# design 1

**src/rtl/stopwatch_pkg.sv**
```systemverilog
// Shared types and constants for the count-up stopwatch: FSM encoding,
// BCD digit limits and the packed 4-digit count layout.
package stopwatch_pkg;

    localparam int DIGIT_W = 4;

    typedef logic [1:0] state_t;

    localparam state_t ST_IDLE    = 2'd0;
    localparam state_t ST_RUNNING = 2'd1;
    localparam state_t ST_LAP     = 2'd2;
    localparam state_t ST_STOPPED = 2'd3;

    localparam logic [DIGIT_W-1:0] MAX_MIN     = 4'd9;
    localparam logic [DIGIT_W-1:0] MAX_TEN_SEC = 4'd5;
    localparam logic [DIGIT_W-1:0] MAX_DIGIT   = 4'd9;

    typedef struct packed {
        logic [DIGIT_W-1:0] min;
        logic [DIGIT_W-1:0] ten_sec;
        logic [DIGIT_W-1:0] sec;
        logic [DIGIT_W-1:0] tenths;
    } count_t;

    localparam count_t COUNT_MAX = '{min: MAX_MIN, ten_sec: MAX_TEN_SEC,
                                     sec: MAX_DIGIT, tenths: MAX_DIGIT};

endpackage

```
**src/rtl/tick_prescaler.sv**
```systemverilog
// Divides CLK down to a one-cycle tick every DIV enabled cycles; the count
// holds while disabled so a paused stopwatch resumes mid-period.
module tick_prescaler #(
    parameter int DIV = 10
) (
    input  logic CLK,
    input  logic RST,
    input  logic enable,
    input  logic clear,
    output logic tick
);

    localparam int            PW   = $clog2(DIV);
    localparam logic [PW-1:0] LAST = PW'(DIV - 1);
    localparam logic [PW-1:0] ONE  = PW'(1);

    logic [PW-1:0] cnt;

    assign tick = enable && (cnt == LAST);

    always_ff @(posedge CLK) begin
        if (RST || clear) begin
            cnt <= '0;
        end else if (enable) begin
            if (tick) cnt <= '0;
            else      cnt <= cnt + ONE;
        end
    end

endmodule

```
**src/rtl/stopwatch.sv**
```systemverilog
// Count-up stopwatch with start/stop, lap freeze and clear, saturating at
// 9:59.9. Digits feed display_7_seg as thousands..units = min..tenths.
module stopwatch
    import stopwatch_pkg::*;
#(
    parameter int CLK_HZ  = 50_000_000,
    parameter int TICK_HZ = 10
) (
    input  logic       CLK,
    input  logic       RST,
    input  logic       start_stop,
    input  logic       lap_reset,
    output logic [3:0] tenths,
    output logic [3:0] sec,
    output logic [3:0] ten_sec,
    output logic [3:0] min,
    output logic       running,
    output logic       lap_active,
    output logic       overflow
);

    localparam int DIV = CLK_HZ / TICK_HZ;

    state_t state, state_n;
    count_t count, count_n;
    count_t latch, latch_n;
    count_t shown;
    logic   ovf_n;
    logic   tick;
    logic   at_max;

    function automatic count_t bcd_inc(input count_t c);
        count_t r;
        r = c;
        if (c.tenths != MAX_DIGIT) begin
            r.tenths = c.tenths + 4'd1;
        end else begin
            r.tenths = '0;
            if (c.sec != MAX_DIGIT) begin
                r.sec = c.sec + 4'd1;
            end else begin
                r.sec = '0;
                if (c.ten_sec != MAX_TEN_SEC) begin
                    r.ten_sec = c.ten_sec + 4'd1;
                end else begin
                    r.ten_sec = '0;
                    r.min     = c.min + 4'd1;
                end
            end
        end
        return r;
    endfunction

    tick_prescaler #(.DIV(DIV)) u_prescaler (
        .CLK    (CLK),
        .RST    (RST),
        .enable ((state == ST_RUNNING) || (state == ST_LAP)),
        .clear  (state == ST_IDLE),
        .tick   (tick)
    );

    assign at_max = (count == COUNT_MAX);

    always_comb begin
        state_n = state;
        count_n = count;
        latch_n = latch;
        ovf_n   = overflow;
        case (state)
            ST_IDLE: begin
                if (start_stop) state_n = ST_RUNNING;
            end
            ST_RUNNING, ST_LAP: begin
                // Saturation overrides any button seen on the same edge.
                if (tick && at_max) begin
                    ovf_n   = 1'b1;
                    state_n = ST_STOPPED;
                end else begin
                    if (tick) count_n = bcd_inc(count);
                    if (start_stop) begin
                        state_n = ST_STOPPED;
                    end else if (lap_reset) begin
                        if (state == ST_RUNNING) begin
                            state_n = ST_LAP;
                            latch_n = count;
                        end else begin
                            state_n = ST_RUNNING;
                        end
                    end
                end
            end
            ST_STOPPED: begin
                if (start_stop) begin
                    if (!overflow) state_n = ST_RUNNING;
                end else if (lap_reset) begin
                    state_n = ST_IDLE;
                    count_n = '0;
                    latch_n = '0;
                    ovf_n   = 1'b0;
                end
            end
        endcase
    end

    always_ff @(posedge CLK) begin
        if (RST) begin
            state      <= ST_IDLE;
            count      <= '0;
            latch      <= '0;
            overflow   <= 1'b0;
            running    <= 1'b0;
            lap_active <= 1'b0;
        end else begin
            state      <= state_n;
            count      <= count_n;
            latch      <= latch_n;
            overflow   <= ovf_n;
            running    <= (state_n == ST_RUNNING) || (state_n == ST_LAP);
            lap_active <= (state_n == ST_LAP);
        end
    end

    assign shown   = (state == ST_LAP) ? latch : count;
    assign tenths  = shown.tenths;
    assign sec     = shown.sec;
    assign ten_sec = shown.ten_sec;
    assign min     = shown.min;

endmodule

```
**config.mk**
```make
export PLATFORM = sky130hd
export DESIGN_NAME = stopwatch
export DESIGN_NICKNAME = d
export VERILOG_FILES = /design/src/rtl/stopwatch_pkg.sv /design/src/rtl/tick_prescaler.sv /design/src/rtl/stopwatch.sv
export SDC_FILE = /design/constraint.sdc
export NUM_CORES = 1
export LEC_CHECK = 0
export ABC_CLOCK_PERIOD_IN_PS = 2600
export CORE_MARGIN = 2
export CORE_UTILIZATION = 40
export DETAILED_ROUTE_END_ITERATION = 10
export HOLD_SLACK_MARGIN = 0.02
export PLACE_DENSITY = 0.55
export SETUP_SLACK_MARGIN = 0.3
export SYNTH_ARGS = -nofsm -noshare
export SYNTH_HDL_FRONTEND = slang
export SYNTH_SLANG_ARGS = --single-unit
```
**constraint.sdc**
```tcl
create_clock -name CLK -period 2.6 [get_ports CLK]
set_input_delay 0.39 -clock CLK [delete_from_list [all_inputs] [get_ports CLK]]
set_output_delay 0.39 -clock CLK [all_outputs]
set_load 0.03 [all_outputs]
```
# design 2

===== config.mk =====
export PLATFORM = sky130hd
export DESIGN_NAME = mod_presc_multi
export DESIGN_NICKNAME = d
export VERILOG_FILES = /design/src/rtl/presc_pkg.sv /design/src/rtl/mod_presc_ch.sv /design/src/rtl/mod_presc_multi.sv
export SDC_FILE = /design/constraint.sdc
export NUM_CORES = 1
export LEC_CHECK = 0
export CAP_MARGIN = 20
export CORE_MARGIN = 2
export CORE_UTILIZATION = 51
export DETAILED_ROUTE_END_ITERATION = 8
export PLACE_DENSITY = 0.69
export SETUP_SLACK_MARGIN = 0.5
export SYNTH_ARGS = -nofsm -noshare
export SYNTH_HDL_FRONTEND = slang
export SYNTH_SLANG_ARGS = --single-unit

===== constraint.sdc =====
create_clock -name clk_i -period 6.42 [get_ports clk_i]
set_input_delay 1.926 -clock clk_i [delete_from_list [all_inputs] [get_ports clk_i]]
set_output_delay 1.926 -clock clk_i [all_outputs]
set_load 0.03 [all_outputs]

===== src/rtl/presc_pkg.sv =====
// Shared types and defaults for the multi-channel prescaler.
package presc_pkg;

    localparam int PRESC_CNT_W_DEF = 16;

    typedef enum logic [1:0] {
        CH_IDLE = 2'd0,
        CH_RUN  = 2'd1,
        CH_PEND = 2'd2
    } ch_state_e;

    typedef struct packed {
        logic                       en;
        logic [PRESC_CNT_W_DEF-1:0] div;
    } presc_cfg_t;

endpackage


===== src/rtl/mod_presc_ch.sv =====
// One prescaler channel: IDLE/RUN/PEND FSM, terminal counter, pending divide register,
// registered tick strobe and 50%-duty divided clock.
module mod_presc_ch
    import presc_pkg::*;
#(
    parameter int               CNT_W   = PRESC_CNT_W_DEF,
    parameter logic [CNT_W-1:0] DIV_RST = '0
) (
    input  logic             clk_i,
    input  logic             rst_ni,
    input  logic             wr_i,
    input  logic             wr_en_i,
    input  logic [CNT_W-1:0] wr_div_i,
    input  logic             sync_i,
    input  logic             hold_i,
    output logic             tick_o,
    output logic             clk_o,
    output ch_state_e        state_o
);

    ch_state_e        state_q, state_d, wr_state;
    logic [CNT_W-1:0] div_q, div_d;
    logic [CNT_W-1:0] cnt_q, cnt_d;
    logic [CNT_W-1:0] pend_q, pend_d;
    logic             tick_q, tick_d;
    logic             clk_q, clk_d;

    always_ff @(posedge clk_i or negedge rst_ni) begin
        if (!rst_ni) begin
            state_q <= CH_IDLE;
            div_q   <= DIV_RST;
            cnt_q   <= '0;
            pend_q  <= DIV_RST;
            tick_q  <= 1'b0;
            clk_q   <= 1'b0;
        end else begin
            state_q <= state_d;
            div_q   <= div_d;
            cnt_q   <= cnt_d;
            pend_q  <= pend_d;
            tick_q  <= tick_d;
            clk_q   <= clk_d;
        end
    end

    always_comb begin
        state_d  = state_q;
        div_d    = div_q;
        cnt_d    = cnt_q;
        pend_d   = pend_q;
        tick_d   = 1'b0;
        clk_d    = clk_q;
        wr_state = state_q;

        case (state_q)
            CH_RUN, CH_PEND: begin
                if (cnt_q == div_q) begin
                    cnt_d  = '0;
                    tick_d = 1'b1;
                    clk_d  = ~clk_q;
                    if (state_q == CH_PEND) begin
                        div_d   = pend_q;
                        state_d = CH_RUN;
                    end
                end else begin
                    cnt_d = cnt_q + CNT_W'(1);
                end
            end
            default: begin
                state_d = CH_IDLE;
                cnt_d   = '0;
                clk_d   = 1'b0;
            end
        endcase

        // Sync restarts a running channel first; a same-cycle write then sees it as RUN.
        if (sync_i && (state_q != CH_IDLE)) begin
            cnt_d    = '0;
            tick_d   = 1'b0;
            clk_d    = 1'b0;
            if (state_q == CH_PEND) begin
                div_d = pend_q;
            end
            state_d  = CH_RUN;
            wr_state = CH_RUN;
        end

        if (wr_i) begin
            if (!wr_en_i) begin
                state_d = CH_IDLE;
                div_d   = wr_div_i;
                cnt_d   = '0;
                tick_d  = 1'b0;
                clk_d   = 1'b0;
            end else if (wr_state == CH_IDLE) begin
                div_d   = wr_div_i;
                cnt_d   = '0;
                state_d = CH_RUN;
            end else begin
                pend_d  = wr_div_i;
                state_d = CH_PEND;
            end
        end

        if (hold_i) begin
            state_d = CH_IDLE;
            cnt_d   = '0;
            tick_d  = 1'b0;
            clk_d   = 1'b0;
        end
    end

    assign tick_o  = tick_q;
    assign clk_o   = clk_q;
    assign state_o = state_q;

endmodule


===== src/rtl/mod_presc_multi.sv =====
// Multi-channel programmable prescaler: NUM_CH channels, shared config port and global sync.
// Optional power-on hold of cfg_ready_o is built when PRESC_MULTI_POR_EN is defined.
module mod_presc_multi
    import presc_pkg::*;
#(
    parameter int          NUM_CH    = 4,
    parameter int          CNT_W     = PRESC_CNT_W_DEF,
    parameter int unsigned DIV_RST   = 0,
    parameter int          POR_TICKS = 1000,
    localparam int         CH_W      = (NUM_CH > 1) ? $clog2(NUM_CH) : 1
) (
    input  logic              clk_i,
    input  logic              rst_ni,
    input  logic              cfg_valid_i,
    output logic              cfg_ready_o,
    input  logic [CH_W-1:0]   cfg_ch_i,
    input  logic [CNT_W-1:0]  cfg_div_i,
    input  logic              cfg_en_i,
    input  logic              sync_i,
    output logic [NUM_CH-1:0] tick_o,
    output logic [NUM_CH-1:0] clk_o
);

    // Per-channel FSM state, kept as a named array so it can be observed directly.
    ch_state_e         ch_state [NUM_CH];
    logic [NUM_CH-1:0] ch_pend;
    logic              por_busy;
    logic              wr_acc;
    logic              sync_eff;

    assign wr_acc      = cfg_valid_i && cfg_ready_o;
    assign sync_eff    = sync_i && !por_busy;
    assign cfg_ready_o = !(|ch_pend) && !por_busy;

    for (genvar g = 0; g < NUM_CH; g++) begin : g_ch
        mod_presc_ch #(
            .CNT_W   (CNT_W),
            .DIV_RST (CNT_W'(DIV_RST))
        ) u_ch (
            .clk_i    (clk_i),
            .rst_ni   (rst_ni),
            .wr_i     (wr_acc && (cfg_ch_i == CH_W'(g))),
            .wr_en_i  (cfg_en_i),
            .wr_div_i (cfg_div_i),
            .sync_i   (sync_eff),
            .hold_i   (por_busy),
            .tick_o   (tick_o[g]),
            .clk_o    (clk_o[g]),
            .state_o  (ch_state[g])
        );
        assign ch_pend[g] = (ch_state[g] == CH_PEND);
    end

`ifdef PRESC_MULTI_POR_EN
    localparam int POR_W = (POR_TICKS > 1) ? $clog2(POR_TICKS + 1) : 1;

    logic [POR_W-1:0] por_cnt_q, por_cnt_d;

    assign por_busy  = (por_cnt_q < POR_W'(POR_TICKS));
    assign por_cnt_d = por_busy ? (por_cnt_q + POR_W'(1)) : por_cnt_q;

    always_ff @(posedge clk_i or negedge rst_ni) begin
        if (!rst_ni) begin
            por_cnt_q <= '0;
        end else begin
            por_cnt_q <= por_cnt_d;
        end
    end
`else
    // No power-on hold; only a nonsensical negative hold length would block config.
    assign por_busy = (POR_TICKS < 0);
`endif

endmodule


# design 3

<file path="src/rtl/clk_sched_pkg.sv">
// clk_sched_pkg: shared definitions for the clock-enable scheduler.
//   - state_e   : scheduler FSM encoding
//   - *_DEF     : default widths / phase count used by the modules
package clk_sched_pkg;

  localparam int DIV_W_DEF  = 8;
  localparam int PHASES_DEF = 4;
  localparam int CNT_W_DEF  = 16;

  typedef enum logic [1:0] {
    ST_IDLE = 2'd0,
    ST_RUN  = 2'd1,
    ST_STOP = 2'd2,
    ST_STEP = 2'd3
  } state_e;

endpackage

</file>
<file path="src/rtl/tick_divider.sv">
// tick_divider: programmable clock divider for the phase scheduler.
//   clk, rst    : system clock, async active-high reset
//   en_i        : count while high (scheduler not idle)
//   clr_i       : synchronous clear of the divide counter (wins over en_i)
//   div_reg_i   : latched divide ratio; hit every div_reg_i+1 enabled clocks
//   hit_o       : combinational, counter has reached the ratio this cycle
module tick_divider
  import clk_sched_pkg::*;
#(
  parameter int DIV_W = DIV_W_DEF
) (
  input  logic             clk,
  input  logic             rst,
  input  logic             en_i,
  input  logic             clr_i,
  input  logic [DIV_W-1:0] div_reg_i,
  output logic             hit_o
);

  logic [DIV_W-1:0] div_cnt_q, div_cnt_d;

  assign hit_o = en_i && (div_cnt_q == div_reg_i);

  always_comb begin
    div_cnt_d = div_cnt_q;
    if (clr_i)     div_cnt_d = '0;
    else if (en_i) div_cnt_d = hit_o ? '0 : div_cnt_q + 1'b1;
  end

  always_ff @(posedge clk or posedge rst) begin
    if (rst) div_cnt_q <= '0;
    else     div_cnt_q <= div_cnt_d;
  end

endmodule

</file>
<file path="src/rtl/clk_phase_sched.sv">
// clk_phase_sched: divides the system clock into a programmable tick rate and
// hands each tick to one datapath phase in rotation (one-hot phase_en).
//   clk, rst     : system clock, async active-high reset
//   cfg_div_i    : divide ratio, tick every cfg_div_i+1 clocks
//   cfg_load_i   : latch cfg_div_i; only honoured while idle
//   run_i        : level, free-running ticks while high (graceful stop on fall)
//   step_req_i   : pulse, run exactly one full phase sequence
//   step_ack_o   : pulse, one clock after the last tick of a step
//   tick_o       : registered tick enable
//   phase_o      : phase index of the current tick
//   phase_en_o   : one-hot phase enable, zero when no tick
//   busy_o       : scheduler not idle
//   tick_cnt_o   : ticks issued since reset, wrapping
module clk_phase_sched
  import clk_sched_pkg::*;
#(
  parameter int DIV_W  = DIV_W_DEF,
  parameter int PHASES = PHASES_DEF,
  parameter int CNT_W  = CNT_W_DEF
) (
  input  logic                      clk,
  input  logic                      rst,
  input  logic [DIV_W-1:0]          cfg_div_i,
  input  logic                      cfg_load_i,
  input  logic                      run_i,
  input  logic                      step_req_i,
  output logic                      step_ack_o,
  output logic                      tick_o,
  output logic [$clog2(PHASES)-1:0] phase_o,
  output logic [PHASES-1:0]         phase_en_o,
  output logic                      busy_o,
  output logic [CNT_W-1:0]          tick_cnt_o
);

  localparam int PH_W = $clog2(PHASES);
  localparam logic [PH_W-1:0] PH_LAST = PH_W'(PHASES - 1);

  state_e              state_q, state_d;
  logic [DIV_W-1:0]    div_reg_q, div_reg_d;
  logic [PH_W-1:0]     phase_q, phase_d, ph_next;
  logic [PHASES-1:0]   phase_en_q, phase_en_d;
  logic [CNT_W-1:0]    tick_cnt_q, tick_cnt_d;
  logic                tick_q, tick_d;
  logic                ack_q, ack_d;
  logic                hit, div_en, div_clr, issue;

  // Divider runs in every non-idle state and is parked at zero whenever the
  // FSM is (or is about to be) idle, so each RUN/STEP entry starts a full period.
  assign div_en  = (state_q != ST_IDLE);
  assign div_clr = (state_d == ST_IDLE);

  tick_divider #(.DIV_W(DIV_W)) u_div (
    .clk       (clk),
    .rst       (rst),
    .en_i      (div_en),
    .clr_i     (div_clr),
    .div_reg_i (div_reg_q),
    .hit_o     (hit)
  );

  // phase_q names the phase of the tick currently on tick_o; it moves on the
  // edge after that tick, so ph_next is the phase the next tick will carry.
  // PHASES is a power of two, so the +1 wraps naturally.
  assign ph_next = tick_q ? phase_q + 1'b1 : phase_q;

  always_comb begin
    state_d   = state_q;
    div_reg_d = div_reg_q;
    ack_d     = 1'b0;
    issue     = 1'b0;
    case (state_q)
      ST_IDLE: begin
        // load lands on the same edge as the state change, so a same-cycle
        // request already runs at the new ratio
        if (cfg_load_i) div_reg_d = cfg_div_i;
        if (run_i)           state_d = ST_RUN;
        else if (step_req_i) state_d = ST_STEP;
      end
      ST_RUN: begin
        if (!run_i && ph_next == '0) begin
          // sequence boundary: nothing partial to finish
          state_d = ST_IDLE;
        end else begin
          issue = hit;
          if (!run_i) state_d = ST_STOP;
        end
      end
      ST_STOP: begin
        if (run_i) begin
          // divider keeps its count, so spacing is undisturbed
          state_d = ST_RUN;
          issue   = hit;
        end else if (ph_next == '0) begin
          // last-phase tick is on tick_o now; suppress a div=0 follow-on
          state_d = ST_IDLE;
        end else begin
          issue = hit;
        end
      end
      ST_STEP: begin
        if (tick_q && phase_q == PH_LAST) begin
          state_d = ST_IDLE;
          ack_d   = 1'b1;
        end else begin
          issue = hit;
        end
      end
      default: state_d = ST_IDLE;
    endcase
  end

  always_comb begin
    tick_d     = issue;
    phase_d    = ph_next;
    phase_en_d = issue ? ({{(PHASES-1){1'b0}}, 1'b1} << ph_next) : '0;
    tick_cnt_d = tick_cnt_q + {{(CNT_W-1){1'b0}}, issue};
  end

  always_ff @(posedge clk or posedge rst) begin
    if (rst) begin
      state_q    <= ST_IDLE;
      div_reg_q  <= '0;
      phase_q    <= '0;
      phase_en_q <= '0;
      tick_cnt_q <= '0;
      tick_q     <= 1'b0;
      ack_q      <= 1'b0;
    end else begin
      state_q    <= state_d;
      div_reg_q  <= div_reg_d;
      phase_q    <= phase_d;
      phase_en_q <= phase_en_d;
      tick_cnt_q <= tick_cnt_d;
      tick_q     <= tick_d;
      ack_q      <= ack_d;
    end
  end

  assign tick_o     = tick_q;
  assign phase_o    = phase_q;
  assign phase_en_o = phase_en_q;
  assign step_ack_o = ack_q;
  assign tick_cnt_o = tick_cnt_q;
  assign busy_o     = (state_q != ST_IDLE);

endmodule

</file>
<file path="config.mk">
export PLATFORM = sky130hd
export DESIGN_NAME = clk_phase_sched
export DESIGN_NICKNAME = d
export VERILOG_FILES = /design/src/rtl/clk_sched_pkg.sv /design/src/rtl/tick_divider.sv /design/src/rtl/clk_phase_sched.sv
export SDC_FILE = /design/constraint.sdc
export NUM_CORES = 1
export LEC_CHECK = 0
export ABC_CLOCK_PERIOD_IN_PS = 2200
export CORE_UTILIZATION = 45
export CTS_BUF_LIST = sky130_fd_sc_hd__clkbuf_16
export CTS_CLUSTER_DIAMETER = 150
export DETAILED_ROUTE_END_ITERATION = 12
export DONT_BUFFER_PORTS = 1
export PLACE_DENSITY = 0.63
export SLEW_MARGIN = 25
export SYNTH_ARGS = -nofsm -noshare
export SYNTH_HDL_FRONTEND = slang
export SYNTH_SLANG_ARGS = --single-unit
</file>
<file path="constraint.sdc">
create_clock -name clk -period 2.2 [get_ports clk]
set_input_delay 0.33 -clock clk [delete_from_list [all_inputs] [get_ports clk]]
set_output_delay 0.33 -clock clk [all_outputs]
set_load 0.01 [all_outputs]
</file>
# design 4

**src/rtl/piece_move_animator.sv**
```systemverilog
// piece_move_animator: slides a chess sprite origin from one board square to another, one step per frame
module piece_move_animator #(
  parameter int BOARD_X0 = 100,
  parameter int BOARD_Y0 = 20,
  parameter int SQUARE   = 55,
  parameter int STEP     = 5
) (
  input  logic       vga_clk,
  input  logic       reset,
  input  logic       frame_tick,
  input  logic       start,
  input  logic [2:0] from_col,
  input  logic [2:0] from_row,
  input  logic [2:0] to_col,
  input  logic [2:0] to_row,
  output logic [9:0] offsetX,
  output logic [9:0] offsetY,
  output logic       sprite_en,
  output logic       busy,
  output logic       done
);
  typedef enum logic [1:0] {IDLE, LOAD, MOVE, DONE} state_t;
  state_t state_q, state_d;
  logic [2:0] fc_q, fr_q, tc_q, tr_q, fc_d, fr_d, tc_d, tr_d;
  logic [9:0] x_q, y_q, tx_q, ty_q, x_d, y_d, tx_d, ty_d;
  logic en_q, busy_q, done_q, en_d, busy_d, done_d;
  function automatic logic [9:0] approach(input logic [9:0] cur, input logic [9:0] tgt);
    logic signed [10:0] d;
    logic [10:0] m;
    d = $signed({1'b0, tgt}) - $signed({1'b0, cur});
    m = d[10] ? 11'(-d) : 11'(d);
    m = m > 11'(STEP) ? 11'(STEP) : m;
    return d[10] ? cur - m[9:0] : cur + m[9:0];
  endfunction
  always_comb begin
    state_d = state_q;
    fc_d = fc_q;
    fr_d = fr_q;
    tc_d = tc_q;
    tr_d = tr_q;
    x_d = x_q;
    y_d = y_q;
    tx_d = tx_q;
    ty_d = ty_q;
    case (state_q)
      IDLE: if (start) begin
        fc_d = from_col;
        fr_d = from_row;
        tc_d = to_col;
        tr_d = to_row;
        state_d = LOAD;
      end
      LOAD: begin
        x_d = 10'(BOARD_X0 + int'(fc_q) * SQUARE);
        y_d = 10'(BOARD_Y0 + int'(fr_q) * SQUARE);
        tx_d = 10'(BOARD_X0 + int'(tc_q) * SQUARE);
        ty_d = 10'(BOARD_Y0 + int'(tr_q) * SQUARE);
        state_d = MOVE;
      end
      MOVE: if (x_q == tx_q && y_q == ty_q) state_d = DONE;
      else if (frame_tick) begin
        x_d = approach(x_q, tx_q);
        y_d = approach(y_q, ty_q);
      end
      DONE: state_d = IDLE;
    endcase
    en_d = state_d == MOVE || state_d == DONE;
    busy_d = state_d != IDLE;
    done_d = state_d == DONE;
  end
  always_ff @(posedge vga_clk) begin
    if (reset) begin
      state_q <= IDLE;
      fc_q <= '0;
      fr_q <= '0;
      tc_q <= '0;
      tr_q <= '0;
      x_q <= 10'(BOARD_X0);
      y_q <= 10'(BOARD_Y0);
      tx_q <= 10'(BOARD_X0);
      ty_q <= 10'(BOARD_Y0);
      en_q <= 1'b0;
      busy_q <= 1'b0;
      done_q <= 1'b0;
    end else begin
      state_q <= state_d;
      fc_q <= fc_d;
      fr_q <= fr_d;
      tc_q <= tc_d;
      tr_q <= tr_d;
      x_q <= x_d;
      y_q <= y_d;
      tx_q <= tx_d;
      ty_q <= ty_d;
      en_q <= en_d;
      busy_q <= busy_d;
      done_q <= done_d;
    end
  end
  assign offsetX = x_q;
  assign offsetY = y_q;
  assign sprite_en = en_q;
  assign busy = busy_q;
  assign done = done_q;
endmodule

```
**config.mk**
```make
export PLATFORM = sky130hd
export DESIGN_NAME = piece_move_animator
export DESIGN_NICKNAME = d
export VERILOG_FILES = /design/src/rtl/piece_move_animator.sv
export SDC_FILE = /design/constraint.sdc
export NUM_CORES = 1
export LEC_CHECK = 0
export CAP_MARGIN = 20
export CORE_ASPECT_RATIO = 0.6
export CORE_MARGIN = 5
export CORE_UTILIZATION = 62
export DETAILED_ROUTE_END_ITERATION = 12
export PLACE_DENSITY = 0.79
export SLEW_MARGIN = 10
export SYNTH_ARGS = -nofsm -noshare
export SYNTH_HDL_FRONTEND = slang
export SYNTH_SLANG_ARGS = --single-unit
```
**constraint.sdc**
```tcl
create_clock -name vga_clk -period 6.7 [get_ports vga_clk]
set_input_delay 1.34 -clock vga_clk [delete_from_list [all_inputs] [get_ports vga_clk]]
set_output_delay 1.34 -clock vga_clk [all_outputs]
set_load 0.02 [all_outputs]
```
# design 5

<file path="config.mk">
export PLATFORM = sky130hd
export DESIGN_NAME = addsub_bist_ctrl
export DESIGN_NICKNAME = d
export VERILOG_FILES = /design/src/rtl/addsub_bist_ctrl.sv
export SDC_FILE = /design/constraint.sdc
export NUM_CORES = 1
export LEC_CHECK = 0
export CORE_ASPECT_RATIO = 0.6
export CORE_UTILIZATION = 57
export DETAILED_ROUTE_END_ITERATION = 16
export PLACE_DENSITY = 0.9
export SYNTH_ARGS = -nofsm -noshare
export SYNTH_HDL_FRONTEND = slang
export SYNTH_SLANG_ARGS = --single-unit
</file>
<file path="constraint.sdc">
create_clock -name clk -period 9.68 [get_ports clk]
set_input_delay 0.968 -clock clk [delete_from_list [all_inputs] [get_ports clk]]
set_output_delay 0.968 -clock clk [all_outputs]
set_load 0.02 [all_outputs]
</file>
<file path="src/rtl/addsub_bist_ctrl.sv">
// addsub_bist_ctrl: LFSR-driven self-test initiator for the add/sub block; ADDSUB_BIST_FIRST_FAIL_EN adds first-fail capture
module addsub_bist_ctrl #(
  parameter int WIDTH = 15,
  parameter int NUM_VECTORS = 256,
  parameter int SETTLE_CYCLES = 1,
  parameter logic [31:0] SEED = 32'h0000_0001
) (
  input  logic             clk,
  input  logic             rst_n,
  input  logic             start,
  output logic             busy,
  output logic             done,
  output logic             pass,
  output logic [15:0]      fail_count,
  output logic [WIDTH-1:0] dut_a,
  output logic [WIDTH-1:0] dut_b,
  output logic             dut_sub,
  input  logic [WIDTH-1:0] dut_s,
  input  logic             dut_c,
  input  logic             dut_v,
  output logic [WIDTH-1:0] err_a,
  output logic [WIDTH-1:0] err_b,
  output logic             err_sub,
  output logic             err_valid
);
  localparam int SW = SETTLE_CYCLES > 1 ? $clog2(SETTLE_CYCLES) : 1;
  localparam logic [31:0] SEED_L = SEED == 32'd0 ? 32'd1 : SEED;
  typedef enum logic [1:0] {IDLE, APPLY, CHECK, DONE} state_t;
  state_t state, state_nx;
  logic [31:0] q;
  logic [15:0] vcnt, fails;
  logic [SW-1:0] settle;
  logic armed, go, last, settled, mism, ce, ve;
  logic [WIDTH-1:0] bx, se;
  assign dut_a = q[WIDTH-1:0];
  assign dut_b = q[2*WIDTH-1:WIDTH];
  assign dut_sub = q[31];
  assign bx = dut_sub ? ~dut_b : dut_b;
  assign {ce, se} = {1'b0, dut_a} + {1'b0, bx} + (WIDTH+1)'(dut_sub);
  assign ve = (dut_a[WIDTH-1] == bx[WIDTH-1]) && (se[WIDTH-1] != dut_a[WIDTH-1]);
  assign mism = {dut_c, dut_v, dut_s} != {ce, ve, se};
  // armed keeps a start sampled on the reset-release edge from launching a run
  assign go = start && armed && (state == IDLE || state == DONE);
  assign last = vcnt == 16'(NUM_VECTORS - 1);
  assign settled = settle == SW'(SETTLE_CYCLES - 1);
  assign busy = state == APPLY || state == CHECK;
  assign done = state == DONE;
  assign pass = done && fails == 16'd0;
  assign fail_count = fails;
  always_ff @(posedge clk or negedge rst_n)
    if (!rst_n) state <= IDLE;
    else state <= state_nx;
  always_comb begin
    state_nx = go ? APPLY :
               (state == APPLY && settled) ? CHECK :
               state == CHECK ? (last ? DONE : APPLY) : state;
  end
  always_ff @(posedge clk or negedge rst_n) begin
    if (!rst_n) begin
      q <= '0;
      vcnt <= '0;
      fails <= '0;
      settle <= '0;
      armed <= 1'b0;
    end else begin
      armed <= 1'b1;
      if (go) begin
        q <= SEED_L;
        vcnt <= '0;
        fails <= '0;
        settle <= '0;
      end else if (state == APPLY) begin
        settle <= settled ? '0 : settle + 1'b1;
      end else if (state == CHECK) begin
        if (mism && fails != 16'hFFFF) fails <= fails + 1'b1;
        if (!last) begin
          q <= {q[30:0], q[31] ^ q[21] ^ q[1] ^ q[0]};
          vcnt <= vcnt + 1'b1;
        end
      end
    end
  end
`ifdef ADDSUB_BIST_FIRST_FAIL_EN
  always_ff @(posedge clk or negedge rst_n) begin
    if (!rst_n) begin
      err_a <= '0;
      err_b <= '0;
      err_sub <= 1'b0;
      err_valid <= 1'b0;
    end else if (go) begin
      err_a <= '0;
      err_b <= '0;
      err_sub <= 1'b0;
      err_valid <= 1'b0;
    end else if (state == CHECK && mism && !err_valid) begin
      err_a <= dut_a;
      err_b <= dut_b;
      err_sub <= dut_sub;
      err_valid <= 1'b1;
    end
  end
`else
  assign err_a = '0;
  assign err_b = '0;
  assign err_sub = 1'b0;
  assign err_valid = 1'b0;
`endif
endmodule

</file>
design_4/congestion_map.png
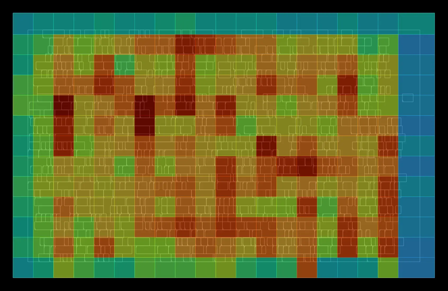
GRT Util Overall: 0.288
GR Util met2: 0.405

==> run_results.csv, design 4 <==
group,metric,value,unit
global_routing,grt_overflow,0,
route,topRoutingLayerUsed,"met5",
worst_hold_path,holdPathStages,2,
synth,ys_area,6630,um^2
critical_path,worstPathArrival,6530,ps
worst_hold_path,worstHoldEndpoint,"ty_q[0]",
sta,fin_ws,373,ps
final_layout,sh_seq_area,0.155,
flow_run,drv_cap,0,
status,outcome,"finished clean",
clocking,clk_latency,300,ps
critical_path,crit_buf_inv,1,
final_layout,utilization,0.688,
final_layout,combGateArea,5090,um^2
global_routing,top_usage_layer,"met1",
final_layout,layout_top_cells,"102 x ha_1, 74 x nand2_1, 72 x inv_1",
synth,ys_async_sr_fraction,0,
synth,synth-simple-area-share,0.198,
die,fp_util,0.630,
critical_path,cp-endpoint,"offsetX[9]",
placed_design,dp_slack,527,ps
global_routing,antenna_found_initial,1,
synth,synth_top_area_share,0.193,
synth,synth-xor-area-share,0.0489,
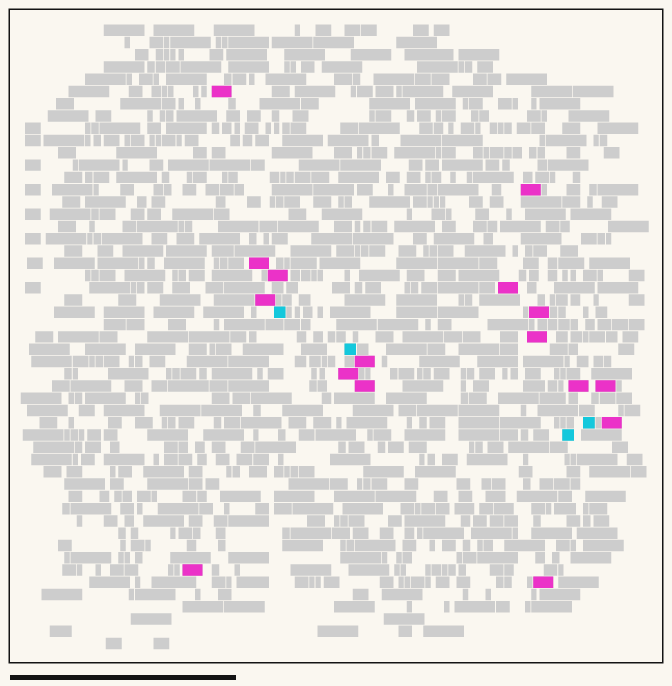
design_2/gates.png
The bar under the picture is 50 um long.
magenta -> fa/ha/maj cells  # cells 16
cyan -> non-inverting ao/oa cells  # cells 4

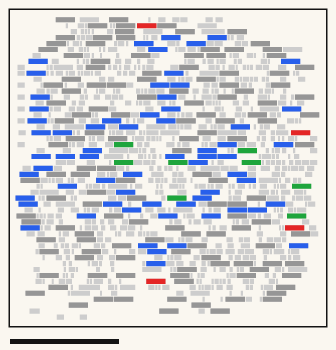
design_2/ff_map.png
The bar under the picture is 50 um long.
blue -> g_ch.u_ch.pend_q  # sequential cells 64
red -> g_ch.u_ch.clk_o  # sequential cells 4
green -> g_ch.u_ch.state_o  # sequential cells 8
not colored = 132
Flop area: 5200 um^2
Util after Layout: 0.582
flop share of the area: 0.461

==> run_results.csv, design 2 <==
group,metric,value,unit
status,outcome,"finished clean",
sta,finalHoldViolations,0,
route,vias,6405,
synth,synth_cell_types,41,
final_layout,seq_cells,208,
global_routing,grt_use_met2,0.333,
synth,ys_area,10100,um^2
final_layout,fillers,1703,
die,fp_util,0.519,
die,nWellTaps,265,
clocking,clock-sinks,208,
final_layout,diodes,0,
route,antenna_left,0,
route,routed-wl-met3,853,um
die,fp.dieH,145,um
sta,setup-tns-final,0,ps
synth,ys_sh_mux,0.138,
die,pin_count,32,
route,met1Wirelength,9780,um
placed_design,placed_area,10500,um^2
synth,netlist_instances,913,
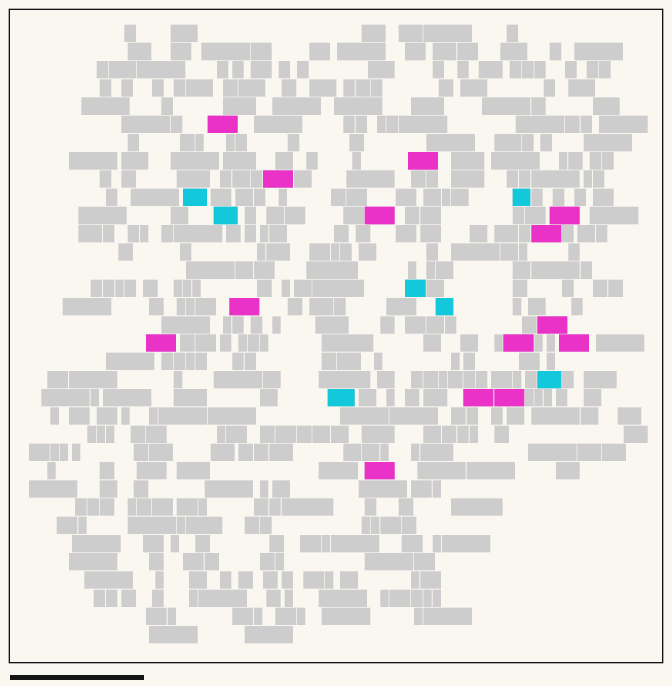
design_1/gates.png
The bar under the picture is 20 um long.
magenta -> fa/ha/maj cells  # cells 14
cyan -> non-inverting ao/oa cells  # cells 7
Comb area share: 0.520
dominant logic cell type in the layout: dfxtp_1
Post-Layout Cell Count: 563

==> run_results.csv, design 1 <==
group,metric,value,unit
status,outcome,"finished clean",
route,drtIter0Drc,195,
final_layout,regArea,1200,um^2
global_routing,grtUsageMet3,0.0504,
clocking,clockBufferDepth,2,
critical_path,slowest_delay,350,ps
sta,fin_ws,376,ps
placed_design,dp_slack,240,ps
clocking,post_cts_buffers,0,
sta,setup-tns-final,0,ps
synth,yosysSeqAreaShare,0.345,
synth,ys_ff,60,
placed_design,placed_area,3930,um^2
sta,whs,470,ps
global_routing,grt_overflow,0,
synth,syn-num-nets,436,
clocking,clk_pin_slew_worst_paths,60,ps
final_layout,nonClockInverterCount,13,
final_layout,finalInstanceArea,4100,um^2
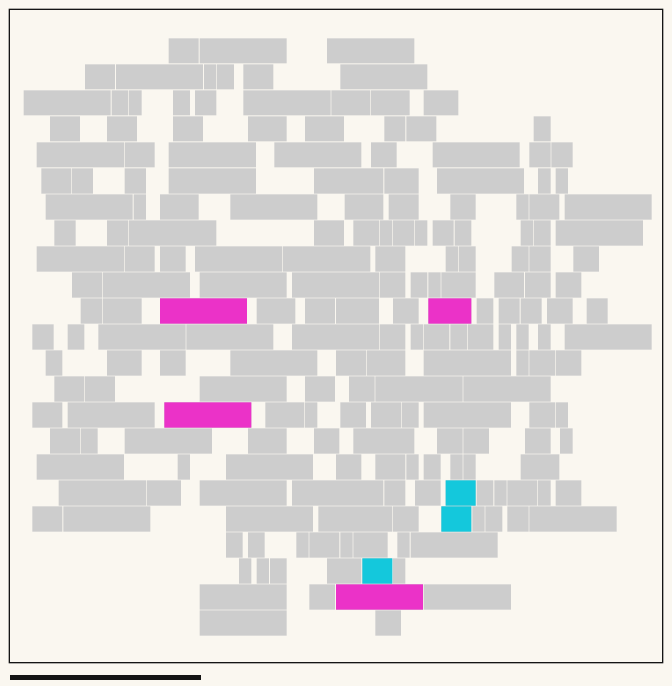
design_3/gates.png
The bar under the picture is 20 um long.
cyan -> non-inverting ao/oa cells  # cells 3
magenta -> fa/ha/maj cells  # cells 4, where center
Comb area share: 0.398
dominant logic cell type in the layout: dfrtp_1

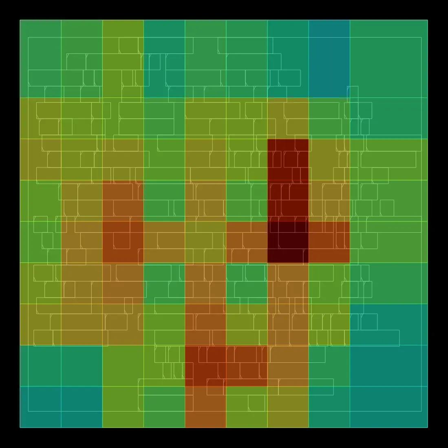
design_3/congestion_map.png
met1 Use GR: 0.244
GR Util met2: 0.327
GRT Util Overall: 0.200
routing usage on met3: 0.0533
Util after Layout: 0.591

==> run_results.csv, design 3 <==
group,metric,value,unit
clocking,clk_pin_slew_worst_paths,60,ps
critical_path,cp-endpoint,"tick_cnt_o[10]",
route,wire_per_inst,16.0,um
critical_path,r2r_setup_slack,110,ps
route,firstDrtPassIters,4,
synth,netlist_instances,182,
critical_path,crit_family,"simple AND/OR/NAND/NOR gates",
placed_design,gp_congestion,0.869,
status,outcome,"finished clean",
final_layout,drive_gt1_frac,0.283,
global_routing,grt_overflow,0,
route,antenna_left,0,
final_layout,clock_cell_area_share,0.0597,
clocking,clockBufferDepth,2,
placed_design,io_buffers,0,
clocking,cts_tree,"built",
placed_design,dp_slack,-36.1,ps
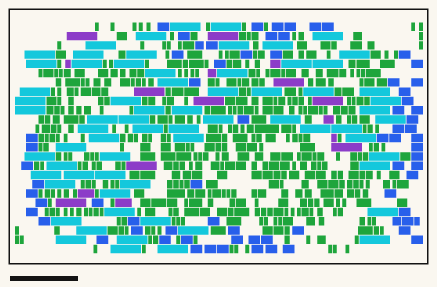
design_5/class_map.png
The bar under the picture is 20 um long.
blue -> remaining buffers and delay cells  # cells 71, share of their area 13%
cyan -> registers  # cells 67, share of their area 30%
purple -> clock drivers and dummy loads  # cells 16, share of their area 5.2%
green -> remaining logic cells  # cells 487, share of their area 52%

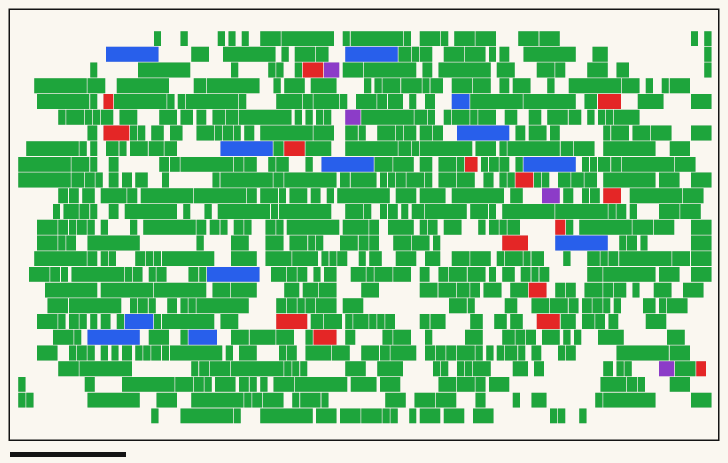
design_5/sizing.png
The bar under the picture is 20 um long.
purple -> x3 and x4  # cells 4
red -> x2  # cells 15
blue -> x6 and larger  # cells 12
green -> x1 and smaller  # cells 610
final instance area: 5660 um^2
Final Worst Setup Slack: 5200 ps
Layout area overhead: 13.9%

==> run_results.csv, design 5 <==
group,metric,value,unit
route,vias_per_cell,5.89,
synth,synth-xor-area-share,0.0723,
final_layout,largest_class,"multi-input combinational cells",
route,drt_wl_total,12500,um
sta,setup-tns-final,0,ps
final_layout,drive_gt1_frac,0.0484,
synth,yosysSeqAreaShare,0.338,
clocking,cts_tree,"built",
synth,synth-warning-count,0,
critical_path,cp-endpoint,"fail_count[14]",
final_layout,fillers,637,
synth,synth-simple-area-share,0.224,
clocking,clk_latency,340,ps
synth,adder_share,0.0594,
route,met1Wirelength,5890,um
worst_hold_path,holdPathStages,1,
status,outcome,"finished clean",

# design 6

design_6/sizing.png
The bar under the picture is 10 um long.
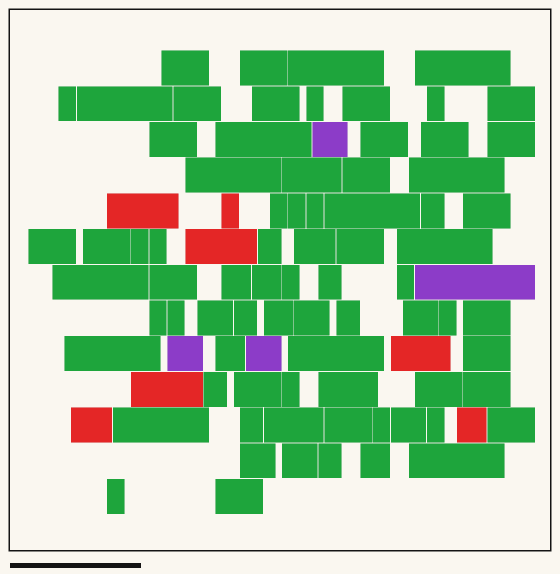

[src/rtl/rom_player_if.sv]
// Handshake bundle for rom_player: run request, streamed word output and status.
// The loop/stop controls exist only when ROM_PLAYER_LOOP_EN is defined.
interface rom_player_if #(
  parameter int ADDR_W = 3,
  parameter int DATA_W = 4
);
  logic              start;
  logic [ADDR_W-1:0] start_addr;
  logic [ADDR_W-1:0] len;
  logic              out_valid;
  logic              out_ready;
  logic [DATA_W-1:0] out_data;
  logic [ADDR_W-1:0] out_addr;
  logic              out_last;
  logic              busy;
  logic              done;
`ifdef ROM_PLAYER_LOOP_EN
  logic              loop;
  logic              stop;
`endif

  modport master (
`ifdef ROM_PLAYER_LOOP_EN
    input  loop,
    input  stop,
`endif
    input  start,
    input  start_addr,
    input  len,
    input  out_ready,
    output out_valid,
    output out_data,
    output out_addr,
    output out_last,
    output busy,
    output done
  );

  modport slave (
`ifdef ROM_PLAYER_LOOP_EN
    output loop,
    output stop,
`endif
    output start,
    output start_addr,
    output len,
    output out_ready,
    input  out_valid,
    input  out_data,
    input  out_addr,
    input  out_last,
    input  busy,
    input  done
  );
endinterface

[src/rtl/rom_player.sv]
// Lookup ROM (mem[i] = i*STEP mod 2^DATA_W) with an address sequencer streaming a run of words.
// Optional ROM_PLAYER_LOOP_EN: runs repeat from the latched start until a stop pulse.
//
// state | meaning
// IDLE  | waiting for start; outputs idle
// FETCH | ROM word for addr_q registered into output regs
// SEND  | word presented with out_valid, waiting for out_ready
module rom_player #(
  parameter int ADDR_W = 3,
  parameter int DATA_W = 4,
  parameter int STEP   = 2
) (
  input logic         clk,
  input logic         rst,
  rom_player_if.master bus
);
  localparam int DEPTH = 2 ** ADDR_W;

  typedef enum logic [1:0] {IDLE, FETCH, SEND} state_t;

  state_t            state_q, state_d;
  logic [ADDR_W-1:0] addr_q, addr_d;
  logic [ADDR_W-1:0] rem_q, rem_d;
  logic [DATA_W-1:0] data_q, data_d;
  logic [ADDR_W-1:0] oaddr_q, oaddr_d;
  logic              last_q, last_d;
  logic              done_q, done_d;
`ifdef ROM_PLAYER_LOOP_EN
  logic [ADDR_W-1:0] base_addr_q, base_addr_d;
  logic [ADDR_W-1:0] base_len_q, base_len_d;
  logic              loop_q, loop_d;
`endif

  logic [DATA_W-1:0] mem [DEPTH];

  for (genvar i = 0; i < DEPTH; i++) begin : g_rom
    assign mem[i] = DATA_W'(i * STEP);
  end

  always_comb begin
    state_d = state_q;
    addr_d  = addr_q;
    rem_d   = rem_q;
    data_d  = data_q;
    oaddr_d = oaddr_q;
    last_d  = last_q;
    done_d  = 1'b0;
`ifdef ROM_PLAYER_LOOP_EN
    base_addr_d = base_addr_q;
    base_len_d  = base_len_q;
    loop_d      = loop_q & ~bus.stop;
`endif
    case (state_q)
      IDLE: begin
        if (bus.start) begin
          addr_d  = bus.start_addr;
          rem_d   = bus.len;
          state_d = FETCH;
`ifdef ROM_PLAYER_LOOP_EN
          base_addr_d = bus.start_addr;
          base_len_d  = bus.len;
          loop_d      = bus.loop;
`endif
        end
      end
      FETCH: begin
        data_d  = mem[addr_q];
        oaddr_d = addr_q;
        last_d  = (rem_q == '0);
        state_d = SEND;
      end
      SEND: begin
        if (bus.out_ready) begin
          if (!last_q) begin
            addr_d  = addr_q + ADDR_W'(1);
            rem_d   = rem_q - ADDR_W'(1);
            state_d = FETCH;
          end else begin
            done_d  = 1'b1;
            state_d = IDLE;
`ifdef ROM_PLAYER_LOOP_EN
            // A stop arriving on the final handshake still ends this pass.
            if (loop_d) begin
              addr_d  = base_addr_q;
              rem_d   = base_len_q;
              state_d = FETCH;
            end
`endif
          end
        end
      end
      default: state_d = IDLE;
    endcase
  end

  always_ff @(posedge clk) begin
    if (rst) begin
      state_q <= IDLE;
      addr_q  <= '0;
      rem_q   <= '0;
      data_q  <= '0;
      oaddr_q <= '0;
      last_q  <= 1'b0;
      done_q  <= 1'b0;
`ifdef ROM_PLAYER_LOOP_EN
      base_addr_q <= '0;
      base_len_q  <= '0;
      loop_q      <= 1'b0;
`endif
    end else begin
      state_q <= state_d;
      addr_q  <= addr_d;
      rem_q   <= rem_d;
      data_q  <= data_d;
      oaddr_q <= oaddr_d;
      last_q  <= last_d;
      done_q  <= done_d;
`ifdef ROM_PLAYER_LOOP_EN
      base_addr_q <= base_addr_d;
      base_len_q  <= base_len_d;
      loop_q      <= loop_d;
`endif
    end
  end

  assign bus.out_valid = (state_q == SEND);
  assign bus.out_data  = data_q;
  assign bus.out_addr  = oaddr_q;
  assign bus.out_last  = last_q;
  assign bus.busy      = (state_q != IDLE);
  assign bus.done      = done_q;
endmodule

[src/flat_wrapper.sv]
// flat-port wrapper written by rule: the top's interface ports become plain ports
module rom_player_flat 
#(
  parameter int ADDR_W = 3,
  parameter int DATA_W = 4,
  parameter int STEP   = 2
)
  (clk, rst, bus_start, bus_start_addr, bus_len, bus_out_ready, bus_out_valid, bus_out_data, bus_out_addr, bus_out_last, bus_busy, bus_done);
  rom_player_if #(.ADDR_W(ADDR_W), .DATA_W(DATA_W)) bus_i ();
  input logic clk;
  input logic rst;
  input wire logic [$bits(bus_i.start)-1:0] bus_start;
  input wire logic [$bits(bus_i.start_addr)-1:0] bus_start_addr;
  input wire logic [$bits(bus_i.len)-1:0] bus_len;
  input wire logic [$bits(bus_i.out_ready)-1:0] bus_out_ready;
  output wire logic [$bits(bus_i.out_valid)-1:0] bus_out_valid;
  output wire logic [$bits(bus_i.out_data)-1:0] bus_out_data;
  output wire logic [$bits(bus_i.out_addr)-1:0] bus_out_addr;
  output wire logic [$bits(bus_i.out_last)-1:0] bus_out_last;
  output wire logic [$bits(bus_i.busy)-1:0] bus_busy;
  output wire logic [$bits(bus_i.done)-1:0] bus_done;
  assign bus_i.start = bus_start;
  assign bus_i.start_addr = bus_start_addr;
  assign bus_i.len = bus_len;
  assign bus_i.out_ready = bus_out_ready;
  assign bus_out_valid = bus_i.out_valid;
  assign bus_out_data = bus_i.out_data;
  assign bus_out_addr = bus_i.out_addr;
  assign bus_out_last = bus_i.out_last;
  assign bus_busy = bus_i.busy;
  assign bus_done = bus_i.done;
  rom_player #(.ADDR_W(ADDR_W), .DATA_W(DATA_W), .STEP(STEP)) u_core (.clk(clk), .rst(rst), .bus(bus_i));
endmodule
[config.mk]
export PLATFORM = sky130hd
export DESIGN_NAME = rom_player_flat
export DESIGN_NICKNAME = d
export VERILOG_FILES = /design/src/rtl/rom_player_if.sv /design/src/rtl/rom_player.sv /design/src/flat_wrapper.sv
export SDC_FILE = /design/constraint.sdc
export NUM_CORES = 1
export LEC_CHECK = 0
export CORE_UTILIZATION = 45
export DETAILED_ROUTE_END_ITERATION = 10
export PLACE_DENSITY = 0.77
export SKIP_CTS_REPAIR_TIMING = 1
export SLEW_MARGIN = 20
export SYNTH_ARGS = -nofsm -noshare
export SYNTH_HDL_FRONTEND = slang
export SYNTH_SLANG_ARGS = --single-unit
[constraint.sdc]
create_clock -name clk -period 3.89 [get_ports clk]
set_input_delay 0.778 -clock clk [delete_from_list [all_inputs] [get_ports clk]]
set_output_delay 0.778 -clock clk [all_outputs]
set_load 0.02 [all_outputs]
# design 7

<file path="src/rtl/multicycle_ctrl.sv">
// Multicycle MIPS-style control FSM with a ready-handshaked memory port.
// Define MULTICYCLE_CTRL_BNE_EN to decode BNE; without it opcode 0x05 is illegal.
module multicycle_ctrl #(
    parameter int unsigned OPW  = 6,
    parameter int unsigned ALUW = 3
) (
    input  logic            clk,
    input  logic            reset,
    input  logic [OPW-1:0]  opcode,
    input  logic            zero,
    input  logic            mem_ready,
    output logic            mem_req,
    output logic            pcen,
    output logic            iord,
    output logic            memtoreg,
    output logic            pcsrc,
    output logic            alusrca,
    output logic            memwrite,
    output logic            irwrite,
    output logic            regwrite,
    output logic [1:0]      alusrcb,
    output logic [ALUW-1:0] alucontrol,
    output logic            illegal,
    output logic [3:0]      state
);

    typedef enum logic [3:0] {
        S_FETCH  = 4'd0,
        S_DECODE = 4'd1,
        S_MEMADR = 4'd2,
        S_MEMRD  = 4'd3,
        S_MEMWB  = 4'd4,
        S_MEMWR  = 4'd5,
        S_EXEC   = 4'd6,
        S_ALUWB  = 4'd7,
        S_BRANCH = 4'd8,
        S_ADDIEX = 4'd9,
        S_ADDIWB = 4'd10,
        S_JUMP   = 4'd11
    } state_e;

    localparam logic [OPW-1:0] OP_RTYPE = OPW'(6'h00);
    localparam logic [OPW-1:0] OP_J     = OPW'(6'h02);
    localparam logic [OPW-1:0] OP_BEQ   = OPW'(6'h04);
    localparam logic [OPW-1:0] OP_ADDI  = OPW'(6'h08);
    localparam logic [OPW-1:0] OP_LW    = OPW'(6'h23);
    localparam logic [OPW-1:0] OP_SW    = OPW'(6'h2B);

    localparam logic [ALUW-1:0] ALU_ADD   = '0;
    localparam logic [ALUW-1:0] ALU_SUB   = ALUW'(1);
    localparam logic [ALUW-1:0] ALU_FUNCT = '1;

    state_e state_q, state_d;
    logic   run_q, run_d;
    logic   pcwrite, branch, taken;

    // Full-width compares, so any nonzero bit above [5:0] prevents a match.
    logic is_rtype, is_j, is_beq, is_bne, is_addi, is_lw, is_sw;
    assign is_rtype = (opcode == OP_RTYPE);
    assign is_j     = (opcode == OP_J);
    assign is_beq   = (opcode == OP_BEQ);
    assign is_addi  = (opcode == OP_ADDI);
    assign is_lw    = (opcode == OP_LW);
    assign is_sw    = (opcode == OP_SW);
`ifdef MULTICYCLE_CTRL_BNE_EN
    assign is_bne   = (opcode == OPW'(6'h05));
`else
    assign is_bne   = 1'b0;
`endif

    // run_q holds the FSM idle for one cycle after reset release.
    always_ff @(posedge clk or negedge reset) begin
        if (!reset) begin
            state_q <= S_FETCH;
            run_q   <= 1'b0;
        end else begin
            state_q <= state_d;
            run_q   <= run_d;
        end
    end

    always_comb begin
        state_d    = state_q;
        run_d      = 1'b1;
        mem_req    = 1'b0;
        iord       = 1'b0;
        memtoreg   = 1'b0;
        pcsrc      = 1'b0;
        alusrca    = 1'b0;
        memwrite   = 1'b0;
        irwrite    = 1'b0;
        regwrite   = 1'b0;
        alusrcb    = 2'd0;
        alucontrol = ALU_ADD;
        illegal    = 1'b0;
        pcwrite    = 1'b0;
        branch     = 1'b0;

        if (!run_q) begin
            state_d = S_FETCH;
        end else begin
            case (state_q)
                S_FETCH: begin
                    mem_req = 1'b1;
                    alusrcb = 2'd1;
                    if (mem_ready) begin
                        irwrite = 1'b1;
                        pcwrite = 1'b1;
                        state_d = S_DECODE;
                    end
                end
                S_DECODE: begin
                    alusrcb = 2'd3;
                    if (is_lw || is_sw)        state_d = S_MEMADR;
                    else if (is_rtype)         state_d = S_EXEC;
                    else if (is_beq || is_bne) state_d = S_BRANCH;
                    else if (is_addi)          state_d = S_ADDIEX;
                    else if (is_j)             state_d = S_JUMP;
                    else begin
                        illegal = 1'b1;
                        state_d = S_FETCH;
                    end
                end
                S_MEMADR: begin
                    alusrca = 1'b1;
                    alusrcb = 2'd2;
                    if (is_lw)      state_d = S_MEMRD;
                    else if (is_sw) state_d = S_MEMWR;
                    else            state_d = S_FETCH;
                end
                S_MEMRD: begin
                    mem_req = 1'b1;
                    iord    = 1'b1;
                    if (mem_ready) state_d = S_MEMWB;
                end
                S_MEMWB: begin
                    regwrite = 1'b1;
                    memtoreg = 1'b1;
                    state_d  = S_FETCH;
                end
                S_MEMWR: begin
                    mem_req  = 1'b1;
                    iord     = 1'b1;
                    memwrite = 1'b1;
                    if (mem_ready) state_d = S_FETCH;
                end
                S_EXEC: begin
                    alusrca    = 1'b1;
                    alucontrol = ALU_FUNCT;
                    state_d    = S_ALUWB;
                end
                S_ALUWB: begin
                    regwrite = 1'b1;
                    state_d  = S_FETCH;
                end
                S_BRANCH: begin
                    alusrca    = 1'b1;
                    alucontrol = ALU_SUB;
                    pcsrc      = 1'b1;
                    branch     = 1'b1;
                    state_d    = S_FETCH;
                end
                S_ADDIEX: begin
                    alusrca = 1'b1;
                    alusrcb = 2'd2;
                    state_d = S_ADDIWB;
                end
                S_ADDIWB: begin
                    regwrite = 1'b1;
                    state_d  = S_FETCH;
                end
                S_JUMP: begin
                    pcsrc   = 1'b1;
                    pcwrite = 1'b1;
                    state_d = S_FETCH;
                end
                default: state_d = S_FETCH;
            endcase
        end

        taken = (is_beq && zero) || (is_bne && !zero);
        pcen  = pcwrite || (branch && taken);
    end

    assign state = state_q;

endmodule

</file>
<file path="config.mk">
export PLATFORM = sky130hd
export DESIGN_NAME = multicycle_ctrl
export DESIGN_NICKNAME = d
export VERILOG_FILES = /design/src/rtl/multicycle_ctrl.sv
export SDC_FILE = /design/constraint.sdc
export NUM_CORES = 1
export LEC_CHECK = 0
export CAP_MARGIN = 0
export CORE_MARGIN = 4
export CORE_UTILIZATION = 45
export CTS_BUF_LIST = sky130_fd_sc_hd__clkbuf_16
export CTS_CLUSTER_SIZE = 30
export DETAILED_ROUTE_END_ITERATION = 12
export PLACE_DENSITY = 0.81
export SYNTH_ARGS = -nofsm -noshare
export SYNTH_HDL_FRONTEND = slang
export SYNTH_SLANG_ARGS = --single-unit
</file>
<file path="constraint.sdc">
create_clock -name clk -period 4.35 [get_ports clk]
set_input_delay 1.0875 -clock clk [delete_from_list [all_inputs] [get_ports clk]]
set_output_delay 1.0875 -clock clk [all_outputs]
set_load 0.1 [all_outputs]
</file>
# design 8

--- src/rtl/cmd_sequencer.sv ---
// Host-command front end: frames 5-byte commands (sync, opcode, 16-bit arg, XOR checksum),
// validates them, updates trigger/divider configuration and sequences arm/abort pulses.
module cmd_sequencer #(
  parameter logic [7:0]  SYNC_BYTE   = 8'hAB,
  parameter int unsigned TIMEOUT     = 50000,
  parameter logic [15:0] DIV_DEFAULT = 16'd1
) (
  input  logic        rdclk,
  input  logic        nreset,
  input  logic        en,
  input  logic [7:0]  rx_byte,
  input  logic        ready,
  input  logic        capture_busy,
  output logic [7:0]  trig_mask,
  output logic [7:0]  trig_value,
  output logic [15:0] clk_div,
  output logic        arm,
  output logic        abort,
  output logic        cmd_ok,
  output logic        frame_err,
  output logic [2:0]  err_code
);

  typedef enum logic [2:0] {IDLE, OP, AHI, ALO, CHK, EXEC} state_t;

  localparam int unsigned CW = $clog2(TIMEOUT + 1);

  state_t        state, next;
  logic [1:0]    rdy;
  logic          stb, in_frame, tmo, sum_ok;
  logic [CW-1:0] cnt;
  logic [7:0]    op;
  logic [15:0]   arg;

  logic [7:0]  mask_d, value_d;
  logic [15:0] div_d;
  logic [2:0]  code_d;
  logic        arm_d, abort_d, ok_d, err_d;

  // rdy[1] is the newest sample; stb fires one cycle after ready rises
  always_ff @(posedge rdclk) begin
    if (!nreset)  rdy <= '0;
    else if (en)  rdy <= {ready, rdy[1]};
  end

  assign stb      = en & rdy[1] & ~rdy[0];
  assign in_frame = (state == OP) || (state == AHI) || (state == ALO) || (state == CHK);
  assign tmo      = en & in_frame & ~stb & (cnt == CW'(TIMEOUT - 1));
  assign sum_ok   = (rx_byte == (op ^ arg[15:8] ^ arg[7:0]));

  always_ff @(posedge rdclk) begin
    if (!nreset)  state <= IDLE;
    else if (en)  state <= next;
  end

  always_ff @(posedge rdclk) begin
    if (!nreset) begin
      cnt <= '0;
    end else if (en) begin
      if (!in_frame || stb || tmo) cnt <= '0;
      else                         cnt <= cnt + 1'b1;
    end
  end

  always_ff @(posedge rdclk) begin
    if (!nreset) begin
      op  <= '0;
      arg <= '0;
    end else if (stb) begin
      case (state)
        OP:      op        <= rx_byte;
        AHI:     arg[15:8] <= rx_byte;
        ALO:     arg[7:0]  <= rx_byte;
        default: ;
      endcase
    end
  end

  always_comb begin
    next = state;
    if (tmo) begin
      next = IDLE;
    end else if (stb) begin
      case (state)
        IDLE:    if (rx_byte == SYNC_BYTE) next = OP;
        OP:      next = AHI;
        AHI:     next = ALO;
        ALO:     next = CHK;
        CHK:     next = sum_ok ? EXEC : IDLE;
        default: next = IDLE;
      endcase
    end else if (state == EXEC) begin
      next = IDLE;
    end
  end

  // Computes next values of the registered outputs; nothing fires while en is low
  always_comb begin
    mask_d  = trig_mask;
    value_d = trig_value;
    div_d   = clk_div;
    code_d  = err_code;
    arm_d   = 1'b0;
    abort_d = 1'b0;
    ok_d    = 1'b0;
    err_d   = 1'b0;
    if (tmo) begin
      err_d  = 1'b1;
      code_d = 3'd3;
    end else if (stb && state == CHK && !sum_ok) begin
      err_d  = 1'b1;
      code_d = 3'd1;
    end else if (en && state == EXEC) begin
      ok_d   = 1'b1;
      code_d = 3'd0;
      case (op)
        8'h01: mask_d  = arg[7:0];
        8'h02: value_d = arg[7:0];
        8'h03: div_d   = (arg == '0) ? 16'd1 : arg;
        8'h04: begin
          if (capture_busy) begin
            ok_d   = 1'b0;
            err_d  = 1'b1;
            code_d = 3'd4;
          end else begin
            arm_d = 1'b1;
          end
        end
        8'h05: abort_d = 1'b1;
        default: begin
          ok_d   = 1'b0;
          err_d  = 1'b1;
          code_d = 3'd2;
        end
      endcase
    end
  end

  always_ff @(posedge rdclk) begin
    if (!nreset) begin
      trig_mask  <= '0;
      trig_value <= '0;
      clk_div    <= DIV_DEFAULT;
      err_code   <= '0;
      arm        <= 1'b0;
      abort      <= 1'b0;
      cmd_ok     <= 1'b0;
      frame_err  <= 1'b0;
    end else begin
      trig_mask  <= mask_d;
      trig_value <= value_d;
      clk_div    <= div_d;
      err_code   <= code_d;
      arm        <= arm_d;
      abort      <= abort_d;
      cmd_ok     <= ok_d;
      frame_err  <= err_d;
    end
  end

endmodule

--- config.mk ---
export PLATFORM = sky130hd
export DESIGN_NAME = cmd_sequencer
export DESIGN_NICKNAME = d
export VERILOG_FILES = /design/src/rtl/cmd_sequencer.sv
export SDC_FILE = /design/constraint.sdc
export NUM_CORES = 1
export LEC_CHECK = 0
export ABC_AREA = 1
export CAP_MARGIN = 5
export CELL_PAD_IN_SITES_DETAIL_PLACEMENT = 0
export CELL_PAD_IN_SITES_GLOBAL_PLACEMENT = 1
export CORE_MARGIN = 2
export CORE_UTILIZATION = 35
export CTS_CLUSTER_SIZE = 40
export DETAILED_ROUTE_END_ITERATION = 10
export GPL_ROUTABILITY_DRIVEN = 0
export PLACE_DENSITY = 0.81
export RECOVER_POWER = 50
export SYNTH_ARGS = -nofsm -noshare
export SYNTH_HDL_FRONTEND = slang
export SYNTH_SLANG_ARGS = --single-unit
--- constraint.sdc ---
create_clock -name rdclk -period 1.4 [get_ports rdclk]
set_input_delay 0.21 -clock rdclk [delete_from_list [all_inputs] [get_ports rdclk]]
set_output_delay 0.21 -clock rdclk [all_outputs]
set_load 0.01 [all_outputs]
design_8/ff_map.png
The bar under the picture is 20 um long.
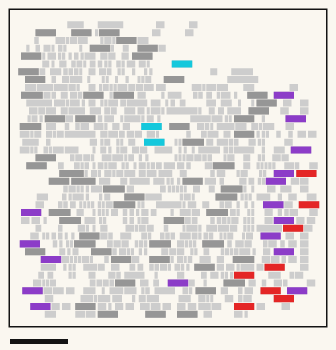
cyan -> err_code  # sequential cells 3
red -> trig_value  # sequential cells 8, where lower right
purple -> clk_div  # sequential cells 16
not colored = 57
Util after Layout: 0.596
seq pwr: 2.39 mW

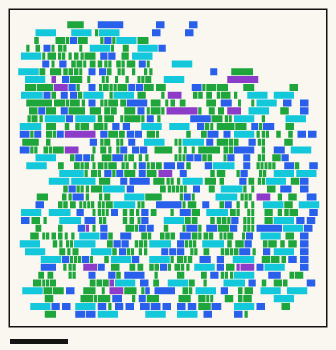
design_8/class_map.png
The bar under the picture is 20 um long.
cyan -> registers  # cells 84, share of their area 27%
blue -> remaining buffers and delay cells  # cells 179, share of their area 26%
purple -> clock drivers and dummy loads  # cells 16, share of their area 3.7%
green -> remaining logic cells  # cells 474, share of their area 44%
flop share of the area: 0.263
Core Region: 10900 um^2
Rows: 38
final instance area: 6490 um^2

==> run_results.csv, design 8 <==
group,metric,value,unit
status,outcome,"complete, but fails checks",
status,violations,"negative setup slack",
sta,setup-violations-final,50,
worst_hold_path,worstHoldEndpoint,"arg[0]",
placed_design,dpl.cell_count,857,
pwr,p_total,4.83,mW
sta,slew-limit-headroom,0.766,
route,drtIter0Drc,145,
synth,adder_share,0.00319,
pwr,seqPwrFrac,0.495,
route,firstDrtPassIters,4,
synth,synth_top_area_share,0.429,
sta,fmax,0.650,GHz
global_routing,use_met1,0.261,
worst_hold_path,holdPathStages,4,
final_layout,seq_cells,84,
final_layout,final_cells,893,
route,drt_wl_total,12000,um
synth,ys_async_sr_fraction,0,
synth,synth_cell_types,32,
sta,fin_ws,-137,ps
worst_hold_path,hp-start,"rx_byte[0]",
final_layout,buffer_area_frac,0.249,
synth,synth_area,3920,um^2
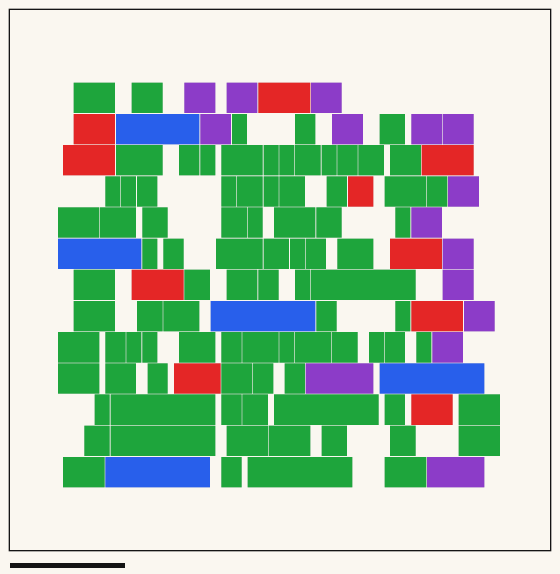
design_7/sizing.png
The bar under the picture is 10 um long.
green -> x1 and smaller  # cells 89
purple -> x3 and x4  # cells 15
red -> x2  # cells 10
blue -> x6 and larger  # cells 5
Layout area overhead: 50.5%
Non-Clock Buffer Count: 28

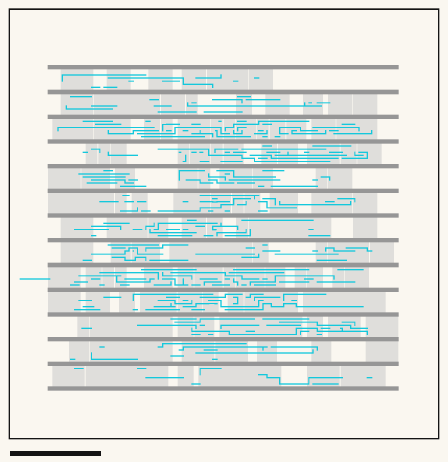
design_7/m1.png
The bar under the picture is 10 um long. Supply wires on this layer in gray.
wire length on this layer = 802 um
longest straight run = 14.7 um
nets with wire on the layer = 108
share of all routed wire = 40%
main direction = horizontal

==> run_results.csv, design 7 <==
group,metric,value,unit
status,outcome,"finished clean",
clocking,clk_latency,230,ps
pwr,total_leakage_power,0.409,nW
final_layout,nets,130,
final_layout,clock_cell_area_share,0.0761,
final_layout,fillers,109,
final_layout,largest_class,"multi-input combinational cells",
critical_path,end_kind,"output pin",
sta,layout_min_cycle_time,3960,ps
pwr,p_sw_frac,0.323,
clocking,hold_buffers,0,
critical_path,crit_type,"input pin to output pin",
final_layout,final_cells,134,
global_routing,track_usage,0.206,
route,met1Wirelength,802,um
die,fp.dieW,47.1,um
synth,synth_cell_types,42,
sta,fin_crit_sh,0.909,
pwr,power_density,277,nW/um^2
route,topRoutingLayerUsed,"met4",
clocking,clock-sinks,5,
placed_design,dpl.cell_count,130,
die,pin_count,29,
final_layout,drive_gt1_frac,0.252,
die,die-area,2220,um^2
synth,ys_sh_mux,0.0309,
route,wl_met2,991,um
synth,ys_top_logic_family,"simple AND/OR/NAND/NOR gates",
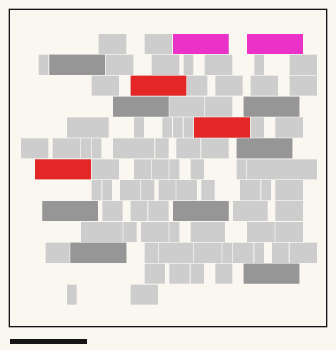
design_6/ff_map.png
The bar under the picture is 10 um long.
magenta -> u_core.bus.out_addr  # sequential cells 2
red -> u_core.addr_q  # sequential cells 3
not colored = 8

## Picture notes: design_6/sizing.png
red -> x2  # cells 7
purple -> x3 and x4  # cells 4
green -> x1 and smaller  # cells 77
Layout area overhead: 26.1%
final instance area: 870 um^2
Non-Clock Buffer Count: 19
Final Worst Setup Slack: 1310 ps

==> run_results.csv, design 6 <==
group,metric,value,unit
final_layout,layout_top_cells,"19 x clkdlybuf4s50_1, 13 x dfxtp_1, 6 x inv_1",
status,outcome,"finished clean",
final_layout,nets,102,
die,pin_count,21,
clocking,clock-sinks,13,
placed_design,io_buffers,19,
global_routing,use_met1,0.192,
synth,adder_share,0.0544,
synth,synth.cells.most_frequent,"13 x dfxtp_1, 6 x inv_1, 5 x mux2i_1, 5 x nor2_1",
route,topRoutingLayerUsed,"met4",
global_routing,grtUsageMet3,0.0652,
synth,syn-num-nets,86,
final_layout,nonClockInverterCount,7,
clocking,root_buffer,"clkbuf_4",
synth,synth-warning-count,0,
synth,ys_ff,13,
critical_path,cp-endpoint,"bus_out_valid",
route,vias_per_cell,5.42,
final_layout,comb_area_frac,0.400,
worst_hold_path,holdPathStages,2,
synth,area_leaders,"dfxtp_1 38%, mux2i_1 7.3%, a221oi_2 6.5%, ha_1 5.4%, buf_4 4.4%",
pwr,comb-power,75.8,uW

# design 9

design_9/class_map.png
The bar under the picture is 20 um long.
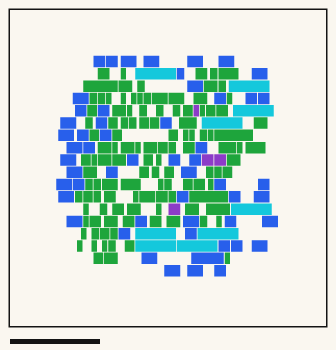

<file path="config.mk">
export PLATFORM = sky130hd
export DESIGN_NAME = universal_register
export DESIGN_NICKNAME = d
export VERILOG_FILES = /design/src/rtl/universal_register.sv
export SDC_FILE = /design/constraint.sdc
export NUM_CORES = 1
export LEC_CHECK = 0
export CORE_MARGIN = 10
export CORE_UTILIZATION = 45
export DETAILED_ROUTE_END_ITERATION = 16
export PLACE_DENSITY = 0.7
export SYNTH_ARGS = -nofsm -noshare
export SYNTH_HDL_FRONTEND = slang
export SYNTH_SLANG_ARGS = --single-unit
export TNS_END_PERCENT = 1
</file>
<file path="constraint.sdc">
create_clock -name clk -period 2.2 [get_ports clk]
set_input_delay 0.66 -clock clk [delete_from_list [all_inputs] [get_ports clk]]
set_output_delay 0.66 -clock clk [all_outputs]
set_load 0.005 [all_outputs]
</file>
<file path="src/rtl/universal_register.sv">
// universal_register: WIDTH-bit enable-gated register with load, shift,
// rotate, increment and decrement modes, a registered carry/shift-out flag
// and a combinational zero flag.
module universal_register #(
    parameter int                 WIDTH       = 8,
    parameter logic [WIDTH-1:0]   RESET_VALUE = '0
) (
    input  logic             clk,
    input  logic             reset,
    input  logic             E,
    input  logic [2:0]       mode,
    input  logic [WIDTH-1:0] D,
    input  logic             sin,
    output logic [WIDTH-1:0] Q,
    output logic             C,
    output logic             Z
);

    typedef enum logic [2:0] {
        MODE_HOLD = 3'b000,
        MODE_LOAD = 3'b001,
        MODE_SHL  = 3'b010,
        MODE_SHR  = 3'b011,
        MODE_ROL  = 3'b100,
        MODE_ROR  = 3'b101,
        MODE_INC  = 3'b110,
        MODE_DEC  = 3'b111
    } mode_e;

    localparam logic [WIDTH:0] ONE_EXT = (WIDTH+1)'(1);

    logic [WIDTH-1:0] q_q, q_d;
    logic             c_q, c_d;
    logic [WIDTH:0]   sum_ext;
    logic [WIDTH:0]   diff_ext;

    // Next-state selection; anything other than a legal enabled mode holds.
    always_comb begin
        // NOTE: defaults first so every path assigns q_d/c_d and no latch is inferred.
        q_d      = q_q;
        c_d      = c_q;
        // Widened by one bit so the carry/borrow falls out of the top bit.
        sum_ext  = {1'b0, q_q} + ONE_EXT;
        diff_ext = {1'b0, q_q} - ONE_EXT;
        if (E) begin
            case (mode)
                MODE_HOLD: begin
                    q_d = q_q;
                    c_d = c_q;
                end
                MODE_LOAD: begin
                    q_d = D;
                    c_d = 1'b0;
                end
                MODE_SHL: begin
                    q_d = {q_q[WIDTH-2:0], sin};
                    c_d = q_q[WIDTH-1];
                end
                MODE_SHR: begin
                    q_d = {sin, q_q[WIDTH-1:1]};
                    c_d = q_q[0];
                end
                MODE_ROL: begin
                    q_d = {q_q[WIDTH-2:0], q_q[WIDTH-1]};
                    c_d = q_q[WIDTH-1];
                end
                MODE_ROR: begin
                    q_d = {q_q[0], q_q[WIDTH-1:1]};
                    c_d = q_q[0];
                end
                MODE_INC: begin
                    q_d = sum_ext[WIDTH-1:0];
                    c_d = sum_ext[WIDTH];
                end
                MODE_DEC: begin
                    q_d = diff_ext[WIDTH-1:0];
                    c_d = diff_ext[WIDTH];
                end
                default: begin
                    q_d = q_q;
                    c_d = c_q;
                end
            endcase
        end
    end

    // State register with asynchronous active-low reset.
    always_ff @(posedge clk or negedge reset) begin
        if (!reset) begin
            q_q <= RESET_VALUE;
            c_q <= 1'b0;
        end else begin
            // NOTE: non-blocking so every flop samples pre-edge values.
            q_q <= q_d;
            c_q <= c_d;
        end
    end

    assign Q = q_q;
    assign C = c_q;
    assign Z = (q_q == '0);

endmodule

</file>
# design 10

--- config.mk ---
export PLATFORM = sky130hd
export DESIGN_NAME = flag_int_unit
export DESIGN_NICKNAME = d
export VERILOG_FILES = /design/src/rtl/flag_int_unit.sv
export SDC_FILE = /design/constraint.sdc
export NUM_CORES = 1
export LEC_CHECK = 0
export ABC_AREA = 1
export CORE_UTILIZATION = 49
export DETAILED_ROUTE_END_ITERATION = 16
export PLACE_DENSITY = 0.92
export SLEW_MARGIN = 20
export SYNTH_ARGS = -nofsm -noshare
export SYNTH_HDL_FRONTEND = slang
export SYNTH_SLANG_ARGS = --single-unit
--- constraint.sdc ---
create_clock -name CLK -period 2.1 [get_ports CLK]
set_input_delay 0.42 -clock CLK [delete_from_list [all_inputs] [get_ports CLK]]
set_output_delay 0.42 -clock CLK [all_outputs]
set_load 0.02 [all_outputs]
--- src/rtl/flag_int_unit.sv ---
// flag_int_unit
//
// Consumer side of the ALU flag interface. It holds the carry/zero flags and
// the interrupt-enable flag, a LIFO shadow stack of {C,Z} for interrupt
// entry/return, and the synchronizer plus request logic for the external
// interrupt line.
//
// Parameters:
//   SYNC_STAGES  flops in the INTR synchronizer chain (>= 2)
//   SHAD_DEPTH   shadow {C,Z} entries = supported nesting depth (>= 1)
//
// Configuration macro:
//   INTR_LEVEL_EN  defined   -> level-sensitive interrupt: the request follows
//                               the synchronized INTR level, and INT_ACK does
//                               not clear it
//                  undefined -> rising-edge detect with a pending latch
//
// Ports:
//   CLK, RST            clock, asynchronous active-high reset
//   C_IN, Z_IN          ALU carry-out / zero
//   FLG_C_LD/SET/CLR    carry flag load / set / clear
//   FLG_Z_LD            zero flag load
//   I_SET, I_CLR        interrupt-enable set / clear
//   RETI                pop the shadow stack into C/Z
//   INT_ACK             interrupt entry acknowledge from the control unit
//   INTR                external interrupt (asynchronous)
//   C_FLAG, Z_FLAG      flags (C_FLAG also feeds ALU CIN)
//   I_FLAG              interrupt enable
//   INT_REQ             interrupt request to the control unit
//   SHAD_CNT            occupied shadow entries
//   SHAD_OVF            sticky shadow-stack overflow

module flag_int_unit #(
    parameter int SYNC_STAGES = 2,
    parameter int SHAD_DEPTH  = 2
) (
    input  logic                            CLK,
    input  logic                            RST,
    input  logic                            C_IN,
    input  logic                            Z_IN,
    input  logic                            FLG_C_LD,
    input  logic                            FLG_C_SET,
    input  logic                            FLG_C_CLR,
    input  logic                            FLG_Z_LD,
    input  logic                            I_SET,
    input  logic                            I_CLR,
    input  logic                            RETI,
    input  logic                            INT_ACK,
    input  logic                            INTR,
    output logic                            C_FLAG,
    output logic                            Z_FLAG,
    output logic                            I_FLAG,
    output logic                            INT_REQ,
    output logic [$clog2(SHAD_DEPTH+1)-1:0] SHAD_CNT,
    output logic                            SHAD_OVF
);

    localparam int                CNT_W     = $clog2(SHAD_DEPTH + 1);
    localparam logic [CNT_W-1:0]  DEPTH_CNT = CNT_W'(SHAD_DEPTH);
    localparam logic [CNT_W-1:0]  ONE_CNT   = CNT_W'(1);

    logic [SYNC_STAGES-1:0] sync_q;
    logic                   intr_sync;
    logic                   pending;
    logic                   ack_acc;
    logic                   reti_act;

    logic [SHAD_DEPTH-1:0]  shad_c;
    logic [SHAD_DEPTH-1:0]  shad_z;
    logic                   shad_full;
    logic                   shad_empty;
    logic [CNT_W-1:0]       wr_idx;
    logic [CNT_W-1:0]       rd_idx;
    logic                   pop_c;
    logic                   pop_z;

    // ------------------------------------------------------------------
    // INTR synchronizer; sync_q[0] is the first flop after the pin.
    // ------------------------------------------------------------------
    always_ff @(posedge CLK or posedge RST) begin
        if (RST) begin
            sync_q <= '0;
        end else begin
            sync_q <= {sync_q[SYNC_STAGES-2:0], INTR};
        end
    end

    assign intr_sync = sync_q[SYNC_STAGES-1];

`ifdef INTR_LEVEL_EN
    // Level mode: the synchronized line itself is the pending condition.
    assign pending = intr_sync;
`else
    logic prev_q;
    logic pending_q;
    logic edge_det;

    assign edge_det = intr_sync & ~prev_q;

    // A fresh edge arriving in the acknowledge cycle must not be lost,
    // so set has priority over the acknowledge clear.
    always_ff @(posedge CLK or posedge RST) begin
        if (RST) begin
            prev_q    <= 1'b0;
            pending_q <= 1'b0;
        end else begin
            prev_q <= intr_sync;
            if (edge_det) begin
                pending_q <= 1'b1;
            end else if (ack_acc) begin
                pending_q <= 1'b0;
            end
        end
    end

    assign pending = pending_q;
`endif

    assign INT_REQ = pending & I_FLAG;

    // An acknowledge without a live request is ignored entirely, and an
    // accepted acknowledge masks any RETI in the same cycle.
    assign ack_acc  = INT_ACK & INT_REQ;
    assign reti_act = RETI & ~ack_acc;

    // ------------------------------------------------------------------
    // Shadow stack addressing. When full, a push overwrites the top entry.
    // ------------------------------------------------------------------
    assign shad_full  = (SHAD_CNT == DEPTH_CNT);
    assign shad_empty = (SHAD_CNT == '0);
    assign wr_idx     = shad_full ? (DEPTH_CNT - ONE_CNT) : SHAD_CNT;
    assign rd_idx     = SHAD_CNT - ONE_CNT;

    // Popping an empty stack yields zeros.
    always_comb begin
        pop_c = 1'b0;
        pop_z = 1'b0;
        for (int i = 0; i < SHAD_DEPTH; i++) begin
            if (!shad_empty && (rd_idx == CNT_W'(i))) begin
                pop_c = shad_c[i];
                pop_z = shad_z[i];
            end
        end
    end

    always_ff @(posedge CLK or posedge RST) begin
        if (RST) begin
            shad_c <= '0;
            shad_z <= '0;
        end else if (ack_acc) begin
            for (int i = 0; i < SHAD_DEPTH; i++) begin
                if (wr_idx == CNT_W'(i)) begin
                    shad_c[i] <= C_FLAG;
                    shad_z[i] <= Z_FLAG;
                end
            end
        end
    end

    always_ff @(posedge CLK or posedge RST) begin
        if (RST) begin
            SHAD_CNT <= '0;
            SHAD_OVF <= 1'b0;
        end else if (ack_acc) begin
            if (shad_full) begin
                SHAD_OVF <= 1'b1;
            end else begin
                SHAD_CNT <= SHAD_CNT + ONE_CNT;
            end
        end else if (reti_act && !shad_empty) begin
            SHAD_CNT <= SHAD_CNT - ONE_CNT;
        end
    end

    // ------------------------------------------------------------------
    // Flags
    // ------------------------------------------------------------------
    always_ff @(posedge CLK or posedge RST) begin
        if (RST) begin
            C_FLAG <= 1'b0;
            Z_FLAG <= 1'b0;
        end else if (ack_acc) begin
            C_FLAG <= C_FLAG;
            Z_FLAG <= Z_FLAG;
        end else if (reti_act) begin
            C_FLAG <= pop_c;
            Z_FLAG <= pop_z;
        end else begin
            if (FLG_C_CLR) begin
                C_FLAG <= 1'b0;
            end else if (FLG_C_SET) begin
                C_FLAG <= 1'b1;
            end else if (FLG_C_LD) begin
                C_FLAG <= C_IN;
            end
            if (FLG_Z_LD) begin
                Z_FLAG <= Z_IN;
            end
        end
    end

    // I_SET/I_CLR act alongside RETI, giving RETIE/RETID.
    always_ff @(posedge CLK or posedge RST) begin
        if (RST) begin
            I_FLAG <= 1'b0;
        end else if (ack_acc) begin
            I_FLAG <= 1'b0;
        end else if (I_CLR) begin
            I_FLAG <= 1'b0;
        end else if (I_SET) begin
            I_FLAG <= 1'b1;
        end
    end

endmodule

# design 11

--- config.mk ---
export PLATFORM = sky130hd
export DESIGN_NAME = riscv_lsu_ctrl
export DESIGN_NICKNAME = d
export VERILOG_FILES = /design/src/rtl/riscv_pkg.sv /design/src/rtl/riscv_lsu_align.sv /design/src/rtl/riscv_lsu_ctrl.sv
export SDC_FILE = /design/constraint.sdc
export NUM_CORES = 1
export LEC_CHECK = 0
export CAP_MARGIN = 5
export CORE_MARGIN = 1.5
export CORE_UTILIZATION = 56
export CTS_CLUSTER_DIAMETER = 80
export DETAILED_ROUTE_END_ITERATION = 16
export PLACE_DENSITY = 0.88
export RECOVER_POWER = 50
export SYNTH_ARGS = -nofsm -noshare
export SYNTH_HDL_FRONTEND = slang
export SYNTH_HIERARCHICAL = 1
export SYNTH_SLANG_ARGS = --single-unit
--- constraint.sdc ---
create_clock -name i_riscv_clk -period 4.2 [get_ports i_riscv_clk]
set_input_delay 0.63 -clock i_riscv_clk [delete_from_list [all_inputs] [get_ports i_riscv_clk]]
set_output_delay 0.63 -clock i_riscv_clk [all_outputs]
set_load 0.005 [all_outputs]
--- src/rtl/riscv_pkg.sv ---
// Shared types and funct3 decode for the load/store unit.
package riscv_pkg;

  typedef enum logic [1:0] {
    IDLE = 2'd0,
    REQ  = 2'd1,
    RESP = 2'd2,
    DONE = 2'd3
  } lsu_state_e;

  localparam logic [2:0] F3_B  = 3'b000;
  localparam logic [2:0] F3_H  = 3'b001;
  localparam logic [2:0] F3_W  = 3'b010;
  localparam logic [2:0] F3_D  = 3'b011;
  localparam logic [2:0] F3_BU = 3'b100;
  localparam logic [2:0] F3_HU = 3'b101;
  localparam logic [2:0] F3_WU = 3'b110;

  // Access size in bytes from funct3[1:0]: 1, 2, 4 or 8.
  function automatic logic [3:0] size_bytes(input logic [1:0] size_log2);
    return 4'd1 << size_log2;
  endfunction

  // Unsigned variants exist only for loads; 3'b111 is never legal.
  function automatic logic f3_illegal(input logic we, input logic [2:0] funct3);
    case (funct3)
      F3_B, F3_H, F3_W, F3_D: return 1'b0;
      F3_BU, F3_HU, F3_WU:    return we;
      default:                return 1'b1;
    endcase
  endfunction

endpackage

--- src/rtl/riscv_lsu_align.sv ---
// Lane alignment for both beats: byte enables, store data shift and load right-justify.
module riscv_lsu_align
  import riscv_pkg::*;
#(
  parameter int XLEN   = 64,
  parameter int NBYTES = XLEN / 8
) (
  input  logic [2:0]        i_off,
  input  logic [1:0]        i_size_log2,
  input  logic [XLEN-1:0]   i_wdata,
  input  logic [XLEN-1:0]   i_buf0,
  input  logic [XLEN-1:0]   i_buf1,
  output logic              o_split,
  output logic [NBYTES-1:0] o_be0,
  output logic [NBYTES-1:0] o_be1,
  output logic [XLEN-1:0]   o_wdata0,
  output logic [XLEN-1:0]   o_wdata1,
  output logic [XLEN-1:0]   o_rdata
);

  logic [3:0]          w_size;
  logic [4:0]          w_end;
  logic [2*NBYTES-1:0] w_m16;
  logic [2*XLEN-1:0]   w_w128;
  logic [5:0]          w_bit_off;

  assign w_size    = size_bytes(i_size_log2);
  assign w_end     = {2'b00, i_off} + {1'b0, w_size};
  assign o_split   = (w_end > 5'd8);
  assign w_bit_off = {i_off, 3'b000};

  assign w_m16 = ((2*NBYTES)'(1) << w_size) - (2*NBYTES)'(1) << i_off;
  assign o_be0 = w_m16[NBYTES-1:0];
  assign o_be1 = w_m16[2*NBYTES-1:NBYTES];

  assign w_w128   = {{XLEN{1'b0}}, i_wdata} << w_bit_off;
  assign o_wdata0 = w_w128[XLEN-1:0];
  assign o_wdata1 = w_w128[2*XLEN-1:XLEN];

  // buf1 is cleared on accept, so unsplit loads shift in zeros from above.
  assign o_rdata = XLEN'({i_buf1, i_buf0} >> w_bit_off);

endmodule

--- src/rtl/riscv_lsu_ctrl.sv ---
// Load/store sequencer: one request at a time, split into two doubleword beats when it straddles 8 bytes.
module riscv_lsu_ctrl
  import riscv_pkg::*;
#(
  parameter int XLEN   = 64,
  parameter int NBYTES = XLEN / 8
) (
  input  logic              i_riscv_clk,
  input  logic              i_riscv_rst_n,
  input  logic              i_riscv_lsu_valid,
  output logic              o_riscv_lsu_ready,
  input  logic              i_riscv_lsu_we,
  input  logic [2:0]        i_riscv_lsu_funct3,
  input  logic [XLEN-1:0]   i_riscv_lsu_addr,
  input  logic [XLEN-1:0]   i_riscv_lsu_wdata,
  output logic              o_riscv_lsu_done,
  output logic              o_riscv_lsu_err,
  output logic [XLEN-1:0]   o_riscv_lsu_rdata,
  output logic [2:0]        o_riscv_lsu_memext_sel,
  output logic              o_riscv_mem_req,
  output logic              o_riscv_mem_we,
  output logic [XLEN-1:0]   o_riscv_mem_addr,
  output logic [NBYTES-1:0] o_riscv_mem_be,
  output logic [XLEN-1:0]   o_riscv_mem_wdata,
  input  logic              i_riscv_mem_gnt,
  input  logic              i_riscv_mem_rvalid,
  input  logic [XLEN-1:0]   i_riscv_mem_rdata
);

  lsu_state_e r_state;
  lsu_state_e w_next;

  logic            r_we;
  logic            r_err;
  logic            r_beat;
  logic [2:0]      r_funct3;
  logic [XLEN-1:0] r_addr;
  logic [XLEN-1:0] r_wdata;
  logic [XLEN-1:0] r_buf0;
  logic [XLEN-1:0] r_buf1;

  logic              w_accept;
  logic              w_illegal;
  logic              w_split;
  logic [NBYTES-1:0] w_be0;
  logic [NBYTES-1:0] w_be1;
  logic [XLEN-1:0]   w_wdata0;
  logic [XLEN-1:0]   w_wdata1;
  logic [XLEN-1:0]   w_rdata;

  assign w_accept  = (r_state == IDLE) && i_riscv_lsu_valid;
  assign w_illegal = f3_illegal(i_riscv_lsu_we, i_riscv_lsu_funct3);

  riscv_lsu_align #(
    .XLEN   (XLEN),
    .NBYTES (NBYTES)
  ) u_align (
    .i_off       (r_addr[2:0]),
    .i_size_log2 (r_funct3[1:0]),
    .i_wdata     (r_wdata),
    .i_buf0      (r_buf0),
    .i_buf1      (r_buf1),
    .o_split     (w_split),
    .o_be0       (w_be0),
    .o_be1       (w_be1),
    .o_wdata0    (w_wdata0),
    .o_wdata1    (w_wdata1),
    .o_rdata     (w_rdata)
  );

  // NOTE: state and datapath registers use non-blocking assignments so every
  // read in this block sees the pre-edge value regardless of statement order.
  always_ff @(posedge i_riscv_clk) begin
    if (!i_riscv_rst_n) begin
      r_state  <= IDLE;
      r_we     <= 1'b0;
      r_err    <= 1'b0;
      r_beat   <= 1'b0;
      r_funct3 <= '0;
      r_addr   <= '0;
      r_wdata  <= '0;
      r_buf0   <= '0;
      r_buf1   <= '0;
    end else begin
      r_state <= w_next;
      if (w_accept) begin
        r_we     <= i_riscv_lsu_we;
        r_err    <= w_illegal;
        r_beat   <= 1'b0;
        r_funct3 <= i_riscv_lsu_funct3;
        r_addr   <= i_riscv_lsu_addr;
        r_wdata  <= i_riscv_lsu_wdata;
        r_buf0   <= '0;
        r_buf1   <= '0;
      end
      if ((r_state == RESP) && i_riscv_mem_rvalid) begin
        if (r_beat) r_buf1 <= i_riscv_mem_rdata;
        else        r_buf0 <= i_riscv_mem_rdata;
        if (w_split && !r_beat) r_beat <= 1'b1;
      end
    end
  end

  // NOTE: every output of this block gets a default first, so no path can
  // leave one unassigned and infer a latch.
  always_comb begin
    w_next            = r_state;
    o_riscv_lsu_ready = 1'b0;
    o_riscv_lsu_done  = 1'b0;
    o_riscv_lsu_err   = 1'b0;
    o_riscv_mem_req   = 1'b0;
    o_riscv_mem_we    = 1'b0;
    o_riscv_mem_be    = '0;
    case (r_state)
      IDLE: begin
        o_riscv_lsu_ready = 1'b1;
        if (i_riscv_lsu_valid) w_next = w_illegal ? DONE : REQ;
      end
      REQ: begin
        o_riscv_mem_req = 1'b1;
        o_riscv_mem_we  = r_we;
        o_riscv_mem_be  = r_beat ? w_be1 : w_be0;
        if (i_riscv_mem_gnt) w_next = RESP;
      end
      RESP: begin
        if (i_riscv_mem_rvalid) w_next = (w_split && !r_beat) ? REQ : DONE;
      end
      DONE: begin
        o_riscv_lsu_done = 1'b1;
        o_riscv_lsu_err  = r_err;
        w_next           = IDLE;
      end
      default: w_next = IDLE;
    endcase
  end

  // Beat 1 is the next doubleword; the add wraps naturally at 2^XLEN.
  assign o_riscv_mem_addr       = {r_addr[XLEN-1:3], 3'b000} + XLEN'({r_beat, 3'b000});
  assign o_riscv_mem_wdata      = r_beat ? w_wdata1 : w_wdata0;
  assign o_riscv_lsu_rdata      = w_rdata;
  assign o_riscv_lsu_memext_sel = r_funct3;

endmodule
# design 12

--- config.mk ---
export PLATFORM = sky130hd
export DESIGN_NAME = seq_sub16
export DESIGN_NICKNAME = d
export VERILOG_FILES = /design/src/rtl/seq_sub16.sv
export SDC_FILE = /design/constraint.sdc
export NUM_CORES = 1
export LEC_CHECK = 0
export CORE_MARGIN = 10
export CORE_UTILIZATION = 50
export DETAILED_ROUTE_END_ITERATION = 8
export GPL_TIMING_DRIVEN = 0
export PLACE_DENSITY = 0.86
export SYNTH_ARGS = -nofsm -noshare
export SYNTH_HDL_FRONTEND = slang
export SYNTH_SLANG_ARGS = --single-unit
--- constraint.sdc ---
create_clock -name clk -period 3.1 [get_ports clk]
set_clock_uncertainty 0.1 [all_clocks]
set_input_delay 0.62 -clock clk [delete_from_list [all_inputs] [get_ports clk]]
set_output_delay 0.62 -clock clk [all_outputs]
set_load 0.03 [all_outputs]
--- src/rtl/seq_sub16.sv ---
// Sequential WIDTH-bit subtractor. It processes one 4-bit borrow-lookahead slice per cycle, from LSB to MSB.
// Optional zero/ovf flags are built when SEQ_SUB16_FLAGS_EN is defined; otherwise both ports are tied to 0.
module seq_sub16 #(
    parameter int unsigned WIDTH = 16
) (
    input  logic             clk,
    input  logic             rst_n,
    input  logic             in_valid,
    output logic             in_ready,
    input  logic [WIDTH-1:0] a,
    input  logic [WIDTH-1:0] b,
    input  logic             bin,
    output logic             out_valid,
    input  logic             out_ready,
    output logic [WIDTH-1:0] diff,
    output logic             bout,
    output logic             zero,
    output logic             ovf
);

    localparam int unsigned S    = WIDTH / 4;
    localparam int unsigned CW   = (S > 1) ? $clog2(S) : 1;
    localparam logic [CW-1:0] LAST = CW'(S - 1);

    typedef enum logic [1:0] {IDLE, RUN, DONE} state_t;

    state_t           state, state_n;
    logic [WIDTH-1:0] a_r, b_r;
    logic             bin_r;
    logic [CW-1:0]    cnt;
    logic             borrow_r;
    logic [WIDTH-1:0] diff_r;
    logic             bout_r;

    logic [3:0]       sa, sb, g, p, sd;
    logic [4:0]       c;
    logic             sbin;
    logic [WIDTH-1:0] diff_n;

    // Select the active slice and resolve its internal borrows in parallel.
    always_comb begin
        sa = '0;
        sb = '0;
        for (int unsigned k = 0; k < S; k++) begin
            if (cnt == CW'(k)) begin
                sa = a_r[4*k +: 4];
                sb = b_r[4*k +: 4];
            end
        end
        sbin = (cnt == '0) ? bin_r : borrow_r;
        g    = ~sa & sb;
        p    = ~(sa ^ sb);
        c[0] = sbin;
        c[1] = g[0] | (p[0] & c[0]);
        c[2] = g[1] | (p[1] & g[0]) | (p[1] & p[0] & c[0]);
        c[3] = g[2] | (p[2] & g[1]) | (p[2] & p[1] & g[0])
             | (p[2] & p[1] & p[0] & c[0]);
        c[4] = g[3] | (p[3] & g[2]) | (p[3] & p[2] & g[1])
             | (p[3] & p[2] & p[1] & g[0])
             | (p[3] & p[2] & p[1] & p[0] & c[0]);
        sd   = sa ^ sb ^ c[3:0];
        diff_n = diff_r;
        for (int unsigned k = 0; k < S; k++) begin
            if (cnt == CW'(k)) begin
                diff_n[4*k +: 4] = sd;
            end
        end
    end

    always_comb begin
        state_n = state;
        case (state)
            IDLE:    if (in_valid) state_n = RUN;
            RUN:     if (cnt == LAST) state_n = DONE;
            DONE:    if (out_ready) state_n = IDLE;
            default: state_n = IDLE;
        endcase
    end

    always_ff @(posedge clk or negedge rst_n) begin
        if (!rst_n) begin
            state <= IDLE;
        end else begin
            state <= state_n;
        end
    end

    always_ff @(posedge clk or negedge rst_n) begin
        if (!rst_n) begin
            a_r      <= '0;
            b_r      <= '0;
            bin_r    <= 1'b0;
            cnt      <= '0;
            borrow_r <= 1'b0;
            diff_r   <= '0;
            bout_r   <= 1'b0;
        end else begin
            case (state)
                IDLE: begin
                    if (in_valid) begin
                        a_r   <= a;
                        b_r   <= b;
                        bin_r <= bin;
                        cnt   <= '0;
                    end
                end
                RUN: begin
                    diff_r   <= diff_n;
                    borrow_r <= c[4];
                    // Hold the counter on the last slice so it never wraps into a further slice.
                    if (cnt == LAST) begin
                        bout_r <= c[4];
                    end else begin
                        cnt <= cnt + CW'(1);
                    end
                end
                default: ;
            endcase
        end
    end

    assign in_ready  = (state == IDLE);
    assign out_valid = (state == DONE);
    assign diff      = diff_r;
    assign bout      = bout_r;

`ifdef SEQ_SUB16_FLAGS_EN
    logic zero_r, ovf_r;

    always_ff @(posedge clk or negedge rst_n) begin
        if (!rst_n) begin
            zero_r <= 1'b0;
            ovf_r  <= 1'b0;
        end else if (state == RUN && cnt == LAST) begin
            zero_r <= (diff_n == '0);
            ovf_r  <= (a_r[WIDTH-1] != b_r[WIDTH-1]) && (diff_n[WIDTH-1] != a_r[WIDTH-1]);
        end
    end

    assign zero = zero_r;
    assign ovf  = ovf_r;
`else
    assign zero = 1'b0;
    assign ovf  = 1'b0;
`endif

endmodule

# design 13

===== src/rtl/sort_engine.sv =====
// ============================================================================
// sort_engine : loads N unsigned words, odd-even transposition sort, drains largest-first
// Revision    : 1.0  initial release
// ============================================================================
`default_nettype none

module sort_engine #(
  parameter int N = 8,
  parameter int W = 8
) (
  input  logic         clk,
  input  logic         rst,
  input  logic         in_valid,
  input  logic [W-1:0] in_data,
  output logic         in_ready,
  output logic         out_valid,
  output logic [W-1:0] out_data,
  input  logic         out_ready,
  output logic         busy,
  output logic [7:0]   swap_cnt
);

  localparam int AW = (N > 1) ? $clog2(N) : 1;
  localparam int CW = AW + 1;
  localparam logic [CW-1:0] LAST = CW'(N - 1);

  typedef enum logic [1:0] {
    S_LOAD  = 2'd0,
    S_SORT  = 2'd1,
    S_DRAIN = 2'd2
  } state_t;

  state_t        state_q, state_d;
  logic [W-1:0]  mem_q [N];
  logic [W-1:0]  mem_d [N];
  logic [CW-1:0] wr_idx_q, wr_idx_d;
  logic [CW-1:0] phase_q, phase_d;
  logic [CW-1:0] rd_idx_q, rd_idx_d;
  logic [7:0]    swap_cnt_q, swap_cnt_d;
  logic [4:0]    phase_swaps;
  logic [8:0]    swap_sum;

  assign in_ready  = (state_q == S_LOAD) && !rst;
  assign out_valid = (state_q == S_DRAIN);
  assign out_data  = (state_q == S_DRAIN) ? mem_q[rd_idx_q[AW-1:0]] : '0;
  assign busy      = (state_q == S_SORT);
  assign swap_cnt  = swap_cnt_q;

  always_comb begin
    state_d     = state_q;
    mem_d       = mem_q;
    wr_idx_d    = wr_idx_q;
    phase_d     = phase_q;
    rd_idx_d    = rd_idx_q;
    swap_cnt_d  = swap_cnt_q;
    phase_swaps = '0;
    swap_sum    = '0;

    case (state_q)
      S_LOAD: begin
        if (in_valid && in_ready) begin
          mem_d[wr_idx_q[AW-1:0]] = in_data;
          wr_idx_d = wr_idx_q + CW'(1);
          if (wr_idx_q == LAST) begin
            state_d    = S_SORT;
            phase_d    = '0;
            swap_cnt_d = '0;
          end
        end
      end

      S_SORT: begin
        // Pairs of one parity never overlap, so every cell reads the old array.
        for (int i = 0; i < N - 1; i++) begin
          if ((i[0] == phase_q[0]) && (mem_q[i+1] > mem_q[i])) begin
            mem_d[i]    = mem_q[i+1];
            mem_d[i+1]  = mem_q[i];
            phase_swaps = phase_swaps + 5'd1;
          end
        end
        swap_sum   = {1'b0, swap_cnt_q} + 9'(phase_swaps);
        swap_cnt_d = swap_sum[8] ? 8'hFF : swap_sum[7:0];
        if (phase_q == LAST) begin
          state_d  = S_DRAIN;
          rd_idx_d = '0;
        end else begin
          phase_d = phase_q + CW'(1);
        end
      end

      S_DRAIN: begin
        if (out_ready) begin
          if (rd_idx_q == LAST) begin
            state_d  = S_LOAD;
            wr_idx_d = '0;
          end else begin
            rd_idx_d = rd_idx_q + CW'(1);
          end
        end
      end

      default: state_d = S_LOAD;
    endcase
  end

  always_ff @(posedge clk) begin
    if (rst) begin
      state_q    <= S_LOAD;
      wr_idx_q   <= '0;
      phase_q    <= '0;
      rd_idx_q   <= '0;
      swap_cnt_q <= '0;
    end else begin
      state_q    <= state_d;
      wr_idx_q   <= wr_idx_d;
      phase_q    <= phase_d;
      rd_idx_q   <= rd_idx_d;
      swap_cnt_q <= swap_cnt_d;
    end
  end

  // Storage needs no reset: a block is always fully written before it is read.
  always_ff @(posedge clk) begin
    mem_q <= mem_d;
  end

endmodule

`default_nettype wire


===== config.mk =====
export PLATFORM = sky130hd
export DESIGN_NAME = sort_engine
export DESIGN_NICKNAME = d
export VERILOG_FILES = /design/src/rtl/sort_engine.sv
export SDC_FILE = /design/constraint.sdc
export NUM_CORES = 1
export LEC_CHECK = 0
export ABC_AREA = 1
export CAP_MARGIN = 10
export CORE_ASPECT_RATIO = 1.4
export CORE_MARGIN = 5
export CORE_UTILIZATION = 50
export CTS_BUF_LIST = sky130_fd_sc_hd__clkbuf_8
export DETAILED_ROUTE_END_ITERATION = 7
export GPL_ROUTABILITY_DRIVEN = 0
export PLACE_DENSITY = 0.76
export SLEW_MARGIN = 20
export SYNTH_ARGS = -nofsm -noshare
export SYNTH_HDL_FRONTEND = slang
export SYNTH_SLANG_ARGS = --single-unit

===== constraint.sdc =====
create_clock -name clk -period 6.9 [get_ports clk]
set_input_delay 1.38 -clock clk [delete_from_list [all_inputs] [get_ports clk]]
set_output_delay 1.38 -clock clk [all_outputs]
set_load 0.02 [all_outputs]

design_10/m1.png
The bar under the picture is 10 um long. Supply wires on this layer in gray.
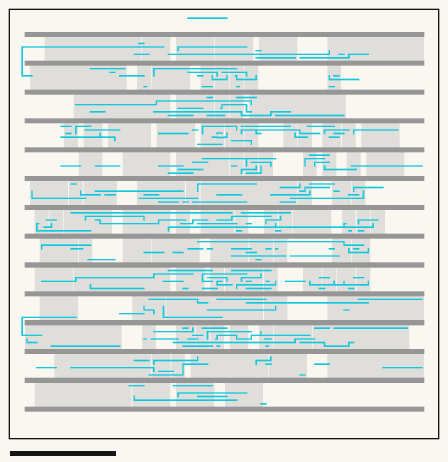
share of all routed wire = 44%
nets with wire on the layer = 101
main direction = horizontal
wire length on this layer = 668 um

==> run_results.csv, design 10 <==
group,metric,value,unit
status,outcome,"finished clean",
synth,ys_sh_aoi,0.0693,
route,wl_met2,776,um
critical_path,worstPathArrival,1480,ps
synth,avgSynthCellArea,8.70,um^2
final_layout,regArea,350,um^2
global_routing,use_met1,0.241,
route,topRoutingLayerUsed,"met4",
die,pin_count,20,
global_routing,antenna_found_initial,0,
sta,fmax,0.527,GHz
critical_path,worstReg2RegStart,"SHAD_CNT[0]",
route,vias,596,
critical_path,worstPathRequired,1680,ps
global_routing,track_usage,0.217,
synth,ys_area,722,um^2
pwr,power_frac_clock,0.193,
synth,adder_share,0.0867,
pwr,share_comb_of_total_power,0.409,
final_layout,area_delta_synth_final,34.0,%
flow_run,warning_count,30,
clocking,htreeDepth,1,
synth,most_common_cell,"nand2_1",
route,drc_errors,0,
critical_path,crit_type,"register to output pin",
worst_hold_path,worstHoldEndpoint,"sync_q[1]",
critical_path,crit_family,"buffers and inverters",
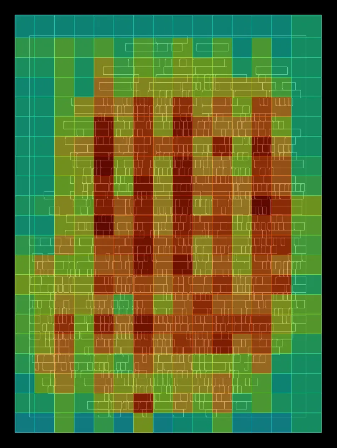
design_13/congestion_map.png
gr busiest metal: met2
wire per inst: 18.5 um
GR Util met2: 0.426

==> run_results.csv, design 13 <==
group,metric,value,unit
final_layout,layout_top_cells,"153 x nand2_1, 114 x inv_1, 85 x o21ai_0",
final_layout,combGateArea,3620,um^2
critical_path,crit_family,"simple AND/OR/NAND/NOR gates",
global_routing,track_usage,0.249,
final_layout,buffers,34,
sta,whs,483,ps
synth,ys_async_sr_fraction,0,
sta,fin_ws,1450,ps
status,outcome,"finished clean",
die,rows,49,
pwr,share_comb_of_total_power,0.078,
die,fp.dieH,146,um
final_layout,layout.cells.most_common,"nand2_1",
synth,avgSynthCellArea,7.74,um^2
pwr,seq-power,563,uW
global_routing,use_met1,0.305,
pwr,comb-power,81.7,uW
route,firstDrtPassIters,5,
final_layout,comb_cells,608,
pwr,power_density,145,nW/um^2
final_layout,sh_seq_area,0.328,
synth,synth-xor-area-share,0.00398,
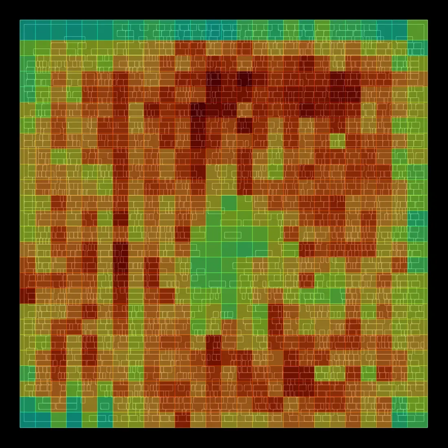
design_11/congestion_map.png
GRT Util Overall: 0.372
gr busiest metal: met2

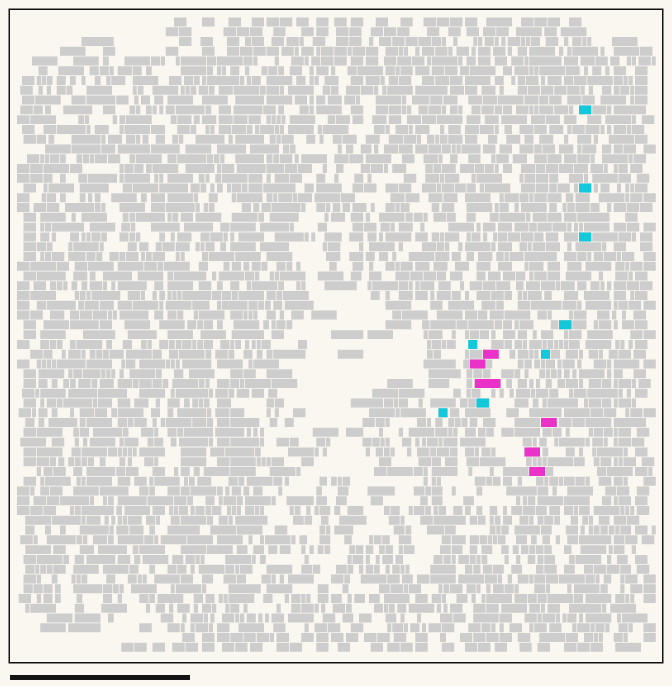
design_11/gates.png
The bar under the picture is 50 um long.
magenta -> fa/ha/maj cells  # cells 6, where middle right
cyan -> non-inverting ao/oa cells  # cells 8, where middle right
Post-Layout Cell Count: 2841
Comb area share: 0.516
dominant logic cell type in the layout: nand2_1

==> run_results.csv, design 11 <==
group,metric,value,unit
sta,fmax,0.242,GHz
flow_run,drv_cap,3,
status,outcome,"complete, but fails checks",
route,routed-wl-met3,6430,um
pwr,vdd_drop_max,0.364,mV
sta,drv_slew,210,
worst_hold_path,worstHoldEndpoint,"o_riscv_lsu_memext_sel[2]",
final_layout,largestRegisters,"r_addr: 64 flops, r_buf0: 64 flops, r_wdata: 64 flops",
route,vias,18000,
final_layout,drive_gt1_frac,0.137,
synth,avgSynthCellArea,8.36,um^2
sta,layout_min_cycle_time,4130,ps
placed_design,placed_area,21800,um^2
pwr,p_total,6.94,mW
critical_path,worstReg2RegStart,"r_beat",
status,violations,"max-capacitance violations, max-slew violations",
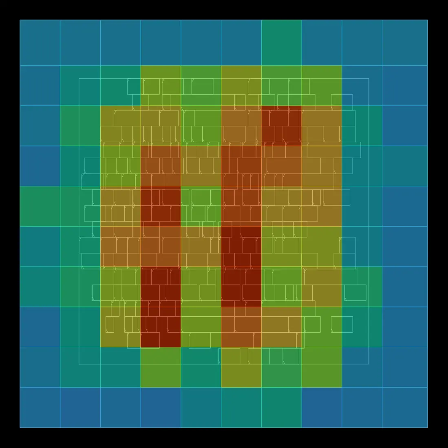
design_9/congestion_map.png
gr busiest metal: met2
GR Util met2: 0.230
Util after Layout: 0.636

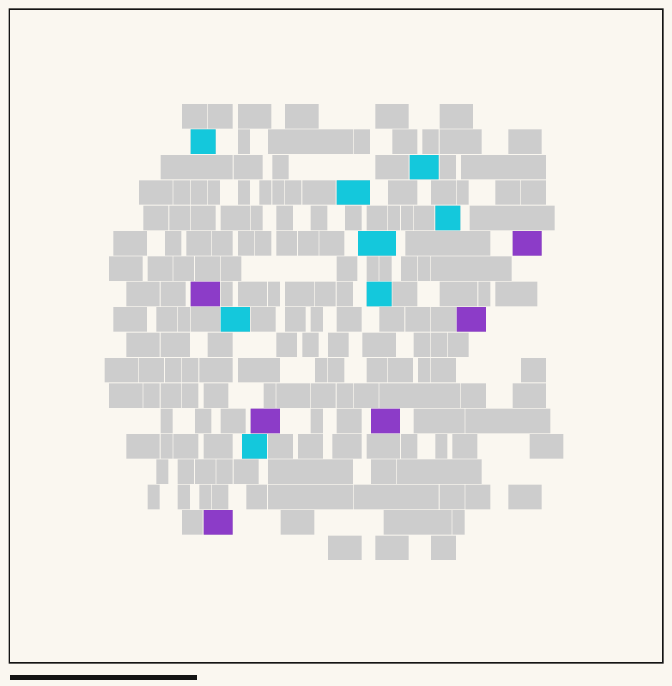
design_9/gates.png
The bar under the picture is 20 um long.
cyan -> non-inverting ao/oa cells  # cells 8
purple -> xor and xnor cells  # cells 6, where center
Post-Layout Cell Count: 214
dominant logic cell type in the layout: buf_4
Comb area share: 0.498

About design_9/class_map.png:
cyan -> registers  # cells 9, share of their area 15%
blue -> remaining buffers and delay cells  # cells 54, share of their area 31%
purple -> clock drivers and dummy loads  # cells 4, share of their area 1.7%
green -> remaining logic cells  # cells 117, share of their area 52%

==> run_results.csv, design 9 <==
group,metric,value,unit
status,outcome,"finished clean",
sta,fin_worst_skew,7.33,ps
synth,most_common_cell,"nand2_1",
global_routing,track_usage,0.138,
flow_run,drv_cap,0,
final_layout,nonClockInverterCount,4,
pwr,power_density,560,nW/um^2
route,drtIter0Drc,79,
worst_hold_path,holdPathStages,1,
sta,drv_slew,0,
final_layout,finalInstanceArea,1550,um^2
global_routing,use_met1,0.173,
clocking,root_buffer,"clkbuf_4",
placed_design,io_buffers,24,
clocking,hold_buffers,0,
placed_design,gp_congestion,0.896,
final_layout,nets,202,
critical_path,worstPathArrival,1440,ps
critical_path,crit_fanout,2,
final_layout,fillers,215,
placed_design,hpwl,2630,um
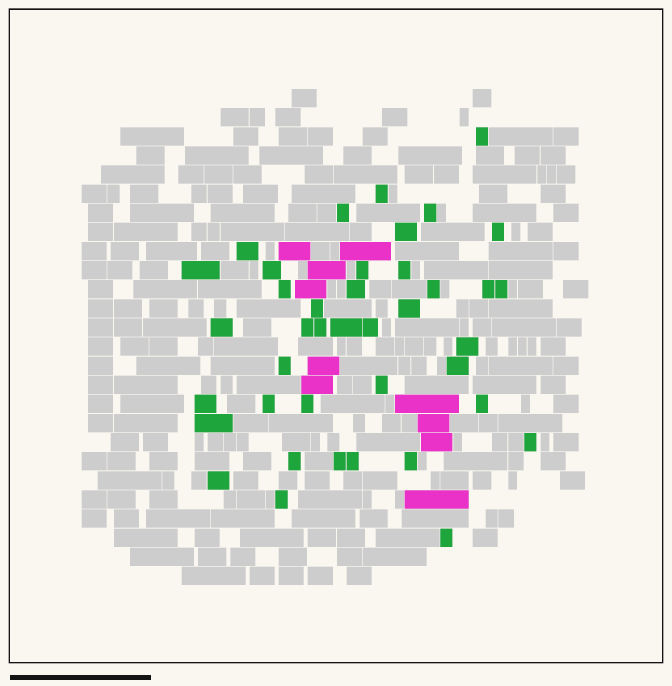
design_12/gates.png
The bar under the picture is 20 um long.
green -> aoi and oai cells  # cells 40, where center
magenta -> fa/ha/maj cells  # cells 10, where center

==> run_results.csv, design 12 <==
group,metric,value,unit
pwr,p_total,4.43,mW
clocking,cts_buffers,5,
final_layout,utilization,0.679,
final_layout,area_delta_synth_final,31.0,%
final_layout,regArea,1380,um^2
route,antenna_left,0,
status,outcome,"finished clean",
critical_path,worstPathArrival,3080,ps
pwr,seq-power,1.31,mW
synth,ys_sh_mux,0.166,
route,firstDrtPassIters,4,
pwr,vdd_drop_max,0.691,mV
final_layout,sh_seq_area,0.397,
clocking,clock-sinks,55,
route,wl_met2,3090,um
critical_path,r2r_setup_slack,170,ps
critical_path,slowest_stage,"or4_1",
synth,synth.cells.most_frequent,"55 x dfrtp_1, 37 x mux2_2, 26 x nand2_1",

==> notes/layouts.md <==
Pictures saved along the way, in no particular order.

Sequential cells colored by netlist name.
panel A
The bar under the picture is 20 um long.
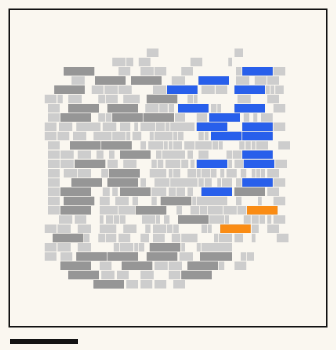
panel B
The bar under the picture is 50 um long.
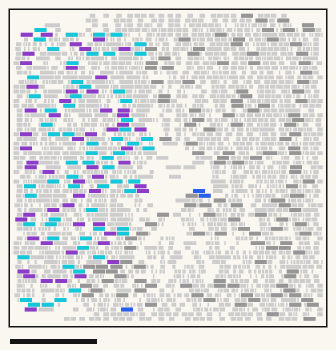
panel C
The bar under the picture is 20 um long.
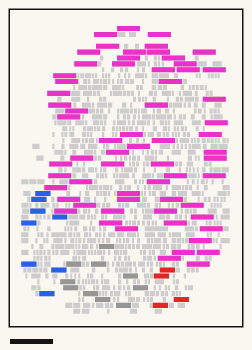
| picture | from |
|---|---|
| panel B | design 11 |
| panel A | design 12 |
| panel C | design 13 |
The one with the fewest sequential cells is panel A.
The one with the fewest cells is panel A.


# design 14

$ cat config.mk
export PLATFORM = sky130hd
export DESIGN_NAME = ttt_status_tx
export DESIGN_NICKNAME = d
export VERILOG_FILES = /design/src/rtl/ttt_status_tx.sv
export SDC_FILE = /design/constraint.sdc
export NUM_CORES = 1
export LEC_CHECK = 0
export CORE_ASPECT_RATIO = 2
export CORE_MARGIN = 2
export CORE_UTILIZATION = 30
export CTS_CLUSTER_SIZE = 30
export DETAILED_ROUTE_END_ITERATION = 7
export GPL_TIMING_DRIVEN = 0
export MAX_ROUTING_LAYER = met4
export SYNTH_ARGS = -nofsm -noshare
export SYNTH_HDL_FRONTEND = slang
export SYNTH_SLANG_ARGS = --single-unit
$ cat constraint.sdc
create_clock -name clk -period 5.18 [get_ports clk]
set_clock_uncertainty 0.15 [all_clocks]
set_input_delay 0.518 -clock clk [delete_from_list [all_inputs] [get_ports clk]]
set_output_delay 0.518 -clock clk [all_outputs]
set_load 0.03 [all_outputs]
$ cat src/rtl/ttt_status_tx.sv
// ttt_status_tx: serialises the tic-tac-toe board status as a 14-byte ASCII
// frame ("C", cursor digit, nine cell chars, win char, CR, LF) over a UART
// line. A frame starts whenever the sampled inputs change or send pulses.
// Events that arrive while a frame is in flight coalesce into one follow-up
// frame.
//
// Build option: define TTT_TX_PARITY_EN for 8E1 framing (even parity bit
// between data and stop). Without it the format is 8N1.
//
// Handshake: there is no ready/valid pair. send is a fire-and-forget pulse
// and busy is high for exactly the cycles in which the line carries a frame.
// dbg_state exposes the FSM encoding for assertion binding.
module ttt_status_tx #(
  parameter int CLK_FREQ = 100000000,
  parameter int BAUD     = 115200
) (
  input  logic       clk,
  input  logic       reset,
  input  logic [3:0] current_cell,
  input  logic [8:0] cell_select_flag,
  input  logic       win_flag,
  input  logic       send,
  output logic       tx_out,
  output logic       busy,
  output logic [2:0] dbg_state
);

  localparam int CLKS_PER_BIT = CLK_FREQ / BAUD;
  localparam int CW           = $clog2(CLKS_PER_BIT) + 1;
  localparam logic [CW-1:0] BAUD_LAST = CW'(CLKS_PER_BIT - 1);
  // The stop bit is one cycle shorter because NEXT supplies its final
  // high cycle; that keeps bytes back-to-back with full-length stop bits.
  localparam logic [CW-1:0] STOP_LAST = CW'(CLKS_PER_BIT - 2);
  localparam logic [3:0]    LAST_BYTE = 4'd13;

`ifdef TTT_TX_PARITY_EN
  typedef enum logic [2:0] {
    S_IDLE   = 3'd0,
    S_START  = 3'd1,
    S_DATA   = 3'd2,
    S_STOP   = 3'd3,
    S_NEXT   = 3'd4,
    S_PARITY = 3'd5
  } state_t;
`else
  typedef enum logic [2:0] {
    S_IDLE   = 3'd0,
    S_START  = 3'd1,
    S_DATA   = 3'd2,
    S_STOP   = 3'd3,
    S_NEXT   = 3'd4
  } state_t;
`endif

  state_t          state_q, state_d;
  logic [CW-1:0]   baud_q, baud_d;
  logic [2:0]      bit_q, bit_d;
  logic [3:0]      byte_q, byte_d;
  logic            pending_q, pending_d;
  logic            load;

  logic [3:0]      prev_cell_q;
  logic [8:0]      prev_flag_q;
  logic            prev_win_q;
  logic [3:0]      snap_cell_q;
  logic [8:0]      snap_flag_q;
  logic            snap_win_q;

  logic            in_change;
  logic            in_event;
  logic            trigger;
  logic            baud_last;
  logic            stop_last;
  logic [7:0]      cur_byte;
  logic            tx_d;

  function automatic logic [7:0] cell_char(input logic f);
    return f ? 8'h58 : 8'h2E;
  endfunction

  // Event detection against last cycle's inputs.
  always_comb begin
    in_change = ({current_cell, cell_select_flag, win_flag} !=
                 {prev_cell_q, prev_flag_q, prev_win_q});
    in_event  = in_change | send;
    trigger   = in_event | pending_q;
    baud_last = (baud_q == BAUD_LAST);
    stop_last = (baud_q == STOP_LAST);
  end

  // Byte currently being sent, built only from the snapshot.
  always_comb begin
    cur_byte = 8'h0A;
    case (byte_q)
      4'd0:    cur_byte = 8'h43;
      4'd1:    cur_byte = (snap_cell_q <= 4'd8) ? (8'h30 + {4'h0, snap_cell_q}) : 8'h3F;
      4'd2:    cur_byte = cell_char(snap_flag_q[0]);
      4'd3:    cur_byte = cell_char(snap_flag_q[1]);
      4'd4:    cur_byte = cell_char(snap_flag_q[2]);
      4'd5:    cur_byte = cell_char(snap_flag_q[3]);
      4'd6:    cur_byte = cell_char(snap_flag_q[4]);
      4'd7:    cur_byte = cell_char(snap_flag_q[5]);
      4'd8:    cur_byte = cell_char(snap_flag_q[6]);
      4'd9:    cur_byte = cell_char(snap_flag_q[7]);
      4'd10:   cur_byte = cell_char(snap_flag_q[8]);
      4'd11:   cur_byte = snap_win_q ? 8'h57 : 8'h2D;
      4'd12:   cur_byte = 8'h0D;
      default: cur_byte = 8'h0A;
    endcase
  end

  // FSM next-state, counters and pending flag.
  always_comb begin
    state_d   = state_q;
    baud_d    = baud_q;
    bit_d     = bit_q;
    byte_d    = byte_q;
    pending_d = pending_q;
    load      = 1'b0;
    case (state_q)
      S_IDLE: begin
        baud_d = '0;
        bit_d  = '0;
        byte_d = '0;
        if (trigger) begin
          state_d   = S_START;
          load      = 1'b1;
          pending_d = 1'b0;
        end
      end
      S_START: begin
        if (baud_last) begin
          state_d = S_DATA;
          baud_d  = '0;
        end else begin
          baud_d = baud_q + 1'b1;
        end
      end
      S_DATA: begin
        if (baud_last) begin
          baud_d = '0;
          bit_d  = bit_q + 1'b1;
          if (bit_q == 3'd7) begin
`ifdef TTT_TX_PARITY_EN
            state_d = S_PARITY;
`else
            state_d = S_STOP;
`endif
          end
        end else begin
          baud_d = baud_q + 1'b1;
        end
      end
`ifdef TTT_TX_PARITY_EN
      S_PARITY: begin
        if (baud_last) begin
          state_d = S_STOP;
          baud_d  = '0;
        end else begin
          baud_d = baud_q + 1'b1;
        end
      end
`endif
      S_STOP: begin
        if (stop_last) begin
          state_d = S_NEXT;
          baud_d  = '0;
        end else begin
          baud_d = baud_q + 1'b1;
        end
      end
      S_NEXT: begin
        baud_d = '0;
        if (byte_q == LAST_BYTE) begin
          state_d = S_IDLE;
          byte_d  = '0;
        end else begin
          state_d = S_START;
          byte_d  = byte_q + 1'b1;
        end
      end
      default: state_d = S_IDLE;
    endcase
    // Anything seen mid-frame earns exactly one follow-up frame.
    if (state_q != S_IDLE && in_event) begin
      pending_d = 1'b1;
    end
  end

  // Line level for the coming cycle, so tx_out is a clean flop output.
  always_comb begin
    tx_d = 1'b1;
    case (state_d)
      S_START:  tx_d = 1'b0;
      S_DATA:   tx_d = cur_byte[bit_d];
`ifdef TTT_TX_PARITY_EN
      S_PARITY: tx_d = ^cur_byte;
`endif
      default:  tx_d = 1'b1;
    endcase
  end

  // State, counters, input history, snapshot and registered line outputs.
  always_ff @(posedge clk) begin
    if (reset) begin
      state_q     <= S_IDLE;
      baud_q      <= '0;
      bit_q       <= '0;
      byte_q      <= '0;
      pending_q   <= 1'b0;
      prev_cell_q <= '0;
      prev_flag_q <= '0;
      prev_win_q  <= 1'b0;
      snap_cell_q <= '0;
      snap_flag_q <= '0;
      snap_win_q  <= 1'b0;
      tx_out      <= 1'b1;
      busy        <= 1'b0;
    end else begin
      state_q     <= state_d;
      baud_q      <= baud_d;
      bit_q       <= bit_d;
      byte_q      <= byte_d;
      pending_q   <= pending_d;
      prev_cell_q <= current_cell;
      prev_flag_q <= cell_select_flag;
      prev_win_q  <= win_flag;
      if (load) begin
        snap_cell_q <= current_cell;
        snap_flag_q <= cell_select_flag;
        snap_win_q  <= win_flag;
      end
      tx_out      <= tx_d;
      busy        <= (state_d != S_IDLE);
    end
  end

  assign dbg_state = state_q;

endmodule

# design 15

[src/rtl/music_box_pkg.sv]
// Shared constants and types for the music box blocks.
//   NUM_KEYS        number of music keys on the gated key bus
//   KEY_W           width of a key index
//   key_idx_t       key index 0..NUM_KEYS-1
//   STATE_IDLE/STATE_PLAYBACK  state-controller codes in which voices may sound
package music_box_pkg;

  localparam int unsigned NUM_KEYS = 6;
  localparam int unsigned KEY_W    = 3;

  typedef logic [KEY_W-1:0] key_idx_t;

  localparam logic [4:0] STATE_IDLE     = 5'd0;
  localparam logic [4:0] STATE_PLAYBACK = 5'd4;

endpackage : music_box_pkg

[src/rtl/key_debouncer.sv]
// Two-flop synchronizer followed by a run-length debouncer for one key.
//   clk_i     system clock
//   rst_ni    asynchronous active-low reset
//   key_i     raw key level, asynchronous to clk_i
//   stable_o  debounced key level (registered)
module key_debouncer #(
  parameter int unsigned DEBOUNCE_CYCLES = 250000
) (
  input  logic clk_i,
  input  logic rst_ni,
  input  logic key_i,
  output logic stable_o
);

  localparam int unsigned CNT_W = $clog2(DEBOUNCE_CYCLES);
  localparam logic [CNT_W-1:0] CNT_MAX = CNT_W'(DEBOUNCE_CYCLES - 1);

  logic [1:0]       sync_q;
  logic             stable_q, stable_d;
  logic [CNT_W-1:0] cnt_q, cnt_d;

  // Accept the synced level only after it has disagreed for DEBOUNCE_CYCLES edges.
  always_comb begin
    stable_d = stable_q;
    cnt_d    = '0;
    if (sync_q[1] != stable_q) begin
      if (cnt_q == CNT_MAX) begin
        stable_d = sync_q[1];
      end else begin
        cnt_d = cnt_q + CNT_W'(1);
      end
    end
  end

  always_ff @(posedge clk_i or negedge rst_ni) begin
    if (!rst_ni) begin
      sync_q   <= '0;
      stable_q <= 1'b0;
      cnt_q    <= '0;
    end else begin
      sync_q   <= {sync_q[0], key_i};
      stable_q <= stable_d;
      cnt_q    <= cnt_d;
    end
  end

  assign stable_o = stable_q;

endmodule : key_debouncer

[src/rtl/music_voice_allocator.sv]
// Debounces the six gated music keys and assigns each held key to a voice.
// Allocation: lowest pending key to lowest free voice, one per cycle, no stealing.
//   clock_50Mhz    system clock
//   reset_n        asynchronous active-low reset
//   allocEnable    high while the box is in a play-capable state; low flushes voices
//   keyPressed     gated key-held bits (asynchronous)
//   voiceActive    voice v is sounding
//   voiceKey       key index per voice, 3 bits each, valid while voiceActive[v]
//   voiceStart     one-cycle pulse when voiceActive[v] rises
//   voiceOverflow  a debounced-held key is waiting and every voice is busy
//   debugString    [5:0] debounced keys, [11:6] assigned mask, [15:12] busy count;
//                  registered snapshot of the state at the start of the previous cycle
module music_voice_allocator
  import music_box_pkg::*;
#(
  parameter int unsigned NUM_VOICES      = 3,
  parameter int unsigned DEBOUNCE_CYCLES = 250000
) (
  input  logic                        clock_50Mhz,
  input  logic                        reset_n,
  input  logic                        allocEnable,
  input  logic [NUM_KEYS-1:0]         keyPressed,
  output logic [NUM_VOICES-1:0]       voiceActive,
  output logic [NUM_VOICES*KEY_W-1:0] voiceKey,
  output logic [NUM_VOICES-1:0]       voiceStart,
  output logic                        voiceOverflow,
  output logic [31:0]                 debugString
);

  logic [NUM_KEYS-1:0]   stable;
  logic [NUM_KEYS-1:0]   assigned, pending;
  logic [NUM_VOICES-1:0] free, grant;
  logic [3:0]            busy;
  key_idx_t              key_sel;

  logic [NUM_VOICES-1:0] active_q, active_d;
  logic [NUM_VOICES-1:0] start_q, start_d;
  key_idx_t              key_q [NUM_VOICES];
  key_idx_t              key_d [NUM_VOICES];
  logic                  ovf_q, ovf_d;
  logic [31:0]           debug_q, debug_d;

  for (genvar k = 0; k < NUM_KEYS; k++) begin : g_key
    key_debouncer #(
      .DEBOUNCE_CYCLES(DEBOUNCE_CYCLES)
    ) u_deb (
      .clk_i   (clock_50Mhz),
      .rst_ni  (reset_n),
      .key_i   (keyPressed[k]),
      .stable_o(stable[k])
    );
  end

  // Keys already owned by a voice, and the number of busy voices.
  always_comb begin
    assigned = '0;
    busy     = '0;
    for (int v = 0; v < int'(NUM_VOICES); v++) begin
      if (active_q[v]) begin
        assigned[key_q[v]] = 1'b1;
        busy = busy + 4'd1;
      end
    end
  end

  assign pending = stable & ~assigned & {NUM_KEYS{allocEnable}};
  assign free    = ~active_q;
  // Isolate the lowest set bit of the free mask.
  assign grant   = free & (~free + NUM_VOICES'(1));

  // Lowest-index pending key.
  always_comb begin
    key_sel = '0;
    for (int k = NUM_KEYS - 1; k >= 0; k--) begin
      if (pending[k]) begin
        key_sel = key_idx_t'(k);
      end
    end
  end

  // Voice table update: flush, release, then at most one allocation.
  always_comb begin
    active_d = active_q;
    key_d    = key_q;
    start_d  = '0;
    ovf_d    = (|pending) && (free == '0);
    debug_d  = {16'b0, busy, assigned, stable};
    if (!allocEnable) begin
      active_d = '0;
    end else begin
      for (int v = 0; v < int'(NUM_VOICES); v++) begin
        if (active_q[v] && !stable[key_q[v]]) begin
          active_d[v] = 1'b0;
        end
      end
      if (|pending) begin
        for (int v = 0; v < int'(NUM_VOICES); v++) begin
          if (grant[v]) begin
            active_d[v] = 1'b1;
            key_d[v]    = key_sel;
            start_d[v]  = 1'b1;
          end
        end
      end
    end
  end

  always_ff @(posedge clock_50Mhz or negedge reset_n) begin
    if (!reset_n) begin
      active_q <= '0;
      start_q  <= '0;
      key_q    <= '{default: '0};
      ovf_q    <= 1'b0;
      debug_q  <= '0;
    end else begin
      active_q <= active_d;
      start_q  <= start_d;
      key_q    <= key_d;
      ovf_q    <= ovf_d;
      debug_q  <= debug_d;
    end
  end

  always_comb begin
    voiceKey = '0;
    for (int v = 0; v < int'(NUM_VOICES); v++) begin
      voiceKey[v*KEY_W +: KEY_W] = key_q[v];
    end
  end

  assign voiceActive   = active_q;
  assign voiceStart    = start_q;
  assign voiceOverflow = ovf_q;
  assign debugString   = debug_q;

endmodule : music_voice_allocator

[config.mk]
export PLATFORM = sky130hd
export DESIGN_NAME = music_voice_allocator
export DESIGN_NICKNAME = d
export VERILOG_FILES = /design/src/rtl/music_box_pkg.sv /design/src/rtl/key_debouncer.sv /design/src/rtl/music_voice_allocator.sv
export SDC_FILE = /design/constraint.sdc
export NUM_CORES = 1
export LEC_CHECK = 0
export CORE_AREA = 2 2 184 132
export DETAILED_ROUTE_END_ITERATION = 8
export DIE_AREA = 0 0 186 134
export PLACE_DENSITY = 0.53
export REMOVE_ABC_BUFFERS = 1
export SLEW_MARGIN = 20
export SYNTH_ARGS = -nofsm -noshare
export SYNTH_HDL_FRONTEND = slang
export SYNTH_HIERARCHICAL = 1
export SYNTH_SLANG_ARGS = --single-unit
[constraint.sdc]
create_clock -name clock_50Mhz -period 2.54 [get_ports clock_50Mhz]
set_input_delay 0.381 -clock clock_50Mhz [delete_from_list [all_inputs] [get_ports clock_50Mhz]]
set_output_delay 0.381 -clock clock_50Mhz [all_outputs]
set_load 0.005 [all_outputs]
# design 16

## config.mk

```make
export PLATFORM = sky130hd
export DESIGN_NAME = grad_weight_div
export DESIGN_NICKNAME = d
export VERILOG_FILES = /design/src/rtl/grad_weight_div.sv
export SDC_FILE = /design/constraint.sdc
export NUM_CORES = 1
export LEC_CHECK = 0
export CELL_PAD_IN_SITES_DETAIL_PLACEMENT = 0
export CELL_PAD_IN_SITES_GLOBAL_PLACEMENT = 1
export CORE_UTILIZATION = 44
export DETAILED_ROUTE_END_ITERATION = 8
export MAX_ROUTING_LAYER = met4
export PLACE_DENSITY = 0.77
export SETUP_SLACK_MARGIN = 0.02
export SYNTH_ARGS = -nofsm -noshare
export SYNTH_HDL_FRONTEND = slang
export SYNTH_SLANG_ARGS = --single-unit
```

## constraint.sdc

```tcl
create_clock -name clk -period 3.5 [get_ports clk]
set_input_delay 0.875 -clock clk [delete_from_list [all_inputs] [get_ports clk]]
set_output_delay 0.875 -clock clk [all_outputs]
set_load 0.01 [all_outputs]
```

## src/rtl/grad_weight_div.sv

```systemverilog
// Gradient-pair to blend-weight converter: w_h = grad_v * 2^FRAC / (grad_h + grad_v)
// via a one-bit-per-cycle restoring divider, with w_v = 2^FRAC - w_h.
module grad_weight_div #(
    parameter int BITWIDTH = 16,
    parameter int FRAC     = 8
) (
    input  logic                clk,
    input  logic                rst_n,
    input  logic [BITWIDTH-1:0] grad_h,
    input  logic [BITWIDTH-1:0] grad_v,
    input  logic                in_valid,
    output logic                in_ready,
    output logic [FRAC:0]       w_h,
    output logic [FRAC:0]       w_v,
    output logic                flat,
    output logic                out_valid,
    input  logic                out_ready
);
    typedef enum logic [1:0] {IDLE, CALC, DONE} state_t;

    localparam int CW = $clog2(FRAC + 1);
    localparam logic [FRAC:0]       ONE_W   = (FRAC + 1)'(1 << FRAC);
    localparam logic [BITWIDTH:0]   FLAT_SUM = (BITWIDTH + 1)'(2);
    localparam logic [BITWIDTH:0]   FLAT_NUM = (BITWIDTH + 1)'(1);
    localparam logic [CW-1:0]       CNT_INIT = CW'(FRAC);

    state_t              state;
    logic [BITWIDTH:0]   sum_r;
    logic [BITWIDTH:0]   rem_r;
    logic [FRAC:0]       q_r;
    logic [CW-1:0]       cnt_r;
    logic                flat_r;

    logic [BITWIDTH:0]   in_sum;
    logic                in_flat;
    logic [BITWIDTH:0]   div_sum;
    logic [BITWIDTH:0]   div_num;
    logic                q_top;
    logic [BITWIDTH:0]   rem_init;
    logic [BITWIDTH+1:0] rem2;
    logic [BITWIDTH+1:0] rem_sub;
    logic                rem_ge;

    // Sum is one bit wider than the gradients so 0xFFFF + 0xFFFF cannot wrap.
    assign in_sum   = {1'b0, grad_h} + {1'b0, grad_v};
    assign in_flat  = (in_sum == '0);
    assign div_sum  = in_flat ? FLAT_SUM : in_sum;
    assign div_num  = in_flat ? FLAT_NUM : {1'b0, grad_v};
    assign q_top    = (div_num >= div_sum);
    assign rem_init = q_top ? (div_num - div_sum) : div_num;

    // Remainder stays below sum, so the restored value always fits back in BITWIDTH+1 bits.
    assign rem2    = {rem_r, 1'b0};
    assign rem_ge  = (rem2 >= {1'b0, sum_r});
    assign rem_sub = rem2 - {1'b0, sum_r};

    assign in_ready = (state == IDLE);

    // NOTE: all state below is updated with non-blocking assignments so every
    // register samples the pre-edge values of its neighbours.
    always_ff @(posedge clk or negedge rst_n) begin
        if (!rst_n) begin
            state     <= IDLE;
            sum_r     <= '0;
            rem_r     <= '0;
            q_r       <= '0;
            cnt_r     <= '0;
            flat_r    <= 1'b0;
            w_h       <= '0;
            w_v       <= '0;
            flat      <= 1'b0;
            out_valid <= 1'b0;
        end else begin
            unique case (state)
                IDLE: begin
                    if (in_valid) begin
                        sum_r  <= div_sum;
                        rem_r  <= rem_init;
                        q_r    <= {q_top, {FRAC{1'b0}}};
                        cnt_r  <= CNT_INIT;
                        flat_r <= in_flat;
                        state  <= CALC;
                    end
                end
                CALC: begin
                    if (cnt_r != '0) begin
                        q_r[cnt_r - 1'b1] <= rem_ge;
                        rem_r <= rem_ge ? rem_sub[BITWIDTH:0] : rem2[BITWIDTH:0];
                        cnt_r <= cnt_r - 1'b1;
                    end else begin
                        // All fraction bits resolved: publish the weights.
                        w_h       <= q_r;
                        w_v       <= ONE_W - q_r;
                        flat      <= flat_r;
                        out_valid <= 1'b1;
                        state     <= DONE;
                    end
                end
                DONE: begin
                    if (out_ready) begin
                        out_valid <= 1'b0;
                        state     <= IDLE;
                    end
                end
                default: state <= IDLE;
            endcase
        end
    end
endmodule
```

# design 17

## src/rtl/rec2pol_pkg.sv

```systemverilog
// Shared types and helpers for the rec2pol scheduler slice.
package rec2pol_pkg;

    typedef enum logic [1:0] {
        ST_IDLE  = 2'd0,
        ST_START = 2'd1,
        ST_WAIT  = 2'd2,
        ST_DONE  = 2'd3
    } state_t;

    localparam int unsigned DEF_LATENCY = 33;

    // Bits needed to encode values 0..n-1, never less than one.
    function automatic int unsigned clog2_min1(input int unsigned n);
        int unsigned w;
        w = 1;
        while ((64'd1 << w) < 64'(n)) w++;
        return w;
    endfunction

endpackage

```

## src/rtl/rec2pol_rr_arbiter.sv

```systemverilog
// Combinational round-robin pick: first asserted request at or after ptr, wrapping upward.
module rec2pol_rr_arbiter
    import rec2pol_pkg::*;
#(
    parameter int unsigned NREQ = 2,
    parameter int unsigned ID_W = 1
) (
    input  logic [NREQ-1:0] req,
    input  logic [ID_W-1:0] ptr,
    output logic [NREQ-1:0] grant,
    output logic [ID_W-1:0] index,
    output logic            any
);

    always_comb begin
        logic [ID_W-1:0] idx;
        grant = '0;
        index = '0;
        any   = 1'b0;
        idx   = '0;
        for (int unsigned k = 0; k < NREQ; k++) begin
            idx = ID_W'((32'(ptr) + k) % NREQ);
            if (!any && req[idx]) begin
                any        = 1'b1;
                index      = idx;
                grant[idx] = 1'b1;
            end
        end
    end

endmodule

```

## src/rtl/rec2pol_scheduler.sv

```systemverilog
// Shares one fixed-latency rec2pol core among NREQ requesters, round-robin,
// returning each result tagged with the owning requester index.
module rec2pol_scheduler
    import rec2pol_pkg::*;
#(
    parameter int unsigned NREQ    = 2,
    parameter int unsigned ID_W    = clog2_min1(NREQ),
    parameter int unsigned DATA_W  = 16,
    parameter int unsigned MOD_W   = 32,
    parameter int unsigned ANG_W   = 32,
    parameter int unsigned LATENCY = DEF_LATENCY,
    parameter int unsigned CNT_W   = clog2_min1(LATENCY + 1)
) (
    input  logic                   clock,
    input  logic                   reset,
    input  logic [NREQ-1:0]        req_valid,
    input  logic [NREQ*DATA_W-1:0] req_x,
    input  logic [NREQ*DATA_W-1:0] req_y,
    output logic [NREQ-1:0]        req_ready,
    output logic                   core_start,
    output logic [DATA_W-1:0]      core_x,
    output logic [DATA_W-1:0]      core_y,
    input  logic [MOD_W-1:0]       core_mod,
    input  logic [ANG_W-1:0]       core_angle,
    output logic                   out_valid,
    output logic [ID_W-1:0]        out_id,
    output logic [MOD_W-1:0]       out_mod,
    output logic [ANG_W-1:0]       out_angle,
    output logic                   busy
);

    state_t            state;
    logic [ID_W-1:0]   ptr;
    logic [ID_W-1:0]   id_q;
    logic [CNT_W-1:0]  cnt;

    logic [NREQ-1:0]   gnt;
    logic [ID_W-1:0]   gnt_idx;
    logic              gnt_any;
    logic [DATA_W-1:0] sel_x;
    logic [DATA_W-1:0] sel_y;

    rec2pol_rr_arbiter #(
        .NREQ (NREQ),
        .ID_W (ID_W)
    ) u_arb (
        .req   (req_valid),
        .ptr   (ptr),
        .grant (gnt),
        .index (gnt_idx),
        .any   (gnt_any)
    );

    // Accept pulses exist only while idle; the grant itself is combinational.
    assign req_ready = (state == ST_IDLE) ? gnt : '0;

    always_comb begin
        sel_x = '0;
        sel_y = '0;
        for (int unsigned i = 0; i < NREQ; i++) begin
            if (gnt_idx == ID_W'(i)) begin
                sel_x = req_x[i*DATA_W +: DATA_W];
                sel_y = req_y[i*DATA_W +: DATA_W];
            end
        end
    end

    always_ff @(posedge clock) begin
        if (reset) begin
            state      <= ST_IDLE;
            ptr        <= '0;
            id_q       <= '0;
            cnt        <= '0;
            core_start <= 1'b0;
            core_x     <= '0;
            core_y     <= '0;
            out_valid  <= 1'b0;
            out_id     <= '0;
            out_mod    <= '0;
            out_angle  <= '0;
            busy       <= 1'b0;
        end else begin
            core_start <= 1'b0;
            out_valid  <= 1'b0;
            case (state)
                ST_IDLE: begin
                    if (gnt_any) begin
                        core_x     <= sel_x;
                        core_y     <= sel_y;
                        id_q       <= gnt_idx;
                        ptr        <= (gnt_idx == ID_W'(NREQ - 1)) ? '0 : gnt_idx + ID_W'(1);
                        core_start <= 1'b1;
                        busy       <= 1'b1;
                        state      <= ST_START;
                    end
                end
                ST_START: begin
                    cnt   <= '0;
                    state <= ST_WAIT;
                end
                ST_WAIT: begin
                    // cnt == LATENCY-1 marks cycle S+LATENCY, when core outputs are valid.
                    cnt <= cnt + CNT_W'(1);
                    if (cnt == CNT_W'(LATENCY - 1)) begin
                        out_mod   <= core_mod;
                        out_angle <= core_angle;
                        out_id    <= id_q;
                        out_valid <= 1'b1;
                        state     <= ST_DONE;
                    end
                end
                ST_DONE: begin
                    busy  <= 1'b0;
                    state <= ST_IDLE;
                end
                default: state <= ST_IDLE;
            endcase
        end
    end

endmodule
```

## config.mk

```make
export PLATFORM = sky130hd
export DESIGN_NAME = rec2pol_scheduler
export DESIGN_NICKNAME = d
export VERILOG_FILES = /design/src/rtl/rec2pol_pkg.sv /design/src/rtl/rec2pol_rr_arbiter.sv /design/src/rtl/rec2pol_scheduler.sv
export SDC_FILE = /design/constraint.sdc
export NUM_CORES = 1
export LEC_CHECK = 0
export ABC_AREA = 1
export CORE_MARGIN = 3
export CORE_UTILIZATION = 40
export CTS_CLUSTER_SIZE = 14
export DETAILED_ROUTE_END_ITERATION = 8
export PLACE_DENSITY = 0.92
export SYNTH_ARGS = -nofsm -noshare
export SYNTH_HDL_FRONTEND = slang
export SYNTH_SLANG_ARGS = --single-unit
```

## constraint.sdc

```tcl
create_clock -name clock -period 2.95 [get_ports clock]
set_clock_uncertainty 0.1 [all_clocks]
set_input_delay 0.7375 -clock clock [delete_from_list [all_inputs] [get_ports clock]]
set_output_delay 0.7375 -clock clock [all_outputs]
set_load 0.01 [all_outputs]
```


## Gallery

Routing congestion.
(a)
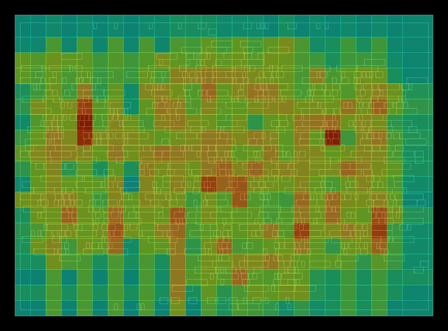
(b)
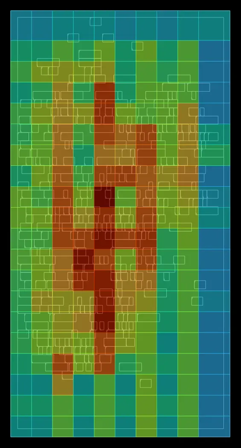
(c)
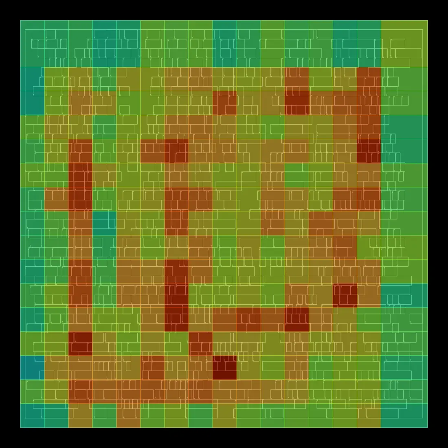
(d)
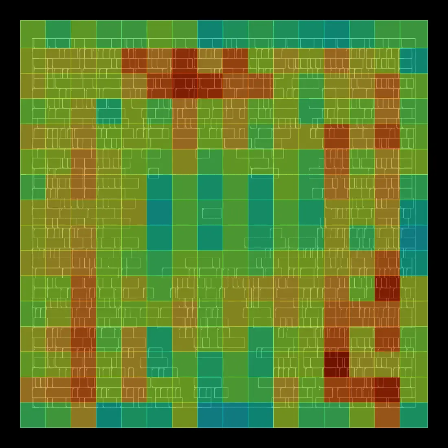
For design 16, see (c).
For design 14, see (b).
For design 15, see (a).
For design 17, see (d).
- highest track usage: (c)

design_15/blocks.png
The bar under the picture is 50 um long.
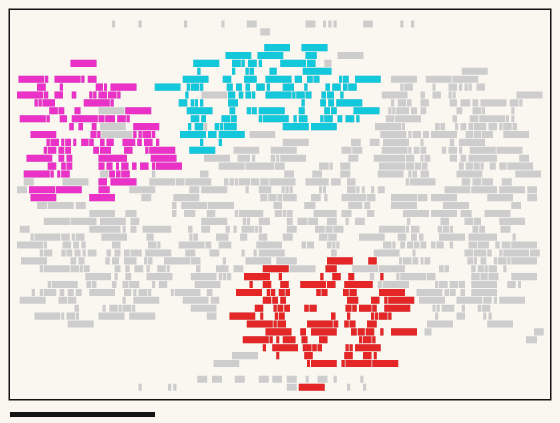
magenta -> g_key[3].u_deb  # cells 100
red -> g_key[4].u_deb  # cells 98, where bottom center
cyan -> g_key[2].u_deb  # cells 99, where top center
chip area: 24900 um^2
Post-Layout Cell Count: 1137
Util after Layout: 0.399

==> run_results.csv, design 15 <==
group,metric,value,unit
critical_path,end_kind,"register",
final_layout,fillers,2283,
global_routing,grt_overflow,0,
route,firstDrtPassIters,4,
synth,top_area_cell,"dfrtp_1",
clocking,clock-sinks,157,
synth,synthFlopType,"dfrtp_1",
sta,finalHoldViolations,0,
critical_path,crit_buf_inv,0,
final_layout,buffer_area_frac,0.0593,
global_routing,antenna_found_initial,0,
die,fp.dieW,186,um
critical_path,crit_path_start_kind,"register",
pwr,seq-power,2.57,mW
synth,edf_count,0,
status,outcome,"finished clean",
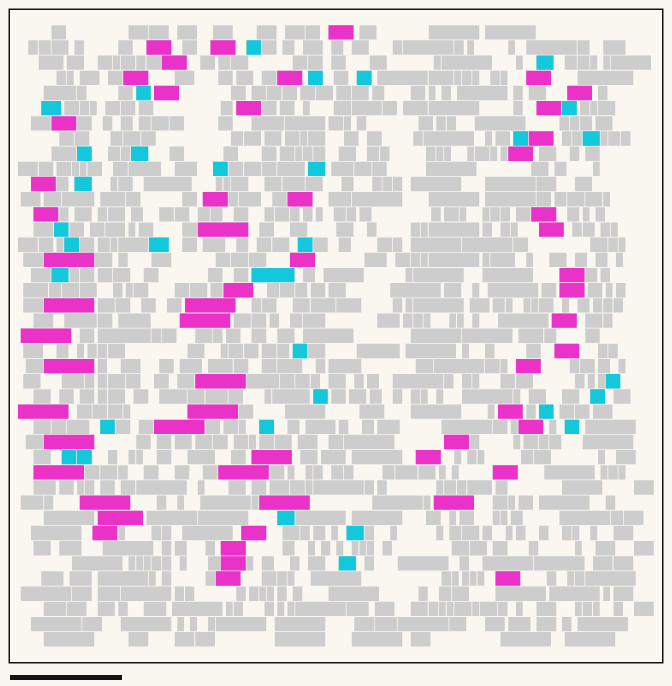
design_16/gates.png
The bar under the picture is 20 um long.
magenta -> fa/ha/maj cells  # cells 57, where widely spread
cyan -> non-inverting ao/oa cells  # cells 33

==> run_results.csv, design 16 <==
group,metric,value,unit
sta,fin_crit_sh,1.47,
sta,setup-violations-final,18,
synth,synth-warning-count,0,
synth,yosysSeqAreaShare,0.297,
placed_design,placed_area,7590,um^2
synth,ys_area,5810,um^2
pwr,comb-power,5.05,mW
synth,ys_async_sr_fraction,1.00,
final_layout,buffers,204,
sta,fin_ws,-1650,ps
global_routing,antenna_found_initial,0,
pwr,power_frac_clock,0.111,
global_routing,track_usage,0.269,
synth,adder_share,0.127,
worst_hold_path,hold_class,"register to register",
die,nWellTaps,172,
final_layout,nets,975,
clocking,htreeDepth,3,
global_routing,grt_max_degree,36,
worst_hold_path,holdPathStages,2,
route,met1Wirelength,8870,um
status,violations,"negative setup slack",
synth,ys_top_logic_family,"AND-OR/OR-AND gates",
die,fp.dieH,117,um
route,vias_per_cell,5.45,
status,outcome,"complete, but fails checks",
pwr,share_comb_of_total_power,0.686,
critical_path,slowest_delay,480,ps
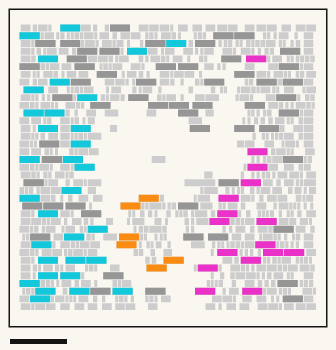
design_17/ff_map.png
The bar under the picture is 20 um long.
magenta -> core_y  # sequential cells 16
orange -> cnt  # sequential cells 6, where bottom center
cyan -> out_mod  # sequential cells 32, where a vertical strip on the left
not colored = 56
Util after Layout: 0.664
Flop area: 2200 um^2

==> run_results.csv, design 17 <==
group,metric,value,unit
status,outcome,"finished clean",
synth,netlist_instances,611,
synth,syn-num-nets,749,
synth,area_leaders,"dfxtp_1 50%, nand2_1 21%, a21oi_1 8.5%, nand3_1 7.8%, inv_1 3.7%",
global_routing,track_usage,0.221,
sta,finalHoldViolations,0,
critical_path,r2r_end,"core_y[7]",
final_layout,fillers,849,
synth,ys_async_sr_fraction,0,
synth,ys_cells,611,
clocking,post_cts_buffers,0,
synth,synthFlopType,"dfxtp_1",
sta,whs,368,ps
critical_path,crit_path_start_kind,"input pin",
sta,rsz0062_at_grt,"no",
placed_design,placed_area,6780,um^2
pwr,seqPwrFrac,0.441,
clocking,hold_buffers,0,
route,wire_per_inst,14.3,um
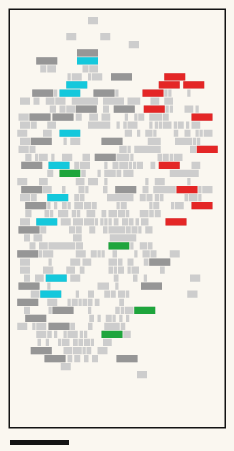
design_14/ff_map.png
The bar under the picture is 20 um long.
green -> byte_q  # sequential cells 4
cyan -> snap_flag_q  # sequential cells 9
red -> baud_q  # sequential cells 11, where upper right
seq pwr: 428 uW
flop share of the area: 0.316

==> run_results.csv, design 14 <==
group,metric,value,unit
critical_path,crit_path_start,"baud_q[0]",
critical_path,cp-endpoint,"tx_out",
die,rows,50,
pwr,power_frac_clock,0.391,
clocking,clk_pin_slew_worst_paths,70,ps
route,wl_met2,4100,um
final_layout,finalInstanceArea,3290,um^2
synth,yosysSeqAreaShare,0.370,
critical_path,slowest_stage,"nor4_4",
synth,ys_ff,52,
clocking,post_cts_buffers,0,
sta,fin_crit_sh,0.563,
critical_path,slowest_delay,480,ps
status,outcome,"finished clean",
route,vias,2390,
critical_path,worstReg2RegStart,"baud_q[0]",
sta,worst_slew_pin_slew,738,ps
sta,whs,364,ps
global_routing,grt_pass1_vias,2421,
clocking,cts_buffers,5,
global_routing,grt_overflow,0,
synth,ys_async_sr_fraction,0,


==> notes/layouts.md <==
Pictures saved along the way, in no particular order.

Routing congestion.
shot_01.png
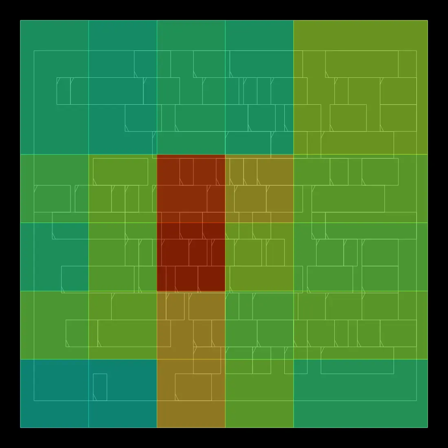
shot_02.png
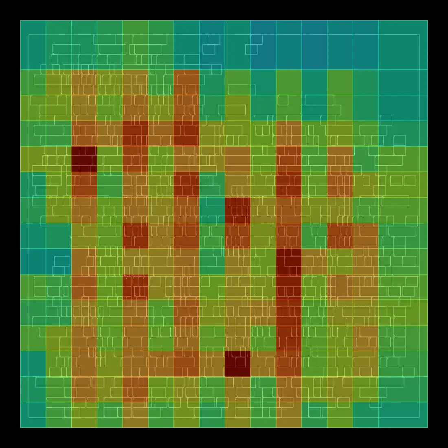
shot_03.png
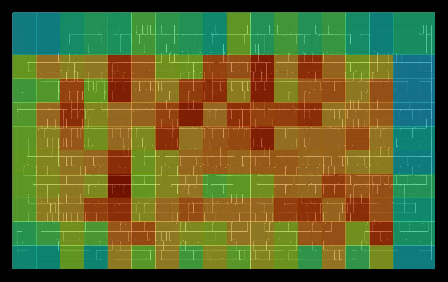
shot_04.png
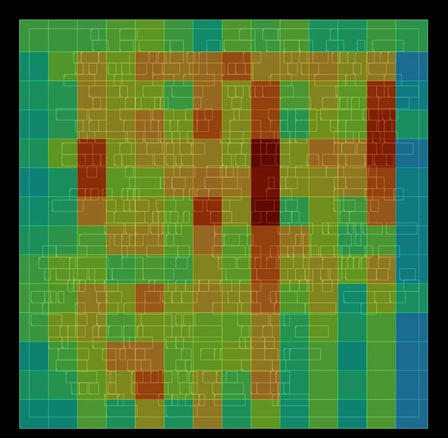
shot_05.png
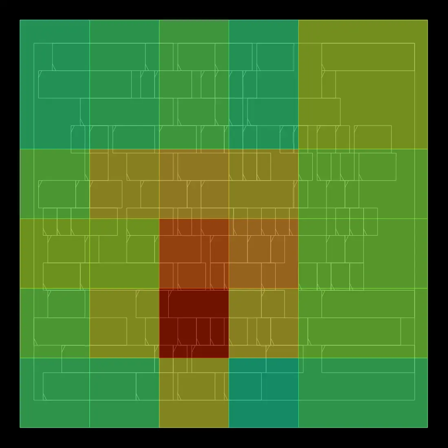
shot_06.png
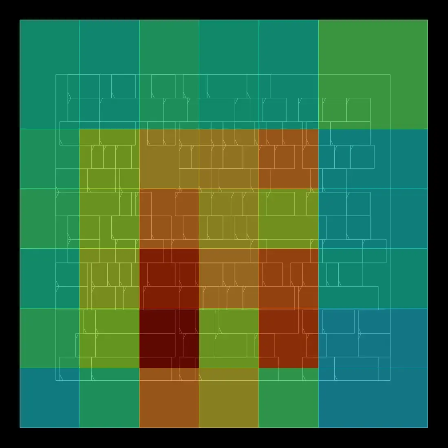
design 10: shot_05.png
design 6: shot_01.png
design 5: shot_03.png
design 8: shot_02.png
design 7: shot_06.png
design 1: shot_04.png


==> layout pictures side by side <==
Sequential cells colored by netlist name.
Plate I
The bar under the picture is 20 um long.
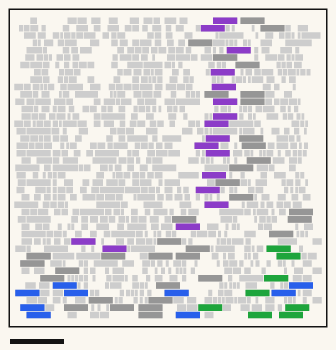
Plate II
The bar under the picture is 20 um long.
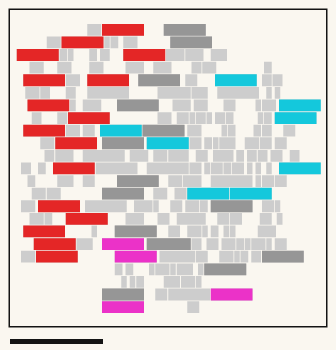
Plate III
The bar under the picture is 20 um long.
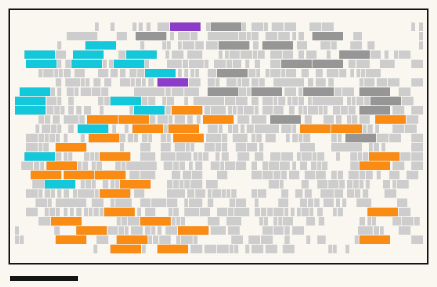
Plate IV
The bar under the picture is 20 um long.
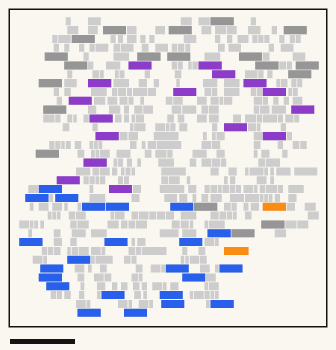
Plate V
The bar under the picture is 50 um long.
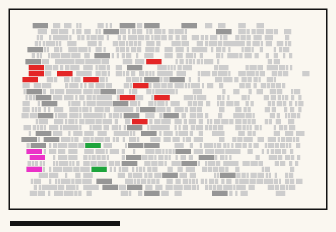
| picture | from |
|---|---|
| Plate I | design 16 |
| Plate V | design 4 |
| Plate II | design 3 |
| Plate IV | design 1 |
| Plate III | design 5 |
The one with the fewest cells is Plate II.
The one with the fewest sequential cells is Plate II.

No activity file was given, so power comes from the tool's default toggle rates.
